=== block 1 ===
block_1/pinout.png
Pins as bars across the die edge, other pins in gray.
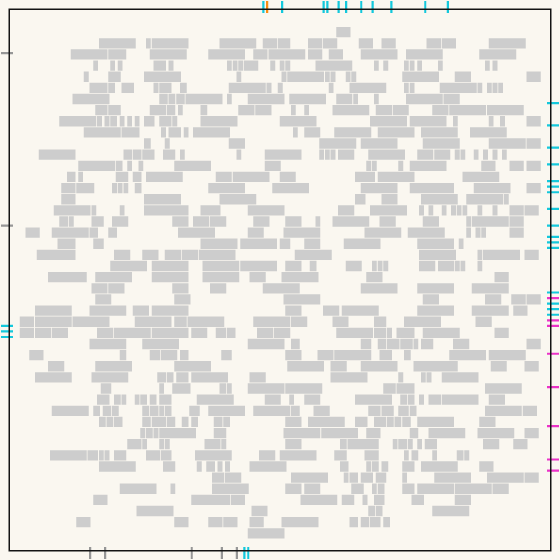
==> src/rtl/loader_pkg.sv <==
// Shared definitions for the UART program loader.
//   DEF_CLKS_PER_BIT : default clock cycles per UART bit (100 MHz / 115200 baud)
//   DEF_ADDR_W       : default instruction-memory word-address width
//   loaderState_t    : loader FSM states (reset state LEN_LO)
//   rxState_t        : serial receiver states
package loader_pkg;

    localparam int DEF_CLKS_PER_BIT = 868;
    localparam int DEF_ADDR_W       = 8;

    typedef enum logic [2:0] {
        LEN_LO,
        LEN_HI,
        DATA,
        DONE,
        ERR
    } loaderState_t;

    typedef enum logic [1:0] {
        RX_IDLE,
        RX_START,
        RX_BITS,
        RX_STOP
    } rxState_t;

endpackage

==> src/rtl/uart_rx.sv <==
// 8N1 UART receiver, LSB first, one byte buffered.
//   clk, rst  : rising-edge clock, asynchronous active-high reset
//   rx        : raw serial input (idle high), synchronized internally
//   rxByte    : last good byte, valid while byteValid is high
//   byteValid : one-cycle pulse at the stop-bit sample when stop=1
//   stopErr   : one-cycle pulse at the stop-bit sample when stop=0
module uart_rx
    import loader_pkg::*;
#(
    parameter int CLKS_PER_BIT = DEF_CLKS_PER_BIT
) (
    input  logic       clk,
    input  logic       rst,
    input  logic       rx,
    output logic [7:0] rxByte,
    output logic       byteValid,
    output logic       stopErr
);

    localparam int CNT_W = $clog2(CLKS_PER_BIT + 1);
    localparam logic [CNT_W-1:0] HALF_LAST = CNT_W'(CLKS_PER_BIT / 2 - 1);
    localparam logic [CNT_W-1:0] BIT_LAST  = CNT_W'(CLKS_PER_BIT - 1);

    logic             rxMeta;
    logic             rxSync;
    rxState_t         state;
    logic [CNT_W-1:0] cnt;
    logic [2:0]       bitIdx;
    logic [7:0]       shiftReg;

    always_ff @(posedge clk or posedge rst) begin
        if (rst) begin
            rxMeta    <= 1'b1;
            rxSync    <= 1'b1;
            state     <= RX_IDLE;
            cnt       <= '0;
            bitIdx    <= '0;
            shiftReg  <= '0;
            rxByte    <= '0;
            byteValid <= 1'b0;
            stopErr   <= 1'b0;
        end else begin
            rxMeta    <= rx;
            rxSync    <= rxMeta;
            byteValid <= 1'b0;
            stopErr   <= 1'b0;
            case (state)
                RX_IDLE: begin
                    cnt <= '0;
                    if (!rxSync) state <= RX_START;
                end
                // Re-check the line at mid start bit; a high here was a glitch.
                RX_START: begin
                    if (cnt == HALF_LAST) begin
                        cnt    <= '0;
                        bitIdx <= '0;
                        state  <= rxSync ? RX_IDLE : RX_BITS;
                    end else begin
                        cnt <= cnt + 1'b1;
                    end
                end
                RX_BITS: begin
                    if (cnt == BIT_LAST) begin
                        cnt      <= '0;
                        shiftReg <= {rxSync, shiftReg[7:1]};
                        bitIdx   <= bitIdx + 1'b1;
                        if (bitIdx == 3'd7) state <= RX_STOP;
                    end else begin
                        cnt <= cnt + 1'b1;
                    end
                end
                RX_STOP: begin
                    if (cnt == BIT_LAST) begin
                        cnt   <= '0;
                        state <= RX_IDLE;
                        if (rxSync) begin
                            rxByte    <= shiftReg;
                            byteValid <= 1'b1;
                        end else begin
                            stopErr <= 1'b1;
                        end
                    end else begin
                        cnt <= cnt + 1'b1;
                    end
                end
                default: state <= RX_IDLE;
            endcase
        end
    end

endmodule

==> src/rtl/uart_program_loader.sv <==
// Loads a program image received over UART into instruction memory.
// Stream format: 16-bit little-endian word count N, then N 32-bit
// little-endian words. The core is held in reset until the load completes.
//   clk, rst   : rising-edge clock, asynchronous active-high reset
//   rx         : UART serial input (8N1, idle high)
//   imem_we    : one-cycle write strobe per word
//   imem_addr  : word address of the current write
//   imem_wdata : word being written
//   core_rst   : processor reset, released only in DONE
//   load_done  : high once all N words are written
//   frame_err  : sticky; bad stop bit or word count above 2^ADDR_W
//   busy       : high from the first length byte until DONE or ERR
module uart_program_loader
    import loader_pkg::*;
#(
    parameter int CLKS_PER_BIT = DEF_CLKS_PER_BIT,
    parameter int ADDR_W       = DEF_ADDR_W
) (
    input  logic              clk,
    input  logic              rst,
    input  logic              rx,
    output logic              imem_we,
    output logic [ADDR_W-1:0] imem_addr,
    output logic [31:0]       imem_wdata,
    output logic              core_rst,
    output logic              load_done,
    output logic              frame_err,
    output logic              busy
);

    localparam logic [16:0] MAX_WORDS = 17'(2 ** ADDR_W);

    logic [7:0]    rxByte;
    logic          byteValid;
    logic          stopErr;
    loaderState_t  state;
    logic [7:0]    lenLo;
    logic [15:0]   wordCount;
    logic [15:0]   lenNext;
    // One extra bit so the index can reach N = 2^ADDR_W without wrapping.
    logic [ADDR_W:0] wordIdx;
    logic [1:0]    byteCnt;
    logic [23:0]   wordAcc;

    uart_rx #(
        .CLKS_PER_BIT(CLKS_PER_BIT)
    ) u_rx (
        .clk      (clk),
        .rst      (rst),
        .rx       (rx),
        .rxByte   (rxByte),
        .byteValid(byteValid),
        .stopErr  (stopErr)
    );

    always_comb lenNext = {rxByte, lenLo};

    always_ff @(posedge clk or posedge rst) begin
        if (rst) begin
            state      <= LEN_LO;
            lenLo      <= '0;
            wordCount  <= '0;
            wordIdx    <= '0;
            byteCnt    <= '0;
            wordAcc    <= '0;
            imem_we    <= 1'b0;
            imem_addr  <= '0;
            imem_wdata <= '0;
            core_rst   <= 1'b1;
            load_done  <= 1'b0;
            frame_err  <= 1'b0;
            busy       <= 1'b0;
        end else begin
            imem_we <= 1'b0;
            case (state)
                LEN_LO: begin
                    if (stopErr) begin
                        frame_err <= 1'b1;
                        busy      <= 1'b0;
                        state     <= ERR;
                    end else if (byteValid) begin
                        lenLo <= rxByte;
                        busy  <= 1'b1;
                        state <= LEN_HI;
                    end
                end
                LEN_HI: begin
                    if (stopErr) begin
                        frame_err <= 1'b1;
                        busy      <= 1'b0;
                        state     <= ERR;
                    end else if (byteValid) begin
                        wordCount <= lenNext;
                        if (lenNext == 16'd0) begin
                            core_rst  <= 1'b0;
                            load_done <= 1'b1;
                            busy      <= 1'b0;
                            state     <= DONE;
                        end else if (17'(lenNext) > MAX_WORDS) begin
                            frame_err <= 1'b1;
                            busy      <= 1'b0;
                            state     <= ERR;
                        end else begin
                            state <= DATA;
                        end
                    end
                end
                DATA: begin
                    // Write cycle: advance the index, finish after word N-1.
                    if (imem_we) begin
                        wordIdx <= wordIdx + 1'b1;
                        if (17'(wordIdx) + 17'd1 == 17'(wordCount)) begin
                            core_rst  <= 1'b0;
                            load_done <= 1'b1;
                            busy      <= 1'b0;
                            state     <= DONE;
                        end
                    end
                    if (stopErr) begin
                        frame_err <= 1'b1;
                        busy      <= 1'b0;
                        state     <= ERR;
                    end else if (byteValid) begin
                        byteCnt <= byteCnt + 1'b1;
                        if (byteCnt == 2'd3) begin
                            imem_we    <= 1'b1;
                            imem_addr  <= wordIdx[ADDR_W-1:0];
                            imem_wdata <= {rxByte, wordAcc};
                        end else begin
                            wordAcc <= {rxByte, wordAcc[23:8]};
                        end
                    end
                end
                DONE, ERR: ;
                default: state <= LEN_LO;
            endcase
        end
    end

endmodule

==> config.mk <==
export PLATFORM = sky130hd
export DESIGN_NAME = uart_program_loader
export DESIGN_NICKNAME = d
export VERILOG_FILES = /design/src/rtl/loader_pkg.sv /design/src/rtl/uart_rx.sv /design/src/rtl/uart_program_loader.sv
export SDC_FILE = /design/constraint.sdc
export NUM_CORES = 1
export LEC_CHECK = 0
export CAP_MARGIN = 10
export CORE_MARGIN = 2
export CORE_UTILIZATION = 37
export DETAILED_ROUTE_END_ITERATION = 12
export MAX_ROUTING_LAYER = met4
export PLACE_DENSITY_LB_ADDON = 0.05
export SYNTH_ARGS = -nofsm -noshare
export SYNTH_HDL_FRONTEND = slang
export SYNTH_SLANG_ARGS = --single-unit
==> constraint.sdc <==
create_clock -name clk -period 5.5 [get_ports clk]
set_input_delay 1.1 -clock clk [delete_from_list [all_inputs] [get_ports clk]]
set_output_delay 1.1 -clock clk [all_outputs]
set_load 0.02 [all_outputs]
==> run notes <==
run results: Post-Route M1 WL=5.81 mm, grt met1 use=20.2%, Place WS=2.64 ns, synthesis-to-layout area growth=21.3%, Non-clock buffers=50, R2R Setup Slk=3.19 ns, placed cell count=756, Die ar.=17400 um^2, Critical Path Start=imem_we$_DFF_PP0_, Max Buffers Root-to-Sink=2, synthesized-area fraction occupied by adder cells=1.24%, comb pwr=0.0227 mW, Post-synth top cells=dfrtp_1 (139), nand2_1 (92), mux2_2 (80), fp_density=38.0%, Max stage delay on crit path=0.66 ns, Residual DRC=0, Hold Fails Final Rpt=0, Clk power=1.18 mW, Synth Warn #=0, aoi share=4.44%, HPWL after DPL=7.85 mm, mi-comb count=334, switching power=0.461 mW, Nets at Floorplan=520, CTS buffer count=17, GR Overflow Total=0, Tool Warnings=29, P_int=1.79 mW, GRT Total Usage=15.4%, Top Metal Used=met4, clk root buf=clkbuf_16, CTS tree=built, Cell Rows=46, Crit path required time=4.40 ns, number of clock sinks=142, inverters=14, Worst Setup EP=imem_we, DP Area=6730 um^2, Routed WL per cell=15.1 um, Storage cell area=3560 um^2, Synth Instances=511, comb area leader=multiplexers, outcome=complete, no violations, Layout Skew=0.00700 ns, Final ANT Viol Nets=0, placer congestion estimate=0.727, CTS-repair resized insts=0, Worst-path clk slew=0.06 ns, xor/xnor share=3.91%, total I/O pin count=48, PnR worst setup slack=2.84 ns, fin crit share=48.3%, clock network fraction of total power=52.4%, GR Util met2=22.9%, final wirelength=11.9 mm, most frequent cells in the layout=dfrtp_1 (139), nand2_1 (92), mux2_2 (80), most common cell in the netlist=dfrtp_1, number of cells in Yosys stat=511, Max FO, Critical Path=6, peak supply drop=214 uV, Yosys Chip Area=6050 um^2, Hold WS=0.362 ns, Async SR Flop Fraction=100%, RSZ-0062 raised after global routing=no, fin crit period=2.66 ns, RR Startpoint=wordIdx[0]$_DFFE_PP0P_, DR pass1 iterations=6
## Picture notes: block_1/pinout.png
[magenta] imem_addr | pins: 8 | direction: output | edge: right
[orange] rst | pins: 1 | direction: input | edge: top
[cyan] imem_wdata | pins: 32 | direction: output | edge: 16 right, 11 top, 3 left, 2 bottom
all pins by edge: 24 right, 12 top, 7 bottom, 5 left
port bufs: 47
Die Y: 132 um
Die X: 132 um


=== block 2 ===
block_2/util_map.png
7 x 8 tiles, from white (low) to dark blue (high), 0 to 100% covered.
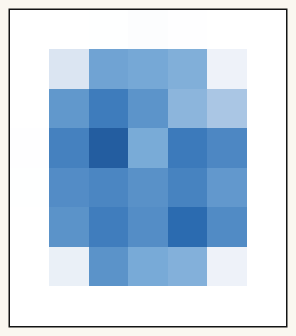
**src/rtl/demux_b3_stream_if.sv**
```systemverilog
// Stream bundle for the 1-to-3 binary-select demux:
// one input stream, three output channels and the drop status.
interface demux_b3_stream_if #(
    parameter int K     = 4,
    parameter int CNT_W = 8
);
    logic [K-1:0]     in_data;
    logic [1:0]       in_sel;
    logic             in_valid;
    logic             in_ready;

    logic [K-1:0]     out0_data;
    logic             out0_valid;
    logic             out0_ready;
    logic [K-1:0]     out1_data;
    logic             out1_valid;
    logic             out1_ready;
    logic [K-1:0]     out2_data;
    logic             out2_valid;
    logic             out2_ready;

    logic             drop_err;
    logic [CNT_W-1:0] drop_cnt;

    modport master (
        output in_data, in_sel, in_valid,
        output out0_ready, out1_ready, out2_ready,
        input  in_ready,
        input  out0_data, out0_valid,
        input  out1_data, out1_valid,
        input  out2_data, out2_valid,
        input  drop_err, drop_cnt
    );

    modport slave (
        input  in_data, in_sel, in_valid,
        input  out0_ready, out1_ready, out2_ready,
        output in_ready,
        output out0_data, out0_valid,
        output out1_data, out1_valid,
        output out2_data, out2_valid,
        output drop_err, drop_cnt
    );
endinterface

```
**src/rtl/demux_b3_stream.sv**
```systemverilog
// Registered 1-to-3 stream demux with binary select; each channel is a
// 1-entry valid/ready slot, select 3 is consumed, dropped and counted.
module demux_b3_stream #(
    parameter int K     = 4,
    parameter int CNT_W = 8
) (
    input logic               clk,
    input logic               reset,
    demux_b3_stream_if.slave  bus
);
    logic [K-1:0]     data_q [3];
    logic [2:0]       valid_q;
    logic [2:0]       rdy_vec;
    logic [2:0]       hit;
    logic             in_ready;
    logic             accept;
    logic             drop;
    logic             drop_err_q;
    logic [CNT_W-1:0] drop_cnt_q;

    // Ready depends only on the addressed slot; other slots never stall input.
    always_comb begin
        rdy_vec  = {bus.out2_ready, bus.out1_ready, bus.out0_ready};
        hit      = 3'b000;
        in_ready = 1'b1;
        unique case (bus.in_sel)
            2'd0: begin
                hit[0]   = 1'b1;
                in_ready = !valid_q[0] | rdy_vec[0];
            end
            2'd1: begin
                hit[1]   = 1'b1;
                in_ready = !valid_q[1] | rdy_vec[1];
            end
            2'd2: begin
                hit[2]   = 1'b1;
                in_ready = !valid_q[2] | rdy_vec[2];
            end
            default: begin
                hit      = 3'b000;
                in_ready = 1'b1;
            end
        endcase
    end

    assign accept = bus.in_valid & in_ready;
    assign drop   = accept & (bus.in_sel == 2'd3);

    always_ff @(posedge clk) begin
        if (reset) begin
            valid_q <= 3'b000;
            for (int n = 0; n < 3; n++) begin
                data_q[n] <= '0;
            end
        end else begin
            for (int n = 0; n < 3; n++) begin
                if (accept && hit[n]) begin
                    data_q[n]  <= bus.in_data;
                    valid_q[n] <= 1'b1;
                end else if (valid_q[n] && rdy_vec[n]) begin
                    valid_q[n] <= 1'b0;
                end
            end
        end
    end

    // Counter sticks at all-ones once saturated.
    always_ff @(posedge clk) begin
        if (reset) begin
            drop_err_q <= 1'b0;
            drop_cnt_q <= '0;
        end else begin
            drop_err_q <= drop;
            if (drop && (drop_cnt_q != {CNT_W{1'b1}})) begin
                drop_cnt_q <= drop_cnt_q + 1'b1;
            end
        end
    end

    assign bus.in_ready   = in_ready;
    assign bus.out0_data  = data_q[0];
    assign bus.out0_valid = valid_q[0];
    assign bus.out1_data  = data_q[1];
    assign bus.out1_valid = valid_q[1];
    assign bus.out2_data  = data_q[2];
    assign bus.out2_valid = valid_q[2];
    assign bus.drop_err   = drop_err_q;
    assign bus.drop_cnt   = drop_cnt_q;
endmodule

```
**src/flat_wrapper.sv**
```systemverilog
// flat-port wrapper written by rule: the top's interface ports become plain ports
module demux_b3_stream_flat 
#(
    parameter int K     = 4,
    parameter int CNT_W = 8
)
  (clk, reset, bus_in_data, bus_in_sel, bus_in_valid, bus_out0_ready, bus_out1_ready, bus_out2_ready, bus_in_ready, bus_out0_data, bus_out0_valid, bus_out1_data, bus_out1_valid, bus_out2_data, bus_out2_valid, bus_drop_err, bus_drop_cnt);
  demux_b3_stream_if #(.K(K), .CNT_W(CNT_W)) bus_i ();
  input logic clk;
  input logic reset;
  input wire logic [$bits(bus_i.in_data)-1:0] bus_in_data;
  input wire logic [$bits(bus_i.in_sel)-1:0] bus_in_sel;
  input wire logic [$bits(bus_i.in_valid)-1:0] bus_in_valid;
  input wire logic [$bits(bus_i.out0_ready)-1:0] bus_out0_ready;
  input wire logic [$bits(bus_i.out1_ready)-1:0] bus_out1_ready;
  input wire logic [$bits(bus_i.out2_ready)-1:0] bus_out2_ready;
  output wire logic [$bits(bus_i.in_ready)-1:0] bus_in_ready;
  output wire logic [$bits(bus_i.out0_data)-1:0] bus_out0_data;
  output wire logic [$bits(bus_i.out0_valid)-1:0] bus_out0_valid;
  output wire logic [$bits(bus_i.out1_data)-1:0] bus_out1_data;
  output wire logic [$bits(bus_i.out1_valid)-1:0] bus_out1_valid;
  output wire logic [$bits(bus_i.out2_data)-1:0] bus_out2_data;
  output wire logic [$bits(bus_i.out2_valid)-1:0] bus_out2_valid;
  output wire logic [$bits(bus_i.drop_err)-1:0] bus_drop_err;
  output wire logic [$bits(bus_i.drop_cnt)-1:0] bus_drop_cnt;
  assign bus_i.in_data = bus_in_data;
  assign bus_i.in_sel = bus_in_sel;
  assign bus_i.in_valid = bus_in_valid;
  assign bus_i.out0_ready = bus_out0_ready;
  assign bus_i.out1_ready = bus_out1_ready;
  assign bus_i.out2_ready = bus_out2_ready;
  assign bus_in_ready = bus_i.in_ready;
  assign bus_out0_data = bus_i.out0_data;
  assign bus_out0_valid = bus_i.out0_valid;
  assign bus_out1_data = bus_i.out1_data;
  assign bus_out1_valid = bus_i.out1_valid;
  assign bus_out2_data = bus_i.out2_data;
  assign bus_out2_valid = bus_i.out2_valid;
  assign bus_drop_err = bus_i.drop_err;
  assign bus_drop_cnt = bus_i.drop_cnt;
  demux_b3_stream #(.K(K), .CNT_W(CNT_W)) u_core (.clk(clk), .reset(reset), .bus(bus_i));
endmodule
```
**config.mk**
```make
export PLATFORM = sky130hd
export DESIGN_NAME = demux_b3_stream_flat
export DESIGN_NICKNAME = d
export VERILOG_FILES = /design/src/rtl/demux_b3_stream_if.sv /design/src/rtl/demux_b3_stream.sv /design/src/flat_wrapper.sv
export SDC_FILE = /design/constraint.sdc
export NUM_CORES = 1
export LEC_CHECK = 0
export CAP_MARGIN = 20
export CORE_ASPECT_RATIO = 1.2
export CORE_MARGIN = 10
export CORE_UTILIZATION = 31
export DETAILED_ROUTE_END_ITERATION = 8
export PLACE_DENSITY = 0.56
export SETUP_SLACK_MARGIN = 0.4
export SKIP_CTS_REPAIR_TIMING = 1
export SLEW_MARGIN = 15
export SYNTH_ARGS = -nofsm -noshare
export SYNTH_HDL_FRONTEND = slang
export SYNTH_SLANG_ARGS = --single-unit
export TNS_END_PERCENT = 10
```
**constraint.sdc**
```tcl
create_clock -name clk -period 1.85 [get_ports clk]
set_clock_uncertainty 0.2 [all_clocks]
set_input_delay 0.37 -clock clk [delete_from_list [all_inputs] [get_ports clk]]
set_output_delay 0.37 -clock clk [all_outputs]
set_load 0.01 [all_outputs]
```
==> run notes <==
run results: hold endpoint=u_core.valid_q[1]$_SDFFE_PP0P_, R2R Setup Slk=0.19 ns, placer congestion estimate=0.766, Tool Warnings=28, number of cells in Yosys stat=92, Seq. pwr=0.582 mW, simple share=18.0%, min-delay src=bus_out1_ready, Area leader share=34.4%, CP Launch Type=register, P_int=0.805 mW, Post-Layout Cell Count=182, switching power=0.239 mW, Well Taps=37, mi-comb count=58, largest power group=registers, port bufs=36, CP Depth=4, Post-Route M1 WL=1.03 mm, Final non-clock buffer share=30.6%, Die ar.=6120 um^2, Post-synth top cells=dfxtp_1 (12), edfxtp_1 (12), nor2_1 (12), switching share of power=22.9%, Worst-path clk slew=0.08 ns, PnR worst setup slack=0.000987 ns, fin crit share=99.9%, Hold Path Depth=3, outcome=complete, no violations, cell family with the largest share of critical-path delay=simple AND/OR/NAND/NOR gates
## Picture notes: block_2/util_map.png
nearly empty tiles: 46%
mean over tiles: 28%
densest ninth of the die: middle
tiles over 75% full: 3.6%
fullest tile: 82%
core area: 3310 um^2
fin util: 53.9%
fp_density: 31.7%


=== block 3 ===
block_3/clock_wires.png
The bar under the picture is 20 um long.
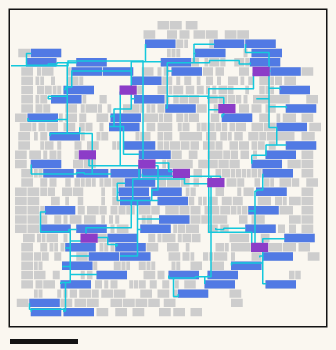
block_3/pinout.png
Pins as bars across the die edge, other pins in gray.
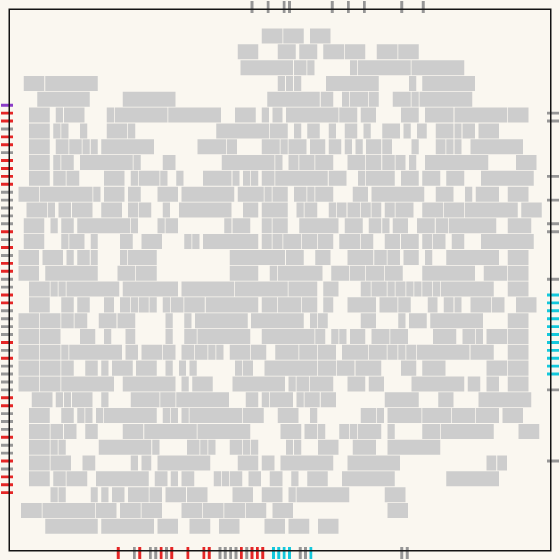
**src/rtl/fuzz_stim_gen.sv**
```systemverilog
// Stimulus generator: 34-bit Fibonacci LFSR vectors for a flat DUT input bus, N vectors per start.
// Latency: first vector valid the cycle after start is accepted; one vector per clock at full rate.
// Backpressure: vec_valid/in_flat held stable while vec_ready is low; LFSR steps only on a handshake.
// Optional feature macro: CORNER_INJECT_EN (every 8th vector replaced by a rotating corner pattern).
module fuzz_stim_gen #(
   parameter logic [33:0] SEED  = 34'h0_0000_0001,
   parameter int          CNT_W = 16
) (
   input  logic             clk,
   input  logic             rst_n,
   input  logic             start,
   input  logic             seed_load,
   input  logic [33:0]      seed,
   input  logic [CNT_W-1:0] num_vec,
   input  logic             vec_ready,
   output logic             vec_valid,
   output logic [33:0]      in_flat,
   output logic             busy,
   output logic             done,
   output logic [CNT_W-1:0] vec_cnt
);

   typedef enum logic [1:0] {
      S_IDLE = 2'd0,
      S_RUN  = 2'd1,
      S_DONE = 2'd2
   } state_t;

   // A zero seed would lock the LFSR; fall back to 1 in that case.
   localparam logic [33:0] SEED_SAFE = (SEED == 34'h0) ? 34'h1 : SEED;
   localparam logic [CNT_W-1:0] CNT_ONE = {{(CNT_W-1){1'b0}}, 1'b1};

   state_t           state;
   state_t           state_nxt;
   logic [33:0]      lfsr;
   logic [33:0]      lfsr_step;
   logic [CNT_W-1:0] num_lat;
   logic             accept_start;
   logic             hs;
   logic             last_hs;
   logic             lfsr_adv;

   // Handshake: vec_valid is exactly "state is RUN", so use the state directly.
   assign hs      = (state == S_RUN) && vec_ready;
   assign last_hs = hs && (vec_cnt == (num_lat - CNT_ONE));

   // Polynomial x^34+x^27+x^2+x+1, shifting toward the MSB.
   assign lfsr_step = {lfsr[32:0], lfsr[33] ^ lfsr[26] ^ lfsr[1] ^ lfsr[0]};

`ifdef CORNER_INJECT_EN
   logic [1:0]  corner_ptr;
   logic        corner_sel;
   logic [33:0] corner_pat;

   // Every vector whose index ends in 3'b111 is replaced by a corner pattern.
   assign corner_sel = (state == S_RUN) && (vec_cnt[2:0] == 3'b111);

   // Corner pattern table indexed by the rotating pointer.
   always_comb begin
      corner_pat = 34'h0;
      case (corner_ptr)
         2'd0:    corner_pat = 34'h0_0000_0000;
         2'd1:    corner_pat = 34'h3_FFFF_FFFF;
         2'd2:    corner_pat = 34'h2_AAAA_AAAA;
         default: corner_pat = 34'h1_5555_5555;
      endcase
   end

   // Pointer restarts on each run and advances only when a corner vector is accepted.
   always_ff @(posedge clk or negedge rst_n) begin
      if (!rst_n) begin
         corner_ptr <= 2'd0;
      end else if (accept_start) begin
         corner_ptr <= 2'd0;
      end else if (hs && corner_sel) begin
         corner_ptr <= corner_ptr + 2'd1;
      end
   end

   // A corner vector does not consume an LFSR value.
   assign lfsr_adv = hs && !corner_sel;
   assign in_flat  = corner_sel ? corner_pat : lfsr;
`else
   assign lfsr_adv = hs;
   assign in_flat  = lfsr;
`endif

   // State register.
   always_ff @(posedge clk or negedge rst_n) begin
      if (!rst_n) begin
         state <= S_IDLE;
      end else begin
         state <= state_nxt;
      end
   end

   // Next-state logic; start is honoured only in IDLE.
   always_comb begin
      state_nxt    = state;
      accept_start = 1'b0;
      case (state)
         S_IDLE: begin
            if (start) begin
               accept_start = 1'b1;
               state_nxt    = (num_vec == '0) ? S_DONE : S_RUN;
            end
         end
         S_RUN: begin
            if (last_hs) begin
               state_nxt = S_DONE;
            end
         end
         S_DONE: begin
            state_nxt = S_IDLE;
         end
         default: begin
            state_nxt = S_IDLE;
         end
      endcase
   end

   // Registered outputs, decoded from the upcoming state so they align with it.
   always_ff @(posedge clk or negedge rst_n) begin
      if (!rst_n) begin
         vec_valid <= 1'b0;
         busy      <= 1'b0;
         done      <= 1'b0;
      end else begin
         vec_valid <= (state_nxt == S_RUN);
         busy      <= (state_nxt == S_RUN);
         done      <= (state_nxt == S_DONE);
      end
   end

   // LFSR: seed loads in IDLE (zero guarded), steps on each non-corner handshake.
   always_ff @(posedge clk or negedge rst_n) begin
      if (!rst_n) begin
         lfsr <= SEED_SAFE;
      end else if ((state == S_IDLE) && seed_load) begin
         lfsr <= (seed == 34'h0) ? 34'h1 : seed;
      end else if (lfsr_adv) begin
         lfsr <= lfsr_step;
      end
   end

   // Run length is latched at start so mid-run num_vec changes are ignored.
   always_ff @(posedge clk or negedge rst_n) begin
      if (!rst_n) begin
         num_lat <= '0;
      end else if (accept_start) begin
         num_lat <= num_vec;
      end
   end

   // Accepted-vector count; cleared on start, held through DONE and IDLE.
   always_ff @(posedge clk or negedge rst_n) begin
      if (!rst_n) begin
         vec_cnt <= '0;
      end else if (accept_start) begin
         vec_cnt <= '0;
      end else if (hs) begin
         vec_cnt <= vec_cnt + CNT_ONE;
      end
   end

endmodule

```
**config.mk**
```make
export PLATFORM = sky130hd
export DESIGN_NAME = fuzz_stim_gen
export DESIGN_NICKNAME = d
export VERILOG_FILES = /design/src/rtl/fuzz_stim_gen.sv
export SDC_FILE = /design/constraint.sdc
export NUM_CORES = 1
export LEC_CHECK = 0
export CORE_UTILIZATION = 44
export CTS_BUF_LIST = sky130_fd_sc_hd__clkbuf_8
export CTS_CLUSTER_DIAMETER = 60
export DETAILED_ROUTE_END_ITERATION = 6
export PLACE_DENSITY = 0.78
export RECOVER_POWER = 100
export SLEW_MARGIN = 20
export SYNTH_ARGS = -nofsm -noshare
export SYNTH_HDL_FRONTEND = slang
export SYNTH_SLANG_ARGS = --single-unit
export TNS_END_PERCENT = 20
```
**constraint.sdc**
```tcl
create_clock -name clk -period 2.5 [get_ports clk]
set_clock_uncertainty 0.1 [all_clocks]
set_input_delay 0.5 -clock clk [delete_from_list [all_inputs] [get_ports clk]]
set_output_delay 0.5 -clock clk [all_outputs]
set_load 0.02 [all_outputs]
```
==> run notes <==
run results: outcome=complete, but fails checks, failing checks=capacitance limit, slew limit, Hold Fails Final Rpt=0, CTS-repair resized insts=1, Max Buffers Root-to-Sink=2, Worst EP arrival=2.50 ns, Final nets=571, max-slew violation total from the final report=71, Area leader share=47.5%, Critical Path Sink Type=register, Post-Route M1 WL=4.18 mm, Storage cell area=1760 um^2, Hold Path Depth=2, crit-path cells=inv_1, ha_1, nor3b_4, nand3_1, mux2i_1, nor4_2, o211ai_1, o41a_1, most frequent cells in the layout=nor2_1 (86), dfrtp_1 (67), dlygate4sd3_1 (55), Worst-path clk slew=0.08 ns, num sequential=70, Worst Max-Slew Pin Slew=1.68 ns, RSZ-0062 raised after global routing=yes, total I/O pin count=108, MaxCap Viol Count=1, clock buffer count=10, Nets at Floorplan=450, P_int=2.41 mW, fillers=643, GRT Total Usage=24.5%, Post-synth top cells=nor2_1 (86), dfrtp_1 (69), o22ai_1 (30), CP Launch Type=register, postcts setup bufs=0, mi-comb count=293, Comb pwr share=32.5%, Slew HR=-12.3%, comb area leader=simple AND/OR/NAND/NOR gates, comb pwr=1.21 mW, Final non-clock buffer share=23.9%, synthesis-to-layout area growth=41.9%, DR pass1 iterations=4, fin crit period=2.36 ns, Netlist cell types=45, ys flops=70, Non-clock buffers=131, Well Taps=102, PnR worst setup slack=0.137 ns, HPWL after DPL=7.31 mm, placed cell count=601, placer congestion estimate=0.831, RR Startpoint=num_lat[0]$_DFFE_PN0P_, Comb area share=34.9%, post-route cell area=5160 um^2, Crit path required time=2.64 ns, GR Util met2=42.0%
Notes on block_3/clock_wires.png above:
[purple] clock-net drivers | count: 9
[blue] flip-flops | count: 70
[cyan] clock wires | length: 914 um
routed clock nets: 10
Clk power: 0.954 mW
clock network fraction of total power: 25.6%
clock latency (worst-skew pair): 0.36 ns

Notes on block_3/pinout.png above:
[cyan] num_vec | pins: 16 | direction: input | edge: 11 right, 5 bottom
[purple] clk | pins: 1 | direction: input | edge: left
[red] in_flat | pins: 34 | direction: output | edge: 23 left, 11 bottom
Die Y: 92.9 um
port bufs: 107


=== block 4 ===
block_4/util_map.png
12 x 12 tiles, from white (low) to dark blue (high), 0 to 100% covered.
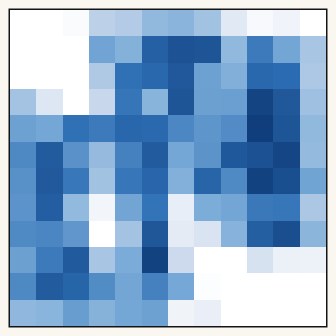
block_4/placed.png
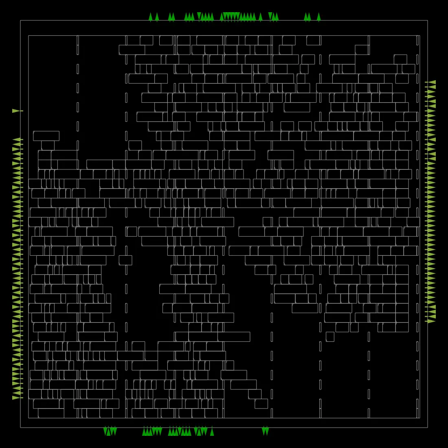
## config.mk

```make
export PLATFORM = sky130hd
export DESIGN_NAME = operand_sequencer
export DESIGN_NICKNAME = d
export VERILOG_FILES = /design/src/rtl/operand_sequencer.sv
export SDC_FILE = /design/constraint.sdc
export NUM_CORES = 1
export LEC_CHECK = 0
export CORE_MARGIN = 2
export CORE_UTILIZATION = 35
export DETAILED_ROUTE_END_ITERATION = 7
export PLACE_DENSITY = 0.8
export SLEW_MARGIN = 30
export SYNTH_ARGS = -nofsm -noshare
export SYNTH_HDL_FRONTEND = slang
export SYNTH_SLANG_ARGS = --single-unit
```

## constraint.sdc

```tcl
create_clock -name clk -period 2.81 [get_ports clk]
set_clock_uncertainty 0.05 [all_clocks]
set_input_delay 0.7025 -clock clk [delete_from_list [all_inputs] [get_ports clk]]
set_output_delay 0.7025 -clock clk [all_outputs]
set_load 0.03 [all_outputs]
```

## src/rtl/operand_sequencer.sv

```systemverilog
// operand_sequencer: assembles N_OPS operands from IN_W-bit beats plus a command, issues them over valid/ready and holds the core result.
module operand_sequencer #(
  parameter int IN_W = 16,
  parameter int OP_W = 32,
  parameter int N_OPS = 2,
  parameter int CMD_W = 5,
  localparam int TOTAL = N_OPS * (OP_W / IN_W),
  localparam int BW = $clog2(TOTAL + 1)
) (
  input  logic                  clk,
  input  logic                  rst,
  input  logic [IN_W-1:0]       din,
  input  logic                  din_valid,
  input  logic                  clear,
  output logic [N_OPS*OP_W-1:0] op_bus,
  output logic [CMD_W-1:0]      cmd,
  output logic                  out_valid,
  input  logic                  out_ready,
  input  logic [OP_W-1:0]       res,
  input  logic                  res_valid,
  output logic [OP_W-1:0]       result,
  output logic                  result_valid,
  output logic                  busy,
  output logic [BW-1:0]         beat_idx
);
  typedef enum logic [1:0] {LOAD, ISSUE, WAIT, DONE} state_t;
  state_t r_state, w_next;
  logic w_take, w_cmd;
  logic [BW-1:0] w_b;
  // chunk c of operand k sits at (k*CHUNKS + c)*IN_W, so the beat index alone gives the offset
  assign w_take = !clear && din_valid && ((r_state == LOAD && beat_idx != BW'(TOTAL)) || r_state == DONE);
  assign w_cmd  = !clear && din_valid && r_state == LOAD && beat_idx == BW'(TOTAL);
  assign w_b    = r_state == DONE ? '0 : beat_idx;
  always_comb begin
    w_next = r_state;
    case (r_state)
      LOAD:    w_next = w_cmd ? ISSUE : LOAD;
      ISSUE:   w_next = out_ready ? WAIT : ISSUE;
      WAIT:    w_next = res_valid ? DONE : WAIT;
      default: w_next = din_valid ? LOAD : DONE;
    endcase
    if (clear) w_next = LOAD;
  end
  always_ff @(posedge clk) begin
    if (rst) begin
      r_state      <= LOAD;
      op_bus       <= '0;
      cmd          <= '0;
      result       <= '0;
      result_valid <= 1'b0;
      out_valid    <= 1'b0;
      busy         <= 1'b0;
      beat_idx     <= '0;
    end else begin
      r_state   <= w_next;
      out_valid <= w_next == ISSUE;
      busy      <= w_next == ISSUE || w_next == WAIT;
      if (w_take) begin
        op_bus[w_b*IN_W +: IN_W] <= din;
        beat_idx                 <= w_b + 1'b1;
      end
      if (w_cmd) begin
        cmd      <= din[CMD_W-1:0];
        beat_idx <= '0;
      end
      if (clear) beat_idx <= '0;
      if (w_take || w_cmd) result_valid <= 1'b0;
      if (r_state == WAIT && res_valid && !clear) begin
        result       <= res;
        result_valid <= 1'b1;
      end
    end
  end
endmodule

```

==> run notes <==
run results: fillers=1091, Avg Inst Size Synth=9.30 um^2, Async SR Flop Fraction=0%, max-slew violation total from the final report=0, mi-comb count=327, Tool Warnings=27, CP Depth=9, WP buf/inv=2, min-delay src=result[23]$_SDFFE_PP0P_, Routed WL per cell=14.9 um, post-route cell area=6520 um^2, MaxCap Viol Count=0, fin crit share=94.7%, outcome=complete, no violations, most common cell in the netlist=dfxtp_1, critical path type=reg -> reg, DP Area=6200 um^2, Yosys Chip Area=4380 um^2
Notes on block_4/util_map.png above:
emptiest ninth of the die: top left
tiles over 75% full: 22%
densest ninth of the die: right middle
fullest tile: 95%
core area: 12100 um^2
fp_density: 36.1%
fin util: 53.8%

Notes on block_4/placed.png above:
Cell Rows: 40
Well Taps: 168
sequential cell area share: 33.5%
num sequential: 109


=== block 5 ===
block_5/placed.png
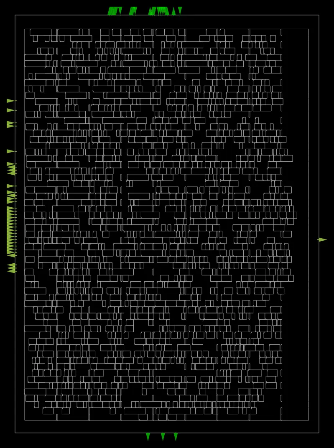
block_5/util_map.png
13 x 18 tiles, from white (low) to dark blue (high), 0 to 100% covered.
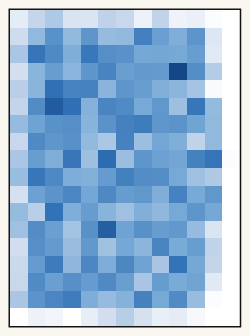
<file path="src/rtl/div_pkg.sv">
// Shared definitions for the multicycle divider issue/capture stage.
//   state_t   : control FSM encoding (2'd3 is unused and treated as IDLE)
//   CNT_W     : width of the settle counter
//   DBZ_QUOT  : quotient reported for a zero divisor (all ones, truncated by the user)
package div_pkg;

  typedef enum logic [1:0] {
    IDLE   = 2'd0,
    SETTLE = 2'd1,
    DONE   = 2'd2
  } state_t;

  localparam int CNT_W = 8;
  localparam int MAX_W = 64;

  // Callers cast the result down to their own data width.
  function automatic logic [MAX_W-1:0] DBZ_QUOT();
    return '1;
  endfunction

endpackage

</file>
<file path="src/rtl/div_mc_ctrl_div.sv">
// Combinational unsigned divider, timed by its user as a multicycle path.
// Ports:
//   a : dividend, unsigned
//   b : divisor, unsigned
//   q : truncated quotient (0 when b is 0; the caller substitutes its own
//       divide-by-zero value)
module div_mc_ctrl_div #(
  parameter int DATAWIDTH = 16
) (
  input  logic [DATAWIDTH-1:0] a,
  input  logic [DATAWIDTH-1:0] b,
  output logic [DATAWIDTH-1:0] q
);

  // Guarded so simulation never sees a divide by zero.
  assign q = (b == '0) ? '0 : (a / b);

endmodule

</file>
<file path="src/rtl/div_mc_ctrl.sv">
// Multicycle issue/capture stage around the combinational divider.
// Operands are registered on accept and held on the divider inputs for
// LATENCY cycles, then the quotient and divide-by-zero flag are captured
// and offered downstream until taken.
// Ports:
//   Clk       : rising-edge clock
//   Rst       : asynchronous reset, active-low
//   in_valid  : upstream operands valid
//   in_ready  : block accepts operands this cycle
//   a, b      : dividend / divisor, unsigned
//   out_valid : quot/dbz valid
//   out_ready : downstream accepts the result
//   quot      : registered quotient
//   dbz       : divide-by-zero flag for the current result
module div_mc_ctrl
  import div_pkg::*;
#(
  parameter int DATAWIDTH = 16,
  parameter int LATENCY   = 4
) (
  input  logic                 Clk,
  input  logic                 Rst,
  input  logic                 in_valid,
  output logic                 in_ready,
  input  logic [DATAWIDTH-1:0] a,
  input  logic [DATAWIDTH-1:0] b,
  output logic                 out_valid,
  input  logic                 out_ready,
  output logic [DATAWIDTH-1:0] quot,
  output logic                 dbz
);

  localparam logic [CNT_W-1:0] CNT_INIT = CNT_W'(LATENCY - 1);

  state_t                 state;
  logic [CNT_W-1:0]       count;
  logic [DATAWIDTH-1:0]   a_r;
  logic [DATAWIDTH-1:0]   b_r;
  logic [DATAWIDTH-1:0]   div_q;
  logic [DATAWIDTH-1:0]   dbz_quot;
  logic                   st_idle;

  assign dbz_quot = DATAWIDTH'(DBZ_QUOT());

  // The unused encoding behaves as IDLE so a corrupted state recovers.
  assign st_idle  = (state != SETTLE) && (state != DONE);

  // Held low during reset so upstream never sees a transfer it would lose.
  assign in_ready = Rst & (st_idle | ((state == DONE) & out_ready));

  div_mc_ctrl_div #(
    .DATAWIDTH(DATAWIDTH)
  ) u_div (
    .a(a_r),
    .b(b_r),
    .q(div_q)
  );

  always_ff @(posedge Clk or negedge Rst) begin
    if (!Rst) begin
      state     <= IDLE;
      count     <= '0;
      a_r       <= '0;
      b_r       <= '0;
      quot      <= '0;
      dbz       <= 1'b0;
      out_valid <= 1'b0;
    end else begin
      case (state)
        SETTLE: begin
          // a_r/b_r are untouched here: the divider is still settling.
          if (count != '0) begin
            count <= count - 1'b1;
          end else begin
            quot      <= (b_r == '0) ? dbz_quot : div_q;
            dbz       <= (b_r == '0);
            out_valid <= 1'b1;
            state     <= DONE;
          end
        end
        DONE: begin
          // Retiring and accepting on the same edge gives the LATENCY+1 issue period.
          if (out_ready) begin
            out_valid <= 1'b0;
            if (in_valid) begin
              a_r   <= a;
              b_r   <= b;
              count <= CNT_INIT;
              state <= SETTLE;
            end else begin
              state <= IDLE;
            end
          end
        end
        default: begin
          if (in_valid) begin
            a_r   <= a;
            b_r   <= b;
            count <= CNT_INIT;
            state <= SETTLE;
          end else begin
            state <= IDLE;
          end
        end
      endcase
    end
  end

endmodule

</file>
<file path="config.mk">
export PLATFORM = sky130hd
export DESIGN_NAME = div_mc_ctrl
export DESIGN_NICKNAME = d
export VERILOG_FILES = /design/src/rtl/div_pkg.sv /design/src/rtl/div_mc_ctrl_div.sv /design/src/rtl/div_mc_ctrl.sv
export SDC_FILE = /design/constraint.sdc
export NUM_CORES = 1
export LEC_CHECK = 0
export CAP_MARGIN = 0
export CORE_ASPECT_RATIO = 1.4
export CORE_MARGIN = 4
export CORE_UTILIZATION = 45
export CTS_BUF_LIST = sky130_fd_sc_hd__clkbuf_4
export DETAILED_ROUTE_END_ITERATION = 10
export GPL_TIMING_DRIVEN = 0
export SLEW_MARGIN = 20
export SYNTH_ARGS = -nofsm -noshare
export SYNTH_HDL_FRONTEND = slang
export SYNTH_SLANG_ARGS = --single-unit
</file>
<file path="constraint.sdc">
create_clock -name Clk -period 34.8 [get_ports Clk]
set_input_delay 6.96 -clock Clk [delete_from_list [all_inputs] [get_ports Clk]]
set_output_delay 6.96 -clock Clk [all_outputs]
set_load 0.1 [all_outputs]
</file>
==> run notes <==
run results: Post-synth EDFFs=0, total I/O pin count=55, Synth mux share=2.62%, GR Util met2=45.9%, mi-comb count=1089, Max FO, Critical Path=16, GRT Total Usage=26.2%, aoi share=30.4%, fin crit share=93.0%, Max Buffers Root-to-Sink=2, Top Metal Used=met4, Hold Fails Final Rpt=0, WP buf/inv=13, Final ANT Viol Nets=0, Worst Max-Slew Pin Slew=1.06 ns, Storage cell area=1500 um^2, H-tree depth=3, post-route cell area=10500 um^2, outcome=complete, no violations, grt met1 use=32.4%, Synth area leader=ha_1, met3 Usage GRT=2.58%, CP Launch Type=register, GRT busiest layer=met2, postcts setup bufs=0, placer congestion estimate=0.916, most common cell in the netlist=nand2_1, RSZ-0062 raised after global routing=no, fraction of layout cells with a size suffix above 1=7.84%, Post-Layout Cell Count=1571, Residual DRC=0, Synth Warn #=0, min-delay src=count[0]$_DFFE_PN0P_, Hold Path Depth=1, num sequential=60, Critical Path Sink Type=register, largest net degree at the start of global routing=36, Post-synth top cells=nand2_1 (141), ha_1 (139), nor2_1 (108), Fin Setup TNS=0 ns, CP Depth=118, hold endpoint=count[0]$_DFFE_PN0P_, Nets at Floorplan=1418, CTS-repair resized insts=0, Netlist cell types=98, Synth Instances=1243, proportion of cell area spent on the clock network=1.14%, Cell Rows=62, comb area leader=AND-OR/OR-AND gates, Final non-clock buffer share=7.14%, Post-Route M1 WL=12.9 mm, logic area=7630 um^2, placed cell count=1554, Worst Setup EP=quot[0]$_DFFE_PN0P_, CP dominant cell by count=ha_1, ys flops=60, maximum clock frequency=0.0309 GHz, DP Area=10400 um^2, most frequent cells in the layout=nand2_1 (141), ha_1 (139), nor2_1 (108), Final nets=1484, clock latency (worst-skew pair)=0.43 ns, Top FF cell, synth=dfrtp_1
Notes on block_5/placed.png above:
fillers: 2094
core area: 20600 um^2

Notes on block_5/util_map.png above:
nearly empty tiles: 9.8%
mean over tiles: 43%
tiles over 75% full: 1.7%
fullest tile: 91%
fin util: 51.0%
fp_density: 46.1%


=== block 6 ===
==> config.mk <==
export PLATFORM = sky130hd
export DESIGN_NAME = sprite_blitter_flat
export DESIGN_NICKNAME = d
export VERILOG_FILES = /design/src/rtl/sprite_blitter_if.sv /design/src/rtl/sprite_blitter.sv /design/src/flat_wrapper.sv
export SDC_FILE = /design/constraint.sdc
export NUM_CORES = 1
export LEC_CHECK = 0
export CAP_MARGIN = 20
export CORE_ASPECT_RATIO = 0.7
export CORE_MARGIN = 2
export CORE_UTILIZATION = 25
export CTS_BUF_LIST = sky130_fd_sc_hd__clkbuf_4 sky130_fd_sc_hd__clkbuf_8
export DETAILED_ROUTE_END_ITERATION = 10
export SYNTH_ARGS = -nofsm -noshare
export SYNTH_HDL_FRONTEND = slang
export SYNTH_SLANG_ARGS = --single-unit
export TNS_END_PERCENT = 100
==> constraint.sdc <==
create_clock -name clk -period 11.73 [get_ports clk]
set_input_delay 2.346 -clock clk [delete_from_list [all_inputs] [get_ports clk]]
set_output_delay 2.346 -clock clk [all_outputs]
set_load 0.005 [all_outputs]
==> src/rtl/sprite_blitter_if.sv <==
// Bus bundle between the sprite blitter and its environment: control/request, sprite ROM
// read port, framebuffer write port with backpressure, and status.
interface sprite_blitter_if #(
  parameter int unsigned FB_ADDR_W  = 19,
  parameter int unsigned SRC_ADDR_W = 15
);
  logic                  start;
  logic [10:0]           x0;
  logic [10:0]           y0;
  logic [9:0]            width;
  logic [9:0]            height;
  logic [SRC_ADDR_W-1:0] src_base;
  logic [SRC_ADDR_W-1:0] src_addr;
  logic [7:0]            src_data;
  logic                  fb_we;
  logic [FB_ADDR_W-1:0]  fb_addr;
  logic [7:0]            fb_wdata;
  logic                  fb_ready;
  logic                  busy;
  logic                  done;

  // Environment side: issues requests, models the ROM, arbitrates framebuffer writes.
  modport master (
    output start, x0, y0, width, height, src_base, src_data, fb_ready,
    input  src_addr, fb_we, fb_addr, fb_wdata, busy, done
  );

  // Blitter side.
  modport slave (
    input  start, x0, y0, width, height, src_base, src_data, fb_ready,
    output src_addr, fb_we, fb_addr, fb_wdata, busy, done
  );
endinterface

==> src/rtl/sprite_blitter.sv <==
// Copies a width x height RGB332 sprite from ROM into the row-major framebuffer at (x0, y0),
// clipping off-screen pixels. Define SPRITE_BLITTER_TRANSPARENCY_EN to also skip 8'h00 pixels.
module sprite_blitter #(
  parameter int unsigned FB_WIDTH   = 640,
  parameter int unsigned FB_HEIGHT  = 480,
  parameter int unsigned FB_ADDR_W  = 19,
  parameter int unsigned SRC_ADDR_W = 15
) (
  input  logic            clk,
  input  logic            rst_n,
  sprite_blitter_if.slave bus
);

  localparam int unsigned COORD_W = 11;
  localparam int unsigned DIM_W   = 10;
  localparam int unsigned DX_W    = 12;
  localparam int unsigned PIX_W   = 8;

  typedef enum logic [2:0] {
    S_IDLE  = 3'd0,
    S_READ  = 3'd1,
    S_CAPT  = 3'd2,
    S_WRITE = 3'd3,
    S_DONE  = 3'd4
  } state_e;

  state_e state_q, state_d;

  logic [COORD_W-1:0]    x0_q, x0_d, y0_q, y0_d;
  logic [DIM_W-1:0]      w_q, w_d, h_q, h_d;
  logic [DIM_W-1:0]      col_q, col_d, row_q, row_d;
  logic [SRC_ADDR_W-1:0] src_ptr_q, src_ptr_d;
  logic [FB_ADDR_W-1:0]  row_base_q, row_base_d;
  logic [PIX_W-1:0]      pix_q, pix_d;
  logic [FB_ADDR_W-1:0]  fb_addr_q, fb_addr_d;
  logic                  fb_we_q, fb_we_d;
  logic                  busy_q, busy_d;
  logic                  done_q, done_d;

  logic [DX_W-1:0] dx_c, dy_c;
  logic            clip_c, key_c, skip_c;
  logic            last_col_c, last_pix_c;
  logic            load_c, accept_c, advance_c, empty_c;

  // Destination coordinates carry a spare bit so a far-right sprite never wraps back on-screen.
  assign dx_c   = DX_W'(x0_q) + DX_W'(col_q);
  assign dy_c   = DX_W'(y0_q) + DX_W'(row_q);
  assign clip_c = (dx_c >= DX_W'(FB_WIDTH)) || (dy_c >= DX_W'(FB_HEIGHT));

`ifdef SPRITE_BLITTER_TRANSPARENCY_EN
  assign key_c = (bus.src_data == PIX_W'(0));
`else
  assign key_c = 1'b0;
`endif

  assign skip_c     = clip_c || key_c;
  assign last_col_c = (col_q == w_q - DIM_W'(1));
  assign last_pix_c = last_col_c && (row_q == h_q - DIM_W'(1));
  assign load_c     = (state_q == S_IDLE) && bus.start;
  assign empty_c    = (bus.width == DIM_W'(0)) || (bus.height == DIM_W'(0));
  assign accept_c   = (state_q == S_WRITE) && bus.fb_ready;
  assign advance_c  = ((state_q == S_CAPT) && skip_c) || accept_c;

  // State register.
  always_ff @(posedge clk or negedge rst_n) begin
    if (!rst_n) state_q <= S_IDLE;
    else        state_q <= state_d;
  end

  // Next-state logic.
  always_comb begin
    state_d = state_q;
    unique case (state_q)
      S_IDLE:  if (bus.start) state_d = empty_c ? S_DONE : S_READ;
      S_READ:  state_d = S_CAPT;
      S_CAPT:  if (skip_c) state_d = last_pix_c ? S_DONE : S_READ;
               else        state_d = S_WRITE;
      S_WRITE: if (bus.fb_ready) state_d = last_pix_c ? S_DONE : S_READ;
      S_DONE:  state_d = S_IDLE;
      default: state_d = S_IDLE;
    endcase
  end

  // Output logic: flags follow the upcoming state so they line up with it after the edge.
  always_comb begin
    fb_we_d   = (state_d == S_WRITE);
    busy_d    = (state_d == S_READ) || (state_d == S_CAPT) || (state_d == S_WRITE);
    done_d    = (state_d == S_DONE);
    fb_addr_d = fb_addr_q;
    if ((state_q == S_CAPT) && !skip_c) fb_addr_d = row_base_q + FB_ADDR_W'(dx_c);
  end

  // Request latch and raster walk; row_base avoids a multiply per pixel.
  always_comb begin
    x0_d       = x0_q;
    y0_d       = y0_q;
    w_d        = w_q;
    h_d        = h_q;
    col_d      = col_q;
    row_d      = row_q;
    src_ptr_d  = src_ptr_q;
    row_base_d = row_base_q;
    pix_d      = pix_q;
    if (load_c) begin
      x0_d       = bus.x0;
      y0_d       = bus.y0;
      w_d        = bus.width;
      h_d        = bus.height;
      col_d      = '0;
      row_d      = '0;
      src_ptr_d  = bus.src_base;
      row_base_d = FB_ADDR_W'(32'(bus.y0) * FB_WIDTH);
    end else if (advance_c) begin
      src_ptr_d = src_ptr_q + SRC_ADDR_W'(1);
      if (last_col_c) begin
        col_d      = '0;
        row_d      = row_q + DIM_W'(1);
        row_base_d = row_base_q + FB_ADDR_W'(FB_WIDTH);
      end else begin
        col_d = col_q + DIM_W'(1);
      end
    end
    if (state_q == S_CAPT) pix_d = bus.src_data;
  end

  always_ff @(posedge clk or negedge rst_n) begin
    if (!rst_n) begin
      x0_q       <= '0;
      y0_q       <= '0;
      w_q        <= '0;
      h_q        <= '0;
      col_q      <= '0;
      row_q      <= '0;
      src_ptr_q  <= '0;
      row_base_q <= '0;
      pix_q      <= '0;
      fb_addr_q  <= '0;
      fb_we_q    <= 1'b0;
      busy_q     <= 1'b0;
      done_q     <= 1'b0;
    end else begin
      x0_q       <= x0_d;
      y0_q       <= y0_d;
      w_q        <= w_d;
      h_q        <= h_d;
      col_q      <= col_d;
      row_q      <= row_d;
      src_ptr_q  <= src_ptr_d;
      row_base_q <= row_base_d;
      pix_q      <= pix_d;
      fb_addr_q  <= fb_addr_d;
      fb_we_q    <= fb_we_d;
      busy_q     <= busy_d;
      done_q     <= done_d;
    end
  end

  assign bus.src_addr = src_ptr_q;
  assign bus.fb_we    = fb_we_q;
  assign bus.fb_addr  = fb_addr_q;
  assign bus.fb_wdata = pix_q;
  assign bus.busy     = busy_q;
  assign bus.done     = done_q;

endmodule

==> src/flat_wrapper.sv <==
// flat-port wrapper written by rule: the top's interface ports become plain ports
module sprite_blitter_flat 
#(
  parameter int unsigned FB_WIDTH   = 640,
  parameter int unsigned FB_HEIGHT  = 480,
  parameter int unsigned FB_ADDR_W  = 19,
  parameter int unsigned SRC_ADDR_W = 15
)
  (clk, rst_n, bus_start, bus_x0, bus_y0, bus_width, bus_height, bus_src_base, bus_src_data, bus_fb_ready, bus_src_addr, bus_fb_we, bus_fb_addr, bus_fb_wdata, bus_busy, bus_done);
  sprite_blitter_if #(.FB_ADDR_W(FB_ADDR_W), .SRC_ADDR_W(SRC_ADDR_W)) bus_i ();
  input  logic clk;
  input  logic rst_n;
  input wire logic [$bits(bus_i.start)-1:0] bus_start;
  input wire logic [$bits(bus_i.x0)-1:0] bus_x0;
  input wire logic [$bits(bus_i.y0)-1:0] bus_y0;
  input wire logic [$bits(bus_i.width)-1:0] bus_width;
  input wire logic [$bits(bus_i.height)-1:0] bus_height;
  input wire logic [$bits(bus_i.src_base)-1:0] bus_src_base;
  input wire logic [$bits(bus_i.src_data)-1:0] bus_src_data;
  input wire logic [$bits(bus_i.fb_ready)-1:0] bus_fb_ready;
  output wire logic [$bits(bus_i.src_addr)-1:0] bus_src_addr;
  output wire logic [$bits(bus_i.fb_we)-1:0] bus_fb_we;
  output wire logic [$bits(bus_i.fb_addr)-1:0] bus_fb_addr;
  output wire logic [$bits(bus_i.fb_wdata)-1:0] bus_fb_wdata;
  output wire logic [$bits(bus_i.busy)-1:0] bus_busy;
  output wire logic [$bits(bus_i.done)-1:0] bus_done;
  assign bus_i.start = bus_start;
  assign bus_i.x0 = bus_x0;
  assign bus_i.y0 = bus_y0;
  assign bus_i.width = bus_width;
  assign bus_i.height = bus_height;
  assign bus_i.src_base = bus_src_base;
  assign bus_i.src_data = bus_src_data;
  assign bus_i.fb_ready = bus_fb_ready;
  assign bus_src_addr = bus_i.src_addr;
  assign bus_fb_we = bus_i.fb_we;
  assign bus_fb_addr = bus_i.fb_addr;
  assign bus_fb_wdata = bus_i.fb_wdata;
  assign bus_busy = bus_i.busy;
  assign bus_done = bus_i.done;
  sprite_blitter #(.FB_WIDTH(FB_WIDTH), .FB_HEIGHT(FB_HEIGHT), .FB_ADDR_W(FB_ADDR_W), .SRC_ADDR_W(SRC_ADDR_W)) u_core (.clk(clk), .rst_n(rst_n), .bus(bus_i));
endmodule
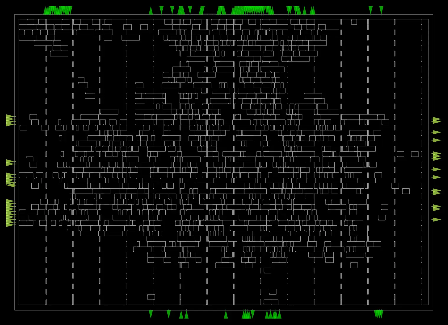
block_6/placed.png
Post-Layout Cell Count: 1426
Well Taps: 420
Cell Rows: 54
num sequential: 122
fillers: 3290

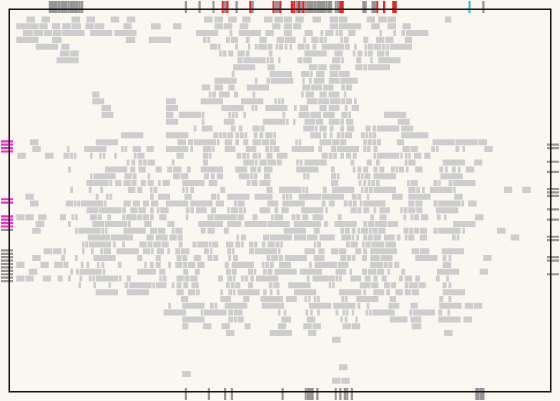
block_6/pinout.png
Pins as bars across the die edge, other pins in gray.
[magenta] bus_height | pins: 10 | direction: input | edge: left
[red] bus_src_addr | pins: 15 | direction: output | edge: top
[cyan] clk | pins: 1 | direction: input | edge: top
all pins by edge: 60 top, 21 left, 19 bottom, 14 right
port bufs: 113
Die Y: 152 um
Die X: 215 um

==> run notes <==
run results: Tool Warnings=28, CTS-repair resized insts=0, antenna diode count=0, number of global-route vias before repair=6478, clock network fraction of total power=18.5%, Hold Path Depth=2, hold endpoint=u_core.x0_q[2]$_DFFE_PN0P_, mi-comb count=709, Post-Route M1 WL=10.7 mm, global-route wire length before repair=34.5 mm, drt via density=4.61, Comb area share=46.1%, total I/O pin count=114, outcome=complete, no violations, maximum clock frequency=0.204 GHz, simple share=21.4%, final wirelength=20.3 mm, Max Buffers Root-to-Sink=2, Synth Instances=894, synthesized-area fraction occupied by adder cells=8.61%

=== block 7 ===
block_7/util_map.png
9 x 9 tiles, from white (low) to dark blue (high), 0 to 100% covered.
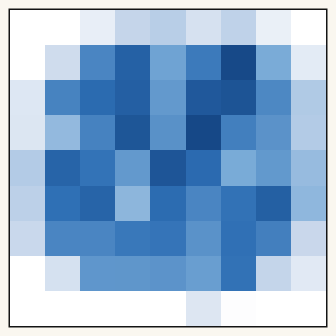
block_7/placed.png
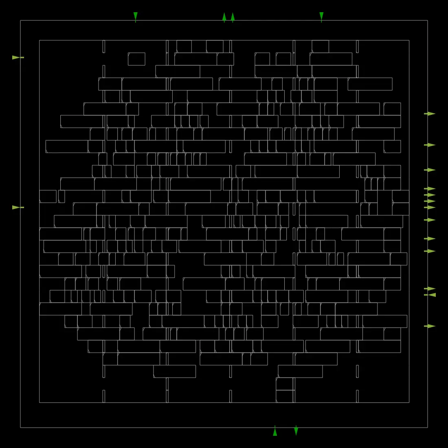
<file path="config.mk">
export PLATFORM = sky130hd
export DESIGN_NAME = key_scan
export DESIGN_NICKNAME = d
export VERILOG_FILES = /design/src/rtl/key_pkg.sv /design/src/rtl/key_debounce_ch.sv /design/src/rtl/key_scan.sv
export SDC_FILE = /design/constraint.sdc
export NUM_CORES = 1
export LEC_CHECK = 0
export CORE_MARGIN = 4
export CORE_UTILIZATION = 50
export DETAILED_ROUTE_END_ITERATION = 8
export GPL_ROUTABILITY_DRIVEN = 0
export HOLD_SLACK_MARGIN = 0.12
export PLACE_DENSITY = 0.76
export SETUP_SLACK_MARGIN = 0.4
export SLEW_MARGIN = 10
export SYNTH_ARGS = -nofsm -noshare
export SYNTH_HDL_FRONTEND = slang
export SYNTH_SLANG_ARGS = --single-unit
</file>
<file path="constraint.sdc">
create_clock -name clk -period 2.44 [get_ports clk]
set_input_delay 0.366 -clock clk [delete_from_list [all_inputs] [get_ports clk]]
set_output_delay 0.366 -clock clk [all_outputs]
set_load 0.03 [all_outputs]
</file>
<file path="src/rtl/key_pkg.sv">
// Shared types and constants for the pushbutton scanner.
package key_pkg;

   localparam int NUM_KEYS = 4;
   localparam int KEY_W    = $clog2(NUM_KEYS);

   typedef logic [KEY_W-1:0] key_idx_t;

   // Per-key debounce state; encodings are fixed so they can be probed.
   typedef enum logic [1:0] {
      UP     = 2'd0,
      CHK_DN = 2'd1,
      DOWN   = 2'd2,
      CHK_UP = 2'd3
   } key_state_e;

   // Lowest set index of a key vector; returns 0 for an all-zero vector.
   function automatic key_idx_t lowest_idx(input logic [NUM_KEYS-1:0] v);
      key_idx_t idx;
      idx = '0;
      for (int i = NUM_KEYS - 1; i >= 0; i--) begin
         if (v[i]) idx = key_idx_t'(i);
      end
      return idx;
   endfunction

endpackage

</file>
<file path="src/rtl/key_debounce_ch.sv">
// One pushbutton channel: 2-FF synchroniser, tick-driven debounce FSM,
// registered level and one-cycle press/release strobes.
module key_debounce_ch
   import key_pkg::*;
#(
   parameter int STABLE_CNT = 20
) (
   input  logic clk,
   input  logic rst,
   input  logic tick_i,
   input  logic key_n_i,
   output logic level_o,
   output logic press_o,
   output logic release_o
);

   localparam int CNT_W = (STABLE_CNT > 2) ? $clog2(STABLE_CNT) : 1;
   localparam logic [CNT_W-1:0] CNT_LAST = CNT_W'(STABLE_CNT - 1);

   logic [1:0]       sync_q;
   key_state_e       state_q;
   logic [CNT_W-1:0] cnt_q;
   logic             level_q;
   logic             press_q;
   logic             release_q;
   logic             s;

   // Synchronised pin, inverted so that 1 means the button is held.
   assign s = ~sync_q[1];

   // Synchroniser, debounce FSM and registered outputs in one process.
   always_ff @(posedge clk or posedge rst) begin
      if (rst) begin
         // NOTE: sync flops reset to the released level so a reset never looks like a press.
         sync_q    <= 2'b11;
         state_q   <= UP;
         cnt_q     <= '0;
         level_q   <= 1'b0;
         press_q   <= 1'b0;
         release_q <= 1'b0;
      end else begin
         // NOTE: non-blocking assignments here so every flop samples pre-edge values.
         sync_q    <= {sync_q[0], key_n_i};
         press_q   <= 1'b0;
         release_q <= 1'b0;
         if (tick_i) begin
            unique case (state_q)
               UP: begin
                  if (s) begin
                     state_q <= CHK_DN;
                     cnt_q   <= CNT_W'(1);
                  end
               end
               CHK_DN: begin
                  if (!s) begin
                     state_q <= UP;
                     cnt_q   <= '0;
                  end else if (cnt_q == CNT_LAST) begin
                     state_q <= DOWN;
                     cnt_q   <= '0;
                     level_q <= 1'b1;
                     press_q <= 1'b1;
                  end else begin
                     cnt_q <= cnt_q + 1'b1;
                  end
               end
               DOWN: begin
                  if (!s) begin
                     state_q <= CHK_UP;
                     cnt_q   <= CNT_W'(1);
                  end
               end
               CHK_UP: begin
                  if (s) begin
                     state_q <= DOWN;
                     cnt_q   <= '0;
                  end else if (cnt_q == CNT_LAST) begin
                     state_q   <= UP;
                     cnt_q     <= '0;
                     level_q   <= 1'b0;
                     release_q <= 1'b1;
                  end else begin
                     cnt_q <= cnt_q + 1'b1;
                  end
               end
               default: begin
                  state_q <= UP;
                  cnt_q   <= '0;
               end
            endcase
         end
      end
   end

   assign level_o   = level_q;
   assign press_o   = press_q;
   assign release_o = release_q;

endmodule

</file>
<file path="src/rtl/key_scan.sv">
// Pushbutton scanner: shared debounce prescaler, one debounce channel per
// key and a registered lowest-index press encoder.
module key_scan
   import key_pkg::*;
#(
   parameter int TICK_DIV   = 50000,
   parameter int STABLE_CNT = 20
) (
   input  logic                clk,
   input  logic                rst,
   input  logic [NUM_KEYS-1:0] key_in,
   output logic [NUM_KEYS-1:0] key_level,
   output logic [NUM_KEYS-1:0] key_press,
   output logic [NUM_KEYS-1:0] key_release,
   output logic [KEY_W-1:0]    key_code,
   output logic                key_valid
);

   localparam int PW = $clog2(TICK_DIV);
   localparam logic [PW-1:0] PRESC_LAST = PW'(TICK_DIV - 1);

   logic [PW-1:0] presc_q;
   logic [PW-1:0] presc_d;
   logic          tick;
   key_idx_t      key_code_q;
   logic          key_valid_q;

   // Prescaler next state: count 0..TICK_DIV-1 and wrap; tick on the last count.
   always_comb begin
      tick    = (presc_q == PRESC_LAST);
      presc_d = tick ? '0 : presc_q + 1'b1;
   end

   // Prescaler register.
   always_ff @(posedge clk or posedge rst) begin
      if (rst) presc_q <= '0;
      else     presc_q <= presc_d;
   end

   for (genvar i = 0; i < NUM_KEYS; i++) begin : g_ch
      key_debounce_ch #(
         .STABLE_CNT (STABLE_CNT)
      ) u_ch (
         .clk       (clk),
         .rst       (rst),
         .tick_i    (tick),
         .key_n_i   (key_in[i]),
         .level_o   (key_level[i]),
         .press_o   (key_press[i]),
         .release_o (key_release[i])
      );
   end

   // Encoder: latch the lowest pressed index and strobe valid once per press cycle.
   always_ff @(posedge clk or posedge rst) begin
      if (rst) begin
         key_code_q  <= '0;
         key_valid_q <= 1'b0;
      end else begin
         key_valid_q <= |key_press;
         if (|key_press) key_code_q <= lowest_idx(key_press);
      end
   end

   assign key_code  = key_code_q;
   assign key_valid = key_valid_q;

endmodule

</file>
==> run notes <==
run results: cell family with the largest share of critical-path delay=simple AND/OR/NAND/NOR gates, switching power=0.468 mW, Worst-path clk slew=0.07 ns, Worst EP arrival=2.10 ns, Layout Skew=0.0108 ns, fin crit period=1.86 ns, Post-Route M1 WL=2.65 mm, Yosys Chip Area=3250 um^2, min-delay src=g_ch[0].u_ch.sync_q[0]$_DFF_PP1_, P_int=1.74 mW, Max Buffers Root-to-Sink=2, Final ANT Viol Nets=0, Critical Path Sink Type=register, Place WS=0.384 ns, Async SR Flop Fraction=100%, MaxCap Viol Count=0, RR Startpoint=presc_q[0]$_DFF_PP0_, synthesized-area fraction occupied by adder cells=1.92%, number of cells in Yosys stat=301, hold-fix buffers at CTS=0, Post-Syn Area=3250 um^2, max-slew violation total from the final report=0, Routed WL per cell=14.4 um, R2R Setup Slk=0.58 ns, Hold Path Depth=0, Slew HR=64.2%, DP Area=3410 um^2, outcome=complete, no violations, Area leader share=45.4%, number of clock sinks=67, Top FF cell, synth=dfrtp_1, clock buffer count=10, Vias=2209, maximum clock frequency=0.537 GHz, CTS buffer count=9, Residual DRC=0, Netlist cell types=49, Final non-clock buffer share=6.44%, grt met1 use=21.1%, Non-clock buffers=23, placed cell count=379, Total Power=2.21 mW
## Picture notes: block_7/util_map.png
densest ninth of the die: middle
fullest tile: 91%
tiles over 75% full: 17%
nearly empty tiles: 16%
mean over tiles: 45%
fin util: 57.5%
fp_density: 51.2%
core area: 6350 um^2

## Picture notes: block_7/placed.png
Post-Layout Cell Count: 395
fillers: 521
sequential cell area share: 46.2%
Cell Rows: 29


=== block 8 ===
block_8/util_map.png
14 x 14 tiles, from white (low) to dark blue (high), 0 to 100% covered.
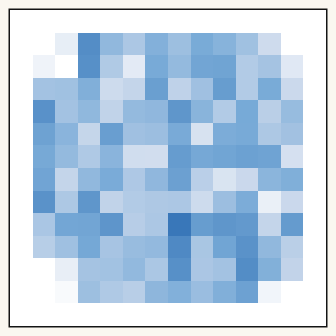
block_8/placed.png
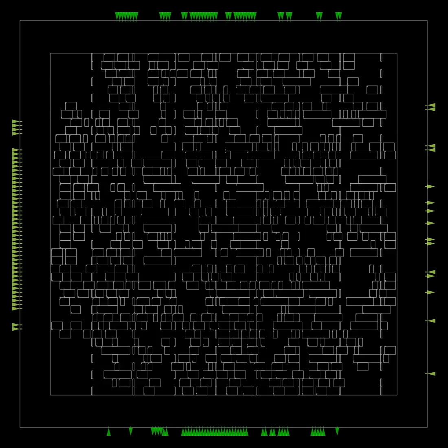
**src/rtl/dummy_lzc_pkg.sv**
```systemverilog
// Shared types and width helpers for the dummy LZC arbiter slice.
package dummy_lzc_pkg;

  // Controller states: accept a request, run the counter, present the result.
  typedef enum logic [1:0] {
    IDLE = 2'd0,
    CALC = 2'd1,
    RESP = 2'd2
  } state_e;

  // Same rule as cf_math_pkg::idx_width: bits needed to index n items, never below 1.
  function automatic int unsigned id_width(input int unsigned n);
    return (n > 32'd1) ? $clog2(n) : 32'd1;
  endfunction

  // Width of a zero count over a w-bit operand (all-zero reported separately).
  function automatic int unsigned cnt_width(input int unsigned w);
    return (w > 32'd1) ? $clog2(w) : 32'd1;
  endfunction

endpackage

```
**src/rtl/dummy_lzc_arbiter_lzc.sv**
```systemverilog
// Leading/trailing zero counter with the common_cells lzc interface.
// MODE=0 counts trailing zeros, MODE=1 counts leading zeros; empty_o flags an
// all-zero input, in which case cnt_o carries no meaning.
module lzc
  import dummy_lzc_pkg::*;
#(
  parameter int unsigned WIDTH = 2,
  parameter bit          MODE  = 1'b0,
  localparam int unsigned CNT_WIDTH = cnt_width(WIDTH)
) (
  input  logic [WIDTH-1:0]     in_i,
  output logic [CNT_WIDTH-1:0] cnt_o,
  output logic                 empty_o
);

  // Scan so the bit closest to the counted end is visited last and wins;
  // in both modes the count for scan step k works out to WIDTH-1-k.
  always_comb begin
    cnt_o   = '0;
    empty_o = 1'b1;
    for (int k = 0; k < int'(WIDTH); k++) begin
      if (MODE) begin
        if (in_i[k]) begin
          cnt_o   = CNT_WIDTH'(int'(WIDTH) - 1 - k);
          empty_o = 1'b0;
        end
      end else begin
        if (in_i[int'(WIDTH) - 1 - k]) begin
          cnt_o   = CNT_WIDTH'(int'(WIDTH) - 1 - k);
          empty_o = 1'b0;
        end
      end
    end
  end

endmodule

```
**src/rtl/dummy_lzc_arbiter.sv**
```systemverilog
// Round-robin front end sharing a single lzc among NumReq requesters.
// One operation is in flight at a time: IDLE grants, CALC captures the
// counter result, RESP holds the response until the consumer takes it.
module dummy_lzc_arbiter
  import dummy_lzc_pkg::*;
#(
  parameter int unsigned NumReq = 4,
  parameter int unsigned Width  = 32,
  parameter bit          Mode   = 1'b0,
  localparam int unsigned IdW  = id_width(NumReq),
  localparam int unsigned CntW = cnt_width(Width)
) (
  input  logic                          clk_i,
  input  logic                          rst_ni,
  input  logic [NumReq-1:0]             req_valid_i,
  output logic [NumReq-1:0]             req_ready_o,
  input  logic [NumReq-1:0][Width-1:0]  req_data_i,
  output logic                          rsp_valid_o,
  input  logic                          rsp_ready_i,
  output logic [IdW-1:0]                rsp_id_o,
  output logic [CntW-1:0]               rsp_cnt_o,
  output logic                          rsp_empty_o,
  output logic                          busy_o
);

  state_e            r_state;
  state_e            w_state_next;
  logic [IdW-1:0]    r_rr;
  logic [IdW-1:0]    r_id;
  logic [Width-1:0]  r_op;
  logic [CntW-1:0]   r_cnt;
  logic              r_empty;

  logic              w_gnt_found;
  logic [IdW-1:0]    w_gnt_idx;
  logic              w_grant;
  logic [CntW-1:0]   w_lzc_cnt;
  logic              w_lzc_empty;

  // Priority search starting just after the last winner, wrapping around,
  // so a continuously valid requester waits at most NumReq operations.
  always_comb begin
    w_gnt_found = 1'b0;
    w_gnt_idx   = '0;
    for (int k = 1; k <= int'(NumReq); k++) begin
      if (!w_gnt_found && req_valid_i[(int'(r_rr) + k) % int'(NumReq)]) begin
        w_gnt_found = 1'b1;
        w_gnt_idx   = IdW'((int'(r_rr) + k) % int'(NumReq));
      end
    end
  end

  // A grant only happens in IDLE; held off while reset is asserted so no
  // requester sees a handshake that the registers would not record.
  assign w_grant     = rst_ni && (r_state == IDLE) && w_gnt_found;
  assign req_ready_o = w_grant ? (NumReq'(1) << w_gnt_idx) : '0;

  // State register.
  always_ff @(posedge clk_i or negedge rst_ni) begin
    if (!rst_ni) begin
      r_state <= IDLE;
    end else begin
      r_state <= w_state_next;
    end
  end

  // Next-state logic; RESP waits on the consumer without issuing grants.
  always_comb begin
    w_state_next = r_state;
    unique case (r_state)
      IDLE:    if (w_gnt_found) w_state_next = CALC;
      CALC:    w_state_next = RESP;
      RESP:    if (rsp_ready_i) w_state_next = IDLE;
      default: w_state_next = IDLE;
    endcase
  end

  // Operand/ID capture on grant and result capture in CALC; the count is
  // zeroed for an all-zero operand so the response never shows a stale value.
  always_ff @(posedge clk_i or negedge rst_ni) begin
    if (!rst_ni) begin
      r_rr    <= IdW'(NumReq - 1);
      r_id    <= '0;
      r_op    <= '0;
      r_cnt   <= '0;
      r_empty <= 1'b0;
    end else begin
      if ((r_state == IDLE) && w_gnt_found) begin
        r_op <= req_data_i[w_gnt_idx];
        r_id <= w_gnt_idx;
        r_rr <= w_gnt_idx;
      end
      if (r_state == CALC) begin
        r_cnt   <= w_lzc_empty ? '0 : w_lzc_cnt;
        r_empty <= w_lzc_empty;
      end
    end
  end

  lzc #(
    .WIDTH (Width),
    .MODE  (Mode)
  ) i_lzc (
    .in_i    (r_op),
    .cnt_o   (w_lzc_cnt),
    .empty_o (w_lzc_empty)
  );

  assign busy_o      = (r_state != IDLE);
  assign rsp_valid_o = (r_state == RESP);
  assign rsp_id_o    = r_id;
  assign rsp_cnt_o   = r_cnt;
  assign rsp_empty_o = r_empty;

endmodule

```
**config.mk**
```make
export PLATFORM = sky130hd
export DESIGN_NAME = dummy_lzc_arbiter
export DESIGN_NICKNAME = d
export VERILOG_FILES = /design/src/rtl/dummy_lzc_pkg.sv /design/src/rtl/dummy_lzc_arbiter_lzc.sv /design/src/rtl/dummy_lzc_arbiter.sv
export SDC_FILE = /design/constraint.sdc
export NUM_CORES = 1
export LEC_CHECK = 0
export CELL_PAD_IN_SITES_DETAIL_PLACEMENT = 1
export CELL_PAD_IN_SITES_GLOBAL_PLACEMENT = 2
export CORE_MARGIN = 10
export CORE_UTILIZATION = 26
export DETAILED_ROUTE_END_ITERATION = 7
export GPL_ROUTABILITY_DRIVEN = 0
export GPL_TIMING_DRIVEN = 0
export HOLD_SLACK_MARGIN = 0.1
export PLACE_DENSITY_LB_ADDON = 0.12
export SLEW_MARGIN = 20
export SYNTH_ARGS = -nofsm -noshare
export SYNTH_HDL_FRONTEND = slang
export SYNTH_SLANG_ARGS = --single-unit
export TNS_END_PERCENT = 1
```
**constraint.sdc**
```tcl
create_clock -name clk_i -period 3.05 [get_ports clk_i]
set_input_delay 0.4575 -clock clk_i [delete_from_list [all_inputs] [get_ports clk_i]]
set_output_delay 0.4575 -clock clk_i [all_outputs]
set_load 0.01 [all_outputs]
```
==> run notes <==
run results: critical path type=in -> out, outcome=complete, no violations, Netlist cell types=47, Post-synth seq share=31.5%, comb pwr=2.53 mW, xor/xnor share=0%, RSZ-0062 raised after global routing=no, Non-clock buffers=189, largest power group=combinational logic, number of global-route vias before repair=4194, Comb pwr share=57.9%, largest net degree at the start of global routing=27, R2R Path End=r_op[13]$_DFFE_PN0P_, Worst Setup EP=req_ready_o[1], DP Area=5220 um^2
Notes on block_8/util_map.png above:
densest ninth of the die: middle
nearly empty tiles: 30%
mean over tiles: 28%
fullest tile: 71%
fp_density: 26.5%
fin util: 40.8%
core area: 13200 um^2

Notes on block_8/placed.png above:
num sequential: 44
sequential cell area share: 20.4%
Cell Rows: 42
Well Taps: 176
fillers: 1631


=== block 9 ===
block_9/m3.png
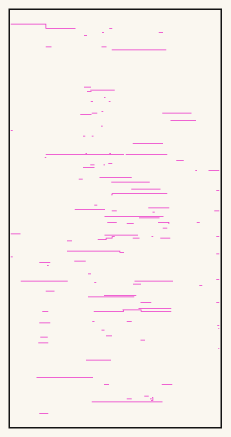
block_9/pinout.png
Pins as bars across the die edge, other pins in gray.
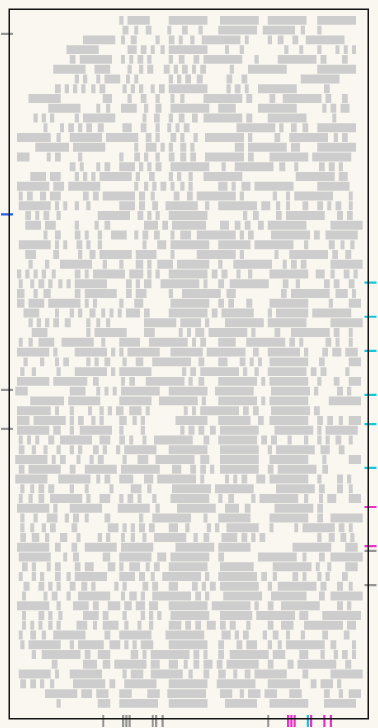
block_9/clock_wires.png
The bar under the picture is 20 um long.
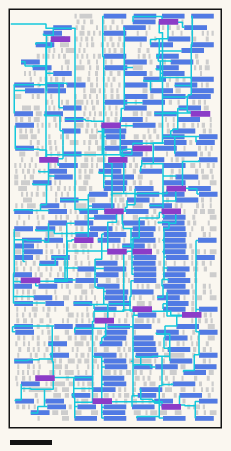
File: src/rtl/ps2_key_event_receiver.sv
// PS/2 keyboard receiver: line synchroniser, 11-bit frame deserialiser, F0/E0 prefix
// decoder with scan-code-to-ASCII map, typematic repeat filter and event FIFO.
module ps2_key_event_receiver #(
  parameter int SYNC_STAGES    = 2,
  parameter int TIMEOUT_CYCLES = 50000,
  parameter int FIFO_DEPTH     = 8,
  parameter int FILTER_REPEAT  = 1
) (
  input  logic                        clock,
  input  logic                        reset,
  input  logic                        kb_clock,
  input  logic                        kb_data,
  input  logic                        ev_ready,
  output logic                        ev_valid,
  output logic [6:0]                  ev_ascii,
  output logic [7:0]                  ev_code,
  output logic                        ev_break,
  output logic                        ev_extended,
  output logic                        frame_error,
  output logic                        overflow,
  output logic [$clog2(FIFO_DEPTH):0] ev_count
);

  localparam int PW = $clog2(FIFO_DEPTH);
  localparam int CW = PW + 1;
  localparam int TW = $clog2(TIMEOUT_CYCLES + 1);

  typedef enum logic [1:0] {IDLE, DATA, PARITY, STOP} state_e;

  logic [SYNC_STAGES-1:0] clk_sync_q, data_sync_q;
  logic                   clk_prev_q;
  logic                   clk_s, data_s, fall;

  state_e          state_q, state_d;
  logic [7:0]      shift_q, byte_q;
  logic [2:0]      bit_cnt_q;
  logic            parity_ok_q, byte_valid_q, reject_q;
  logic [TW-1:0]   timeout_q;
  logic            timeout_hit, shift_en, parity_en, deliver, reject;

  logic            break_pending_q, ext_pending_q;
  logic            last_valid_q, last_ext_q;
  logic [7:0]      last_code_q;
  logic            is_f0, is_e0, is_repeat, event_d, push;
  logic [6:0]      dec_ascii;
  logic [16:0]     push_entry;

  logic [16:0]     mem_q [FIFO_DEPTH];
  logic [16:0]     hold_q, head;
  logic [PW-1:0]   wr_ptr_q, rd_ptr_q;
  logic [CW-1:0]   count_q;
  logic            overflow_q, full, empty, pop, push_ok;

  // Idle bus is high, so the synchroniser resets to 1 to avoid a false fall.
  always_ff @(posedge clock or posedge reset) begin
    if (reset) begin
      clk_sync_q  <= '1;
      data_sync_q <= '1;
      clk_prev_q  <= 1'b1;
    end else begin
      clk_sync_q  <= {clk_sync_q[SYNC_STAGES-2:0], kb_clock};
      data_sync_q <= {data_sync_q[SYNC_STAGES-2:0], kb_data};
      clk_prev_q  <= clk_s;
    end
  end

  assign clk_s       = clk_sync_q[SYNC_STAGES-1];
  assign data_s      = data_sync_q[SYNC_STAGES-1];
  assign fall        = clk_prev_q & ~clk_s;
  assign timeout_hit = (state_q != IDLE) && !fall && (timeout_q == TW'(TIMEOUT_CYCLES - 1));

  always_ff @(posedge clock or posedge reset) begin
    if (reset) state_q <= IDLE;
    else       state_q <= state_d;
  end

  always_comb begin
    state_d = state_q;
    case (state_q)
      IDLE:   if (fall && !data_s) state_d = DATA;
      DATA:   if (fall && bit_cnt_q == 3'd7) state_d = PARITY;
      PARITY: if (fall) state_d = STOP;
      STOP:   if (fall) state_d = IDLE;
      default: state_d = IDLE;
    endcase
    if (timeout_hit) state_d = IDLE;
  end

  always_comb begin
    shift_en    = (state_q == DATA) && fall;
    parity_en   = (state_q == PARITY) && fall;
    deliver     = (state_q == STOP) && fall && parity_ok_q && data_s;
    reject      = (state_q == STOP) && fall && !(parity_ok_q && data_s);
    frame_error = timeout_hit | reject_q;
  end

  always_ff @(posedge clock or posedge reset) begin
    if (reset) begin
      shift_q      <= '0;
      byte_q       <= '0;
      bit_cnt_q    <= '0;
      parity_ok_q  <= 1'b0;
      byte_valid_q <= 1'b0;
      reject_q     <= 1'b0;
      timeout_q    <= '0;
    end else begin
      if (shift_en) shift_q <= {data_s, shift_q[7:1]};
      if (state_q == IDLE) bit_cnt_q <= '0;
      else if (shift_en)   bit_cnt_q <= bit_cnt_q + 3'd1;
      if (parity_en) parity_ok_q <= ^{shift_q, data_s};
      if (deliver)   byte_q <= shift_q;
      byte_valid_q <= deliver;
      reject_q     <= reject;
      if (state_q == IDLE || fall) timeout_q <= '0;
      else                         timeout_q <= timeout_q + TW'(1);
    end
  end

  function automatic logic [6:0] letter_ascii(input logic [7:0] c);
    case (c)
      8'h1C: letter_ascii = 7'd65;  8'h32: letter_ascii = 7'd66;
      8'h21: letter_ascii = 7'd67;  8'h23: letter_ascii = 7'd68;
      8'h24: letter_ascii = 7'd69;  8'h2B: letter_ascii = 7'd70;
      8'h34: letter_ascii = 7'd71;  8'h33: letter_ascii = 7'd72;
      8'h43: letter_ascii = 7'd73;  8'h3B: letter_ascii = 7'd74;
      8'h42: letter_ascii = 7'd75;  8'h4B: letter_ascii = 7'd76;
      8'h3A: letter_ascii = 7'd77;  8'h31: letter_ascii = 7'd78;
      8'h44: letter_ascii = 7'd79;  8'h4D: letter_ascii = 7'd80;
      8'h15: letter_ascii = 7'd81;  8'h2D: letter_ascii = 7'd82;
      8'h1B: letter_ascii = 7'd83;  8'h2C: letter_ascii = 7'd84;
      8'h3C: letter_ascii = 7'd85;  8'h2A: letter_ascii = 7'd86;
      8'h1D: letter_ascii = 7'd87;  8'h22: letter_ascii = 7'd88;
      8'h35: letter_ascii = 7'd89;  8'h1A: letter_ascii = 7'd90;
      default: letter_ascii = 7'd32;
    endcase
  endfunction

  assign is_f0      = (byte_q == 8'hF0);
  assign is_e0      = (byte_q == 8'hE0);
  assign dec_ascii  = ext_pending_q ? 7'd32 : letter_ascii(byte_q);
  assign event_d    = byte_valid_q && !is_f0 && !is_e0;
  assign is_repeat  = (FILTER_REPEAT != 0) && !break_pending_q && last_valid_q &&
                      (last_ext_q == ext_pending_q) && (last_code_q == byte_q);
  assign push       = event_d && !is_repeat;
  assign push_entry = {dec_ascii, byte_q, break_pending_q, ext_pending_q};

  always_ff @(posedge clock or posedge reset) begin
    if (reset) begin
      break_pending_q <= 1'b0;
      ext_pending_q   <= 1'b0;
      last_valid_q    <= 1'b0;
      last_ext_q      <= 1'b0;
      last_code_q     <= '0;
    end else begin
      if (reject_q) begin
        break_pending_q <= 1'b0;
        ext_pending_q   <= 1'b0;
      end else if (byte_valid_q) begin
        if (is_f0)      break_pending_q <= 1'b1;
        else if (is_e0) ext_pending_q   <= 1'b1;
        else begin
          break_pending_q <= 1'b0;
          ext_pending_q   <= 1'b0;
        end
      end
      if (event_d && !break_pending_q && !is_repeat) begin
        last_valid_q <= 1'b1;
        last_ext_q   <= ext_pending_q;
        last_code_q  <= byte_q;
      end else if (event_d && break_pending_q && last_ext_q == ext_pending_q &&
                   last_code_q == byte_q) begin
        last_valid_q <= 1'b0;
      end
    end
  end

  assign full    = (count_q == CW'(FIFO_DEPTH));
  assign empty   = (count_q == '0);
  assign pop     = !empty && ev_ready;
  assign push_ok = push && (!full || pop);

  always_ff @(posedge clock) begin
    if (push_ok) mem_q[wr_ptr_q] <= push_entry;
  end

  always_ff @(posedge clock or posedge reset) begin
    if (reset) begin
      wr_ptr_q   <= '0;
      rd_ptr_q   <= '0;
      count_q    <= '0;
      hold_q     <= '0;
      overflow_q <= 1'b0;
    end else begin
      if (push_ok) wr_ptr_q <= wr_ptr_q + PW'(1);
      if (pop) begin
        rd_ptr_q <= rd_ptr_q + PW'(1);
        hold_q   <= mem_q[rd_ptr_q];
      end
      if (push_ok && !pop)      count_q <= count_q + CW'(1);
      else if (!push_ok && pop) count_q <= count_q - CW'(1);
      overflow_q <= push && full && !pop;
    end
  end

  // An empty queue keeps presenting the most recently consumed event.
  assign head     = empty ? hold_q : mem_q[rd_ptr_q];
  assign {ev_ascii, ev_code, ev_break, ev_extended} = head;
  assign ev_valid = !empty;
  assign ev_count = count_q;
  assign overflow = overflow_q;

endmodule

File: config.mk
export PLATFORM = sky130hd
export DESIGN_NAME = ps2_key_event_receiver
export DESIGN_NICKNAME = d
export VERILOG_FILES = /design/src/rtl/ps2_key_event_receiver.sv
export SDC_FILE = /design/constraint.sdc
export NUM_CORES = 1
export LEC_CHECK = 0
export ABC_AREA = 1
export CAP_MARGIN = 20
export CELL_PAD_IN_SITES_DETAIL_PLACEMENT = 1
export CELL_PAD_IN_SITES_GLOBAL_PLACEMENT = 1
export CORE_ASPECT_RATIO = 2
export CORE_UTILIZATION = 53
export CTS_CLUSTER_DIAMETER = 200
export DETAILED_ROUTE_END_ITERATION = 10
export PLACE_DENSITY_LB_ADDON = 0.1
export SETUP_SLACK_MARGIN = 0.1
export SYNTH_ARGS = -nofsm -noshare
export SYNTH_HDL_FRONTEND = slang
export SYNTH_SLANG_ARGS = --single-unit
File: constraint.sdc
create_clock -name clock -period 6.2 [get_ports clock]
set_input_delay 1.86 -clock clock [delete_from_list [all_inputs] [get_ports clock]]
set_output_delay 1.86 -clock clock [all_outputs]
set_load 0.05 [all_outputs]
==> run notes <==
run results: comb area leader=simple AND/OR/NAND/NOR gates, most frequent cells in the layout=nand2_1 (188), o21ai_0 (160), nor2_1 (155), leakage power total=4.36 nW, Yosys Chip Area=10100 um^2, fin crit period=5.22 ns, Routed WL per cell=19.7 um, sequential power share=37.3%, Netlist cell types=38, Slew HR=33.5%, R2R Path End=ev_count[3]$_DFFE_PP0P_, outcome=complete, no violations, H-tree depth=1, fraction of layout cells with a size suffix above 1=7.26%, initial antenna violation count=0, P_int=3.06 mW, total I/O pin count=29, clock buffer count=26, postcts setup bufs=0, crit-path cells=buf_4, o21ai_0, o211ai_1, o21ai_1, o21ai_0, clkdlybuf4s50_1, HPWL after DPL=17.5 mm, Top Metal Used=met4
About block_9/m3.png:
main direction: horizontal
longest straight run: 36.8 um
Vias: 7467
final wirelength: 26.0 mm
met3 Usage GRT: 2.83%

About block_9/pinout.png:
[blue] kb_data | pins: 1 | direction: input | edge: left
[cyan] ev_ascii | pins: 7 | direction: output | edge: 6 right, 1 bottom
[magenta] ev_code | pins: 8 | direction: output | edge: 6 bottom, 2 right
port bufs: 28
Die Y: 197 um
Die X: 99.7 um

About block_9/clock_wires.png:
[blue] flip-flops | count: 221
[purple] clock-net drivers | count: 20
[cyan] clock wires | length: 2650 um
flops lie: spread over the die
Layout Skew: 0.0149 ns
clock latency (worst-skew pair): 0.51 ns
clock network fraction of total power: 24.1%
Clk power: 1.24 mW


=== block 10 ===
block_10/pinout.png
Pins as bars across the die edge, other pins in gray.
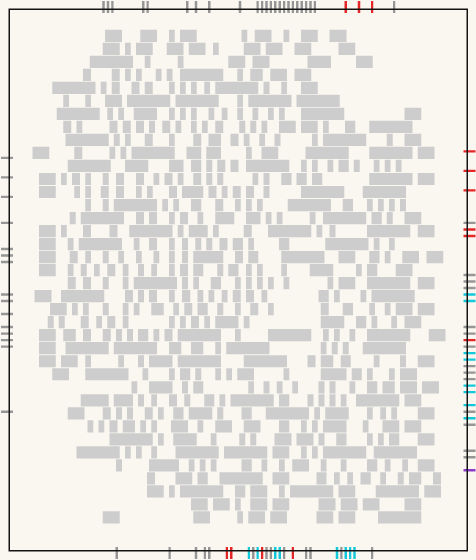
block_10/util_map.png
10 x 11 tiles, from white (low) to dark blue (high), 0 to 100% covered.
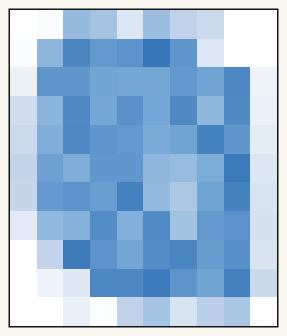
==> config.mk <==
export PLATFORM = sky130hd
export DESIGN_NAME = fetch_sequencer_flat
export DESIGN_NICKNAME = d
export VERILOG_FILES = /design/src/rtl/fetch_sequencer_pkg.sv /design/src/rtl/fetch_sequencer_if.sv /design/src/rtl/fetch_sequencer_pc_next.sv /design/src/rtl/fetch_sequencer.sv /design/src/flat_wrapper.sv
export SDC_FILE = /design/constraint.sdc
export NUM_CORES = 1
export LEC_CHECK = 0
export ABC_AREA = 1
export CAP_MARGIN = 30
export CELL_PAD_IN_SITES_DETAIL_PLACEMENT = 1
export CELL_PAD_IN_SITES_GLOBAL_PLACEMENT = 1
export CORE_ASPECT_RATIO = 1.2
export CORE_MARGIN = 4
export CORE_UTILIZATION = 36
export CTS_CLUSTER_DIAMETER = 60
export DETAILED_ROUTE_END_ITERATION = 16
export PLACE_DENSITY = 0.88
export SYNTH_ARGS = -nofsm -noshare
export SYNTH_HDL_FRONTEND = slang
export SYNTH_HIERARCHICAL = 1
export SYNTH_SLANG_ARGS = --single-unit
==> constraint.sdc <==
create_clock -name clk -period 7.3 [get_ports clk]
set_input_delay 1.46 -clock clk [delete_from_list [all_inputs] [get_ports clk]]
set_output_delay 1.46 -clock clk [all_outputs]
set_load 0.05 [all_outputs]
==> src/rtl/fetch_sequencer_pkg.sv <==
// fetch_sequencer_pkg
//   Shared widths, default constants, FSM state type and the PC increment
//   helper used by the fetch sequencer slice.
package fetch_sequencer_pkg;

  localparam int unsigned ADDR_W  = 13;
  localparam int unsigned INSTR_W = 16;

  localparam logic [ADDR_W-1:0]  DEF_RESET_PC   = 13'h0000;
  localparam logic [INSTR_W-1:0] DEF_HALT_INSTR = 16'hFFFF;

  typedef enum logic [2:0] {
    ST_IDLE  = 3'd0,
    ST_REQ   = 3'd1,
    ST_WAIT  = 3'd2,
    ST_ISSUE = 3'd3,
    ST_HALT  = 3'd4
  } fetch_state_e;

  // Wraps modulo 2^ADDR_W by construction of the result width.
  function automatic logic [ADDR_W-1:0] pc_incr(input logic [ADDR_W-1:0] pc);
    return pc + ADDR_W'(1);
  endfunction

endpackage

==> src/rtl/fetch_sequencer_if.sv <==
// fetch_sequencer_if
//   Bundles the sequencer's control, instruction-memory, decode and
//   PC-register signals.
//   master : the fetch sequencer (drives imem_req/addr, ir_*, pc_*, halted, err)
//   slave  : the surrounding CPU / memory (drives start, stall, br_*, imem_ack/rdata)
interface fetch_sequencer_if;
  import fetch_sequencer_pkg::*;

  logic               start;
  logic               stall;
  logic               br_valid;
  logic [ADDR_W-1:0]  br_target;
  logic               imem_req;
  logic [ADDR_W-1:0]  imem_addr;
  logic               imem_ack;
  logic [INSTR_W-1:0] imem_rdata;
  logic               ir_valid;
  logic [INSTR_W-1:0] ir_data;
  logic [ADDR_W-1:0]  ir_pc;
  logic               pc_chosen;
  logic               pc_w_en;
  logic [ADDR_W-1:0]  pc_w_data;
  logic               halted;
  logic               err;

  modport master (
    input  start, stall, br_valid, br_target, imem_ack, imem_rdata,
    output imem_req, imem_addr, ir_valid, ir_data, ir_pc,
           pc_chosen, pc_w_en, pc_w_data, halted, err
  );

  modport slave (
    output start, stall, br_valid, br_target, imem_ack, imem_rdata,
    input  imem_req, imem_addr, ir_valid, ir_data, ir_pc,
           pc_chosen, pc_w_en, pc_w_data, halted, err
  );

endinterface

==> src/rtl/fetch_sequencer_pc_next.sv <==
// fetch_sequencer_pc_next
//   Combinational next-PC select: redirect target, wrapping increment, or hold.
//   i_pc      current PC
//   i_sel_br  take i_target (has priority over increment)
//   i_sel_inc take i_pc + 1 (mod 2^ADDR_W)
//   i_target  redirect address
//   o_pc_next selected next PC
module fetch_sequencer_pc_next
  import fetch_sequencer_pkg::*;
(
  input  logic [ADDR_W-1:0] i_pc,
  input  logic              i_sel_br,
  input  logic              i_sel_inc,
  input  logic [ADDR_W-1:0] i_target,
  output logic [ADDR_W-1:0] o_pc_next
);

  always_comb begin
    o_pc_next = i_pc;
    if (i_sel_br) begin
      o_pc_next = i_target;
    end else if (i_sel_inc) begin
      o_pc_next = pc_incr(i_pc);
    end
  end

endmodule

==> src/rtl/fetch_sequencer.sv <==
// fetch_sequencer
//   Instruction-fetch sequencer and program-counter source. Issues one fetch
//   at a time, hands the fetched word to decode and writes the next PC into
//   the PC register whenever the PC advances.
//   clk  rising-edge clock
//   rst  asynchronous reset, active-low
//   bus  fetch_sequencer_if.master: start/stall/br_* control, imem_* fetch
//        handshake, ir_* decode output, pc_* PC-register write port,
//        halted and err status
//   Optional macro FETCH_ERR_EN: when defined, err flags acks outside WAIT
//   and X on control/ack/data (simulation-only); otherwise err is tied 0.
module fetch_sequencer
  import fetch_sequencer_pkg::*;
#(
  parameter logic [ADDR_W-1:0]  RESET_PC   = DEF_RESET_PC,
  parameter logic [INSTR_W-1:0] HALT_INSTR = DEF_HALT_INSTR
) (
  input logic               clk,
  input logic               rst,
  fetch_sequencer_if.master bus
);

  fetch_state_e       r_state;
  fetch_state_e       w_state_nxt;
  logic [ADDR_W-1:0]  r_pc;
  logic [INSTR_W-1:0] r_ir_data;
  logic [ADDR_W-1:0]  r_ir_pc;
  logic               r_redir_pend;
  logic [ADDR_W-1:0]  r_redir_tgt;

  logic [ADDR_W-1:0]  w_target;
  logic [ADDR_W-1:0]  w_pc_nxt;
  logic               w_pc_we;
  logic               w_sel_br;
  logic               w_sel_inc;
  logic               w_capture;
  logic               w_pend_set;
  logic               w_pend_clr;

  // A live redirect this cycle beats one latched earlier during the fetch.
  assign w_target = bus.br_valid ? bus.br_target : r_redir_tgt;

  fetch_sequencer_pc_next u_pc_next (
    .i_pc      (r_pc),
    .i_sel_br  (w_sel_br),
    .i_sel_inc (w_sel_inc),
    .i_target  (w_target),
    .o_pc_next (w_pc_nxt)
  );

  always_comb begin
    w_state_nxt = r_state;
    w_pc_we     = 1'b0;
    w_sel_br    = 1'b0;
    w_sel_inc   = 1'b0;
    w_capture   = 1'b0;
    w_pend_set  = 1'b0;
    w_pend_clr  = 1'b0;
    case (r_state)
      ST_IDLE: begin
        if (bus.start) w_state_nxt = ST_REQ;
      end
      // The request already issued must complete, so a redirect seen while
      // it is outstanding is only remembered; the PC moves when the ack
      // retires the (discarded) word.
      ST_REQ: begin
        w_state_nxt = ST_WAIT;
        if (bus.br_valid) w_pend_set = 1'b1;
      end
      ST_WAIT: begin
        if (bus.imem_ack) begin
          if (bus.br_valid || r_redir_pend) begin
            w_sel_br    = 1'b1;
            w_pc_we     = 1'b1;
            w_pend_clr  = 1'b1;
            w_state_nxt = ST_REQ;
          end else if (bus.imem_rdata == HALT_INSTR) begin
            w_state_nxt = ST_HALT;
          end else begin
            w_capture   = 1'b1;
            w_state_nxt = ST_ISSUE;
          end
        end else if (bus.br_valid) begin
          w_pend_set = 1'b1;
        end
      end
      ST_ISSUE: begin
        if (bus.br_valid) begin
          w_sel_br    = 1'b1;
          w_pc_we     = 1'b1;
          w_state_nxt = ST_REQ;
        end else if (!bus.stall) begin
          w_sel_inc   = 1'b1;
          w_pc_we     = 1'b1;
          w_state_nxt = ST_REQ;
        end
      end
      ST_HALT: ;
      default: w_state_nxt = ST_IDLE;
    endcase
  end

  always_ff @(posedge clk or negedge rst) begin
    if (!rst) begin
      r_state      <= ST_IDLE;
      r_pc         <= RESET_PC;
      r_ir_data    <= '0;
      r_ir_pc      <= '0;
      r_redir_pend <= 1'b0;
      r_redir_tgt  <= '0;
    end else begin
      r_state <= w_state_nxt;
      if (w_pc_we) r_pc <= w_pc_nxt;
      if (w_capture) begin
        r_ir_data <= bus.imem_rdata;
        r_ir_pc   <= r_pc;
      end
      if (w_pend_set) begin
        r_redir_pend <= 1'b1;
        r_redir_tgt  <= bus.br_target;
      end else if (w_pend_clr) begin
        r_redir_pend <= 1'b0;
      end
    end
  end

  assign bus.imem_req  = (r_state == ST_REQ) || (r_state == ST_WAIT);
  assign bus.imem_addr = r_pc;
  assign bus.ir_valid  = (r_state == ST_ISSUE);
  assign bus.ir_data   = r_ir_data;
  assign bus.ir_pc     = r_ir_pc;
  assign bus.pc_w_en   = w_pc_we;
  assign bus.pc_chosen = w_pc_we;
  assign bus.pc_w_data = w_pc_we ? w_pc_nxt : '0;
  assign bus.halted    = (r_state == ST_HALT);

`ifdef FETCH_ERR_EN
  always_comb begin
    bus.err = 1'b0;
    if ((bus.imem_ack === 1'b1) && (r_state != ST_WAIT)) bus.err = 1'b1;
    if ($isunknown({bus.br_valid, bus.stall, bus.imem_ack})) bus.err = 1'b1;
    if ((bus.imem_ack === 1'b1) && $isunknown(bus.imem_rdata)) bus.err = 1'b1;
  end
`else
  assign bus.err = 1'b0;
`endif

endmodule
==> src/flat_wrapper.sv <==
// flat-port wrapper written by rule: the top's interface ports become plain ports
module fetch_sequencer_flat import fetch_sequencer_pkg::*;
#(
  parameter logic [ADDR_W-1:0]  RESET_PC   = DEF_RESET_PC,
  parameter logic [INSTR_W-1:0] HALT_INSTR = DEF_HALT_INSTR
)
  (clk, rst, bus_start, bus_stall, bus_br_valid, bus_br_target, bus_imem_ack, bus_imem_rdata, bus_imem_req, bus_imem_addr, bus_ir_valid, bus_ir_data, bus_ir_pc, bus_pc_chosen, bus_pc_w_en, bus_pc_w_data, bus_halted, bus_err);
  fetch_sequencer_if bus_i ();
  input logic clk;
  input logic rst;
  input wire logic [$bits(bus_i.start)-1:0] bus_start;
  input wire logic [$bits(bus_i.stall)-1:0] bus_stall;
  input wire logic [$bits(bus_i.br_valid)-1:0] bus_br_valid;
  input wire logic [$bits(bus_i.br_target)-1:0] bus_br_target;
  input wire logic [$bits(bus_i.imem_ack)-1:0] bus_imem_ack;
  input wire logic [$bits(bus_i.imem_rdata)-1:0] bus_imem_rdata;
  output wire logic [$bits(bus_i.imem_req)-1:0] bus_imem_req;
  output wire logic [$bits(bus_i.imem_addr)-1:0] bus_imem_addr;
  output wire logic [$bits(bus_i.ir_valid)-1:0] bus_ir_valid;
  output wire logic [$bits(bus_i.ir_data)-1:0] bus_ir_data;
  output wire logic [$bits(bus_i.ir_pc)-1:0] bus_ir_pc;
  output wire logic [$bits(bus_i.pc_chosen)-1:0] bus_pc_chosen;
  output wire logic [$bits(bus_i.pc_w_en)-1:0] bus_pc_w_en;
  output wire logic [$bits(bus_i.pc_w_data)-1:0] bus_pc_w_data;
  output wire logic [$bits(bus_i.halted)-1:0] bus_halted;
  output wire logic [$bits(bus_i.err)-1:0] bus_err;
  assign bus_i.start = bus_start;
  assign bus_i.stall = bus_stall;
  assign bus_i.br_valid = bus_br_valid;
  assign bus_i.br_target = bus_br_target;
  assign bus_i.imem_ack = bus_imem_ack;
  assign bus_i.imem_rdata = bus_imem_rdata;
  assign bus_imem_req = bus_i.imem_req;
  assign bus_imem_addr = bus_i.imem_addr;
  assign bus_ir_valid = bus_i.ir_valid;
  assign bus_ir_data = bus_i.ir_data;
  assign bus_ir_pc = bus_i.ir_pc;
  assign bus_pc_chosen = bus_i.pc_chosen;
  assign bus_pc_w_en = bus_i.pc_w_en;
  assign bus_pc_w_data = bus_i.pc_w_data;
  assign bus_halted = bus_i.halted;
  assign bus_err = bus_i.err;
  fetch_sequencer #(.RESET_PC(RESET_PC), .HALT_INSTR(HALT_INSTR)) u_core (.clk(clk), .rst(rst), .bus(bus_i));
endmodule
==> run notes <==
run results: Non-clock buffers=101, min-delay src=u_core/bus.ir_data[6]$_DFFE_PN0P_, top cells, area=dfrtp_1 (45%), nand2_1 (20%), nand4_1 (6.3%), MaxCap Viol Count=0, GR Util met2=35.8%, clk root buf=clkbuf_8, number of global-route vias before repair=3486, Post-synth EDFFs=0, Max stage delay on crit path=0.81 ns, critical path type=in -> out, outcome=complete, no violations, number of clock sinks=59, fraction of layout cells with a size suffix above 1=7.17%, max-slew violation total from the final report=0, fin crit share=84.3%, DR pass1 iterations=4, Largest register FFs=16, Total Power=1.96 mW, post-route cell area=4470 um^2, Post-Syn Area=3300 um^2, maximum clock frequency=0.163 GHz, placed cell count=649, CP max-delay cell=clkdlybuf4s50_1, synthesis-to-layout area growth=35.6%, Comb pwr share=57.0%, Seq. pwr=0.566 mW, Final nets=576, Fin Setup TNS=0 ns, num sequential=59, Place WS=1.18 ns, CTS buffer count=9, postcts setup bufs=0, Area leader share=44.8%, sequential power share=29.0%, hold endpoint=u_core/bus.ir_data[6]$_DFFE_PN0P_, CP Depth=11, Worst EP arrival=4.69 ns, comb area leader=simple AND/OR/NAND/NOR gates
Notes on block_10/pinout.png above:
[red] bus_ir_pc | pins: 13 | direction: output | edge: 6 right, 4 bottom, 3 top
[purple] rst | pins: 1 | direction: input | edge: right
[cyan] bus_imem_rdata | pins: 16 | direction: input | edge: 8 bottom, 8 right
Die Y: 113 um
port bufs: 94
Die X: 95.4 um

Notes on block_10/util_map.png above:
fullest tile: 72%
mean over tiles: 40%
emptiest ninth of the die: bottom left
nearly empty tiles: 10%
fp_density: 36.7%
fin util: 49.7%
core area: 8990 um^2


=== block 11 ===
block_11/pinout.png
Pins as bars across the die edge, other pins in gray.
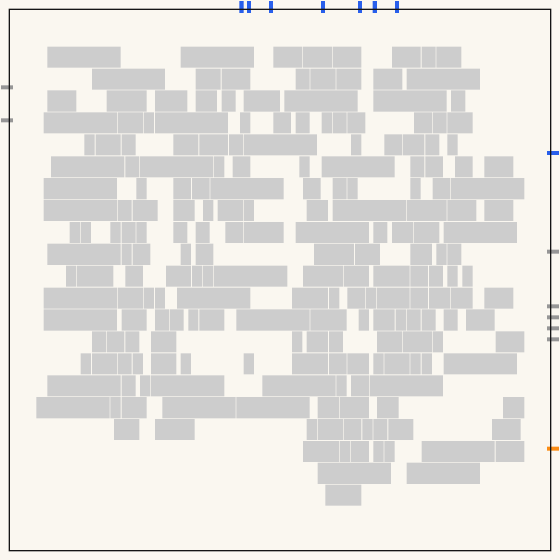
block_11/m3.png
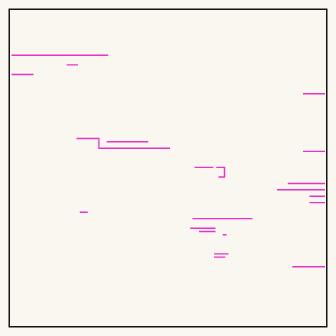
block_11/util_map.png
7 x 7 tiles, from white (low) to dark blue (high), 0 to 100% covered.
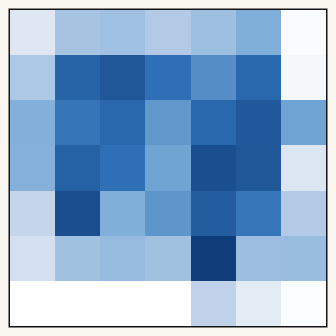
[config.mk]
export PLATFORM = sky130hd
export DESIGN_NAME = jump_ctrl
export DESIGN_NICKNAME = d
export VERILOG_FILES = /design/src/rtl/jump_ctrl.sv
export SDC_FILE = /design/constraint.sdc
export NUM_CORES = 1
export LEC_CHECK = 0
export CORE_MARGIN = 3
export CORE_UTILIZATION = 51
export CTS_CLUSTER_SIZE = 8
export DETAILED_ROUTE_END_ITERATION = 16
export MAX_ROUTING_LAYER = met4
export PLACE_DENSITY = 0.74
export SYNTH_ARGS = -nofsm -noshare
export SYNTH_HDL_FRONTEND = slang
export SYNTH_SLANG_ARGS = --single-unit
[constraint.sdc]
create_clock -name clk -period 5.4 [get_ports clk]
set_input_delay 0.81 -clock clk [delete_from_list [all_inputs] [get_ports clk]]
set_output_delay 0.81 -clock clk [all_outputs]
set_load 0.005 [all_outputs]
[src/rtl/jump_ctrl.sv]
// Player-input stage for the LED-matrix jump game: button synchroniser and
// debouncer feeding a tick-paced jump state machine with a saturating jump counter.
module jump_ctrl #(
  parameter int DB_CYCLES  = 20000,
  parameter int AIR_TICKS  = 6,
  parameter int COOL_TICKS = 2,
  parameter int CNT_W      = 8
) (
  input  logic             clk,
  input  logic             rst,
  input  logic             btn_raw,
  input  logic             tick,
  input  logic             col,
  output logic             up,
  output logic             dead,
  output logic             btn_press,
  output logic [CNT_W-1:0] jump_cnt
);

  localparam int DB_W   = (DB_CYCLES  > 1) ? $clog2(DB_CYCLES)  : 1;
  localparam int AIR_W  = (AIR_TICKS  > 1) ? $clog2(AIR_TICKS)  : 1;
  localparam int COOL_W = (COOL_TICKS > 1) ? $clog2(COOL_TICKS) : 1;
  localparam int COOL_INIT = (COOL_TICKS > 0) ? COOL_TICKS - 1 : 0;

  typedef enum logic [1:0] {
    ST_GROUND = 2'd0,
    ST_AIR    = 2'd1,
    ST_COOL   = 2'd2,
    ST_DEAD   = 2'd3
  } state_t;

  logic              sync1_q, sync1_d;
  logic              sync2_q, sync2_d;
  logic [DB_W-1:0]   db_cnt_q, db_cnt_d;
  logic              db_lvl_q, db_lvl_d;
  logic              btn_press_q, btn_press_d;
  logic              db_flip_s;

  state_t            state_q, state_d;
  logic [AIR_W-1:0]  air_cnt_q, air_cnt_d;
  logic [COOL_W-1:0] cool_cnt_q, cool_cnt_d;
  logic [CNT_W-1:0]  jump_cnt_q, jump_cnt_d;
  logic              pending_q, pending_d;
  logic              up_q, up_d;
  logic              dead_q, dead_d;

  // Input path: two-stage synchroniser and stability counter.
  always_comb begin
    sync1_d     = btn_raw;
    sync2_d     = sync1_q;
    db_cnt_d    = db_cnt_q;
    db_lvl_d    = db_lvl_q;
    db_flip_s   = 1'b0;
    if (sync2_q == db_lvl_q) begin
      db_cnt_d = {DB_W{1'b0}};
    end else if (db_cnt_q == DB_W'(DB_CYCLES - 1)) begin
      db_cnt_d  = {DB_W{1'b0}};
      db_lvl_d  = sync2_q;
      db_flip_s = 1'b1;
    end else begin
      db_cnt_d = db_cnt_q + DB_W'(1);
    end
    btn_press_d = db_flip_s & ~db_lvl_q;
  end

  // Input path registers.
  always_ff @(posedge clk or negedge rst) begin
    if (!rst) begin
      sync1_q     <= 1'b0;
      sync2_q     <= 1'b0;
      db_cnt_q    <= {DB_W{1'b0}};
      db_lvl_q    <= 1'b0;
      btn_press_q <= 1'b0;
    end else begin
      sync1_q     <= sync1_d;
      sync2_q     <= sync2_d;
      db_cnt_q    <= db_cnt_d;
      db_lvl_q    <= db_lvl_d;
      btn_press_q <= btn_press_d;
    end
  end

  // Jump FSM next state; collision overrides tick and press in every state.
  always_comb begin
    state_d    = state_q;
    air_cnt_d  = air_cnt_q;
    cool_cnt_d = cool_cnt_q;
    jump_cnt_d = jump_cnt_q;
    pending_d  = pending_q | (btn_press_q & (state_q == ST_GROUND));
    if (col) begin
      state_d   = ST_DEAD;
      pending_d = 1'b0;
    end else begin
      case (state_q)
        ST_GROUND: begin
          if (tick && (pending_q || btn_press_q)) begin
            state_d   = ST_AIR;
            air_cnt_d = AIR_W'(AIR_TICKS - 1);
            pending_d = 1'b0;
            if (jump_cnt_q == {CNT_W{1'b1}}) begin
              jump_cnt_d = jump_cnt_q;
            end else begin
              jump_cnt_d = jump_cnt_q + CNT_W'(1);
            end
          end else begin
            state_d = ST_GROUND;
          end
        end
        ST_AIR: begin
          if (!tick) begin
            state_d = ST_AIR;
          end else if (air_cnt_q != {AIR_W{1'b0}}) begin
            air_cnt_d = air_cnt_q - AIR_W'(1);
          end else if (COOL_TICKS == 0) begin
            state_d = ST_GROUND;
          end else begin
            state_d    = ST_COOL;
            cool_cnt_d = COOL_W'(COOL_INIT);
          end
        end
        ST_COOL: begin
          if (!tick) begin
            state_d = ST_COOL;
          end else if (cool_cnt_q == {COOL_W{1'b0}}) begin
            state_d = ST_GROUND;
          end else begin
            cool_cnt_d = cool_cnt_q - COOL_W'(1);
          end
        end
        ST_DEAD: begin
          if (btn_press_q) begin
            state_d    = ST_GROUND;
            jump_cnt_d = {CNT_W{1'b0}};
            pending_d  = 1'b0;
            air_cnt_d  = {AIR_W{1'b0}};
            cool_cnt_d = {COOL_W{1'b0}};
          end else begin
            state_d = ST_DEAD;
          end
        end
        default: begin
          state_d   = ST_GROUND;
          pending_d = 1'b0;
        end
      endcase
    end
    // Outputs decoded from the next state so they leave straight from flops.
    up_d   = (state_d == ST_AIR);
    dead_d = (state_d == ST_DEAD);
  end

  // Jump FSM registers.
  always_ff @(posedge clk or negedge rst) begin
    if (!rst) begin
      state_q    <= ST_GROUND;
      air_cnt_q  <= {AIR_W{1'b0}};
      cool_cnt_q <= {COOL_W{1'b0}};
      jump_cnt_q <= {CNT_W{1'b0}};
      pending_q  <= 1'b0;
      up_q       <= 1'b0;
      dead_q     <= 1'b0;
    end else begin
      state_q    <= state_d;
      air_cnt_q  <= air_cnt_d;
      cool_cnt_q <= cool_cnt_d;
      jump_cnt_q <= jump_cnt_d;
      pending_q  <= pending_d;
      up_q       <= up_d;
      dead_q     <= dead_d;
    end
  end

  assign up        = up_q;
  assign dead      = dead_q;
  assign btn_press = btn_press_q;
  assign jump_cnt  = jump_cnt_q;

endmodule

==> run notes <==
run results: Synth Warn #=0, fillers=291, placed cell count=252, Max Buffers Root-to-Sink=2, RSZ-0062 raised after global routing=no, drt via density=5.75, clock network fraction of total power=25.5%, CP Launch Type=input port, CP Depth=6, Hold Path Class=reg -> reg, fraction of layout cells with a size suffix above 1=5.63%, outcome=complete, no violations, Netlist cell types=48, MaxCap Viol Count=0, most common cell in the netlist=dfrtp_1
Notes on block_11/pinout.png above:
[orange] rst | pins: 1 | direction: input | edge: right
[blue] jump_cnt | pins: 8 | direction: output | edge: 7 top, 1 right
all pins by edge: 7 right, 7 top, 2 left
Die Y: 67.1 um
Die X: 67.1 um
port bufs: 15

Notes on block_11/m3.png above:
main direction: horizontal
share of all routed wire: 3.6%
Vias: 1490
final wirelength: 3.67 mm
met3 Usage GRT: 4.22%

Notes on block_11/util_map.png above:
mean over tiles: 47%
emptiest ninth of the die: bottom left
densest ninth of the die: middle
fp_density: 54.8%
core area: 3470 um^2
fin util: 62.3%


=== block 12 ===
block_12/pinout.png
Pins as bars across the die edge, other pins in gray.
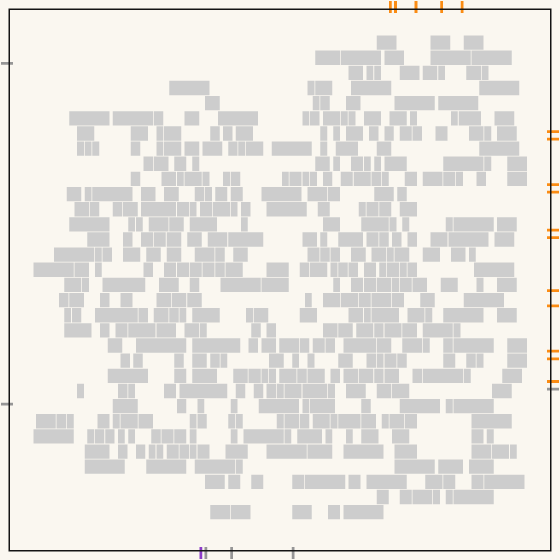
block_12/util_map.png
10 x 10 tiles, from white (low) to dark blue (high), 0 to 100% covered.
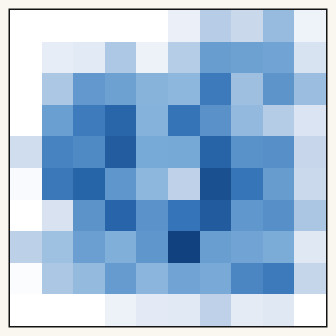
block_12/placed.png
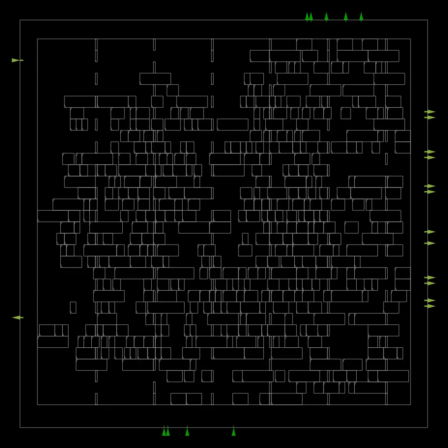
[config.mk]
export PLATFORM = sky130hd
export DESIGN_NAME = phase_detector_flat
export DESIGN_NICKNAME = d
export VERILOG_FILES = /design/src/rtl/pll_pkg.sv /design/src/rtl/phase_detector_if.sv /design/src/rtl/phase_detector_edge_sync.sv /design/src/rtl/phase_detector.sv /design/src/flat_wrapper.sv
export SDC_FILE = /design/constraint.sdc
export NUM_CORES = 1
export LEC_CHECK = 0
export CAP_MARGIN = 10
export CORE_MARGIN = 4
export CORE_UTILIZATION = 40
export DETAILED_ROUTE_END_ITERATION = 7
export GPL_TIMING_DRIVEN = 0
export SLEW_MARGIN = 20
export SYNTH_ARGS = -nofsm -noshare
export SYNTH_HDL_FRONTEND = slang
export SYNTH_SLANG_ARGS = --single-unit
[constraint.sdc]
create_clock -name clk -period 3.61 [get_ports clk]
set_input_delay 0.722 -clock clk [delete_from_list [all_inputs] [get_ports clk]]
set_output_delay 0.722 -clock clk [all_outputs]
set_load 0.05 [all_outputs]
[src/rtl/pll_pkg.sv]
// Shared PLL definitions: default error width, phase-detector state encoding
// and the signed magnitude limit helper.
package pll_pkg;

   localparam int unsigned ERR_W = 16;

   typedef enum logic [1:0] {
      PD_IDLE     = 2'd0,
      PD_WAIT_FB  = 2'd1,
      PD_WAIT_REF = 2'd2
   } pd_state_t;

   // Largest symmetric magnitude of a signed w-bit value: 2^(w-1)-1.
   function automatic int unsigned pd_maxe(input int unsigned w);
      return (32'd1 << (w - 32'd1)) - 32'd1;
   endfunction

endpackage

[src/rtl/phase_detector_if.sv]
// Phase detector pin/measurement bundle; master drives the pins, slave is the detector.
interface phase_detector_if #(
   parameter int unsigned ERR_W = pll_pkg::ERR_W
);
   logic                    ena;
   logic                    ref_in;
   logic                    fb_in;
   logic                    phase_valid;
   logic signed [ERR_W-1:0] phase_err;
   logic                    lock;

   modport master (
      output ena, ref_in, fb_in,
      input  phase_valid, phase_err, lock
   );

   modport slave (
      input  ena, ref_in, fb_in,
      output phase_valid, phase_err, lock
   );
endinterface

[src/rtl/phase_detector_edge_sync.sv]
// Multi-stage synchronizer with rising-edge detector; edges are suppressed while
// the post-reset warm-up counter drains so a pin held high through reset is ignored.
module edge_sync
   import pll_pkg::*;
#(
   parameter int unsigned STAGES = 2
) (
   input  logic clk,
   input  logic rst,
   input  logic async_i,
   output logic rise_c
);

   localparam int unsigned WU_W = $clog2(STAGES + 2);

   logic [STAGES-1:0] sync_q;
   logic              prev_q;
   logic [WU_W-1:0]   warm_q;

   always_ff @(posedge clk) begin
      if (rst) begin
         sync_q <= '0;
         prev_q <= 1'b0;
         warm_q <= WU_W'(STAGES + 1);
      end else begin
         sync_q <= {sync_q[STAGES-2:0], async_i};
         prev_q <= sync_q[STAGES-1];
         if (warm_q != '0) begin
            warm_q <= warm_q - WU_W'(1);
         end
      end
   end

   assign rise_c = sync_q[STAGES-1] & ~prev_q & (warm_q == '0);

endmodule

[src/rtl/phase_detector.sv]
// Counter-based phase/frequency detector: measures ref/fb rising-edge spacing in clk
// cycles, emits a saturated signed error with a strobe and tracks loop lock.
module phase_detector
   import pll_pkg::*;
#(
   parameter int unsigned ERR_W       = pll_pkg::ERR_W,
   parameter int unsigned SYNC_STAGES = 2,
   parameter int unsigned LOCK_TOL    = 4,
   parameter int unsigned LOCK_N      = 8
) (
   input logic             clk,
   input logic             rst,
   phase_detector_if.slave pd
);

   localparam int unsigned CNT_W = ERR_W - 1;
   localparam int unsigned LC_W  = $clog2(LOCK_N + 1);
   localparam logic [CNT_W-1:0] MAXE = CNT_W'(pd_maxe(ERR_W));

   logic ref_e_c;
   logic fb_e_c;

   edge_sync #(.STAGES(SYNC_STAGES)) u_ref_sync (
      .clk     (clk),
      .rst     (rst),
      .async_i (pd.ref_in),
      .rise_c  (ref_e_c)
   );

   edge_sync #(.STAGES(SYNC_STAGES)) u_fb_sync (
      .clk     (clk),
      .rst     (rst),
      .async_i (pd.fb_in),
      .rise_c  (fb_e_c)
   );

   pd_state_t        state_q, state_d;
   logic [CNT_W-1:0] cnt_q, cnt_d;
   logic             valid_q, valid_d;
   logic [ERR_W-1:0] err_q, err_d;
   logic [LC_W-1:0]  lock_cnt_q, lock_cnt_d;
   logic             lock_q, lock_d;

   logic             emit;
   logic             emit_neg;
   logic [CNT_W-1:0] emit_mag;
   logic [CNT_W-1:0] cnt_inc;
   logic [ERR_W-1:0] mag_ext;

   always_ff @(posedge clk) begin
      if (rst) begin
         state_q    <= PD_IDLE;
         cnt_q      <= '0;
         valid_q    <= 1'b0;
         err_q      <= '0;
         lock_cnt_q <= '0;
         lock_q     <= 1'b0;
      end else begin
         state_q    <= state_d;
         cnt_q      <= cnt_d;
         valid_q    <= valid_d;
         err_q      <= err_d;
         lock_cnt_q <= lock_cnt_d;
         lock_q     <= lock_d;
      end
   end

   // Measurement FSM; WAIT_REF mirrors WAIT_FB with the edges swapped and sign negated.
   always_comb begin
      state_d    = state_q;
      cnt_d      = cnt_q;
      valid_d    = 1'b0;
      err_d      = err_q;
      lock_cnt_d = lock_cnt_q;
      lock_d     = lock_q;
      emit       = 1'b0;
      emit_neg   = 1'b0;
      emit_mag   = '0;
      cnt_inc    = cnt_q + CNT_W'(1);
      mag_ext    = '0;

      if (!pd.ena) begin
         state_d    = PD_IDLE;
         cnt_d      = '0;
         lock_cnt_d = '0;
         lock_d     = 1'b0;
      end else begin
         case (state_q)
            PD_IDLE: begin
               if (ref_e_c && fb_e_c) begin
                  emit = 1'b1;
               end else if (ref_e_c) begin
                  state_d = PD_WAIT_FB;
                  cnt_d   = CNT_W'(1);
               end else if (fb_e_c) begin
                  state_d = PD_WAIT_REF;
                  cnt_d   = CNT_W'(1);
               end
            end

            PD_WAIT_FB: begin
               if (fb_e_c) begin
                  emit     = 1'b1;
                  emit_mag = cnt_q;
                  if (ref_e_c) begin
                     cnt_d = CNT_W'(1);
                  end else begin
                     state_d = PD_IDLE;
                     cnt_d   = '0;
                  end
               end else if (ref_e_c) begin
                  emit     = 1'b1;
                  emit_mag = MAXE;
                  cnt_d    = CNT_W'(1);
               end else if (cnt_inc == MAXE) begin
                  emit     = 1'b1;
                  emit_mag = MAXE;
                  state_d  = PD_IDLE;
                  cnt_d    = '0;
               end else begin
                  cnt_d = cnt_inc;
               end
            end

            PD_WAIT_REF: begin
               emit_neg = 1'b1;
               if (ref_e_c) begin
                  emit     = 1'b1;
                  emit_mag = cnt_q;
                  if (fb_e_c) begin
                     cnt_d = CNT_W'(1);
                  end else begin
                     state_d = PD_IDLE;
                     cnt_d   = '0;
                  end
               end else if (fb_e_c) begin
                  emit     = 1'b1;
                  emit_mag = MAXE;
                  cnt_d    = CNT_W'(1);
               end else if (cnt_inc == MAXE) begin
                  emit     = 1'b1;
                  emit_mag = MAXE;
                  state_d  = PD_IDLE;
                  cnt_d    = '0;
               end else begin
                  cnt_d = cnt_inc;
               end
            end

            default: begin
               state_d = PD_IDLE;
               cnt_d   = '0;
            end
         endcase

         // Magnitude never exceeds MAXE, so negation cannot reach -2^(ERR_W-1).
         if (emit) begin
            valid_d = 1'b1;
            mag_ext = {1'b0, emit_mag};
            err_d   = emit_neg ? (~mag_ext + ERR_W'(1)) : mag_ext;
            if (emit_mag <= CNT_W'(LOCK_TOL)) begin
               if (lock_cnt_q != LC_W'(LOCK_N)) begin
                  lock_cnt_d = lock_cnt_q + LC_W'(1);
               end
               lock_d = (lock_cnt_d == LC_W'(LOCK_N));
            end else begin
               lock_cnt_d = '0;
               lock_d     = 1'b0;
            end
         end
      end
   end

   assign pd.phase_valid = valid_q;
   assign pd.phase_err   = err_q;
   assign pd.lock        = lock_q;

endmodule
[src/flat_wrapper.sv]
// flat-port wrapper written by rule: the top's interface ports become plain ports
module phase_detector_flat import pll_pkg::*;
#(
   parameter int unsigned ERR_W       = pll_pkg::ERR_W,
   parameter int unsigned SYNC_STAGES = 2,
   parameter int unsigned LOCK_TOL    = 4,
   parameter int unsigned LOCK_N      = 8
)
  (clk, rst, pd_ena, pd_ref_in, pd_fb_in, pd_phase_valid, pd_phase_err, pd_lock);
  phase_detector_if #(.ERR_W(ERR_W)) pd_i ();
  input logic clk;
  input logic rst;
  input wire logic [$bits(pd_i.ena)-1:0] pd_ena;
  input wire logic [$bits(pd_i.ref_in)-1:0] pd_ref_in;
  input wire logic [$bits(pd_i.fb_in)-1:0] pd_fb_in;
  output wire logic [$bits(pd_i.phase_valid)-1:0] pd_phase_valid;
  output wire logic [$bits(pd_i.phase_err)-1:0] pd_phase_err;
  output wire logic [$bits(pd_i.lock)-1:0] pd_lock;
  assign pd_i.ena = pd_ena;
  assign pd_i.ref_in = pd_ref_in;
  assign pd_i.fb_in = pd_fb_in;
  assign pd_phase_valid = pd_i.phase_valid;
  assign pd_phase_err = pd_i.phase_err;
  assign pd_lock = pd_i.lock;
  phase_detector #(.ERR_W(ERR_W), .SYNC_STAGES(SYNC_STAGES), .LOCK_TOL(LOCK_TOL), .LOCK_N(LOCK_N)) u_core (.clk(clk), .rst(rst), .pd(pd_i));
endmodule
==> run notes <==
run results: outcome=complete, no violations, number of global-route vias before repair=2925, Total Power=0.976 mW, Largest register FFs=16, hold-fix buffers at CTS=0, Clk power=0.338 mW, Nets at Floorplan=419, cell family with the largest share of critical-path delay=simple AND/OR/NAND/NOR gates, min-delay src=u_core.u_ref_sync.sync_q[0]$_SDFF_PP0_, CP dominant cell by count=o21ai_2, sequential cell area share=25.9%, R2R Setup Slk=0.12 ns, Layout Skew=0.0118 ns, peak supply drop=130 uV, most common cell in the netlist=dfxtp_1, Cell Rows=32, maximum clock frequency=0.286 GHz, Synth Warn #=0, dominant kind of cell=combinational gates, CTS buffer count=5, WP buf/inv=2, placed cell count=527, Place WS=-0.655 ns, Setup violations, final=0, drt via density=5.61, xor/xnor share=2.77%, Post-Route M1 WL=4.13 mm, PnR worst setup slack=0.116 ns, GR Overflow Total=0, Seq. pwr=0.558 mW
## Picture notes: block_12/pinout.png
[purple] rst | pins: 1 | direction: input | edge: bottom
[orange] pd_phase_err | pins: 16 | direction: output | edge: 11 right, 5 top
all pins by edge: 12 right, 5 top, 4 bottom, 2 left
Die Y: 97.0 um
Die X: 97.0 um
port bufs: 22

## Picture notes: block_12/util_map.png
densest ninth of the die: middle
emptiest ninth of the die: top left
tiles over 75% full: 8.0%
mean over tiles: 39%
fin util: 49.4%
fp_density: 41.0%

## Picture notes: block_12/placed.png
core area: 7730 um^2
Well Taps: 102
Post-Layout Cell Count: 553
num sequential: 49
fillers: 742


=== block 13 ===
block_13/pinout.png
Pins as bars across the die edge, other pins in gray.
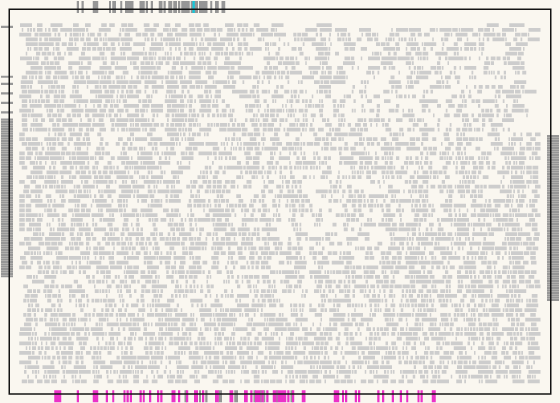
block_13/placed.png
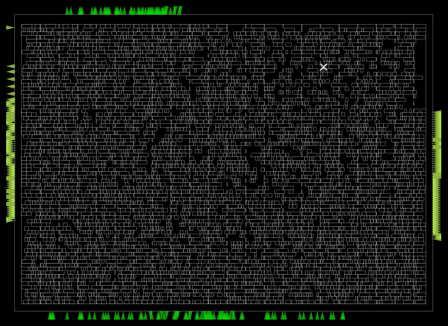
File: src/rtl/div_pkg.sv
// Shared types and helpers for the iterative divider.
package div_pkg;

  typedef enum logic [2:0] {
    IDLE,
    PREP,
    CALC,
    FIX,
    DONE
  } state_t;

  // Bits needed to hold a count from 0 up to and including width.
  function automatic int count_width(input int width);
    return $clog2(width + 1);
  endfunction

endpackage

File: src/rtl/lzc_nb.sv
// Combinational leading-zero counter; an all-zero input yields WIDTH.
module lzc_nb
  import div_pkg::*;
#(
  parameter  int WIDTH = 64,
  localparam int CW    = count_width(WIDTH)
) (
  input  logic [WIDTH-1:0] value,
  output logic [CW-1:0]    count
);

  // Scan upward so the highest set bit is the one that finally sets the count.
  always_comb begin
    count = CW'(WIDTH);
    for (int i = 0; i < WIDTH; i++) begin
      if (value[i]) count = CW'(WIDTH - 1 - i);
    end
  end

endmodule

File: src/rtl/div_nb.sv
// Iterative restoring divider with leading-zero skip, signed/unsigned mode,
// valid/ready handshakes and RISC-V style divide-by-zero / overflow results.
module div_nb
  import div_pkg::*;
#(
  parameter int WIDTH = 64
) (
  input  logic             clk_i,
  input  logic             rst_i,
  input  logic             in_valid_i,
  output logic             in_ready_o,
  input  logic             signed_i,
  input  logic [WIDTH-1:0] dividend_i,
  input  logic [WIDTH-1:0] divisor_i,
  output logic             out_valid_o,
  input  logic             out_ready_i,
  output logic [WIDTH-1:0] quotient_o,
  output logic [WIDTH-1:0] remainder_o,
  output logic             div_zero_o,
  output logic             overflow_o
);

  localparam int             CW      = count_width(WIDTH);
  localparam logic [WIDTH-1:0] MIN_VAL = {1'b1, {(WIDTH-1){1'b0}}};

  state_t           state;
  logic [WIDTH-1:0] dividend_reg;
  logic [WIDTH-1:0] divisor_reg;
  logic             signed_reg;
  logic [WIDTH-1:0] divisor_mag;
  logic [WIDTH-1:0] shift_reg;
  logic [WIDTH-1:0] rem_reg;
  logic [WIDTH-1:0] quot_reg;
  logic [CW-1:0]    count;
  logic             neg_quot;
  logic             neg_rem;

  logic             sign_a;
  logic             sign_b;
  logic [WIDTH-1:0] dividend_mag;
  logic [WIDTH-1:0] divisor_mag_c;
  logic [CW-1:0]    lead_zeros;
  logic [CW-1:0]    n_bits;
  logic [WIDTH:0]   partial;
  logic [WIDTH+1:0] trial;
  logic             trial_ok;
  logic [WIDTH-1:0] rem_next;

  // Operand magnitudes and the significant-bit count used while in PREP.
  always_comb begin
    sign_a        = signed_reg & dividend_reg[WIDTH-1];
    sign_b        = signed_reg & divisor_reg[WIDTH-1];
    dividend_mag  = sign_a ? -dividend_reg : dividend_reg;
    divisor_mag_c = sign_b ? -divisor_reg : divisor_reg;
    n_bits        = CW'(WIDTH) - lead_zeros;
  end

  lzc_nb #(
    .WIDTH(WIDTH)
  ) u_lzc (
    .value(dividend_mag),
    .count(lead_zeros)
  );

  // Restoring trial subtraction; a non-negative result is always below the
  // divisor, so both the sign bit and bit WIDTH are clear when it succeeds.
  always_comb begin
    partial  = {rem_reg, shift_reg[WIDTH-1]};
    trial    = {1'b0, partial} - {2'b00, divisor_mag};
    trial_ok = ~trial[WIDTH+1] & ~trial[WIDTH];
    rem_next = trial_ok ? trial[WIDTH-1:0] : partial[WIDTH-1:0];
  end

  // Control FSM together with the datapath registers and registered outputs.
  always_ff @(posedge clk_i) begin
    if (rst_i) begin
      state        <= IDLE;
      in_ready_o   <= 1'b1;
      out_valid_o  <= 1'b0;
      quotient_o   <= '0;
      remainder_o  <= '0;
      div_zero_o   <= 1'b0;
      overflow_o   <= 1'b0;
      dividend_reg <= '0;
      divisor_reg  <= '0;
      signed_reg   <= 1'b0;
      divisor_mag  <= '0;
      shift_reg    <= '0;
      rem_reg      <= '0;
      quot_reg     <= '0;
      count        <= '0;
      neg_quot     <= 1'b0;
      neg_rem      <= 1'b0;
    end else begin
      case (state)
        IDLE: begin
          if (in_valid_i) begin
            dividend_reg <= dividend_i;
            divisor_reg  <= divisor_i;
            signed_reg   <= signed_i;
            div_zero_o   <= 1'b0;
            overflow_o   <= 1'b0;
            in_ready_o   <= 1'b0;
            state        <= PREP;
          end
        end
        PREP: begin
          divisor_mag <= divisor_mag_c;
          neg_quot    <= sign_a ^ sign_b;
          neg_rem     <= sign_a;
          shift_reg   <= dividend_mag << lead_zeros;
          rem_reg     <= '0;
          quot_reg    <= '0;
          count       <= n_bits;
          if (divisor_reg == '0) begin
            quotient_o  <= '1;
            remainder_o <= dividend_reg;
            div_zero_o  <= 1'b1;
            out_valid_o <= 1'b1;
            state       <= DONE;
          end else if (signed_reg && dividend_reg == MIN_VAL && divisor_reg == '1) begin
            quotient_o  <= MIN_VAL;
            remainder_o <= '0;
            overflow_o  <= 1'b1;
            out_valid_o <= 1'b1;
            state       <= DONE;
          end else if (n_bits == '0) begin
            state <= FIX;
          end else begin
            state <= CALC;
          end
        end
        CALC: begin
          shift_reg <= shift_reg << 1;
          rem_reg   <= rem_next;
          quot_reg  <= {quot_reg[WIDTH-2:0], trial_ok};
          count     <= count - CW'(1);
          if (count == CW'(1)) state <= FIX;
        end
        FIX: begin
          quotient_o  <= neg_quot ? -quot_reg : quot_reg;
          remainder_o <= neg_rem ? -rem_reg : rem_reg;
          out_valid_o <= 1'b1;
          state       <= DONE;
        end
        DONE: begin
          if (out_ready_i) begin
            out_valid_o <= 1'b0;
            in_ready_o  <= 1'b1;
            state       <= IDLE;
          end
        end
        default: begin
          state      <= IDLE;
          in_ready_o <= 1'b1;
        end
      endcase
    end
  end

endmodule
File: config.mk
export PLATFORM = sky130hd
export DESIGN_NAME = div_nb
export DESIGN_NICKNAME = d
export VERILOG_FILES = /design/src/rtl/div_pkg.sv /design/src/rtl/lzc_nb.sv /design/src/rtl/div_nb.sv
export SDC_FILE = /design/constraint.sdc
export NUM_CORES = 2
export LEC_CHECK = 0
export CORE_ASPECT_RATIO = 0.7
export CORE_MARGIN = 5
export CORE_UTILIZATION = 55
export CTS_BUF_LIST = sky130_fd_sc_hd__clkbuf_16
export DETAILED_ROUTE_END_ITERATION = 6
export MAX_ROUTING_LAYER = met4
export PLACE_DENSITY_LB_ADDON = 0.1
export SYNTH_ARGS = -nofsm -noshare
export SYNTH_HDL_FRONTEND = slang
export SYNTH_HIERARCHICAL = 1
export SYNTH_SLANG_ARGS = --single-unit
File: constraint.sdc
create_clock -name clk_i -period 20 [get_ports clk_i]
set_input_delay 4 -clock clk_i [delete_from_list [all_inputs] [get_ports clk_i]]
set_output_delay 4 -clock clk_i [all_outputs]
set_load 0.02 [all_outputs]
==> run notes <==
run results: outcome=complete, but fails checks, failing checks=DRC, fin crit period=7.66 ns, RR Startpoint=dividend_reg[16]$_SDFFE_PP0P_, initial antenna violation count=4, Critical Path Start=dividend_reg[16]$_SDFFE_PP0P_, fin crit share=38.3%, most frequent cells in the layout=nand2_1 (597), dfxtp_1 (527), nor2_1 (506), cell family with the largest share of critical-path delay=AND-OR/OR-AND gates, number of cells in Yosys stat=4610, placed cell count=5398, GRT busiest layer=met1, Max Buffers Root-to-Sink=3, PnR worst setup slack=12.34 ns, Synth mux share=5.24%, clock latency (worst-skew pair)=0.64 ns, Max FO, Critical Path=35, max-slew violation total from the final report=0, Final ANT Viol Nets=0, Nets at Floorplan=4817, Post-synth top cells=nand2_1 (597), dfxtp_1 (529), nor2_1 (512), largest power group=combinational logic, Residual DRC=10, Top FF cell, synth=dfxtp_1, num sequential=529, Top Metal Used=met4, initial DRC count=5234, top cells, area=dfxtp_1 (31%), nand2_1 (6.5%), a21oi_1 (5.6%), synthesis-to-layout area growth=13.3%, largest net degree at the start of global routing=138, CP Depth=20, postcts setup bufs=0, antenna diode count=4, proportion of cell area spent on the clock network=4.17%, met3 Usage GRT=13.0%, sequential power share=35.0%, GR Overflow Total=0, power per standard cell area=85.9 nW/um^2, number of clock sinks=529, aoi share=26.2%, GR Util met2=47.6%, Die ar.=67900 um^2, H-tree depth=2, HPWL after DPL=92.3 mm, Worst-path clk slew=0.07 ns, most common cell in the netlist=nand2_1, CTS-repair resized insts=0, critical path type=reg -> reg, Comb area share=56.5%, leakage power total=14.7 nW, Max stage delay on crit path=0.71 ns, R2R Setup Slk=12.34 ns, Final nets=4840, RSZ-0062 raised after global routing=no
Notes on block_13/pinout.png above:
[magenta] divisor_i | pins: 64 | direction: input | edge: bottom
[cyan] out_valid_o | pins: 1 | direction: output | edge: top
Die X: 309 um
Die Y: 219 um
port bufs: 264

Notes on block_13/placed.png above:
Post-Layout Cell Count: 5497
fillers: 5685
fin util: 63.2%
sequential cell area share: 27.1%


=== block 14 ===
### config.mk
export PLATFORM = sky130hd
export DESIGN_NAME = inport_fifo_flat
export DESIGN_NICKNAME = d
export VERILOG_FILES = /design/src/rtl/inport_fifo_if.sv /design/src/rtl/inport_fifo.sv /design/src/flat_wrapper.sv
export SDC_FILE = /design/constraint.sdc
export NUM_CORES = 1
export LEC_CHECK = 0
export ABC_AREA = 1
export CAP_MARGIN = 20
export CORE_MARGIN = 2
export CORE_UTILIZATION = 42
export CTS_CLUSTER_DIAMETER = 120
export CTS_CLUSTER_SIZE = 30
export DETAILED_ROUTE_END_ITERATION = 7
export HOLD_SLACK_MARGIN = 0.1
export PLACE_DENSITY = 0.65
export SLEW_MARGIN = 15
export SYNTH_ARGS = -nofsm -noshare
export SYNTH_HDL_FRONTEND = slang
export SYNTH_SLANG_ARGS = --single-unit
### constraint.sdc
create_clock -name clk -period 4.2 [get_ports clk]
set_input_delay 0.84 -clock clk [delete_from_list [all_inputs] [get_ports clk]]
set_output_delay 0.84 -clock clk [all_outputs]
set_load 0.02 [all_outputs]
### src/rtl/inport_fifo_if.sv
// Producer-side handshake bundle for the CPU in-port FIFO.
// The producer (master) offers a word with ext_valid/ext_data.
// The FIFO (slave) answers with ext_ready.
interface inport_fifo_if #(
    parameter int DATA_WIDTH = 32
);
    logic                  ext_valid;
    logic [DATA_WIDTH-1:0] ext_data;
    logic                  ext_ready;

    modport master (
        output ext_valid,
        output ext_data,
        input  ext_ready
    );

    modport slave (
        input  ext_valid,
        input  ext_data,
        output ext_ready
    );
endinterface

### src/rtl/inport_fifo.sv
// In-port FIFO feeding the datapath's inport_ext_input.
// An external producer pushes words through a valid/ready handshake.
// The CPU reads the head word while rd_strobe is high. The word is retired on
// the cycle after the strobe falls, so one `in` consumes exactly one word no
// matter how long the strobe is held.
module inport_fifo #(
    parameter int DATA_WIDTH = 32,
    parameter int DEPTH      = 4,
    parameter int ADDR_WIDTH = 2
) (
    input  logic                  clk,
    input  logic                  reset,
    inport_fifo_if.slave          ext,
    input  logic                  rd_strobe,
    input  logic                  clr_err,
    output logic [DATA_WIDTH-1:0] inport_data,
    output logic                  data_avail,
    output logic [ADDR_WIDTH:0]   count,
    output logic                  underrun
);

    localparam logic [ADDR_WIDTH:0]   FULL_COUNT = (ADDR_WIDTH + 1)'(DEPTH);
    localparam logic [ADDR_WIDTH:0]   CNT_ONE    = (ADDR_WIDTH + 1)'(1);
    localparam logic [ADDR_WIDTH:0]   CNT_ZERO   = (ADDR_WIDTH + 1)'(0);
    localparam logic [ADDR_WIDTH-1:0] PTR_ONE    = ADDR_WIDTH'(1);
    localparam logic [ADDR_WIDTH-1:0] PTR_ZERO   = ADDR_WIDTH'(0);

    logic [DATA_WIDTH-1:0] mem_r [DEPTH];
    logic [ADDR_WIDTH-1:0] wr_ptr_r;
    logic [ADDR_WIDTH-1:0] rd_ptr_r;
    logic [ADDR_WIDTH:0]   count_r;
    logic [DATA_WIDTH-1:0] last_data_r;
    logic                  rd_strobe_q_r;
    logic                  low_seen_r;
    logic                  underrun_r;

    logic                  ext_ready_s;
    logic                  empty_s;
    logic                  push_s;
    logic                  retire_s;
    logic                  pop_s;
    logic                  underrun_set_s;
    logic [DATA_WIDTH-1:0] head_s;
    logic [ADDR_WIDTH:0]   count_next_s;

    // Handshake, retire detection and next occupancy, all from registered state.
    always_comb begin
        ext_ready_s    = (count_r != FULL_COUNT);
        empty_s        = (count_r == CNT_ZERO);
        push_s         = ext.ext_valid && ext_ready_s;
        retire_s       = rd_strobe_q_r && !rd_strobe;
        pop_s          = retire_s && !empty_s;
        underrun_set_s = retire_s && empty_s;
        head_s         = mem_r[rd_ptr_r];
        count_next_s   = count_r;
        case ({push_s, pop_s})
            2'b10:   count_next_s = count_r + CNT_ONE;
            2'b01:   count_next_s = count_r - CNT_ONE;
            default: count_next_s = count_r;
        endcase
    end

    assign ext.ext_ready = ext_ready_s;
    assign inport_data   = empty_s ? last_data_r : head_s;
    assign data_avail    = !empty_s;
    assign count         = count_r;
    assign underrun      = underrun_r;

    // Storage array: written on an accepted push, never reset.
    always_ff @(posedge clk) begin
        if (push_s) begin
            mem_r[wr_ptr_r] <= ext.ext_data;
        end
    end

    // Write pointer advances, wrapping naturally, on each accepted push.
    always_ff @(posedge clk or posedge reset) begin
        if (reset) begin
            wr_ptr_r <= PTR_ZERO;
        end else if (push_s) begin
            wr_ptr_r <= wr_ptr_r + PTR_ONE;
        end else begin
            wr_ptr_r <= wr_ptr_r;
        end
    end

    // Read pointer and last retired word update on a non-empty retire.
    always_ff @(posedge clk or posedge reset) begin
        if (reset) begin
            rd_ptr_r    <= PTR_ZERO;
            last_data_r <= '0;
        end else if (pop_s) begin
            rd_ptr_r    <= rd_ptr_r + PTR_ONE;
            last_data_r <= head_s;
        end else begin
            rd_ptr_r    <= rd_ptr_r;
            last_data_r <= last_data_r;
        end
    end

    // Occupancy counter.
    always_ff @(posedge clk or posedge reset) begin
        if (reset) begin
            count_r <= CNT_ZERO;
        end else begin
            count_r <= count_next_s;
        end
    end

    // Strobe history. A strobe only counts if it started after a low level was
    // seen, so a strobe that straddles reset release never retires a word.
    always_ff @(posedge clk or posedge reset) begin
        if (reset) begin
            rd_strobe_q_r <= 1'b0;
            low_seen_r    <= 1'b0;
        end else begin
            rd_strobe_q_r <= rd_strobe && (rd_strobe_q_r || low_seen_r);
            low_seen_r    <= low_seen_r || !rd_strobe;
        end
    end

    // Sticky underrun flag; a new underrun beats a simultaneous clear.
    always_ff @(posedge clk or posedge reset) begin
        if (reset) begin
            underrun_r <= 1'b0;
        end else if (underrun_set_s) begin
            underrun_r <= 1'b1;
        end else if (clr_err) begin
            underrun_r <= 1'b0;
        end else begin
            underrun_r <= underrun_r;
        end
    end

endmodule

### src/flat_wrapper.sv
// flat-port wrapper written by rule: the top's interface ports become plain ports
module inport_fifo_flat 
#(
    parameter int DATA_WIDTH = 32,
    parameter int DEPTH      = 4,
    parameter int ADDR_WIDTH = 2
)
  (clk, reset, rd_strobe, clr_err, inport_data, data_avail, count, underrun, ext_ext_valid, ext_ext_data, ext_ext_ready);
  inport_fifo_if #(.DATA_WIDTH(DATA_WIDTH)) ext_i ();
  input  logic clk;
  input  logic reset;
  input  logic rd_strobe;
  input  logic clr_err;
  output logic [DATA_WIDTH-1:0] inport_data;
  output logic data_avail;
  output logic [ADDR_WIDTH:0] count;
  output logic underrun;
  input wire logic [$bits(ext_i.ext_valid)-1:0] ext_ext_valid;
  input wire logic [$bits(ext_i.ext_data)-1:0] ext_ext_data;
  output wire logic [$bits(ext_i.ext_ready)-1:0] ext_ext_ready;
  assign ext_i.ext_valid = ext_ext_valid;
  assign ext_i.ext_data = ext_ext_data;
  assign ext_ext_ready = ext_i.ext_ready;
  inport_fifo #(.DATA_WIDTH(DATA_WIDTH), .DEPTH(DEPTH), .ADDR_WIDTH(ADDR_WIDTH)) u_core (.clk(clk), .reset(reset), .ext(ext_i), .rd_strobe(rd_strobe), .clr_err(clr_err), .inport_data(inport_data), .data_avail(data_avail), .count(count), .underrun(underrun));
endmodule
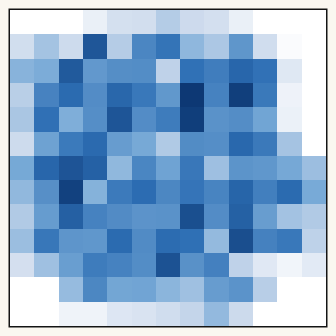
block_14/util_map.png
13 x 13 tiles, from white (low) to dark blue (high), 0 to 100% covered.
nearly empty tiles: 12%
tiles over 75% full: 15%
mean over tiles: 47%
fp_density: 42.7%
core area: 16500 um^2
fin util: 52.0%

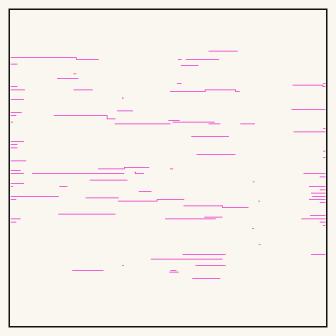
block_14/m3.png
nets with wire on the layer: 59
wire length on this layer: 738 um
share of all routed wire: 4.6%
longest straight run: 38.6 um
main direction: horizontal
final wirelength: 15.9 mm
Vias: 4819
met3 Usage GRT: 4.11%

==> run notes <==
run results: PnR worst setup slack=0.829 ns, R2R Setup Slk=1.87 ns, CTS buffer count=17, top cells, area=edfxtp_1 (55%), dfrtp_1 (15%), nand2_1 (14%), total I/O pin count=75, xor/xnor share=0.499%, Routed WL per cell=16.8 um, P_int=4.24 mW, post-route cell area=8570 um^2, Die X=133 um, outcome=complete, no violations, hold endpoint=u_core.low_seen_r$_DFF_PP0_, maximum clock frequency=0.297 GHz, fillers=1440, CP Launch Type=register, Final non-clock buffer share=9.84%, ys flops=170, port bufs=74, placed cell count=916, Synth Warn #=0

=== block 15 ===
block_15/pinout.png
Pins as bars across the die edge, other pins in gray.
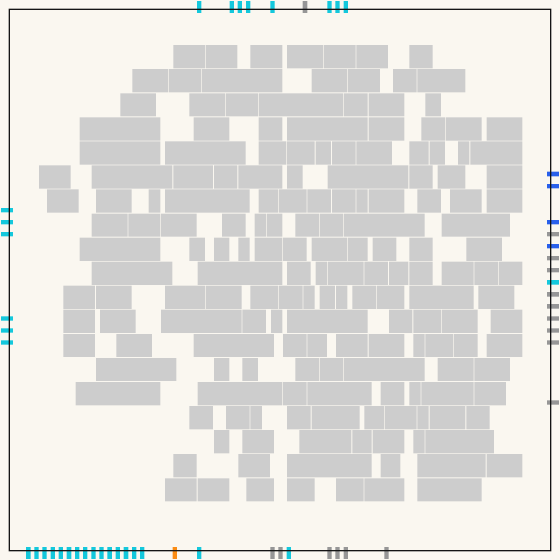
block_15/placed.png
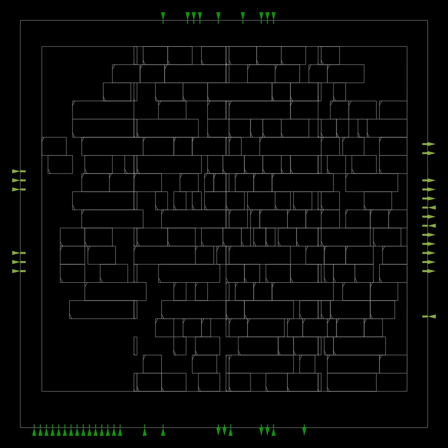
`config.mk`:
```
export PLATFORM = sky130hd
export DESIGN_NAME = riscv_multicycle_control
export DESIGN_NICKNAME = d
export VERILOG_FILES = /design/src/rtl/riscv_multicycle_control.sv
export SDC_FILE = /design/constraint.sdc
export NUM_CORES = 1
export LEC_CHECK = 0
export CORE_MARGIN = 3
export CORE_UTILIZATION = 38
export CTS_BUF_LIST = sky130_fd_sc_hd__clkbuf_2
export CTS_CLUSTER_DIAMETER = 120
export DETAILED_ROUTE_END_ITERATION = 10
export GPL_TIMING_DRIVEN = 1
export PLACE_DENSITY = 0.74
export SKIP_LAST_GASP = 1
export SLEW_MARGIN = 10
export SYNTH_ARGS = -nofsm -noshare
export SYNTH_HDL_FRONTEND = slang
export SYNTH_SLANG_ARGS = --single-unit
```
`constraint.sdc`:
```
create_clock -name clk -period 1.91 [get_ports clk]
set_input_delay 0.382 -clock clk [delete_from_list [all_inputs] [get_ports clk]]
set_output_delay 0.382 -clock clk [all_outputs]
set_load 0.03 [all_outputs]
```
`src/rtl/riscv_multicycle_control.sv`:
```
// riscv_multicycle_control: FETCH/DECODE/EXECUTE/MEM control FSM for the
// simple RISC-V datapath.
// Ports: clk, rst (async, active-low); instruction/iValid/iReq fetch handshake;
//   dReady/MemRead/MemWrite data handshake; Zero from the ALU; datapath strobes
//   loadPC, PCSrc, ALUSrc, RegWrite, MemtoReg, ALUCtrl[3:0]; sticky IllegalInstr;
//   ctrlState[2:0] for debug.
// Optional: define RETIRE_COUNT_EN to add the 32-bit instret retire counter.
module riscv_multicycle_control #(
    parameter logic [31:0] INSTR_RESET = 32'h00000013
) (
    input  logic        clk,
    input  logic        rst,
    input  logic [31:0] instruction,
    input  logic        iValid,
    input  logic        dReady,
    input  logic        Zero,
    output logic        iReq,
    output logic        MemRead,
    output logic        MemWrite,
    output logic        loadPC,
    output logic        PCSrc,
    output logic        ALUSrc,
    output logic        RegWrite,
    output logic        MemtoReg,
    output logic [3:0]  ALUCtrl,
    output logic        IllegalInstr,
`ifdef RETIRE_COUNT_EN
    output logic [31:0] instret,
`endif
    output logic [2:0]  ctrlState
);

    typedef enum logic [2:0] {
        S_FETCH   = 3'd0,
        S_DECODE  = 3'd1,
        S_EXECUTE = 3'd2,
        S_MEM     = 3'd3,
        S_ERROR   = 3'd7
    } state_t;

    localparam logic [6:0] OP_R  = 7'b0110011;
    localparam logic [6:0] OP_I  = 7'b0010011;
    localparam logic [6:0] OP_LW = 7'b0000011;
    localparam logic [6:0] OP_SW = 7'b0100011;
    localparam logic [6:0] OP_BR = 7'b1100011;

    localparam logic [3:0] ALU_AND = 4'b0000;
    localparam logic [3:0] ALU_OR  = 4'b0001;
    localparam logic [3:0] ALU_ADD = 4'b0010;
    localparam logic [3:0] ALU_SUB = 4'b0110;
    localparam logic [3:0] ALU_SLT = 4'b0111;
    localparam logic [3:0] ALU_SRL = 4'b1000;
    localparam logic [3:0] ALU_SLL = 4'b1001;
    localparam logic [3:0] ALU_SRA = 4'b1010;
    localparam logic [3:0] ALU_XOR = 4'b1101;

    state_t      state;
    state_t      state_n;
    logic [31:0] ir;
    logic        illegal_q;

    logic [6:0] opcode;
    logic [2:0] funct3;
    logic [6:0] funct7;
    logic       is_r;
    logic       is_i;
    logic       is_lw;
    logic       is_sw;
    logic       is_br;
    logic       is_legal;
    logic [3:0] alu_op;
    logic       unused_ir;

    assign opcode    = ir[6:0];
    assign funct3    = ir[14:12];
    assign funct7    = ir[31:25];
    // Register and immediate fields are the datapath's business.
    assign unused_ir = ^{ir[24:15], ir[11:7]};

    // Instruction class; each flag implies the instruction is legal.
    always_comb begin
        is_r  = 1'b0;
        if (opcode == OP_R && funct3 != 3'b011) begin
            if (funct7 == 7'b0000000)
                is_r = 1'b1;
            else if (funct7 == 7'b0100000)
                is_r = (funct3 == 3'b000) || (funct3 == 3'b101);
        end
        is_i  = (opcode == OP_I) && (funct3 != 3'b011);
        is_lw = (opcode == OP_LW) && (funct3 == 3'b010);
        is_sw = (opcode == OP_SW) && (funct3 == 3'b010);
        is_br = (opcode == OP_BR) && (funct3[2:1] == 2'b00);
        is_legal = is_r | is_i | is_lw | is_sw | is_br;
    end

    // IR[30] picks SUB only for R-type; for I-ALU it is immediate data.
    always_comb begin
        unique case (funct3)
            3'b000:  alu_op = (is_r && ir[30]) ? ALU_SUB : ALU_ADD;
            3'b001:  alu_op = ALU_SLL;
            3'b010:  alu_op = ALU_SLT;
            3'b100:  alu_op = ALU_XOR;
            3'b101:  alu_op = ir[30] ? ALU_SRA : ALU_SRL;
            3'b110:  alu_op = ALU_OR;
            3'b111:  alu_op = ALU_AND;
            default: alu_op = ALU_ADD;
        endcase
    end

    always_comb begin
        ALUCtrl = ALU_ADD;
        unique case (1'b1)
            is_r, is_i: ALUCtrl = alu_op;
            is_br:      ALUCtrl = ALU_SUB;
            default:    ALUCtrl = ALU_ADD;
        endcase
    end

    assign ALUSrc       = is_i | is_lw | is_sw;
    assign MemtoReg     = is_lw;
    assign IllegalInstr = illegal_q;
    assign ctrlState    = state;

    always_ff @(posedge clk or negedge rst) begin
        if (!rst) begin
            state     <= S_FETCH;
            ir        <= INSTR_RESET;
            illegal_q <= 1'b0;
        end else begin
            state <= state_n;
            if (state == S_FETCH && iValid)
                ir <= instruction;
            if (state == S_DECODE && !is_legal)
                illegal_q <= 1'b1;
        end
    end

    always_comb begin
        state_n = state;
        unique case (state)
            S_FETCH:   if (iValid) state_n = S_DECODE;
            S_DECODE:  state_n = is_legal ? S_EXECUTE : S_ERROR;
            S_EXECUTE: state_n = (is_lw | is_sw) ? S_MEM : S_FETCH;
            S_MEM:     if (dReady) state_n = S_FETCH;
            S_ERROR:   state_n = S_ERROR;
            default:   state_n = S_ERROR;
        endcase
    end

    always_comb begin
        iReq     = 1'b0;
        MemRead  = 1'b0;
        MemWrite = 1'b0;
        loadPC   = 1'b0;
        PCSrc    = 1'b0;
        RegWrite = 1'b0;
        unique case (state)
            S_FETCH: iReq = 1'b1;
            S_EXECUTE: begin
                if (is_r | is_i) begin
                    RegWrite = 1'b1;
                    loadPC   = 1'b1;
                end
                if (is_br) begin
                    loadPC = 1'b1;
                    // funct3[0] distinguishes BNE from BEQ.
                    PCSrc  = funct3[0] ? ~Zero : Zero;
                end
            end
            S_MEM: begin
                MemRead  = is_lw;
                MemWrite = is_sw;
                if (dReady && (is_lw | is_sw)) begin
                    loadPC   = 1'b1;
                    RegWrite = is_lw;
                end
            end
            default: ;
        endcase
    end

`ifdef RETIRE_COUNT_EN
    always_ff @(posedge clk or negedge rst) begin
        if (!rst)
            instret <= 32'd0;
        else if (loadPC)
            instret <= instret + 32'd1;
    end
`endif

endmodule

```
==> run notes <==
run results: Top Metal Used=met4, Non-clock buffers=71, failing checks=setup timing, hold-fix buffers at CTS=0, inverters=3, Comb pwr share=50.1%, Hold Path Class=in -> async, outcome=complete, but fails checks, Post-Syn Area=1150 um^2, post-route cell area=1980 um^2, PnR worst setup slack=-0.589 ns, Top FF cell, synth=dfrtp_1, RSZ-0062 raised after global routing=yes, Setup violations, final=15, crit-path cells=and4bb_2, nand2_2, or2_4, buf_6, or2_4, nor3_4, buf_6
Notes on block_15/pinout.png above:
[blue] ALUCtrl | pins: 4 | direction: output | edge: right
[cyan] instruction | pins: 32 | direction: input | edge: 17 bottom, 8 top, 6 left, 1 right
[orange] rst | pins: 1 | direction: input | edge: bottom
Die Y: 61.0 um
port bufs: 37
Die X: 61.0 um

Notes on block_15/placed.png above:
fillers: 196
core area: 2830 um^2
Cell Rows: 19
num sequential: 21
sequential cell area share: 27.0%


=== block 16 ===
--- config.mk ---
export PLATFORM = sky130hd
export DESIGN_NAME = pent_mem_pager
export DESIGN_NICKNAME = d
export VERILOG_FILES = /design/src/rtl/pent_mem_pager.sv
export SDC_FILE = /design/constraint.sdc
export NUM_CORES = 1
export LEC_CHECK = 0
export CAP_MARGIN = 20
export CORE_MARGIN = 5
export CORE_UTILIZATION = 37
export DETAILED_ROUTE_END_ITERATION = 10
export PLACE_DENSITY = 0.75
export SLEW_MARGIN = 20
export SYNTH_ARGS = -nofsm -noshare
export SYNTH_HDL_FRONTEND = slang
export SYNTH_SLANG_ARGS = --single-unit
--- constraint.sdc ---
create_clock -name CLK -period 1.2 [get_ports CLK]
set_input_delay 0.12 -clock CLK [delete_from_list [all_inputs] [get_ports CLK]]
set_output_delay 0.12 -clock CLK [all_outputs]
set_load 0.05 [all_outputs]
--- src/rtl/pent_mem_pager.sv ---
// ---------------------------------------------------------------------------
// pent_mem_pager
//
// Pentagon-style memory pager. CPU writes to port 0x7FFD (A15=0, A1=0) are
// taken from the asynchronous IORQn/WRn strobes through a synchroniser and
// an edge detector, then latched into a page register. That register holds
// the RAM page for the top window, the screen select, the ROM half select
// and a sticky lock bit. The RAM page is remapped per 16K window, and the
// DRAM column strobe is steered to RAM or ROM.
//
// Optional feature macro: PENT_EXT_PAGE_EN
//   When defined, D7:D6 extend the page number (page[4:3], truncated to
//   PAGE_BITS), and the LOCK_DIS port allows writes while locked without
//   allowing the lock to be set.
//
// Parameters
//   PAGE_BITS   RAM page number width, 3..5
//   SYNC_STAGES synchroniser depth for IORQn/WRn, 2..3
//
// Ports
//   CLK        system clock, rising edge
//   RSTn       synchronous active-low reset
//   D          CPU data bus
//   A15,A14,A1 CPU address bits for port decode and window select
//   IORQn,WRn  CPU I/O request / write strobes, active-low, asynchronous
//   CAS        DRAM column strobe request, active-high
//   DIS        ROM disable, 1 maps bank 0 to RAM
//   LOCK_DIS   lock override (PENT_EXT_PAGE_EN only)
//   PAGE       RAM page for the currently addressed window
//   SCR        screen select (latched D3)
//   ROMSEL     ROM half select (latched D4)
//   CAS_RAMn   gated RAM column strobe, active-low
//   CAS_ROMn   gated ROM column strobe, active-low
//   LOCKED     paging lock status
// ---------------------------------------------------------------------------
module pent_mem_pager #(
   parameter int PAGE_BITS   = 3,
   parameter int SYNC_STAGES = 2
) (
   input  logic                 CLK,
   input  logic                 RSTn,
   input  logic [7:0]           D,
   input  logic                 A15,
   input  logic                 A14,
   input  logic                 A1,
   input  logic                 IORQn,
   input  logic                 WRn,
   input  logic                 CAS,
   input  logic                 DIS,
`ifdef PENT_EXT_PAGE_EN
   input  logic                 LOCK_DIS,
`endif
   output logic [PAGE_BITS-1:0] PAGE,
   output logic                 SCR,
   output logic                 ROMSEL,
   output logic                 CAS_RAMn,
   output logic                 CAS_ROMn,
   output logic                 LOCKED
);

   logic                   wr_io;
   logic [SYNC_STAGES-1:0] sync_q;
   logic [SYNC_STAGES-1:0] fill_q;
   logic                   edge_q;
   logic                   armed_q;
   logic                   wr_pulse;
   logic                   port_hit;
   logic                   load_en;
   logic                   lock_set;
   logic [4:0]             page_full;
   logic [PAGE_BITS-1:0]   page_q;
   logic                   scr_q;
   logic                   romsel_q;
   logic                   lock_q;
   logic                   rom_area;

   assign wr_io = ~(IORQn | WRn);

   // fill_q marks when the last synchroniser stage holds a real sample
   // instead of its reset value. armed_q is only set once a genuine
   // "strobe inactive" sample has been seen, so a strobe that was already
   // active across reset release cannot produce a pulse.
   assign wr_pulse = sync_q[SYNC_STAGES-1] & ~edge_q & armed_q;
   assign port_hit = wr_pulse & ~A15 & ~A1;

`ifdef PENT_EXT_PAGE_EN
   assign load_en   = port_hit & (~lock_q | LOCK_DIS);
   assign lock_set  = D[5] & ~LOCK_DIS;
   assign page_full = {D[7:6], D[2:0]};
`else
   logic unused_d;
   assign unused_d  = ^D[7:6];
   assign load_en   = port_hit & ~lock_q;
   assign lock_set  = D[5];
   assign page_full = {2'b00, D[2:0]};
`endif

   // Strobe synchroniser, reset-fill tracker, edge flop and arm flag.
   always_ff @(posedge CLK) begin
      if (!RSTn) begin
         sync_q  <= '0;
         fill_q  <= '0;
         edge_q  <= 1'b0;
         armed_q <= 1'b0;
      end else begin
         sync_q <= {sync_q[SYNC_STAGES-2:0], wr_io};
         fill_q <= {fill_q[SYNC_STAGES-2:0], 1'b1};
         edge_q <= sync_q[SYNC_STAGES-1];
         if (fill_q[SYNC_STAGES-1] && !sync_q[SYNC_STAGES-1]) begin
            armed_q <= 1'b1;
         end
      end
   end

   // Page register. Lock is sticky and only cleared by reset.
   always_ff @(posedge CLK) begin
      if (!RSTn) begin
         page_q   <= '0;
         scr_q    <= 1'b0;
         romsel_q <= 1'b0;
         lock_q   <= 1'b0;
      end else if (load_en) begin
         page_q   <= page_full[PAGE_BITS-1:0];
         scr_q    <= D[3];
         romsel_q <= D[4];
         lock_q   <= lock_q | lock_set;
      end
   end

   // Window mapping: only the top window follows the page register.
   always_comb begin
      PAGE = '0;
      unique case ({A15, A14})
         2'b11:   PAGE = page_q;
         2'b10:   PAGE = PAGE_BITS'(3'd2);
         2'b01:   PAGE = PAGE_BITS'(3'd5);
         default: PAGE = '0;
      endcase
   end

   assign rom_area = ~A15 & ~A14 & ~DIS;
   assign CAS_ROMn = ~(CAS & rom_area);
   assign CAS_RAMn = ~(CAS & ~rom_area);

   assign SCR    = scr_q;
   assign ROMSEL = romsel_q;
   assign LOCKED = lock_q;

endmodule
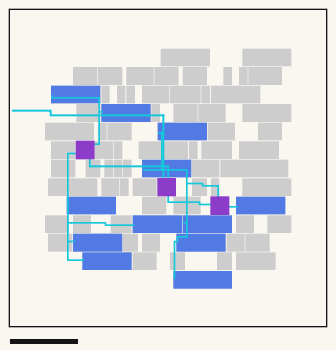
block_16/clock_wires.png
The bar under the picture is 10 um long.
[cyan] clock wires | length: 151 um
[blue] flip-flops | count: 12
[purple] clock-net drivers | count: 3
routed clock nets: 4
Layout Skew: 0.00366 ns
Clk power: 0.250 mW
clock network fraction of total power: 30.1%
clock latency (worst-skew pair): 0.26 ns

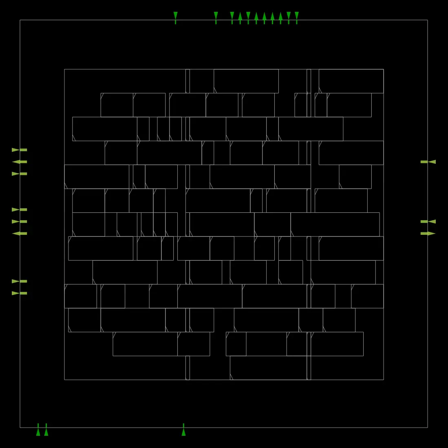
block_16/placed.png
Post-Layout Cell Count: 94
Well Taps: 15
Cell Rows: 13
num sequential: 12

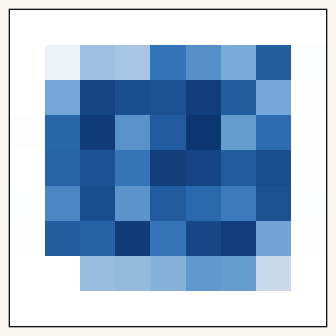
block_16/util_map.png
9 x 9 tiles, from white (low) to dark blue (high), 0 to 100% covered.
densest ninth of the die: middle
nearly empty tiles: 41%
fullest tile: 98%
mean over tiles: 42%
tiles over 75% full: 32%
core area: 1280 um^2
fp_density: 38.2%
fin util: 71.9%

==> run notes <==
run results: Final nets=97, Hold Fails Final Rpt=0, fillers=97, Die X=46.4 um, comb area leader=simple AND/OR/NAND/NOR gates, H-tree depth=1, Async SR Flop Fraction=0%, simple share=27.6%, Hold Path Class=in -> reg, port bufs=22, max-slew violation total from the final report=0, Residual DRC=0, RR Startpoint=LOCKED$_SDFFE_PN0P_, largest net degree at the start of global routing=9, synthesis-to-layout area growth=88.3%, MaxCap Viol Count=0, outcome=complete, no violations, placer congestion estimate=0.668, PnR worst setup slack=0.0264 ns, GRT busiest layer=met2, Critical Path Sink Type=output port, initial antenna violation count=0, most frequent cells in the layout=clkdlybuf4s50_1 (12), dfxtp_1 (11), nand2_1 (11), total I/O pin count=25, Yosys Chip Area=490 um^2, Crit path required time=1.08 ns, Fin Setup TNS=0 ns, synthesized-area fraction occupied by adder cells=0%, Avg Inst Size Synth=10.2 um^2, Setup violations, final=0, Synth Instances=48, Non-clock buffers=29, xor/xnor share=0%, Netlist cell types=16, Post-synth top cells=dfxtp_1 (12), nand2_1 (11), mux2i_1 (5), Comb pwr share=20.6%, Storage cell area=244 um^2, min-delay src=IORQn, GR Overflow Total=0, dominant logic cell type in the layout=clkdlybuf4s50_1, Max Buffers Root-to-Sink=2, post-route cell area=923 um^2, Worst Setup EP=CAS_RAMn, Synth area leader=dfxtp_1, critical path type=in -> out, sequential cell area share=26.4%, leakage power total=0.365 nW, antenna diode count=0, Routed WL per cell=12.7 um

=== block 17 ===
$ cat config.mk
export PLATFORM = sky130hd
export DESIGN_NAME = wish_unpacker
export DESIGN_NICKNAME = d
export VERILOG_FILES = /design/src/rtl/wish_unpacker.sv
export SDC_FILE = /design/constraint.sdc
export NUM_CORES = 1
export LEC_CHECK = 0
export CORE_MARGIN = 10
export CORE_UTILIZATION = 45
export CTS_BUF_LIST = sky130_fd_sc_hd__clkbuf_2
export DETAILED_ROUTE_END_ITERATION = 10
export GPL_TIMING_DRIVEN = 1
export PLACE_DENSITY = 0.68
export SKIP_CTS_REPAIR_TIMING = 1
export SYNTH_ARGS = -nofsm -noshare
export SYNTH_HDL_FRONTEND = slang
export SYNTH_SLANG_ARGS = --single-unit
$ cat constraint.sdc
create_clock -name clk_i -period 2.32 [get_ports clk_i]
set_input_delay 0.348 -clock clk_i [delete_from_list [all_inputs] [get_ports clk_i]]
set_output_delay 0.348 -clock clk_i [all_outputs]
set_load 0.01 [all_outputs]
$ cat src/rtl/wish_unpacker.sv
// -----------------------------------------------------------------------------
// wish_unpacker
//   Width-converting Wishbone bridge. It accepts one wide word of NUM_PACK
//   slices on a pipelined slave port and re-emits it as NUM_PACK consecutive
//   narrow words on a master port. Frame tags are split across the slices:
//   first-of-frame rides on slice 0, last-of-frame rides on the final slice,
//   and user tag bits are copied to every slice.
//
//   Buffering is two words deep: an output shift stage plus one input holding
//   register. With that depth the bridge sustains one narrow word per clock.
//
// Parameters
//   DATA_WIDTH     width of one narrow slice
//   NUM_PACK       slices per wide word (>= 2)
//   TGC_WIDTH      tag width (>= 2); bit0 first, bit1 last, higher bits user
//   LITTLE_ENDIAN  0: most-significant slice first, 1: least-significant first
//
// Ports
//   clk_i, rst_i                 clock, asynchronous active-low reset
//   s_cyc_i/s_stb_i/s_dat_i/s_tgc_i  slave request (wide word + tags)
//   s_ack_o                      one-cycle acknowledge per accepted word
//   s_stall_o                    registered stall, high while holding reg full
//   d_cyc_o/d_stb_o/d_dat_o/d_tgc_o  master narrow word
//   d_ack_i                      consumer accepts the current narrow word
// -----------------------------------------------------------------------------
module wish_unpacker #(
    parameter int DATA_WIDTH    = 8,
    parameter int NUM_PACK      = 4,
    parameter int TGC_WIDTH     = 2,
    parameter int LITTLE_ENDIAN = 0
) (
    input  logic                           clk_i,
    input  logic                           rst_i,
    input  logic                           s_cyc_i,
    input  logic                           s_stb_i,
    input  logic [DATA_WIDTH*NUM_PACK-1:0] s_dat_i,
    input  logic [TGC_WIDTH-1:0]           s_tgc_i,
    output logic                           s_ack_o,
    output logic                           s_stall_o,
    output logic                           d_cyc_o,
    output logic                           d_stb_o,
    output logic [DATA_WIDTH-1:0]          d_dat_o,
    output logic [TGC_WIDTH-1:0]           d_tgc_o,
    input  logic                           d_ack_i
);

    localparam int WIDE_W = DATA_WIDTH * NUM_PACK;
    localparam int IDX_W  = $clog2(NUM_PACK);
    localparam logic [IDX_W-1:0] LAST_IDX = IDX_W'(NUM_PACK - 1);

    typedef struct packed {
        logic [TGC_WIDTH-1:0] tgc;
        logic [WIDE_W-1:0]    dat;
    } word_t;

    // Output stage: word being serialised, slice index, valid.
    word_t            r_out;
    logic             r_out_vld;
    logic [IDX_W-1:0] r_idx;

    // Input holding register.
    word_t            r_hold;
    logic             r_hold_vld;

    logic             r_ack;

    word_t             w_in;
    logic              w_accept;
    logic              w_xfer;
    logic              w_last;
    logic              w_out_free;
    logic [WIDE_W-1:0] w_shifted;
    logic [DATA_WIDTH-1:0] w_cur;
    logic [TGC_WIDTH-1:0]  w_tgc;

    assign w_in = '{tgc: s_tgc_i, dat: s_dat_i};

    // The stall output is the holding-register valid bit itself, so the
    // accept qualifier uses it directly.
    assign w_accept   = s_cyc_i & s_stb_i & ~r_hold_vld;
    assign w_xfer     = r_out_vld & d_ack_i;
    assign w_last     = w_xfer & (r_idx == LAST_IDX);
    // The output stage can take a new word this edge if it is idle or is
    // handing off its final slice right now (no bubble between words).
    assign w_out_free = ~r_out_vld | w_last;

    // The current slice always sits at a fixed end of the shift register;
    // the stage shifts toward that end on every transfer.
    generate
        if (LITTLE_ENDIAN != 0) begin : g_le
            assign w_cur     = r_out.dat[DATA_WIDTH-1:0];
            assign w_shifted = r_out.dat >> DATA_WIDTH;
        end else begin : g_be
            assign w_cur     = r_out.dat[WIDE_W-1 -: DATA_WIDTH];
            assign w_shifted = r_out.dat << DATA_WIDTH;
        end
    endgenerate

    always_ff @(posedge clk_i or negedge rst_i) begin
        if (!rst_i) begin
            r_out      <= '0;
            r_out_vld  <= 1'b0;
            r_idx      <= '0;
            r_hold     <= '0;
            r_hold_vld <= 1'b0;
            r_ack      <= 1'b0;
        end else begin
            r_ack <= w_accept;
            if (w_out_free) begin
                r_idx <= '0;
                // An accept cannot coincide with a full holding register,
                // so the holding word and the incoming word never compete.
                if (r_hold_vld) begin
                    r_out      <= r_hold;
                    r_out_vld  <= 1'b1;
                    r_hold_vld <= 1'b0;
                end else if (w_accept) begin
                    r_out     <= w_in;
                    r_out_vld <= 1'b1;
                end else begin
                    r_out_vld <= 1'b0;
                end
            end else begin
                if (w_xfer) begin
                    r_out.dat <= w_shifted;
                    r_idx     <= r_idx + IDX_W'(1);
                end
                if (w_accept) begin
                    r_hold     <= w_in;
                    r_hold_vld <= 1'b1;
                end
            end
        end
    end

    // First/last tags are confined to their slice; user bits pass through.
    always_comb begin
        w_tgc = '0;
        if (r_out_vld) begin
            w_tgc    = r_out.tgc;
            w_tgc[0] = r_out.tgc[0] & (r_idx == '0);
            w_tgc[1] = r_out.tgc[1] & (r_idx == LAST_IDX);
        end
    end

    assign s_ack_o   = r_ack;
    assign s_stall_o = r_hold_vld;
    assign d_stb_o   = r_out_vld;
    assign d_cyc_o   = r_out_vld;
    assign d_dat_o   = r_out_vld ? w_cur : '0;
    assign d_tgc_o   = w_tgc;

endmodule

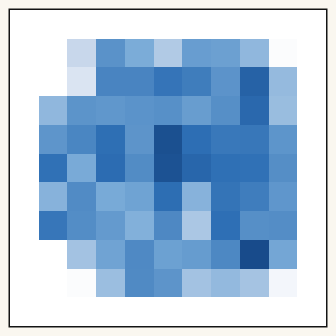
block_17/util_map.png
11 x 11 tiles, from white (low) to dark blue (high), 0 to 100% covered.
densest ninth of the die: middle
nearly empty tiles: 38%
mean over tiles: 36%
fp_density: 46.3%
fin util: 57.4%
core area: 7770 um^2

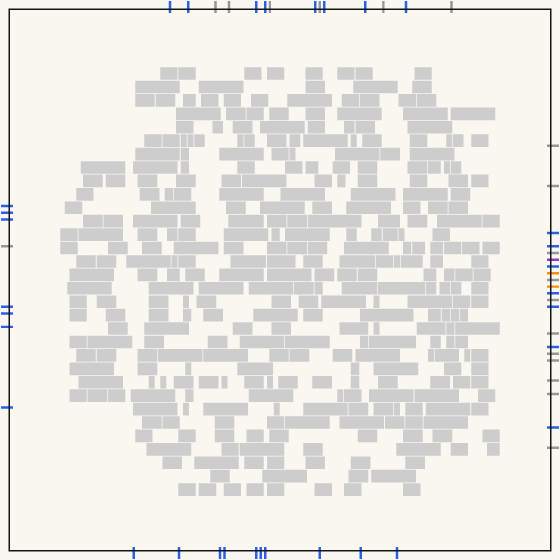
block_17/pinout.png
Pins as bars across the die edge, other pins in gray.
[orange] d_tgc_o | pins: 2 | direction: output | edge: right
[blue] s_dat_i | pins: 32 | direction: input | edge: 10 bottom, 8 top, 7 right, 7 left
[purple] d_cyc_o | pins: 1 | direction: output | edge: right
all pins by edge: 21 right, 14 top, 10 bottom, 8 left
Die Y: 109 um
Die X: 109 um
port bufs: 52

==> run notes <==
run results: Final nets=367, Max stage delay on crit path=0.47 ns, Hold Path Class=in -> async, Worst EP arrival=1.84 ns, Met3 Wirelength=358 um, PnR worst setup slack=0.134 ns, outcome=complete, no violations, met3 Usage GRT=2.63%, Avg Inst Size Synth=13.6 um^2, sequential power share=41.9%, RSZ-0062 raised after global routing=no, Cell Rows=32, Top FF cell, synth=dfrtp_1, grt met1 use=15.6%, initial antenna violation count=0, Routed WL per cell=17.1 um, clock buffer count=9, Post-synth top cells=mux2_2 (93), dfrtp_1 (73), mux2i_1 (26), Critical Path Sink Type=output port, CTS buffer count=9, synthesis-to-layout area growth=23.9%, Storage cell area=1830 um^2, peak supply drop=389 uV, Non-clock buffers=66, Netlist cell types=25, total I/O pin count=53, initial DRC count=70, aoi share=1.56%, Async SR Flop Fraction=100%, Hold Fails Final Rpt=0, worst reg2reg path depth=4, R2R Path End=r_out[9]$_DFFE_PN0P_, num sequential=73, switching share of power=30.7%, Post-Layout Cell Count=433, H-tree depth=3, HPWL after DPL=5.01 mm, Residual DRC=0, antenna diode count=0, Synth Instances=264, dominant kind of cell=flip-flops and latches, MaxCap Viol Count=0, RR Startpoint=r_idx[0]$_DFFE_PN0P_, Comb pwr share=41.9%, Hold WS=0.364 ns

=== block 18 ===
===== src/rtl/decoder_3to8_pulse_seq.sv =====
// decoder_3to8_pulse_seq
//   Re-expands a (code, valid) stream into timed one-hot strobes. Codes are
//   buffered in a small FIFO. Each code drives its one-hot line of x for HOLD
//   cycles, and exactly one all-zero cycle separates back-to-back pulses.
// Parameters
//   HOLD    : cycles each one-hot pulse stays high (1..15)
//   DEPTH   : FIFO entries, power of two (2..8)
// Ports
//   clk     : clock, rising edge
//   rst     : asynchronous reset, active-high
//   y       : 3-bit code to decode
//   f       : y valid; transfer when f && ready
//   ready   : FIFO can accept (combinational from FIFO count)
//   x       : registered one-hot output, 8'h00 when no pulse is active
//   busy    : FSM not idle or FIFO not empty
//   err     : sticky, a code was offered while ready=0 and was dropped
//   err_clr : synchronous clear of err
module decoder_3to8_pulse_seq #(
    parameter int unsigned HOLD  = 4,
    parameter int unsigned DEPTH = 2
) (
    input  logic       clk,
    input  logic       rst,
    input  logic [2:0] y,
    input  logic       f,
    output logic       ready,
    output logic [7:0] x,
    output logic       busy,
    output logic       err,
    input  logic       err_clr
);

    localparam int unsigned AW    = (DEPTH > 1) ? $clog2(DEPTH) : 1;
    localparam int unsigned CW    = AW + 1;
    localparam int unsigned CNT_W = 4;

    localparam logic [1:0] S_IDLE  = 2'd0;
    localparam logic [1:0] S_DRIVE = 2'd1;
    localparam logic [1:0] S_GAP   = 2'd2;

    logic [2:0]       r_mem [DEPTH];
    logic [AW-1:0]    r_wptr;
    logic [AW-1:0]    r_rptr;
    logic [CW-1:0]    r_count;
    logic [1:0]       r_state;
    logic [CNT_W-1:0] r_cnt;
    logic [7:0]       r_x;
    logic             r_err;

    logic             w_full;
    logic             w_empty;
    logic             w_push;
    logic             w_pop;
    logic [2:0]       w_head;
    logic [7:0]       w_onehot;
    logic [1:0]       w_state_nxt;
    logic [CNT_W-1:0] w_cnt_nxt;
    logic [7:0]       w_x_nxt;

    // FIFO status uses the count at the start of the cycle, so a full FIFO
    // never accepts even if the FSM pops at the same edge.
    assign w_full   = (r_count == CW'(DEPTH));
    assign w_empty  = (r_count == '0);
    assign w_push   = f && !w_full;
    assign w_head   = r_mem[r_rptr];
    assign w_onehot = 8'(8'h01 << w_head);

    assign ready = !w_full;
    assign x     = r_x;
    assign busy  = (r_state != S_IDLE) || !w_empty;
    assign err   = r_err;

    // Storage array; validity is tracked by pointers and count.
    always_ff @(posedge clk) begin
        if (w_push) begin
            r_mem[r_wptr] <= y;
        end
    end

    // FIFO pointers and occupancy; pointers wrap modulo DEPTH.
    always_ff @(posedge clk or posedge rst) begin
        if (rst) begin
            r_wptr  <= '0;
            r_rptr  <= '0;
            r_count <= '0;
        end else begin
            if (w_push) begin
                r_wptr <= r_wptr + AW'(1);
            end
            if (w_pop) begin
                r_rptr <= r_rptr + AW'(1);
            end
            case ({w_push, w_pop})
                2'b10:   r_count <= r_count + CW'(1);
                2'b01:   r_count <= r_count - CW'(1);
                default: r_count <= r_count;
            endcase
        end
    end

    // FSM state, hold counter and output register.
    always_ff @(posedge clk or posedge rst) begin
        if (rst) begin
            r_state <= S_IDLE;
            r_cnt   <= '0;
            r_x     <= '0;
        end else begin
            r_state <= w_state_nxt;
            r_cnt   <= w_cnt_nxt;
            r_x     <= w_x_nxt;
        end
    end

    // Next-state logic; IDLE and GAP both start a new pulse when a code waits.
    always_comb begin
        w_state_nxt = r_state;
        w_cnt_nxt   = r_cnt;
        w_x_nxt     = r_x;
        w_pop       = 1'b0;
        case (r_state)
            S_IDLE, S_GAP: begin
                w_x_nxt = '0;
                if (!w_empty) begin
                    w_pop       = 1'b1;
                    w_x_nxt     = w_onehot;
                    w_cnt_nxt   = CNT_W'(HOLD - 1);
                    w_state_nxt = S_DRIVE;
                end else begin
                    w_state_nxt = S_IDLE;
                end
            end
            S_DRIVE: begin
                if (r_cnt == '0) begin
                    w_x_nxt     = '0;
                    w_state_nxt = S_GAP;
                end else begin
                    w_cnt_nxt = r_cnt - CNT_W'(1);
                end
            end
            default: begin
                w_x_nxt     = '0;
                w_state_nxt = S_IDLE;
            end
        endcase
    end

    // Sticky drop flag; a new drop wins over a clear in the same cycle.
    always_ff @(posedge clk or posedge rst) begin
        if (rst) begin
            r_err <= 1'b0;
        end else if (f && w_full) begin
            r_err <= 1'b1;
        end else if (err_clr) begin
            r_err <= 1'b0;
        end
    end

endmodule


===== config.mk =====
export PLATFORM = sky130hd
export DESIGN_NAME = decoder_3to8_pulse_seq
export DESIGN_NICKNAME = d
export VERILOG_FILES = /design/src/rtl/decoder_3to8_pulse_seq.sv
export SDC_FILE = /design/constraint.sdc
export NUM_CORES = 1
export LEC_CHECK = 0
export ABC_AREA = 1
export CAP_MARGIN = 20
export CORE_AREA = 2 2 40 60
export DETAILED_ROUTE_END_ITERATION = 12
export DIE_AREA = 0 0 42 62
export GPL_TIMING_DRIVEN = 0
export PLACE_DENSITY_LB_ADDON = 0.3
export SLEW_MARGIN = 20
export SYNTH_ARGS = -nofsm -noshare
export SYNTH_HDL_FRONTEND = slang
export SYNTH_SLANG_ARGS = --single-unit

===== constraint.sdc =====
create_clock -name clk -period 4.4 [get_ports clk]
set_input_delay 0.66 -clock clk [delete_from_list [all_inputs] [get_ports clk]]
set_output_delay 0.66 -clock clk [all_outputs]
set_load 0.05 [all_outputs]

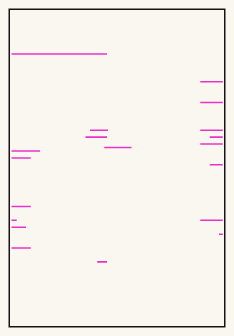
block_18/m3.png
share of all routed wire: 4.1%
main direction: horizontal
Vias: 788
met3 Usage GRT: 2.60%
final wirelength: 1.85 mm

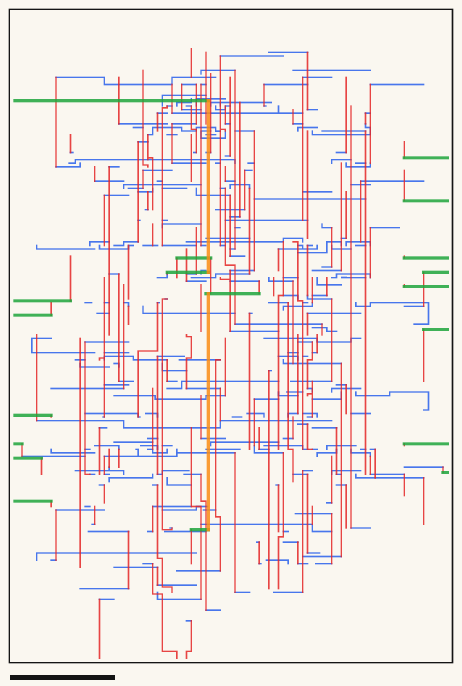
block_18/layers.png
The bar under the picture is 10 um long.
[orange] M4 | wire length: 38.8 um
[blue] M1 | wire length: 762 um
[red] M2 | wire length: 969 um
[green] M3 | wire length: 76.3 um
GRT Total Usage: 16.1%
Routed WL per cell: 11.5 um

==> run notes <==
run results: outcome=complete, no violations, Storage cell area=656 um^2, Top Metal Used=met4, max-slew violation total from the final report=0, synthesized-area fraction occupied by adder cells=2.27%, num sequential=25, Synth area leader=dfrtp_1, post-route cell area=1330 um^2, Layout Skew=0.00348 ns, fillers=181, Comb area share=28.3%, top cells, area=dfrtp_1 (43%), edfxtp_1 (16%), nand2_1 (11%), placed cell count=157, Max FO, Critical Path=5, Yosys Chip Area=1100 um^2, simple share=21.8%

=== block 19 ===
block_19/clock_wires.png
The bar under the picture is 20 um long.
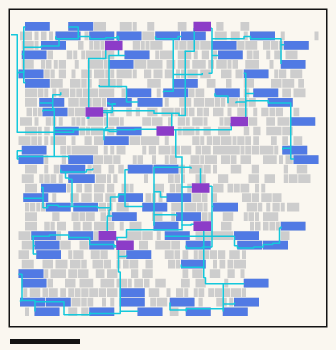
block_19/m3.png
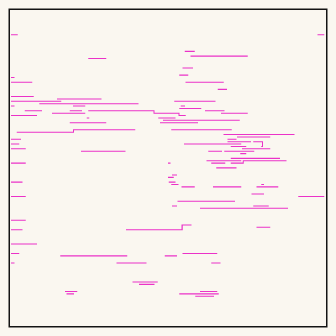
==> src/rtl/disp_pkg.sv <==
// Shared definitions for the display command path: state encodings,
// escape byte, power-up table, long-wait opcodes and default tick counts.
package disp_pkg;

   typedef enum logic [2:0] {
      S_POWERUP,
      S_INIT,
      S_IDLE,
      S_FETCH,
      S_DECODE,
      S_WRITE
   } ctl_state_t;

   typedef enum logic [2:0] {
      S_WR_IDLE,
      S_SETUP,
      S_EHIGH,
      S_HOLD,
      S_WAIT
   } wr_state_t;

   localparam logic [7:0] ESC_BYTE    = 8'h00;
   localparam logic [7:0] OP_CLEAR    = 8'h01;
   localparam logic [7:0] OP_HOME     = 8'h02;
   localparam logic [7:0] OP_HOME_ALT = 8'h03;

   localparam int INIT_LEN = 4;

   localparam int DEF_E_SETUP_TICKS = 5;
   localparam int DEF_E_HIGH_TICKS  = 29;
   localparam int DEF_WAIT_SHORT    = 4800;
   localparam int DEF_WAIT_LONG     = 196800;
   localparam int DEF_WAIT_POWERUP  = 4800000;
   localparam int DEF_CNT_W         = 24;

   // 8-bit bus, 2 lines; display on; clear; entry mode increment
   function automatic logic [7:0] init_entry(input logic [1:0] idx);
      logic [7:0] v;
      unique case (idx)
         2'd0: v = 8'h38;
         2'd1: v = 8'h0C;
         2'd2: v = 8'h01;
         2'd3: v = 8'h06;
      endcase
      return v;
   endfunction

   // clear and return-home need the long execution delay
   function automatic logic needs_long_wait(input logic rs,
                                            input logic [7:0] db);
      return !rs && (db == OP_CLEAR || db == OP_HOME || db == OP_HOME_ALT);
   endfunction

endpackage

==> src/rtl/lcd_write_cycle.sv <==
// One HD44780 write: setup, E high, hold, then the execution wait.
// Bus outputs are latched on start and held until the next start.
module lcd_write_cycle
   import disp_pkg::*;
#(
   parameter int E_SETUP_TICKS = DEF_E_SETUP_TICKS,
   parameter int E_HIGH_TICKS  = DEF_E_HIGH_TICKS,
   parameter int WAIT_SHORT    = DEF_WAIT_SHORT,
   parameter int WAIT_LONG     = DEF_WAIT_LONG,
   parameter int CNT_W         = DEF_CNT_W
) (
   input  logic       clk,
   input  logic       nrst,
   input  logic       start,
   input  logic       rs,
   input  logic [7:0] db,
   input  logic       long_wait,
   output logic       done,
   output logic       lcd_rs,
   output logic       lcd_e,
   output logic [7:0] lcd_db
);

   wr_state_t        state;
   logic [CNT_W-1:0] cnt;
   logic             long_q;

   assign done = (state == S_WAIT) && (cnt == '0);

   // phase sequencer; every phase loads ticks-1 and leaves at zero
   always_ff @(posedge clk) begin
      if (nrst) begin
         state  <= S_WR_IDLE;
         cnt    <= '0;
         long_q <= 1'b0;
         lcd_rs <= 1'b0;
         lcd_e  <= 1'b0;
         lcd_db <= 8'h00;
      end else begin
         unique case (state)
            S_WR_IDLE: begin
               if (start) begin
                  lcd_rs <= rs;
                  lcd_db <= db;
                  long_q <= long_wait;
                  cnt    <= CNT_W'(E_SETUP_TICKS - 1);
                  state  <= S_SETUP;
               end
            end
            S_SETUP: begin
               if (cnt == '0) begin
                  lcd_e <= 1'b1;
                  cnt   <= CNT_W'(E_HIGH_TICKS - 1);
                  state <= S_EHIGH;
               end else begin
                  cnt <= cnt - 1'b1;
               end
            end
            S_EHIGH: begin
               if (cnt == '0) begin
                  lcd_e <= 1'b0;
                  cnt   <= CNT_W'(E_SETUP_TICKS - 1);
                  state <= S_HOLD;
               end else begin
                  cnt <= cnt - 1'b1;
               end
            end
            S_HOLD: begin
               if (cnt == '0) begin
                  cnt   <= long_q ? CNT_W'(WAIT_LONG - 1)
                                  : CNT_W'(WAIT_SHORT - 1);
                  state <= S_WAIT;
               end else begin
                  cnt <= cnt - 1'b1;
               end
            end
            S_WAIT: begin
               if (cnt == '0) state <= S_WR_IDLE;
               else           cnt   <= cnt - 1'b1;
            end
            default: begin
               lcd_e <= 1'b0;
               state <= S_WR_IDLE;
            end
         endcase
      end
   end

endmodule

==> src/rtl/display_cmd_exec.sv <==
// Pops bytes from the shared command register, splits escape-prefixed
// instructions from character data and feeds the LCD write sequencer.
module display_cmd_exec
   import disp_pkg::*;
#(
   parameter int E_SETUP_TICKS = DEF_E_SETUP_TICKS,
   parameter int E_HIGH_TICKS  = DEF_E_HIGH_TICKS,
   parameter int WAIT_SHORT    = DEF_WAIT_SHORT,
   parameter int WAIT_LONG     = DEF_WAIT_LONG,
   parameter int WAIT_POWERUP  = DEF_WAIT_POWERUP,
   parameter int CNT_W         = DEF_CNT_W
) (
   input  logic       clk,
   input  logic       nrst,
   input  logic       cmdreg_data_avail,
   input  logic [7:0] cmdreg_data_recv,
   output logic       cmdreg_rd,
   output logic       lcd_rs,
   output logic       lcd_rw,
   output logic       lcd_e,
   output logic [7:0] lcd_db,
   output logic       busy,
   output logic       init_done
);

   ctl_state_t       state;
   logic [CNT_W-1:0] pwr_cnt;
   logic [2:0]       init_idx;
   logic [7:0]       byte_q;
   logic             esc_pending;

   logic             wr_start;
   logic             wr_rs;
   logic [7:0]       wr_db;
   logic             wr_long;
   logic             wr_done;

   assign lcd_rw  = 1'b0;
   assign wr_long = needs_long_wait(wr_rs, wr_db);

   // launch a bus write from INIT or from a non-escape DECODE
   always_comb begin
      wr_start = 1'b0;
      wr_rs    = 1'b0;
      wr_db    = 8'h00;
      if (state == S_INIT) begin
         wr_start = 1'b1;
         wr_db    = init_entry(init_idx[1:0]);
      end else if (state == S_DECODE &&
                   (esc_pending || byte_q != ESC_BYTE)) begin
         wr_start = 1'b1;
         wr_rs    = ~esc_pending;
         wr_db    = byte_q;
      end
   end

   // control FSM: power-up delay, init table, fetch and decode
   always_ff @(posedge clk) begin
      if (nrst) begin
         state       <= S_POWERUP;
         pwr_cnt     <= '0;
         init_idx    <= 3'd0;
         byte_q      <= 8'h00;
         esc_pending <= 1'b0;
         cmdreg_rd   <= 1'b0;
         busy        <= 1'b1;
         init_done   <= 1'b0;
      end else begin
         unique case (state)
            S_POWERUP: begin
               if (pwr_cnt == CNT_W'(WAIT_POWERUP - 1)) state <= S_INIT;
               else pwr_cnt <= pwr_cnt + 1'b1;
            end
            S_INIT: begin
               init_idx <= init_idx + 3'd1;
               state    <= S_WRITE;
            end
            S_WRITE: begin
               if (wr_done) begin
                  if (!init_done && init_idx != 3'(INIT_LEN)) begin
                     state <= S_INIT;
                  end else begin
                     init_done <= 1'b1;
                     busy      <= 1'b0;
                     state     <= S_IDLE;
                  end
               end
            end
            S_IDLE: begin
               if (cmdreg_data_avail) begin
                  byte_q    <= cmdreg_data_recv;
                  cmdreg_rd <= 1'b1;
                  busy      <= 1'b1;
                  state     <= S_FETCH;
               end
            end
            S_FETCH: begin
               // avail may still be stale here; it is not looked at
               cmdreg_rd <= 1'b0;
               state     <= S_DECODE;
            end
            S_DECODE: begin
               if (!esc_pending && byte_q == ESC_BYTE) begin
                  esc_pending <= 1'b1;
                  busy        <= 1'b0;
                  state       <= S_IDLE;
               end else begin
                  esc_pending <= 1'b0;
                  state       <= S_WRITE;
               end
            end
            default: state <= S_POWERUP;
         endcase
      end
   end

   lcd_write_cycle #(
      .E_SETUP_TICKS (E_SETUP_TICKS),
      .E_HIGH_TICKS  (E_HIGH_TICKS),
      .WAIT_SHORT    (WAIT_SHORT),
      .WAIT_LONG     (WAIT_LONG),
      .CNT_W         (CNT_W)
   ) u_wr (
      .clk       (clk),
      .nrst      (nrst),
      .start     (wr_start),
      .rs        (wr_rs),
      .db        (wr_db),
      .long_wait (wr_long),
      .done      (wr_done),
      .lcd_rs    (lcd_rs),
      .lcd_e     (lcd_e),
      .lcd_db    (lcd_db)
   );

endmodule

==> config.mk <==
export PLATFORM = sky130hd
export DESIGN_NAME = display_cmd_exec
export DESIGN_NICKNAME = d
export VERILOG_FILES = /design/src/rtl/disp_pkg.sv /design/src/rtl/lcd_write_cycle.sv /design/src/rtl/display_cmd_exec.sv
export SDC_FILE = /design/constraint.sdc
export NUM_CORES = 1
export LEC_CHECK = 0
export CAP_MARGIN = 5
export CORE_MARGIN = 2
export CORE_UTILIZATION = 60
export DETAILED_ROUTE_END_ITERATION = 12
export PLACE_DENSITY = 0.8
export SETUP_SLACK_MARGIN = 0.4
export SLEW_MARGIN = 20
export SYNTH_ARGS = -nofsm -noshare
export SYNTH_HDL_FRONTEND = slang
export SYNTH_HIERARCHICAL = 1
export SYNTH_SLANG_ARGS = --single-unit
==> constraint.sdc <==
create_clock -name clk -period 3.09 [get_ports clk]
set_input_delay 0.309 -clock clk [delete_from_list [all_inputs] [get_ports clk]]
set_output_delay 0.309 -clock clk [all_outputs]
set_load 0.01 [all_outputs]
==> run notes <==
run results: dominant logic cell type in the layout=dfxtp_1, crit-path cells=inv_1, ha_1, nor2b_1, and4_4, nand2_1, nor2_1, inv_1, o21ai_1, o211ai_1, a211o_1, Crit path required time=3.34 ns, Top Metal Used=met4, clk root buf=clkbuf_8, Cell Rows=31, DP Area=4760 um^2, Tool Warnings=31, GRT Total Usage=26.4%, Worst Setup EP=busy$_SDFFE_PP1P_, worst reg2reg path depth=10, number of clock sinks=80, largest power group=combinational logic, Final nets=588, maximum clock frequency=0.399 GHz, switching power=2.63 mW, peak supply drop=644 uV, P_int=2.84 mW, Die Y=90.4 um, PnR worst setup slack=0.581 ns, Post-synth top cells=dfxtp_1 (80), nand2_1 (78), a21oi_1 (49), nor2_1 (49), o21ai_0 (18), most common cell in the netlist=dfxtp_1, mi-comb count=425, Synth area leader=dfxtp_1, aoi share=20.8%, initial antenna violation count=0, initial DRC count=356, MaxCap Viol Count=0, cell family with the largest share of critical-path delay=simple AND/OR/NAND/NOR gates, Critical Path Start=u_wr/cnt[0]$_SDFFE_PP0P_, most frequent cells in the layout=dfxtp_1 (79), nand2_1 (78), a21oi_1 (49), nor2_1 (49), clkdlybuf4s50_1 (22), proportion of cell area spent on the clock network=4.22%, switching share of power=48.1%, total I/O pin count=25, Yosys Chip Area=4480 um^2, Die X=90.4 um, Max stage delay on crit path=0.36 ns, hold endpoint=pwr_cnt[15]$_SDFFE_PP0P_, RSZ-0062 raised after global routing=no, Seq. pwr=1.47 mW, Hold Fails Final Rpt=0, Total Power=5.47 mW, sequential power share=26.9%, CTS-repair resized insts=0, fraction of layout cells with a size suffix above 1=11.8%, outcome=complete, no violations, postcts setup bufs=0
## Picture notes: block_19/clock_wires.png
[blue] flip-flops | count: 80
[cyan] clock wires | length: 947 um
[purple] clock-net drivers | count: 9
routed clock nets: 10
flops lie: spread over the die
Layout Skew: 0.00955 ns
Clk power: 0.819 mW

## Picture notes: block_19/m3.png
share of all routed wire: 6.3%
main direction: horizontal
longest straight run: 28.1 um
nets with wire on the layer: 71
wire length on this layer: 662 um
Vias: 4171
met3 Usage GRT: 4.67%
final wirelength: 10.6 mm


=== block 20 ===
**src/rtl/muldiv_unit.sv**
```systemverilog
// Iterative HI/LO engine for MULT/MULTU/DIV/DIVU: shift-add multiply and restoring
// divide, one bit per cycle, with a single-cycle write strobe per completed op.
module muldiv_unit #(
  parameter int DATA_W = 32
) (
  input  logic              clk,
  input  logic              rst,
  input  logic              start_i,
  input  logic [1:0]        op_i,
  input  logic [DATA_W-1:0] src_a_i,
  input  logic [DATA_W-1:0] src_b_i,
  input  logic              cancel_i,
  output logic              busy_o,
  output logic              done_o,
  output logic              hi_write_enable_o,
  output logic [DATA_W-1:0] hi_write_data_o,
  output logic              lo_write_enable_o,
  output logic [DATA_W-1:0] lo_write_data_o
);

  localparam logic [1:0] S_IDLE = 2'd0;
  localparam logic [1:0] S_MUL  = 2'd1;
  localparam logic [1:0] S_DIV  = 2'd2;
  localparam logic [1:0] S_DONE = 2'd3;
  localparam logic [5:0] LAST_ITER = 6'(DATA_W - 1);

  logic [1:0]          state_q, state_d;
  logic [5:0]          cnt_q, cnt_d;
  logic [2*DATA_W-1:0] acc_q, acc_d;        // product, or remainder in the upper half
  logic [DATA_W-1:0]   mcand_q, mcand_d;    // multiplicand / divisor magnitude
  logic [DATA_W-1:0]   mplier_q, mplier_d;  // multiplier bits / dividend-then-quotient
  logic                neg_q, neg_d;
  logic                rem_neg_q, rem_neg_d;
  logic [DATA_W-1:0]   hi_q, hi_d;
  logic [DATA_W-1:0]   lo_q, lo_d;

  logic                a_neg, b_neg;
  logic [DATA_W-1:0]   abs_a, abs_b;
  logic [DATA_W:0]     mul_sum;
  logic [2*DATA_W-1:0] mul_acc, mul_res;
  logic [DATA_W:0]     div_shift, div_diff;
  logic                div_ge;
  logic [DATA_W-1:0]   div_rem, div_quo;

  always_comb begin
    // NOTE: every always_comb output gets a default first so no path infers a latch.
    state_d   = state_q;
    cnt_d     = cnt_q;
    acc_d     = acc_q;
    mcand_d   = mcand_q;
    mplier_d  = mplier_q;
    neg_d     = neg_q;
    rem_neg_d = rem_neg_q;
    hi_d      = hi_q;
    lo_d      = lo_q;

    // Unsigned ops have op_i[0] set, so their operands never count as negative.
    a_neg = ~op_i[0] & src_a_i[DATA_W-1];
    b_neg = ~op_i[0] & src_b_i[DATA_W-1];
    abs_a = a_neg ? -src_a_i : src_a_i;
    abs_b = b_neg ? -src_b_i : src_b_i;

    mul_sum = {1'b0, acc_q[2*DATA_W-1:DATA_W]} + (mplier_q[0] ? {1'b0, mcand_q} : '0);
    mul_acc = {mul_sum, acc_q[DATA_W-1:1]};
    mul_res = neg_q ? -mul_acc : mul_acc;

    div_shift = {acc_q[2*DATA_W-1:DATA_W], mplier_q[DATA_W-1]};
    div_diff  = div_shift - {1'b0, mcand_q};
    div_ge    = ~div_diff[DATA_W];
    div_rem   = div_ge ? div_diff[DATA_W-1:0] : div_shift[DATA_W-1:0];
    div_quo   = {mplier_q[DATA_W-2:0], div_ge};

    case (state_q)
      S_IDLE: begin
        if (start_i) begin
          neg_d     = a_neg ^ b_neg;
          rem_neg_d = a_neg;
          cnt_d     = '0;
          acc_d     = '0;
          if (op_i[1]) begin
            mcand_d  = abs_b;
            mplier_d = abs_a;
            if (src_b_i == '0) begin
              state_d = S_DONE;
              hi_d    = src_a_i;
              lo_d    = '1;
            end else begin
              state_d = S_DIV;
            end
          end else begin
            mcand_d  = abs_a;
            mplier_d = abs_b;
            state_d  = S_MUL;
          end
        end
      end
      S_MUL: begin
        acc_d    = mul_acc;
        mplier_d = mplier_q >> 1;
        cnt_d    = cnt_q + 6'd1;
        if (cnt_q == LAST_ITER) begin
          state_d = S_DONE;
          hi_d    = mul_res[2*DATA_W-1:DATA_W];
          lo_d    = mul_res[DATA_W-1:0];
        end
      end
      S_DIV: begin
        acc_d[2*DATA_W-1:DATA_W] = div_rem;
        mplier_d = div_quo;
        cnt_d    = cnt_q + 6'd1;
        if (cnt_q == LAST_ITER) begin
          state_d = S_DONE;
          hi_d    = rem_neg_q ? -div_rem : div_rem;
          lo_d    = neg_q ? -div_quo : div_quo;
        end
      end
      default: state_d = S_IDLE;
    endcase

    // A flush overrides everything: back to IDLE with the result registers untouched.
    if (cancel_i) begin
      state_d = S_IDLE;
      hi_d    = hi_q;
      lo_d    = lo_q;
    end
  end

  // NOTE: sequential state uses non-blocking assignments so all flops update together.
  always_ff @(posedge clk or posedge rst) begin
    if (rst) begin
      state_q   <= S_IDLE;
      cnt_q     <= '0;
      acc_q     <= '0;
      mcand_q   <= '0;
      mplier_q  <= '0;
      neg_q     <= 1'b0;
      rem_neg_q <= 1'b0;
      hi_q      <= '0;
      lo_q      <= '0;
    end else begin
      state_q   <= state_d;
      cnt_q     <= cnt_d;
      acc_q     <= acc_d;
      mcand_q   <= mcand_d;
      mplier_q  <= mplier_d;
      neg_q     <= neg_d;
      rem_neg_q <= rem_neg_d;
      hi_q      <= hi_d;
      lo_q      <= lo_d;
    end
  end

  assign busy_o            = (state_q == S_MUL) || (state_q == S_DIV);
  assign done_o            = (state_q == S_DONE) && !cancel_i;
  assign hi_write_enable_o = done_o;
  assign lo_write_enable_o = done_o;
  assign hi_write_data_o   = hi_q;
  assign lo_write_data_o   = lo_q;

endmodule

```
**config.mk**
```make
export PLATFORM = sky130hd
export DESIGN_NAME = muldiv_unit
export DESIGN_NICKNAME = d
export VERILOG_FILES = /design/src/rtl/muldiv_unit.sv
export SDC_FILE = /design/constraint.sdc
export NUM_CORES = 1
export LEC_CHECK = 0
export ABC_AREA = 1
export CAP_MARGIN = 20
export CORE_AREA = 2 2 166 290
export CTS_CLUSTER_SIZE = 8
export DETAILED_ROUTE_END_ITERATION = 10
export DIE_AREA = 0 0 168 292
export GPL_TIMING_DRIVEN = 0
export PLACE_DENSITY = 0.67
export RECOVER_POWER = 25
export SYNTH_ARGS = -nofsm -noshare
export SYNTH_HDL_FRONTEND = slang
export SYNTH_SLANG_ARGS = --single-unit
```
**constraint.sdc**
```tcl
create_clock -name clk -period 7.22 [get_ports clk]
set_input_delay 1.083 -clock clk [delete_from_list [all_inputs] [get_ports clk]]
set_output_delay 1.083 -clock clk [all_outputs]
set_load 0.02 [all_outputs]
```
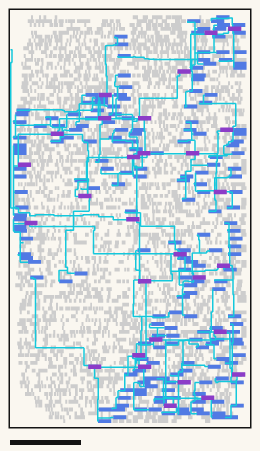
block_20/clock_wires.png
The bar under the picture is 50 um long.
[blue] flip-flops | count: 201
[purple] clock-net drivers | count: 29
[cyan] clock wires | length: 3960 um
flops lie: spread over the die
routed clock nets: 30
clock network fraction of total power: 13.5%
clock latency (worst-skew pair): 0.59 ns

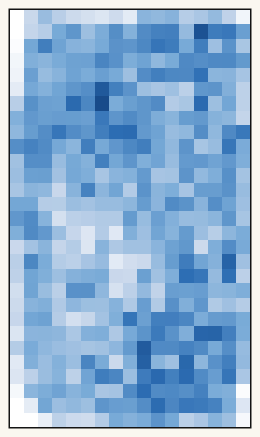
block_20/util_map.png
17 x 29 tiles, from white (low) to dark blue (high), 0 to 100% covered.
nearly empty tiles: 1.4%
tiles over 75% full: 3.4%
mean over tiles: 47%
fullest tile: 89%
emptiest ninth of the die: bottom left
core area: 46600 um^2
fin util: 51.2%
fp_density: 44.7%

==> run notes <==
run results: failing checks=capacitance limit, slew limit, Worst EP arrival=6.81 ns, Netlist cell types=59, RSZ-0062 raised after global routing=no, Clk power=1.31 mW, maximum clock frequency=0.157 GHz, fin crit share=88.0%, outcome=complete, but fails checks, cell family with the largest share of critical-path delay=simple AND/OR/NAND/NOR gates, Layout Skew=0.0209 ns, synthesis-to-layout area growth=14.5%, placer congestion estimate=1.13, max-slew violation total from the final report=93, Routed WL per cell=27.6 um, switching power=5.67 mW, Die ar.=49100 um^2, fillers=5125, ys flops=201, fin crit period=6.36 ns, Storage cell area=5030 um^2, Largest register FFs=63, Synth area leader=dfrtp_1, min-delay src=hi_write_data_o[13]$_DFFE_PP0P_, Comb pwr share=67.0%, Max stage delay on crit path=0.56 ns, postcts setup bufs=0, port bufs=137, Top Metal Used=met5, xor/xnor share=3.56%, CP Depth=32, proportion of cell area spent on the clock network=3.21%, Max Buffers Root-to-Sink=3, clk root buf=clkbuf_16, HPWL after DPL=95.1 mm, largest power group=combinational logic, fraction of layout cells with a size suffix above 1=3.60%, CTS tree=built, Hold Fails Final Rpt=0, MaxCap Viol Count=1, Post-Route M1 WL=37.1 mm, Synth Warn #=0, Synth Instances=3511, top cells, area=dfrtp_1 (24%), nand2_1 (18%), inv_1 (9.0%), R2R Setup Slk=0.86 ns, drt via density=6.10, critical path type=reg -> reg, sequential power share=19.4%, hold endpoint=hi_write_data_o[13]$_DFFE_PP0P_, aoi share=17.7%, Critical Path Sink Type=register, final wirelength=118 mm, CTS buffer count=29, DR pass1 iterations=9, GRT Total Usage=47.7%, Tool Warnings=33, Post-Syn Area=20900 um^2, initial antenna violation count=3

=== block 21 ===
## src/rtl/ecc_queued_engine.sv

```systemverilog
`default_nettype none
// ==========================================================================
// ecc_queued_engine : APB-programmed SECDED encode/decode engine with
//                     job FIFO, result FIFO, PSLVERR and interrupt.
// Revision 1.0
// ==========================================================================
module ecc_queued_engine #(
  parameter int AMBA_WORD       = 32,
  parameter int AMBA_ADDR_WIDTH = 20,
  parameter int DATA_WIDTH      = 32,
  parameter int JOB_DEPTH       = 4,
  parameter int RES_DEPTH       = 4
) (
  input  logic                       clk,
  input  logic                       reset,
  input  logic [AMBA_ADDR_WIDTH-1:0] PADDR,
  input  logic                       PSEL,
  input  logic                       PENABLE,
  input  logic                       PWRITE,
  input  logic [AMBA_WORD-1:0]       PWDATA,
  output logic [AMBA_WORD-1:0]       PRDATA,
  output logic                       PREADY,
  output logic                       PSLVERR,
  output logic [DATA_WIDTH-1:0]      data_out,
  output logic                       operation_done,
  output logic [1:0]                 num_of_errors,
  output logic                       irq
);

  localparam int c_JAW = $clog2(JOB_DEPTH);
  localparam int c_RAW = $clog2(RES_DEPTH);

  localparam logic [1:0] c_IDLE = 2'd0;
  localparam logic [1:0] c_EXEC = 2'd1;
  localparam logic [1:0] c_DEC  = 2'd2;
  localparam logic [1:0] c_DONE = 2'd3;

  // Highest Hamming position (n-1) for each codeword width code.
  function automatic int f_np(input logic [1:0] w);
    return (w == 2'd0) ? 7 : (w == 2'd1) ? 15 : 31;
  endfunction

  function automatic logic [31:0] f_mask(input logic [1:0] w);
    return (w == 2'd0) ? 32'h0000_00FF : (w == 2'd1) ? 32'h0000_FFFF : 32'hFFFF_FFFF;
  endfunction

  function automatic logic [31:0] f_encode(input logic [25:0] d, input logic [1:0] w);
    logic [31:0] cw;
    logic [4:0]  syn;
    int          k;
    int          np;
    np  = f_np(w);
    cw  = '0;
    syn = '0;
    k   = 0;
    for (int p = 1; p < 32; p++) begin
      if (p <= np && (p & (p - 1)) != 0) begin
        cw[p-1] = d[k];
        if (d[k]) syn = syn ^ 5'(p);
        k = k + 1;
      end
    end
    for (int i = 0; i < 5; i++)
      if ((1 << i) <= np) cw[(1 << i) - 1] = syn[i];
    cw[np] = ^cw;
    return cw;
  endfunction

  // Returns {num_of_errors, extracted data}; input must already be masked to n bits.
  function automatic logic [27:0] f_decode(input logic [31:0] cw_in, input logic [1:0] w);
    logic [31:0] cw;
    logic [4:0]  syn;
    logic [25:0] d;
    logic [1:0]  err;
    int          k;
    int          np;
    np  = f_np(w);
    cw  = cw_in;
    syn = '0;
    d   = '0;
    err = 2'd0;
    k   = 0;
    for (int p = 1; p < 32; p++)
      if (p <= np && cw[p-1]) syn = syn ^ 5'(p);
    if (^cw) begin
      err = 2'd1;
      if (syn == 5'd0) cw[np] = ~cw[np];
      else             cw[syn - 5'd1] = ~cw[syn - 5'd1];
    end else if (syn != 5'd0) begin
      err = 2'd2;
    end
    for (int p = 1; p < 32; p++) begin
      if (p <= np && (p & (p - 1)) != 0) begin
        d[k] = cw[p-1];
        k = k + 1;
      end
    end
    return {err, d};
  endfunction

  logic [AMBA_WORD-1:0] r_data_in;
  logic [1:0]           r_width;
  logic [AMBA_WORD-1:0] r_noise;
  logic                 r_irq_en;
  logic                 r_irq_pend;

  logic [1:0]           r_job_mode  [JOB_DEPTH];
  logic [1:0]           r_job_width [JOB_DEPTH];
  logic [AMBA_WORD-1:0] r_job_data  [JOB_DEPTH];
  logic [AMBA_WORD-1:0] r_job_noise [JOB_DEPTH];
  logic [c_JAW-1:0]     r_job_wp;
  logic [c_JAW-1:0]     r_job_rp;
  logic [3:0]           r_job_cnt;

  logic [31:0]          r_res_data [RES_DEPTH];
  logic [1:0]           r_res_err  [RES_DEPTH];
  logic [c_RAW-1:0]     r_res_wp;
  logic [c_RAW-1:0]     r_res_rp;
  logic [3:0]           r_res_cnt;

  logic [1:0]           r_state;
  logic [1:0]           r_cur_mode;
  logic [1:0]           r_cur_width;
  logic [AMBA_WORD-1:0] r_cur_data;
  logic [AMBA_WORD-1:0] r_cur_noise;
  logic [31:0]          r_cw;
  logic [31:0]          r_dec_data;
  logic [1:0]           r_dec_err;
  logic [DATA_WIDTH-1:0] r_data_out;
  logic [1:0]           r_nerr;
  logic                 r_op_done;

  logic                 w_acc, w_wr, w_rd, w_aligned;
  logic [2:0]           w_reg;
  logic                 w_job_full, w_job_empty, w_res_full, w_res_empty;
  logic                 w_ctrl_wr, w_ctrl_bad, w_job_push, w_job_pop;
  logic                 w_res_rd, w_res_pop, w_res_push, w_irq_w1c, w_busy;
  logic [31:0]          w_status;
  logic [27:0]          w_dec;
  logic                 w_unused_paddr;

  assign w_acc       = PSEL & PENABLE;
  assign w_wr        = w_acc & PWRITE;
  assign w_rd        = w_acc & ~PWRITE;
  assign w_aligned   = (PADDR[1:0] == 2'b00);
  assign w_reg       = PADDR[4:2];
  assign w_unused_paddr = ^PADDR[AMBA_ADDR_WIDTH-1:5];

  assign w_job_full  = (r_job_cnt == 4'(JOB_DEPTH));
  assign w_job_empty = (r_job_cnt == 4'd0);
  assign w_res_full  = (r_res_cnt == 4'(RES_DEPTH));
  assign w_res_empty = (r_res_cnt == 4'd0);
  assign w_busy      = (r_state != c_IDLE);

  // Full check uses the registered count, so a same-cycle pop does not make room.
  assign w_ctrl_wr   = w_wr & w_aligned & (w_reg == 3'd0);
  assign w_ctrl_bad  = (PWDATA[1:0] == 2'd3) | (r_width == 2'd3) | w_job_full;
  assign w_job_push  = w_ctrl_wr & ~w_ctrl_bad;
  assign w_job_pop   = (r_state == c_IDLE) & ~w_job_empty & ~w_res_full;

  assign w_res_rd    = w_rd & w_aligned & (w_reg == 3'd5);
  assign w_res_pop   = w_res_rd & ~w_res_empty;
  assign w_res_push  = (r_state == c_DONE);
  assign w_irq_w1c   = w_wr & w_aligned & (w_reg == 3'd7) & PWDATA[1];

  assign w_status = {12'b0, r_res_cnt, 4'b0, r_job_cnt, 3'b0,
                     r_irq_pend, ~w_res_empty, w_job_empty, w_job_full, w_busy};

  assign PREADY  = 1'b1;
  assign PSLVERR = w_acc & (~w_aligned | (w_ctrl_wr & w_ctrl_bad) | (w_res_rd & w_res_empty));

  always_comb begin
    PRDATA = '0;
    if (w_rd && w_aligned) begin
      case (w_reg)
        3'd1:    PRDATA = r_data_in;
        3'd2:    PRDATA = AMBA_WORD'(r_width);
        3'd3:    PRDATA = r_noise;
        3'd4:    PRDATA = AMBA_WORD'(w_status);
        3'd5:    PRDATA = w_res_empty ? '0 : AMBA_WORD'(r_res_data[r_res_rp]);
        3'd6:    PRDATA = w_res_empty ? '0 : AMBA_WORD'(r_res_err[r_res_rp]);
        3'd7:    PRDATA = AMBA_WORD'({r_irq_pend, r_irq_en});
        default: PRDATA = '0;
      endcase
    end
  end

  always_ff @(posedge clk or negedge reset) begin
    if (!reset) begin
      r_data_in  <= '0;
      r_width    <= '0;
      r_noise    <= '0;
      r_irq_en   <= 1'b0;
      r_irq_pend <= 1'b0;
    end else begin
      if (w_wr && w_aligned) begin
        case (w_reg)
          3'd1:    r_data_in <= PWDATA;
          3'd2:    r_width   <= PWDATA[1:0];
          3'd3:    r_noise   <= PWDATA;
          3'd7:    r_irq_en  <= PWDATA[0];
          default: ;
        endcase
      end
      // A completion in the same cycle as the clear keeps the interrupt pending.
      if (w_res_push && r_irq_en) r_irq_pend <= 1'b1;
      else if (w_irq_w1c)         r_irq_pend <= 1'b0;
    end
  end

  always_ff @(posedge clk or negedge reset) begin
    if (!reset) begin
      for (int i = 0; i < JOB_DEPTH; i++) begin
        r_job_mode[i]  <= '0;
        r_job_width[i] <= '0;
        r_job_data[i]  <= '0;
        r_job_noise[i] <= '0;
      end
      r_job_wp  <= '0;
      r_job_rp  <= '0;
      r_job_cnt <= '0;
    end else begin
      if (w_job_push) begin
        r_job_mode[r_job_wp]  <= PWDATA[1:0];
        r_job_width[r_job_wp] <= r_width;
        r_job_data[r_job_wp]  <= r_data_in;
        r_job_noise[r_job_wp] <= r_noise;
        r_job_wp              <= r_job_wp + c_JAW'(1);
      end
      if (w_job_pop) r_job_rp <= r_job_rp + c_JAW'(1);
      r_job_cnt <= r_job_cnt + {3'b0, w_job_push} - {3'b0, w_job_pop};
    end
  end

  always_ff @(posedge clk or negedge reset) begin
    if (!reset) begin
      for (int i = 0; i < RES_DEPTH; i++) begin
        r_res_data[i] <= '0;
        r_res_err[i]  <= '0;
      end
      r_res_wp  <= '0;
      r_res_rp  <= '0;
      r_res_cnt <= '0;
    end else begin
      if (w_res_push) begin
        r_res_data[r_res_wp] <= r_dec_data;
        r_res_err[r_res_wp]  <= r_dec_err;
        r_res_wp             <= r_res_wp + c_RAW'(1);
      end
      if (w_res_pop) r_res_rp <= r_res_rp + c_RAW'(1);
      r_res_cnt <= r_res_cnt + {3'b0, w_res_push} - {3'b0, w_res_pop};
    end
  end

  assign w_dec = f_decode(r_cw, r_cur_width);

  always_ff @(posedge clk or negedge reset) begin
    if (!reset) begin
      r_state     <= c_IDLE;
      r_cur_mode  <= '0;
      r_cur_width <= '0;
      r_cur_data  <= '0;
      r_cur_noise <= '0;
      r_cw        <= '0;
      r_dec_data  <= '0;
      r_dec_err   <= '0;
      r_data_out  <= '0;
      r_nerr      <= '0;
      r_op_done   <= 1'b0;
    end else begin
      r_op_done <= 1'b0;
      case (r_state)
        c_IDLE: begin
          if (w_job_pop) begin
            r_cur_mode  <= r_job_mode[r_job_rp];
            r_cur_width <= r_job_width[r_job_rp];
            r_cur_data  <= r_job_data[r_job_rp];
            r_cur_noise <= r_job_noise[r_job_rp];
            r_state     <= c_EXEC;
          end
        end
        c_EXEC: begin
          if (r_cur_mode == 2'd1)
            r_cw <= r_cur_data[31:0] & f_mask(r_cur_width);
          else if (r_cur_mode == 2'd2)
            r_cw <= f_encode(r_cur_data[25:0], r_cur_width) ^ (r_cur_noise[31:0] & f_mask(r_cur_width));
          else
            r_cw <= f_encode(r_cur_data[25:0], r_cur_width);
          r_state <= c_DEC;
        end
        c_DEC: begin
          if (r_cur_mode == 2'd0) begin
            r_dec_data <= r_cw;
            r_dec_err  <= 2'd0;
          end else begin
            r_dec_data <= {6'b0, w_dec[25:0]};
            r_dec_err  <= w_dec[27:26];
          end
          r_state <= c_DONE;
        end
        default: begin
          r_data_out <= DATA_WIDTH'(r_dec_data);
          r_nerr     <= r_dec_err;
          r_op_done  <= 1'b1;
          r_state    <= c_IDLE;
        end
      endcase
    end
  end

  assign data_out       = r_data_out;
  assign num_of_errors  = r_nerr;
  assign operation_done = r_op_done;
  assign irq            = r_irq_pend & r_irq_en;

endmodule
`default_nettype wire

```

## config.mk

```make
export PLATFORM = sky130hd
export DESIGN_NAME = ecc_queued_engine
export DESIGN_NICKNAME = d
export VERILOG_FILES = /design/src/rtl/ecc_queued_engine.sv
export SDC_FILE = /design/constraint.sdc
export NUM_CORES = 1
export LEC_CHECK = 0
export CAP_MARGIN = 20
export CORE_ASPECT_RATIO = 1.2
export CORE_MARGIN = 2
export CORE_UTILIZATION = 50
export DETAILED_ROUTE_END_ITERATION = 8
export PLACE_DENSITY = 0.68
export SYNTH_ARGS = -nofsm -noshare
export SYNTH_HDL_FRONTEND = slang
export SYNTH_SLANG_ARGS = --single-unit
export TNS_END_PERCENT = 30
```

## constraint.sdc

```tcl
create_clock -name clk -period 9 [get_ports clk]
set_clock_uncertainty 0.2 [all_clocks]
set_input_delay 1.8 -clock clk [delete_from_list [all_inputs] [get_ports clk]]
set_output_delay 1.8 -clock clk [all_outputs]
set_load 0.01 [all_outputs]
```

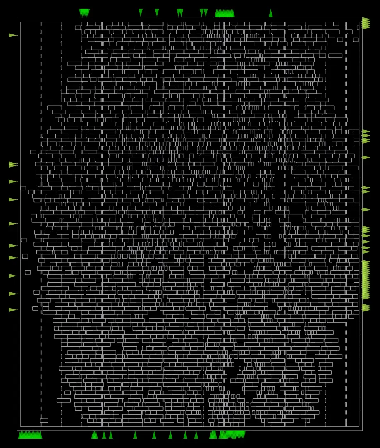
block_21/placed.png
Cell Rows: 101
sequential cell area share: 46.1%
core area: 63200 um^2
Well Taps: 824
fin util: 57.0%

==> run notes <==
run results: Fin Setup TNS=0 ns, switching power=3.18 mW, maximum clock frequency=0.155 GHz, Total Power=9.20 mW, drt via density=5.89, Netlist cell types=66, critical path type=in -> out, Worst Setup EP=PRDATA[19], number of clock sinks=663, met3 Usage GRT=3.83%, Yosys Chip Area=31900 um^2, Storage cell area=16600 um^2, Synth mux share=27.5%, biggest regs=r_job_data (128), r_job_noise (128), r_res_data (128), GRT busiest layer=met2, Critical Path Sink Type=output port, postcts setup bufs=0, Routed WL per cell=23.1 um, peak supply drop=240 uV, R2R Setup Slk=4.01 ns, Setup violations, final=0, MaxCap Viol Count=0, CP dominant cell by count=clkdlybuf4s50_1, Synth area leader=dfrtp_1, R2R Path End=r_dec_data[24]$_DFFE_PN0P_, DP Area=33700 um^2, xor/xnor share=4.22%, switching share of power=34.6%, GRT Total Usage=24.8%, outcome=complete, no violations, Place WS=2.61 ns, Post-synth seq share=52.0%, Hold WS=0.273 ns, Post-Syn Area=31900 um^2, Hold Path Class=reg -> reg, ys flops=663, Hold Fails Final Rpt=0, aoi share=5.97%, total I/O pin count=127, P_int=6.02 mW, Synth Warn #=0, antenna diode count=1, most frequent cells in the layout=dfrtp_1 (658), mux2_2 (508), nand2_1 (177), Max FO, Critical Path=13, max-slew violation total from the final report=0, WP buf/inv=2, initial DRC count=1357, comb area leader=multiplexers, mi-comb count=1617, post-route cell area=36000 um^2
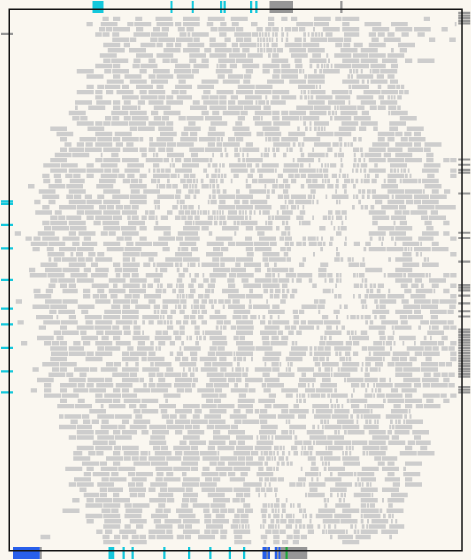
block_21/pinout.png
Pins as bars across the die edge, other pins in gray.
[green] PSLVERR | pins: 1 | direction: output | edge: bottom
[blue] PADDR | pins: 20 | direction: input | edge: bottom
[cyan] PWDATA | pins: 32 | direction: input | edge: 12 top, 10 bottom, 10 left
all pins by edge: 48 bottom, 42 right, 26 top, 11 left
port bufs: 110
Die Y: 281 um


=== block 22 ===
block_22/m3.png
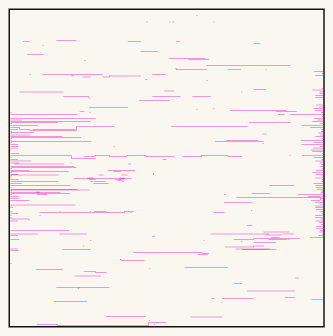
File: src/rtl/npu_param_loader_if.sv
// rtl/npu_param_loader_if.sv - one-word-per-beat parameter stream, weights first then biases
interface npu_param_loader_if #(
  parameter int DATA_WIDTH = 8
);
  logic                  s_valid;
  logic                  s_ready;
  logic [DATA_WIDTH-1:0] s_data;
  logic                  s_last;

  modport master (output s_valid, output s_data, output s_last, input s_ready);
  modport slave  (input s_valid, input s_data, input s_last, output s_ready);
endinterface

File: src/rtl/npu_param_loader.sv
// rtl/npu_param_loader.sv - assembles streamed weights/biases in a shadow buffer, commits atomically
function automatic int npl_w_words(input int n, input logic [255:0] sizes);
  int acc;
  acc = 0;
  for (int j = 1; j < n; j++) begin
    acc += int'(sizes[(n-1-j)*8 +: 8]) * int'(sizes[(n-j)*8 +: 8]);
  end
  return acc;
endfunction

function automatic int npl_b_words(input int n, input logic [255:0] sizes);
  int acc;
  acc = 0;
  for (int j = 1; j < n; j++) begin
    acc += int'(sizes[(n-1-j)*8 +: 8]);
  end
  return acc;
endfunction

module npu_param_loader #(
  parameter int                      NUM_LAYERS  = 3,
  parameter logic [8*NUM_LAYERS-1:0] LAYER_SIZES = {8'd4, 8'd4, 8'd4},
  parameter int                      DATA_WIDTH  = 8,
  localparam int W_WORDS = npl_w_words(NUM_LAYERS, 256'(LAYER_SIZES)),
  localparam int B_WORDS = npl_b_words(NUM_LAYERS, 256'(LAYER_SIZES))
) (
  input  logic                          clk,
  input  logic                          rst_n,
  input  logic                          start_i,
  npu_param_loader_if.slave             s,
  output logic [W_WORDS*DATA_WIDTH-1:0] weights_flat_o,
  output logic [B_WORDS*DATA_WIDTH-1:0] biases_flat_o,
  output logic                          params_valid_o,
  output logic                          commit_pulse_o,
  output logic                          busy_o,
  output logic                          err_o
);

  localparam int TOTAL = W_WORDS + B_WORDS;
  localparam int CW    = $clog2(TOTAL + 1);
  localparam logic [CW-1:0] W_LAST = CW'(W_WORDS - 1);
  localparam logic [CW-1:0] T_LAST = CW'(TOTAL - 1);

  typedef enum logic [1:0] {IDLE, LOAD_W, LOAD_B, COMMIT} state_t;

  state_t                        state_q;
  logic [CW-1:0]                 cnt_q;
  logic [W_WORDS*DATA_WIDTH-1:0] shadow_w_q;
  logic [B_WORDS*DATA_WIDTH-1:0] shadow_b_q;
  logic [W_WORDS*DATA_WIDTH-1:0] weights_q;
  logic [B_WORDS*DATA_WIDTH-1:0] biases_q;
  logic                          params_valid_q;
  logic                          commit_pulse_q;
  logic                          err_q;
  logic                          accept;

  assign s.s_ready = (state_q == LOAD_W) || (state_q == LOAD_B);
  assign accept    = s.s_valid && s.s_ready;

  always_ff @(posedge clk or negedge rst_n) begin
    if (!rst_n) begin
      state_q        <= IDLE;
      cnt_q          <= '0;
      shadow_w_q     <= '0;
      shadow_b_q     <= '0;
      weights_q      <= '0;
      biases_q       <= '0;
      params_valid_q <= 1'b0;
      commit_pulse_q <= 1'b0;
      err_q          <= 1'b0;
    end else begin
      commit_pulse_q <= 1'b0;
      case (state_q)
        IDLE: begin
          if (start_i) begin
            state_q <= LOAD_W;
            err_q   <= 1'b0;
            cnt_q   <= '0;
          end
        end
        LOAD_W: begin
          if (accept) begin
            // Any s_last among the weights is a framing error; abandon the shadow.
            if (s.s_last) begin
              err_q   <= 1'b1;
              state_q <= IDLE;
            end else begin
              for (int i = 0; i < W_WORDS; i++) begin
                if (cnt_q == CW'(i)) shadow_w_q[i*DATA_WIDTH +: DATA_WIDTH] <= s.s_data;
              end
              cnt_q <= cnt_q + CW'(1);
              if (cnt_q == W_LAST) state_q <= LOAD_B;
            end
          end
        end
        LOAD_B: begin
          if (accept) begin
            if (s.s_last != (cnt_q == T_LAST)) begin
              err_q   <= 1'b1;
              state_q <= IDLE;
            end else begin
              for (int i = 0; i < B_WORDS; i++) begin
                if (cnt_q == CW'(W_WORDS + i)) shadow_b_q[i*DATA_WIDTH +: DATA_WIDTH] <= s.s_data;
              end
              cnt_q <= cnt_q + CW'(1);
              if (cnt_q == T_LAST) state_q <= COMMIT;
            end
          end
        end
        COMMIT: begin
          weights_q      <= shadow_w_q;
          biases_q       <= shadow_b_q;
          params_valid_q <= 1'b1;
          commit_pulse_q <= 1'b1;
          state_q        <= IDLE;
        end
        default: state_q <= IDLE;
      endcase
    end
  end

  assign weights_flat_o = weights_q;
  assign biases_flat_o  = biases_q;
  assign params_valid_o = params_valid_q;
  assign commit_pulse_o = commit_pulse_q;
  assign busy_o         = (state_q != IDLE);
  assign err_o          = err_q;

endmodule

File: src/flat_wrapper.sv
// flat-port wrapper written by rule: the top's interface ports become plain ports
module npu_param_loader_flat 
#(
  parameter int                      NUM_LAYERS  = 3,
  parameter logic [8*NUM_LAYERS-1:0] LAYER_SIZES = {8'd4, 8'd4, 8'd4},
  parameter int                      DATA_WIDTH  = 8,
  localparam int W_WORDS = npl_w_words(NUM_LAYERS, 256'(LAYER_SIZES)),
  localparam int B_WORDS = npl_b_words(NUM_LAYERS, 256'(LAYER_SIZES))
)
  (clk, rst_n, start_i, weights_flat_o, biases_flat_o, params_valid_o, commit_pulse_o, busy_o, err_o, s_s_valid, s_s_data, s_s_last, s_s_ready);
  npu_param_loader_if #(.DATA_WIDTH(DATA_WIDTH)) s_i ();
  input  logic clk;
  input  logic rst_n;
  input  logic start_i;
  output logic [W_WORDS*DATA_WIDTH-1:0] weights_flat_o;
  output logic [B_WORDS*DATA_WIDTH-1:0] biases_flat_o;
  output logic params_valid_o;
  output logic commit_pulse_o;
  output logic busy_o;
  output logic err_o;
  input wire logic [$bits(s_i.s_valid)-1:0] s_s_valid;
  input wire logic [$bits(s_i.s_data)-1:0] s_s_data;
  input wire logic [$bits(s_i.s_last)-1:0] s_s_last;
  output wire logic [$bits(s_i.s_ready)-1:0] s_s_ready;
  assign s_i.s_valid = s_s_valid;
  assign s_i.s_data = s_s_data;
  assign s_i.s_last = s_s_last;
  assign s_s_ready = s_i.s_ready;
  npu_param_loader #(.NUM_LAYERS(NUM_LAYERS), .LAYER_SIZES(LAYER_SIZES), .DATA_WIDTH(DATA_WIDTH)) u_core (.clk(clk), .rst_n(rst_n), .start_i(start_i), .s(s_i), .weights_flat_o(weights_flat_o), .biases_flat_o(biases_flat_o), .params_valid_o(params_valid_o), .commit_pulse_o(commit_pulse_o), .busy_o(busy_o), .err_o(err_o));
endmodule
File: config.mk
export PLATFORM = sky130hd
export DESIGN_NAME = npu_param_loader_flat
export DESIGN_NICKNAME = d
export VERILOG_FILES = /design/src/rtl/npu_param_loader_if.sv /design/src/rtl/npu_param_loader.sv /design/src/flat_wrapper.sv
export SDC_FILE = /design/constraint.sdc
export NUM_CORES = 1
export LEC_CHECK = 0
export CAP_MARGIN = 20
export CORE_AREA = 2 2 226 228
export DETAILED_ROUTE_END_ITERATION = 6
export DIE_AREA = 0 0 228 230
export PLACE_DENSITY = 0.77
export SLEW_MARGIN = 10
export SYNTH_ARGS = -nofsm -noshare
export SYNTH_HDL_FRONTEND = slang
export SYNTH_SLANG_ARGS = --single-unit
File: constraint.sdc
create_clock -name clk -period 6.45 [get_ports clk]
set_input_delay 1.29 -clock clk [delete_from_list [all_inputs] [get_ports clk]]
set_output_delay 1.29 -clock clk [all_outputs]
set_load 0.05 [all_outputs]
==> run notes <==
run results: outcome=complete, no violations, crit-path cells=inv_1, ha_1, clkdlybuf4s50_1, power per standard cell area=323 nW/um^2, worst reg2reg path depth=7, Hold WS=0.481 ns, MaxCap Viol Count=0, inverters=7, hold-fix buffers at CTS=0, largest net degree at the start of global routing=167, Worst Max-Slew Pin Slew=0.990 ns, comb area leader=multiplexers, postcts setup bufs=0, HPWL after DPL=35.9 mm, xor/xnor share=0%, Post-synth EDFFs=0, Synth area leader=dfrtp_1, fin crit share=60.2%, logic area=8170 um^2
## Picture notes: block_22/m3.png
nets with wire on the layer: 191
wire length on this layer: 3590 um
share of all routed wire: 6.1%
met3 Usage GRT: 5.58%
Vias: 13700
final wirelength: 58.5 mm


=== block 23 ===
block_23/clock_wires.png
The bar under the picture is 20 um long.
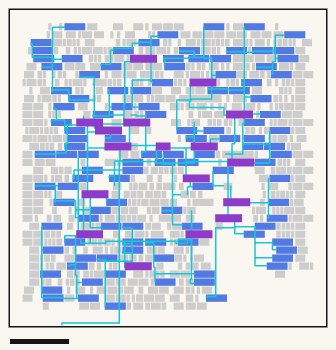
block_23/m3.png
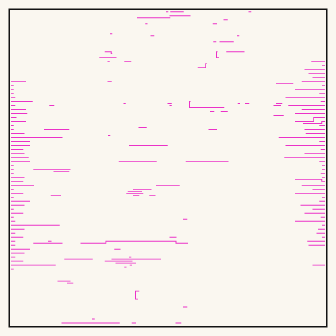
block_23/pinout.png
Pins as bars across the die edge, other pins in gray.
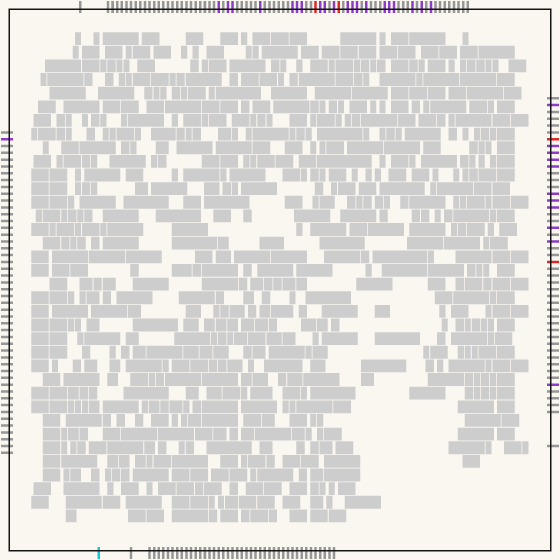
$ cat src/rtl/wb_timeout_bridge.sv
// wb_timeout_bridge: single-outstanding Wishbone bridge between an upstream
// master and a downstream interconnect. It registers each request, watches
// for a downstream acknowledge and, if none arrives within 2^TSIZE-1 wait
// cycles, completes the upstream cycle with ERR_DATA. This keeps the master
// from hanging on an unmapped slave.
//
// Optional feature: define WB_TIMEOUT_IRQ_EN to enable the timeout interrupt
// pulse (irq) and the saturating timeout counter (timeout_cnt). When the
// macro is undefined, both outputs are tied to 0. Timeout completion with
// ERR_DATA still works the same way.
module wb_timeout_bridge #(
  parameter int          TSIZE    = 8,
  parameter logic [31:0] ERR_DATA = 32'hDEADBEEF
) (
  input  logic        clk,
  input  logic        rst_n,
  // upstream (master side)
  input  logic        wbs_cyc_i,
  input  logic        wbs_stb_i,
  input  logic        wbs_we_i,
  input  logic [31:0] wbs_adr_i,
  input  logic [31:0] wbs_dat_i,
  input  logic [3:0]  wbs_sel_i,
  output logic        wbs_ack_o,
  output logic [31:0] wbs_dat_o,
  // downstream (toward the interconnect)
  output logic        wbm_cyc_o,
  output logic        wbm_stb_o,
  output logic        wbm_we_o,
  output logic [31:0] wbm_adr_o,
  output logic [31:0] wbm_dat_o,
  output logic [3:0]  wbm_sel_o,
  input  logic        wbm_ack_i,
  input  logic [31:0] wbm_dat_i,
  // timeout reporting
  output logic        irq,
  output logic [7:0]  timeout_cnt
);

  typedef enum logic [1:0] {
    IDLE = 2'd0,
    REQ  = 2'd1,
    RESP = 2'd2
  } state_t;

  localparam logic [TSIZE-1:0] WAIT_MAX = '1;

  state_t           state;
  logic [TSIZE-1:0] wait_cnt;

`ifdef WB_TIMEOUT_IRQ_EN
  logic       irq_q;
  logic [7:0] tcnt_q;

  assign irq         = irq_q;
  assign timeout_cnt = tcnt_q;
`else
  assign irq         = 1'b0;
  assign timeout_cnt = 8'd0;
`endif

  // Bridge FSM: request capture, downstream wait/timeout, one-cycle upstream response.
  // NOTE: every register here updates with non-blocking assignments. The
  // FSM then reads old-cycle values consistently, and simulation matches
  // the synthesized flops.
  always_ff @(posedge clk) begin
    if (!rst_n) begin
      state     <= IDLE;
      wait_cnt  <= '0;
      wbs_ack_o <= 1'b0;
      wbs_dat_o <= '0;
      wbm_cyc_o <= 1'b0;
      wbm_stb_o <= 1'b0;
      wbm_we_o  <= 1'b0;
      wbm_adr_o <= '0;
      wbm_dat_o <= '0;
      wbm_sel_o <= '0;
`ifdef WB_TIMEOUT_IRQ_EN
      irq_q     <= 1'b0;
      tcnt_q    <= '0;
`endif
    end else begin
`ifdef WB_TIMEOUT_IRQ_EN
      // irq is a single-cycle pulse. It is set only on the edge that
      // enters RESP after a timeout.
      irq_q <= 1'b0;
`endif
      unique case (state)
        IDLE: begin
          // wbs_ack_o is low in IDLE, so this check never blocks here.
          // A request offered during RESP is simply seen again next cycle.
          if (wbs_cyc_i && wbs_stb_i && !wbs_ack_o) begin
            wbm_we_o  <= wbs_we_i;
            wbm_adr_o <= wbs_adr_i;
            wbm_dat_o <= wbs_dat_i;
            wbm_sel_o <= wbs_sel_i;
            wbm_cyc_o <= 1'b1;
            wbm_stb_o <= 1'b1;
            wait_cnt  <= '0;
            state     <= REQ;
          end
        end

        REQ: begin
          if (!wbs_cyc_i) begin
            // Master gave up: drop downstream and return silently.
            wbm_cyc_o <= 1'b0;
            wbm_stb_o <= 1'b0;
            state     <= IDLE;
          end else if (wbm_ack_i) begin
            // A real acknowledge wins over a timeout on the same cycle.
            wbm_cyc_o <= 1'b0;
            wbm_stb_o <= 1'b0;
            wbs_dat_o <= wbm_dat_i;
            wbs_ack_o <= 1'b1;
            state     <= RESP;
          end else if (wait_cnt == WAIT_MAX) begin
            wbm_cyc_o <= 1'b0;
            wbm_stb_o <= 1'b0;
            wbs_dat_o <= ERR_DATA;
            wbs_ack_o <= 1'b1;
            state     <= RESP;
`ifdef WB_TIMEOUT_IRQ_EN
            irq_q <= 1'b1;
            if (tcnt_q != 8'hFF) begin
              tcnt_q <= tcnt_q + 8'd1;
            end
`endif
          end else begin
            wait_cnt <= wait_cnt + 1'b1;
          end
        end

        RESP: begin
          wbs_ack_o <= 1'b0;
          wbs_dat_o <= '0;
          state     <= IDLE;
        end

        default: begin
          state <= IDLE;
        end
      endcase
    end
  end

endmodule

$ cat config.mk
export PLATFORM = sky130hd
export DESIGN_NAME = wb_timeout_bridge
export DESIGN_NICKNAME = d
export VERILOG_FILES = /design/src/rtl/wb_timeout_bridge.sv
export SDC_FILE = /design/constraint.sdc
export NUM_CORES = 1
export LEC_CHECK = 0
export CAP_MARGIN = 10
export CORE_MARGIN = 4
export CORE_UTILIZATION = 43
export DETAILED_ROUTE_END_ITERATION = 8
export PLACE_DENSITY = 0.95
export SLEW_MARGIN = 25
export SYNTH_ARGS = -nofsm -noshare
export SYNTH_HDL_FRONTEND = slang
export SYNTH_SLANG_ARGS = --single-unit
$ cat constraint.sdc
create_clock -name clk -period 4.4 [get_ports clk]
set_clock_uncertainty 0.1 [all_clocks]
set_input_delay 0.88 -clock clk [delete_from_list [all_inputs] [get_ports clk]]
set_output_delay 0.88 -clock clk [all_outputs]
set_load 0.005 [all_outputs]
==> run notes <==
run results: outcome=complete, no violations, Post-Route M1 WL=5.30 mm, number of clock sinks=113, proportion of cell area spent on the clock network=8.38%, initial antenna violation count=0, Tool Warnings=26, Post-Layout Cell Count=865, largest power group=the clock network, Final ANT Viol Nets=0, Worst-path clk slew=0.06 ns, Synth mux share=0%, simple share=22.6%, Die ar.=11600 um^2, synthesis-to-layout area growth=62.7%, P_int=2.06 mW, postcts setup bufs=0, most frequent cells in the layout=clkdlybuf4s50_1 (209), nand2_1 (175), dfxtp_1 (113), Post-synth EDFFs=0, clock buffer count=19, Top FF cell, synth=dfxtp_1, Setup violations, final=0, switching share of power=23.5%, Hold Path Class=reg -> reg, clk root buf=clkbuf_8, Hold Fails Final Rpt=0, most common cell in the netlist=nand2_1, CP Depth=6, CTS tree=built, Top Metal Used=met4, MaxCap Viol Count=0, Synth Warn #=0, logic area=1800 um^2, fp_density=43.9%, Seq. pwr=1.08 mW, Slew HR=42.7%, DR pass1 iterations=4, RSZ-0062 raised after global routing=no, Post-Syn Area=4280 um^2, crit-path cells=clkdlybuf4s50_1, nand2_1, or4_2, buf_4, nand2_1, a21oi_1, synthesized-area fraction occupied by adder cells=0.293%, inverters=3, power per standard cell area=388 nW/um^2, Synth Instances=529, Met3 Wirelength=771 um, hold-fix buffers at CTS=0, Max FO, Critical Path=58, Netlist cell types=38, met2 wire length=7.33 mm, drt via density=5.20, xor/xnor share=0%, hold endpoint=wbm_adr_o[25]$_SDFFE_PN0P_, Yosys Chip Area=4280 um^2, CTS-repair resized insts=0, peak supply drop=278 uV, Synth area leader=dfxtp_1, total I/O pin count=219, leakage power total=2.47 nW, number of cells in Yosys stat=529, H-tree depth=4, Crit path required time=4.68 ns, Final nets=826, GRT busiest layer=met2
Notes on block_23/clock_wires.png above:
[blue] flip-flops | count: 113
[purple] clock-net drivers | count: 17
[cyan] clock wires | length: 1370 um
flops lie: spread over the die
routed clock nets: 18
clock latency (worst-skew pair): 0.50 ns
clock network fraction of total power: 49.1%
Clk power: 1.32 mW

Notes on block_23/m3.png above:
main direction: horizontal
longest straight run: 23.9 um
final wirelength: 13.9 mm
Vias: 4499
met3 Usage GRT: 5.16%

Notes on block_23/pinout.png above:
[purple] wbs_dat_i | pins: 32 | direction: input | edge: 20 top, 11 right, 1 left
[cyan] clk | pins: 1 | direction: input | edge: bottom
[red] wbm_sel_o | pins: 4 | direction: output | edge: 2 top, 2 right
Die Y: 108 um
port bufs: 209
Die X: 108 um


=== block 24 ===
block_24/util_map.png
18 x 18 tiles, from white (low) to dark blue (high), 0 to 100% covered.
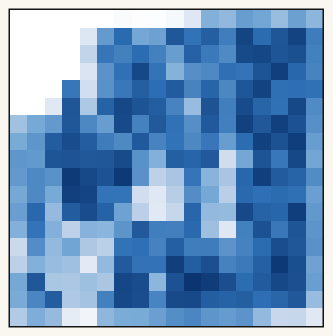
block_24/m3.png
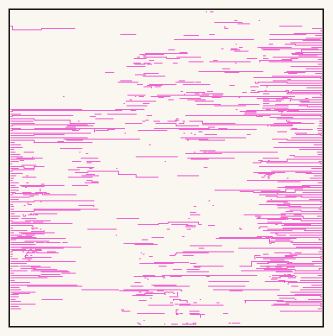
## src/rtl/load_gather_unit.sv

```systemverilog
// load_gather_unit: banked data-memory read path for scalar and 4-lane vector loads.
// Lanes that collide on a bank are serialized, lowest lane first.
// Ports:
//   clk, nrst                      clock, async active-low reset
//   req_valid/req_ready            request handshake (ready only in IDLE)
//   is_vltype, load_select,        request kind, scalar size/sign,
//   byte_offset, addr0..addr3      scalar byte position, lane addresses
//   bank_rd*, bank_addr*           per-bank read strobe and in-bank address
//   bank_rdata*                    per-bank read data, one cycle after strobe
//   resp_valid, resp_err,          one-cycle response pulse, misaligned flag,
//   resp_data0..resp_data3         response words (held until next response)
module load_gather_unit #(
  parameter int ADDR_W = 10
) (
  input  logic              clk,
  input  logic              nrst,
  input  logic              req_valid,
  output logic              req_ready,
  input  logic              is_vltype,
  input  logic [2:0]        load_select,
  input  logic [1:0]        byte_offset,
  input  logic [ADDR_W-1:0] addr0,
  input  logic [ADDR_W-1:0] addr1,
  input  logic [ADDR_W-1:0] addr2,
  input  logic [ADDR_W-1:0] addr3,
  output logic              bank_rd0,
  output logic              bank_rd1,
  output logic              bank_rd2,
  output logic              bank_rd3,
  output logic [ADDR_W-3:0] bank_addr0,
  output logic [ADDR_W-3:0] bank_addr1,
  output logic [ADDR_W-3:0] bank_addr2,
  output logic [ADDR_W-3:0] bank_addr3,
  input  logic [31:0]       bank_rdata0,
  input  logic [31:0]       bank_rdata1,
  input  logic [31:0]       bank_rdata2,
  input  logic [31:0]       bank_rdata3,
  output logic              resp_valid,
  output logic              resp_err,
  output logic [31:0]       resp_data0,
  output logic [31:0]       resp_data1,
  output logic [31:0]       resp_data2,
  output logic [31:0]       resp_data3
);

  typedef enum logic [1:0] {
    S_IDLE,
    S_ISSUE,
    S_DRAIN,
    S_RESP
  } state_t;

  state_t state, state_nx;

  logic [ADDR_W-1:0] la [4];
  logic              vec_q;
  logic [2:0]        lsel_q;
  logic [1:0]        off_q;
  logic [3:0]        pend, pend_nx, grant;
  logic [3:0]        iss_v;
  logic [1:0]        iss_bank [4];
  logic [31:0]       lane [4];
  logic [31:0]       lane_nx [4];
  logic [31:0]       rdata [4];
  logic [31:0]       rsp [4];
  logic              rd_v [4];
  logic [ADDR_W-3:0] baddr [4];
  logic              accept, mis;
  logic [31:0]       sh, ext;

  assign rdata[0] = bank_rdata0;
  assign rdata[1] = bank_rdata1;
  assign rdata[2] = bank_rdata2;
  assign rdata[3] = bank_rdata3;

  assign req_ready  = (state == S_IDLE);
  assign resp_valid = (state == S_RESP);
  assign accept     = req_valid && req_ready;

  always_comb begin
    mis = 1'b0;
    if (!is_vltype) begin
      unique case (load_select[1:0])
        2'd1:    mis = byte_offset[0];
        2'd2:    mis = |byte_offset;
        2'd3:    mis = |byte_offset;
        default: mis = 1'b0;
      endcase
    end
  end

  // A lane loses its turn to any lower, still-pending lane on its bank.
  always_comb begin
    grant = '0;
    for (int k = 0; k < 4; k++) begin
      if (state == S_ISSUE && pend[k]) begin
        grant[k] = 1'b1;
        for (int j = 0; j < k; j++) begin
          if (pend[j] && la[j][1:0] == la[k][1:0])
            grant[k] = 1'b0;
        end
      end
    end
  end

  assign pend_nx = pend & ~grant;

  always_comb begin
    for (int b = 0; b < 4; b++) begin
      rd_v[b]  = 1'b0;
      baddr[b] = '0;
    end
    for (int k = 0; k < 4; k++) begin
      if (grant[k]) begin
        rd_v[la[k][1:0]]  = 1'b1;
        baddr[la[k][1:0]] = la[k][ADDR_W-1:2];
      end
    end
  end

  assign bank_rd0   = rd_v[0];
  assign bank_rd1   = rd_v[1];
  assign bank_rd2   = rd_v[2];
  assign bank_rd3   = rd_v[3];
  assign bank_addr0 = baddr[0];
  assign bank_addr1 = baddr[1];
  assign bank_addr2 = baddr[2];
  assign bank_addr3 = baddr[3];

  // Lane values including this cycle's capture, so the final group
  // can be folded straight into the response registers.
  always_comb begin
    for (int k = 0; k < 4; k++) begin
      lane_nx[k] = iss_v[k] ? rdata[iss_bank[k]] : lane[k];
    end
  end

  always_comb begin
    sh  = lane_nx[0] >> {off_q, 3'b000};
    ext = sh;
    unique case (lsel_q[1:0])
      2'd0: ext = lsel_q[2] ? {24'd0, sh[7:0]}
                            : {{24{sh[7]}}, sh[7:0]};
      2'd1: ext = lsel_q[2] ? {16'd0, sh[15:0]}
                            : {{16{sh[15]}}, sh[15:0]};
      default: ext = sh;
    endcase
  end

  always_comb begin
    state_nx = state;
    unique case (state)
      S_IDLE:  if (accept) state_nx = mis ? S_RESP : S_ISSUE;
      S_ISSUE: if (pend_nx == 4'b0000) state_nx = S_DRAIN;
      S_DRAIN: state_nx = S_RESP;
      S_RESP:  state_nx = S_IDLE;
      default: state_nx = S_IDLE;
    endcase
  end

  always_ff @(posedge clk or negedge nrst) begin
    if (!nrst) begin
      state <= S_IDLE;
    end else begin
      state <= state_nx;
    end
  end

  always_ff @(posedge clk or negedge nrst) begin
    if (!nrst) begin
      vec_q    <= 1'b0;
      lsel_q   <= '0;
      off_q    <= '0;
      pend     <= '0;
      iss_v    <= '0;
      resp_err <= 1'b0;
      for (int k = 0; k < 4; k++) begin
        la[k]       <= '0;
        iss_bank[k] <= '0;
        lane[k]     <= '0;
        rsp[k]      <= '0;
      end
    end else begin
      iss_v <= grant;
      for (int k = 0; k < 4; k++) begin
        iss_bank[k] <= la[k][1:0];
      end
      if (accept) begin
        vec_q  <= is_vltype;
        lsel_q <= load_select;
        off_q  <= byte_offset;
        la[0]  <= addr0;
        la[1]  <= addr1;
        la[2]  <= addr2;
        la[3]  <= addr3;
        if (is_vltype)
          pend <= 4'b1111;
        else
          pend <= mis ? 4'b0000 : 4'b0001;
        for (int k = 0; k < 4; k++) begin
          lane[k] <= '0;
        end
      end else begin
        pend <= pend_nx;
        for (int k = 0; k < 4; k++) begin
          lane[k] <= lane_nx[k];
        end
      end
      if (accept && mis) begin
        resp_err <= 1'b1;
        for (int k = 0; k < 4; k++) begin
          rsp[k] <= '0;
        end
      end else if (state == S_DRAIN) begin
        resp_err <= 1'b0;
        if (vec_q) begin
          for (int k = 0; k < 4; k++) begin
            rsp[k] <= lane_nx[k];
          end
        end else begin
          rsp[0] <= ext;
          rsp[1] <= '0;
          rsp[2] <= '0;
          rsp[3] <= '0;
        end
      end
    end
  end

  assign resp_data0 = rsp[0];
  assign resp_data1 = rsp[1];
  assign resp_data2 = rsp[2];
  assign resp_data3 = rsp[3];

endmodule

```

## config.mk

```make
export PLATFORM = sky130hd
export DESIGN_NAME = load_gather_unit
export DESIGN_NICKNAME = d
export VERILOG_FILES = /design/src/rtl/load_gather_unit.sv
export SDC_FILE = /design/constraint.sdc
export NUM_CORES = 1
export LEC_CHECK = 0
export CAP_MARGIN = 10
export CORE_AREA = 2 2 177 179
export DETAILED_ROUTE_END_ITERATION = 8
export DIE_AREA = 0 0 179 181
export DONT_BUFFER_PORTS = 1
export PLACE_DENSITY = 0.82
export SLEW_MARGIN = 20
export SYNTH_ARGS = -nofsm -noshare
export SYNTH_HDL_FRONTEND = slang
export SYNTH_SLANG_ARGS = --single-unit
```

## constraint.sdc

```tcl
create_clock -name clk -period 3.05 [get_ports clk]
set_clock_uncertainty 0.1 [all_clocks]
set_input_delay 0.915 -clock clk [delete_from_list [all_inputs] [get_ports clk]]
set_output_delay 0.915 -clock clk [all_outputs]
set_load 0.005 [all_outputs]
```

==> run notes <==
run results: fin crit period=3.40 ns, worst reg2reg path depth=10, DR pass1 iterations=9, xor/xnor share=0.602%, biggest regs=lane (128), la (40), dominant logic cell type in the layout=dfrtp_1, Synth Instances=1578, Residual DRC=0, Place WS=-0.0339 ns, comb pwr=9.32 mW, sequential cell area share=40.6%, Worst Setup EP=bank_addr0[5], Area leader share=46.0%, Worst Max-Slew Pin Slew=1.01 ns, Critical Path Start=la[11]$_DFFE_PN0P_, Yosys Chip Area=17400 um^2, Final nets=1760, clock latency (worst-skew pair)=0.53 ns, post-route cell area=19800 um^2, CP Launch Type=register, peak supply drop=568 uV, PnR worst setup slack=-0.349 ns, Die ar.=32400 um^2, Post-synth seq share=46.0%, placed cell count=1902, GRT Total Usage=34.8%, MaxCap Viol Count=0, most frequent cells in the layout=dfrtp_1 (301), nand2_1 (241), nor2_1 (155), Final ANT Viol Nets=0, Routed WL per cell=28.8 um, total I/O pin count=344, Avg Inst Size Synth=11.1 um^2, fraction of layout cells with a size suffix above 1=23.9%, Max stage delay on crit path=0.61 ns, P_int=12.5 mW, power per standard cell area=1070 nW/um^2, R2R Path End=resp_data0[22]$_DFFE_PN0P_, fillers=2188, Setup violations, final=36, CP Depth=6, Die Y=181 um, ys flops=321, CTS-repair resized insts=60, Post-synth top cells=dfrtp_1 (321), nand2_1 (242), nor2_1 (161), Synth area leader=dfrtp_1, Fin Setup TNS=-7.76 ns, Tool Warnings=34, Top Metal Used=met4, port bufs=0, Post-synth EDFFs=0, Critical Path Sink Type=output port, Synth mux share=25.4%, RSZ-0062 raised after global routing=yes, failing checks=setup timing, proportion of cell area spent on the clock network=5.86%, Crit path required time=2.03 ns, WP buf/inv=1, initial DRC count=1768, crit-path cells=xor2_2, o31ai_4, buf_6, or4b_4, o21ai_1, mux2_4, R2R Setup Slk=0.25 ns, initial antenna violation count=0, outcome=complete, but fails checks, Slew HR=33.0%, dominant kind of cell=combinational gates, Hold Fails Final Rpt=0, Async SR Flop Fraction=100%, CTS tree=built, placer congestion estimate=0.941, GRT busiest layer=met2, met2 wire length=27.4 mm
## Picture notes: block_24/util_map.png
fullest tile: 98%
tiles over 75% full: 36%
nearly empty tiles: 7.7%
fp_density: 57.5%
fin util: 65.4%
core area: 30300 um^2

## Picture notes: block_24/m3.png
share of all routed wire: 13%
nets with wire on the layer: 432
wire length on this layer: 7520 um
final wirelength: 57.6 mm
met3 Usage GRT: 12.3%
Vias: 14000


=== block 25 ===
===== src/rtl/vga_timing_ctrl.sv =====
// VGA timing controller: pixel-enable divider, PIX/LINE scan counters and
// sync/DE/blanking outputs aligned to the image source's one-CE registered RGB.
module vga_timing_ctrl #(
  parameter int CLK_DIV  = 2,
  parameter int H_ACTIVE = 640,
  parameter int H_FP     = 16,
  parameter int H_SYNC   = 96,
  parameter int H_BP     = 48,
  parameter int V_ACTIVE = 480,
  parameter int V_FP     = 10,
  parameter int V_SYNC   = 2,
  parameter int V_BP     = 33,
  parameter bit HS_POL   = 1'b0,
  parameter bit VS_POL   = 1'b0
) (
  input  logic       CLK,
  input  logic       RST_N,
  input  logic       EN,
  output logic       CE,
  output logic [9:0] PIX,
  output logic [9:0] LINE,
  input  logic [2:0] R_IN,
  input  logic [2:0] G_IN,
  input  logic [1:0] B_IN,
  output logic [2:0] VGA_R,
  output logic [2:0] VGA_G,
  output logic [1:0] VGA_B,
  output logic       HSYNC,
  output logic       VSYNC,
  output logic       DE,
  output logic       FRAME_START
);

  localparam int H_TOTAL = H_ACTIVE + H_FP + H_SYNC + H_BP;
  localparam int V_TOTAL = V_ACTIVE + V_FP + V_SYNC + V_BP;
  localparam int DIV_W   = (CLK_DIV > 1) ? $clog2(CLK_DIV) : 1;

  localparam logic [DIV_W-1:0] DIV_LAST  = DIV_W'(CLK_DIV - 1);
  localparam logic [9:0]       PIX_LAST  = 10'(H_TOTAL - 1);
  localparam logic [9:0]       LINE_LAST = 10'(V_TOTAL - 1);
  // 11-bit bounds so a range ending exactly at 1024 still compares correctly
  localparam logic [10:0] H_ACT  = 11'(H_ACTIVE);
  localparam logic [10:0] HS_BEG = 11'(H_ACTIVE + H_FP);
  localparam logic [10:0] HS_END = 11'(H_ACTIVE + H_FP + H_SYNC);
  localparam logic [10:0] V_ACT  = 11'(V_ACTIVE);
  localparam logic [10:0] VS_BEG = 11'(V_ACTIVE + V_FP);
  localparam logic [10:0] VS_END = 11'(V_ACTIVE + V_FP + V_SYNC);

  typedef enum logic [1:0] {IDLE, RUN, DRAIN} state_e;

  state_e           state_q;
  logic [DIV_W-1:0] div_q, div_d;
  logic [9:0]       pix_q, pix_d;
  logic [9:0]       line_q, line_d;
  logic             de_q, de_d;
  logic             hs_q, hs_d;
  logic             vs_q, vs_d;
  logic             running, ce, frame_end, to_idle;

  always_comb begin
    running   = (state_q != IDLE);
    ce        = running && (div_q == DIV_LAST);
    frame_end = ce && (pix_q == PIX_LAST) && (line_q == LINE_LAST);
    to_idle   = (state_q == DRAIN) && !EN && frame_end;

    div_d  = (!running || div_q == DIV_LAST) ? '0 : div_q + 1'b1;
    pix_d  = (pix_q == PIX_LAST) ? '0 : pix_q + 10'd1;
    line_d = line_q;
    if (pix_q == PIX_LAST) begin
      line_d = (line_q == LINE_LAST) ? '0 : line_q + 10'd1;
    end

    de_d = ({1'b0, pix_q} < H_ACT) && ({1'b0, line_q} < V_ACT);
    hs_d = ({1'b0, pix_q} >= HS_BEG) && ({1'b0, pix_q} < HS_END);
    vs_d = ({1'b0, line_q} >= VS_BEG) && ({1'b0, line_q} < VS_END);
    if (to_idle) begin
      de_d = 1'b0;
      hs_d = 1'b0;
      vs_d = 1'b0;
    end
  end

  always_ff @(posedge CLK or negedge RST_N) begin
    if (!RST_N) begin
      state_q <= IDLE;
      div_q   <= '0;
      pix_q   <= '0;
      line_q  <= '0;
      de_q    <= 1'b0;
      hs_q    <= 1'b0;
      vs_q    <= 1'b0;
    end else begin
      div_q <= div_d;
      if (ce) begin
        pix_q  <= pix_d;
        line_q <= line_d;
        de_q   <= de_d;
        hs_q   <= hs_d;
        vs_q   <= vs_d;
      end
      unique case (state_q)
        IDLE:    if (EN) state_q <= RUN;
        RUN:     if (!EN) state_q <= DRAIN;
        DRAIN: begin
          if (EN)             state_q <= RUN;
          else if (frame_end) state_q <= IDLE;
        end
        default: state_q <= IDLE;
      endcase
    end
  end

  assign CE          = ce;
  assign PIX         = pix_q;
  assign LINE        = line_q;
  assign FRAME_START = ce && (pix_q == '0) && (line_q == '0);
  assign DE          = de_q;
  assign HSYNC       = hs_q ? HS_POL : ~HS_POL;
  assign VSYNC       = vs_q ? VS_POL : ~VS_POL;
  assign VGA_R       = de_q ? R_IN : '0;
  assign VGA_G       = de_q ? G_IN : '0;
  assign VGA_B       = de_q ? B_IN : '0;

endmodule


===== config.mk =====
export PLATFORM = sky130hd
export DESIGN_NAME = vga_timing_ctrl
export DESIGN_NICKNAME = d
export VERILOG_FILES = /design/src/rtl/vga_timing_ctrl.sv
export SDC_FILE = /design/constraint.sdc
export NUM_CORES = 1
export LEC_CHECK = 0
export ABC_AREA = 1
export CORE_UTILIZATION = 25
export DETAILED_ROUTE_END_ITERATION = 10
export GPL_ROUTABILITY_DRIVEN = 0
export SLEW_MARGIN = 20
export SYNTH_ARGS = -nofsm -noshare
export SYNTH_HDL_FRONTEND = slang
export SYNTH_SLANG_ARGS = --single-unit

===== constraint.sdc =====
create_clock -name CLK -period 1.6 [get_ports CLK]
set_clock_uncertainty 0.05 [all_clocks]
set_input_delay 0.32 -clock CLK [delete_from_list [all_inputs] [get_ports CLK]]
set_output_delay 0.32 -clock CLK [all_outputs]
set_load 0.05 [all_outputs]

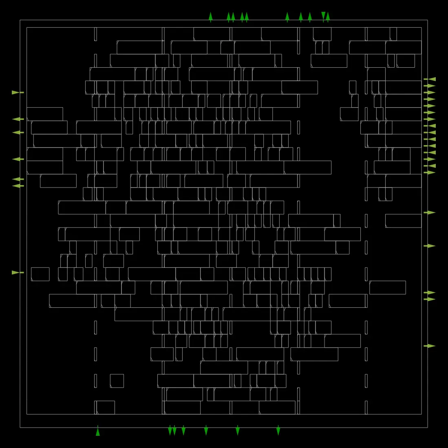
block_25/placed.png
Post-Layout Cell Count: 397
fillers: 601
Well Taps: 77

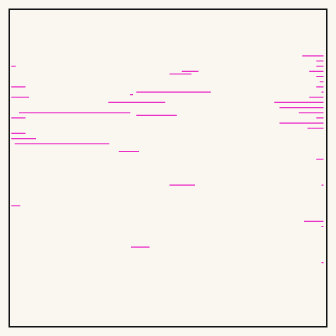
block_25/m3.png
main direction: horizontal
share of all routed wire: 4.6%
Vias: 1762
final wirelength: 4.83 mm
met3 Usage GRT: 1.39%

==> run notes <==
run results: outcome=complete, but fails checks, failing checks=setup timing, Synth Warn #=0, Tool Warnings=31, most frequent cells in the layout=nand2_1 (69), buf_4 (38), buf_12 (35), Seq. pwr=0.816 mW, logic area=923 um^2, Critical Path Start=LINE[4]$_DFFE_PN0N_, fin crit period=1.98 ns, Worst Max-Slew Pin Slew=0.355 ns, GRT busiest layer=met2, ys flops=26, number of global-route vias before repair=1749, Routed WL per cell=12.2 um, fin util=47.5%, initial antenna violation count=0, MaxCap Viol Count=0, Max Buffers Root-to-Sink=2, CTS buffer count=3, fraction of layout cells with a size suffix above 1=39.1%, PnR worst setup slack=-0.382 ns, Worst Setup EP=FRAME_START, Die ar.=6910 um^2, core area=6350 um^2, post-route cell area=3020 um^2, CP Depth=6, placed cell count=387, WP buf/inv=2, GR Overflow Total=0, Synth area leader=dfrtp_1, Hold Fails Final Rpt=0, CTS tree=built, top cells, area=dfrtp_1 (40%), nand2_1 (16%), inv_1 (8.0%), simple share=38.7%, Async SR Flop Fraction=100%, Hold Path Class=in -> async, leakage power total=1.47 nW, Setup violations, final=1, Die X=83.1 um, Final non-clock buffer share=37.5%, critical path type=reg -> out, Synth mux share=0%, Critical Path Sink Type=output port, Total Power=2.94 mW
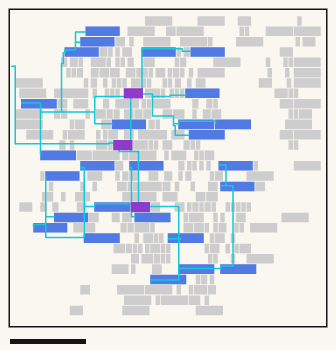
block_25/clock_wires.png
The bar under the picture is 20 um long.
[blue] flip-flops | count: 26
[purple] clock-net drivers | count: 3
[cyan] clock wires | length: 418 um
routed clock nets: 4
clock network fraction of total power: 15.5%
Clk power: 0.456 mW
clock latency (worst-skew pair): 0.28 ns



==> layout pictures side by side <==
Clock wires, drivers and flops.
shot_01.png
The bar under the picture is 20 um long.
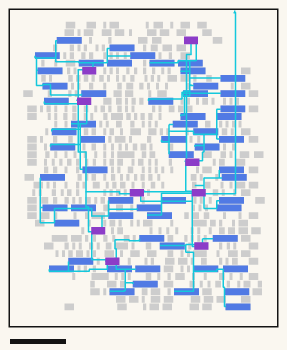
shot_02.png
The bar under the picture is 20 um long.
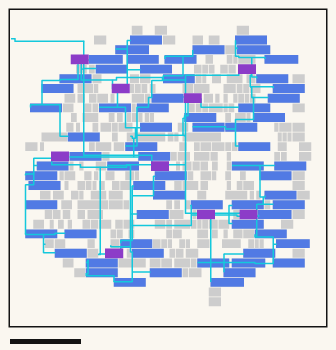
shot_03.png
The bar under the picture is 50 um long.
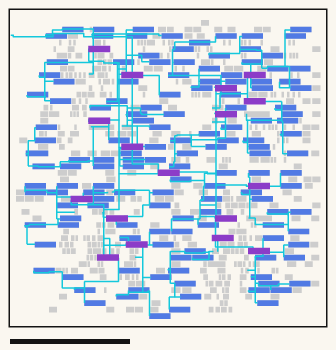
shot_04.png
The bar under the picture is 50 um long.
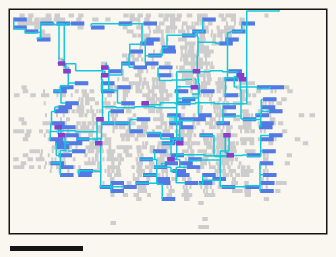
shot_05.png
The bar under the picture is 20 um long.
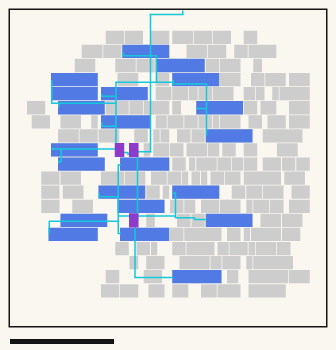
shot_06.png
The bar under the picture is 50 um long.
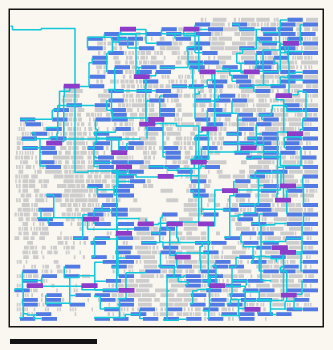
- block 6 = shot_04.png
- block 10 = shot_01.png
- block 15 = shot_05.png
- block 24 = shot_06.png
- block 7 = shot_02.png
- block 1 = shot_03.png

Key to shot_01.png:
[cyan] clock wires | length: 895 um
[purple] clock-net drivers | count: 9
[blue] flip-flops | count: 59
flops lie: spread over the die
routed clock nets: 10


==> screenshots <==
Cell outlines without signal wires.
image #1
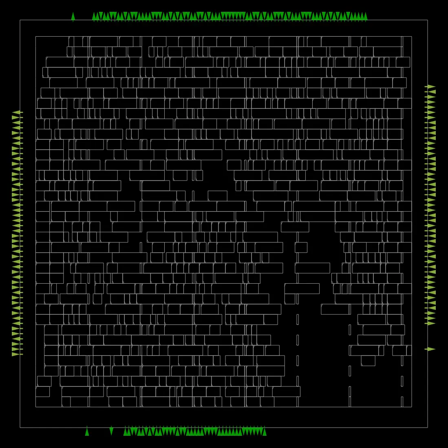
image #2
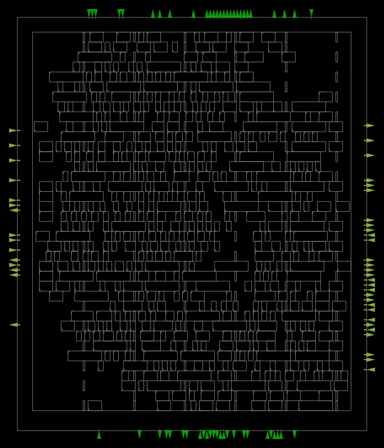
image #3
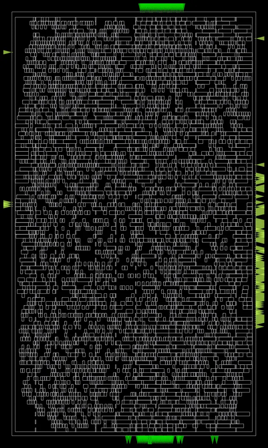
image #4
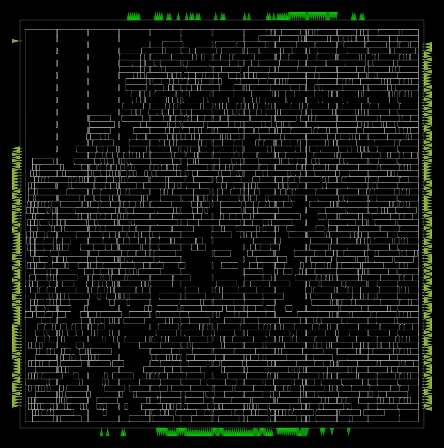
image #5
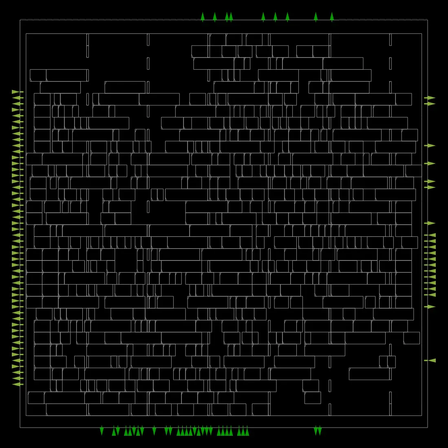
image #6
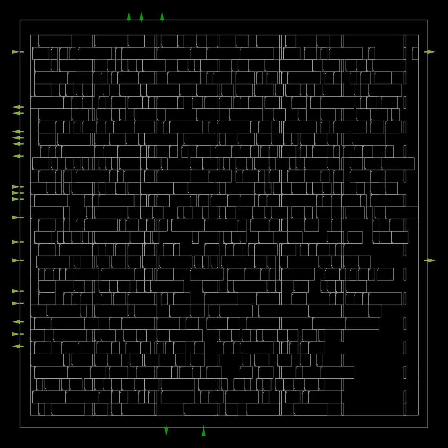
- block 24 = image #4
- block 10 = image #2
- block 23 = image #1
- block 20 = image #3
- block 3 = image #5
- block 19 = image #6

Power and IR drop assume default switching activity.
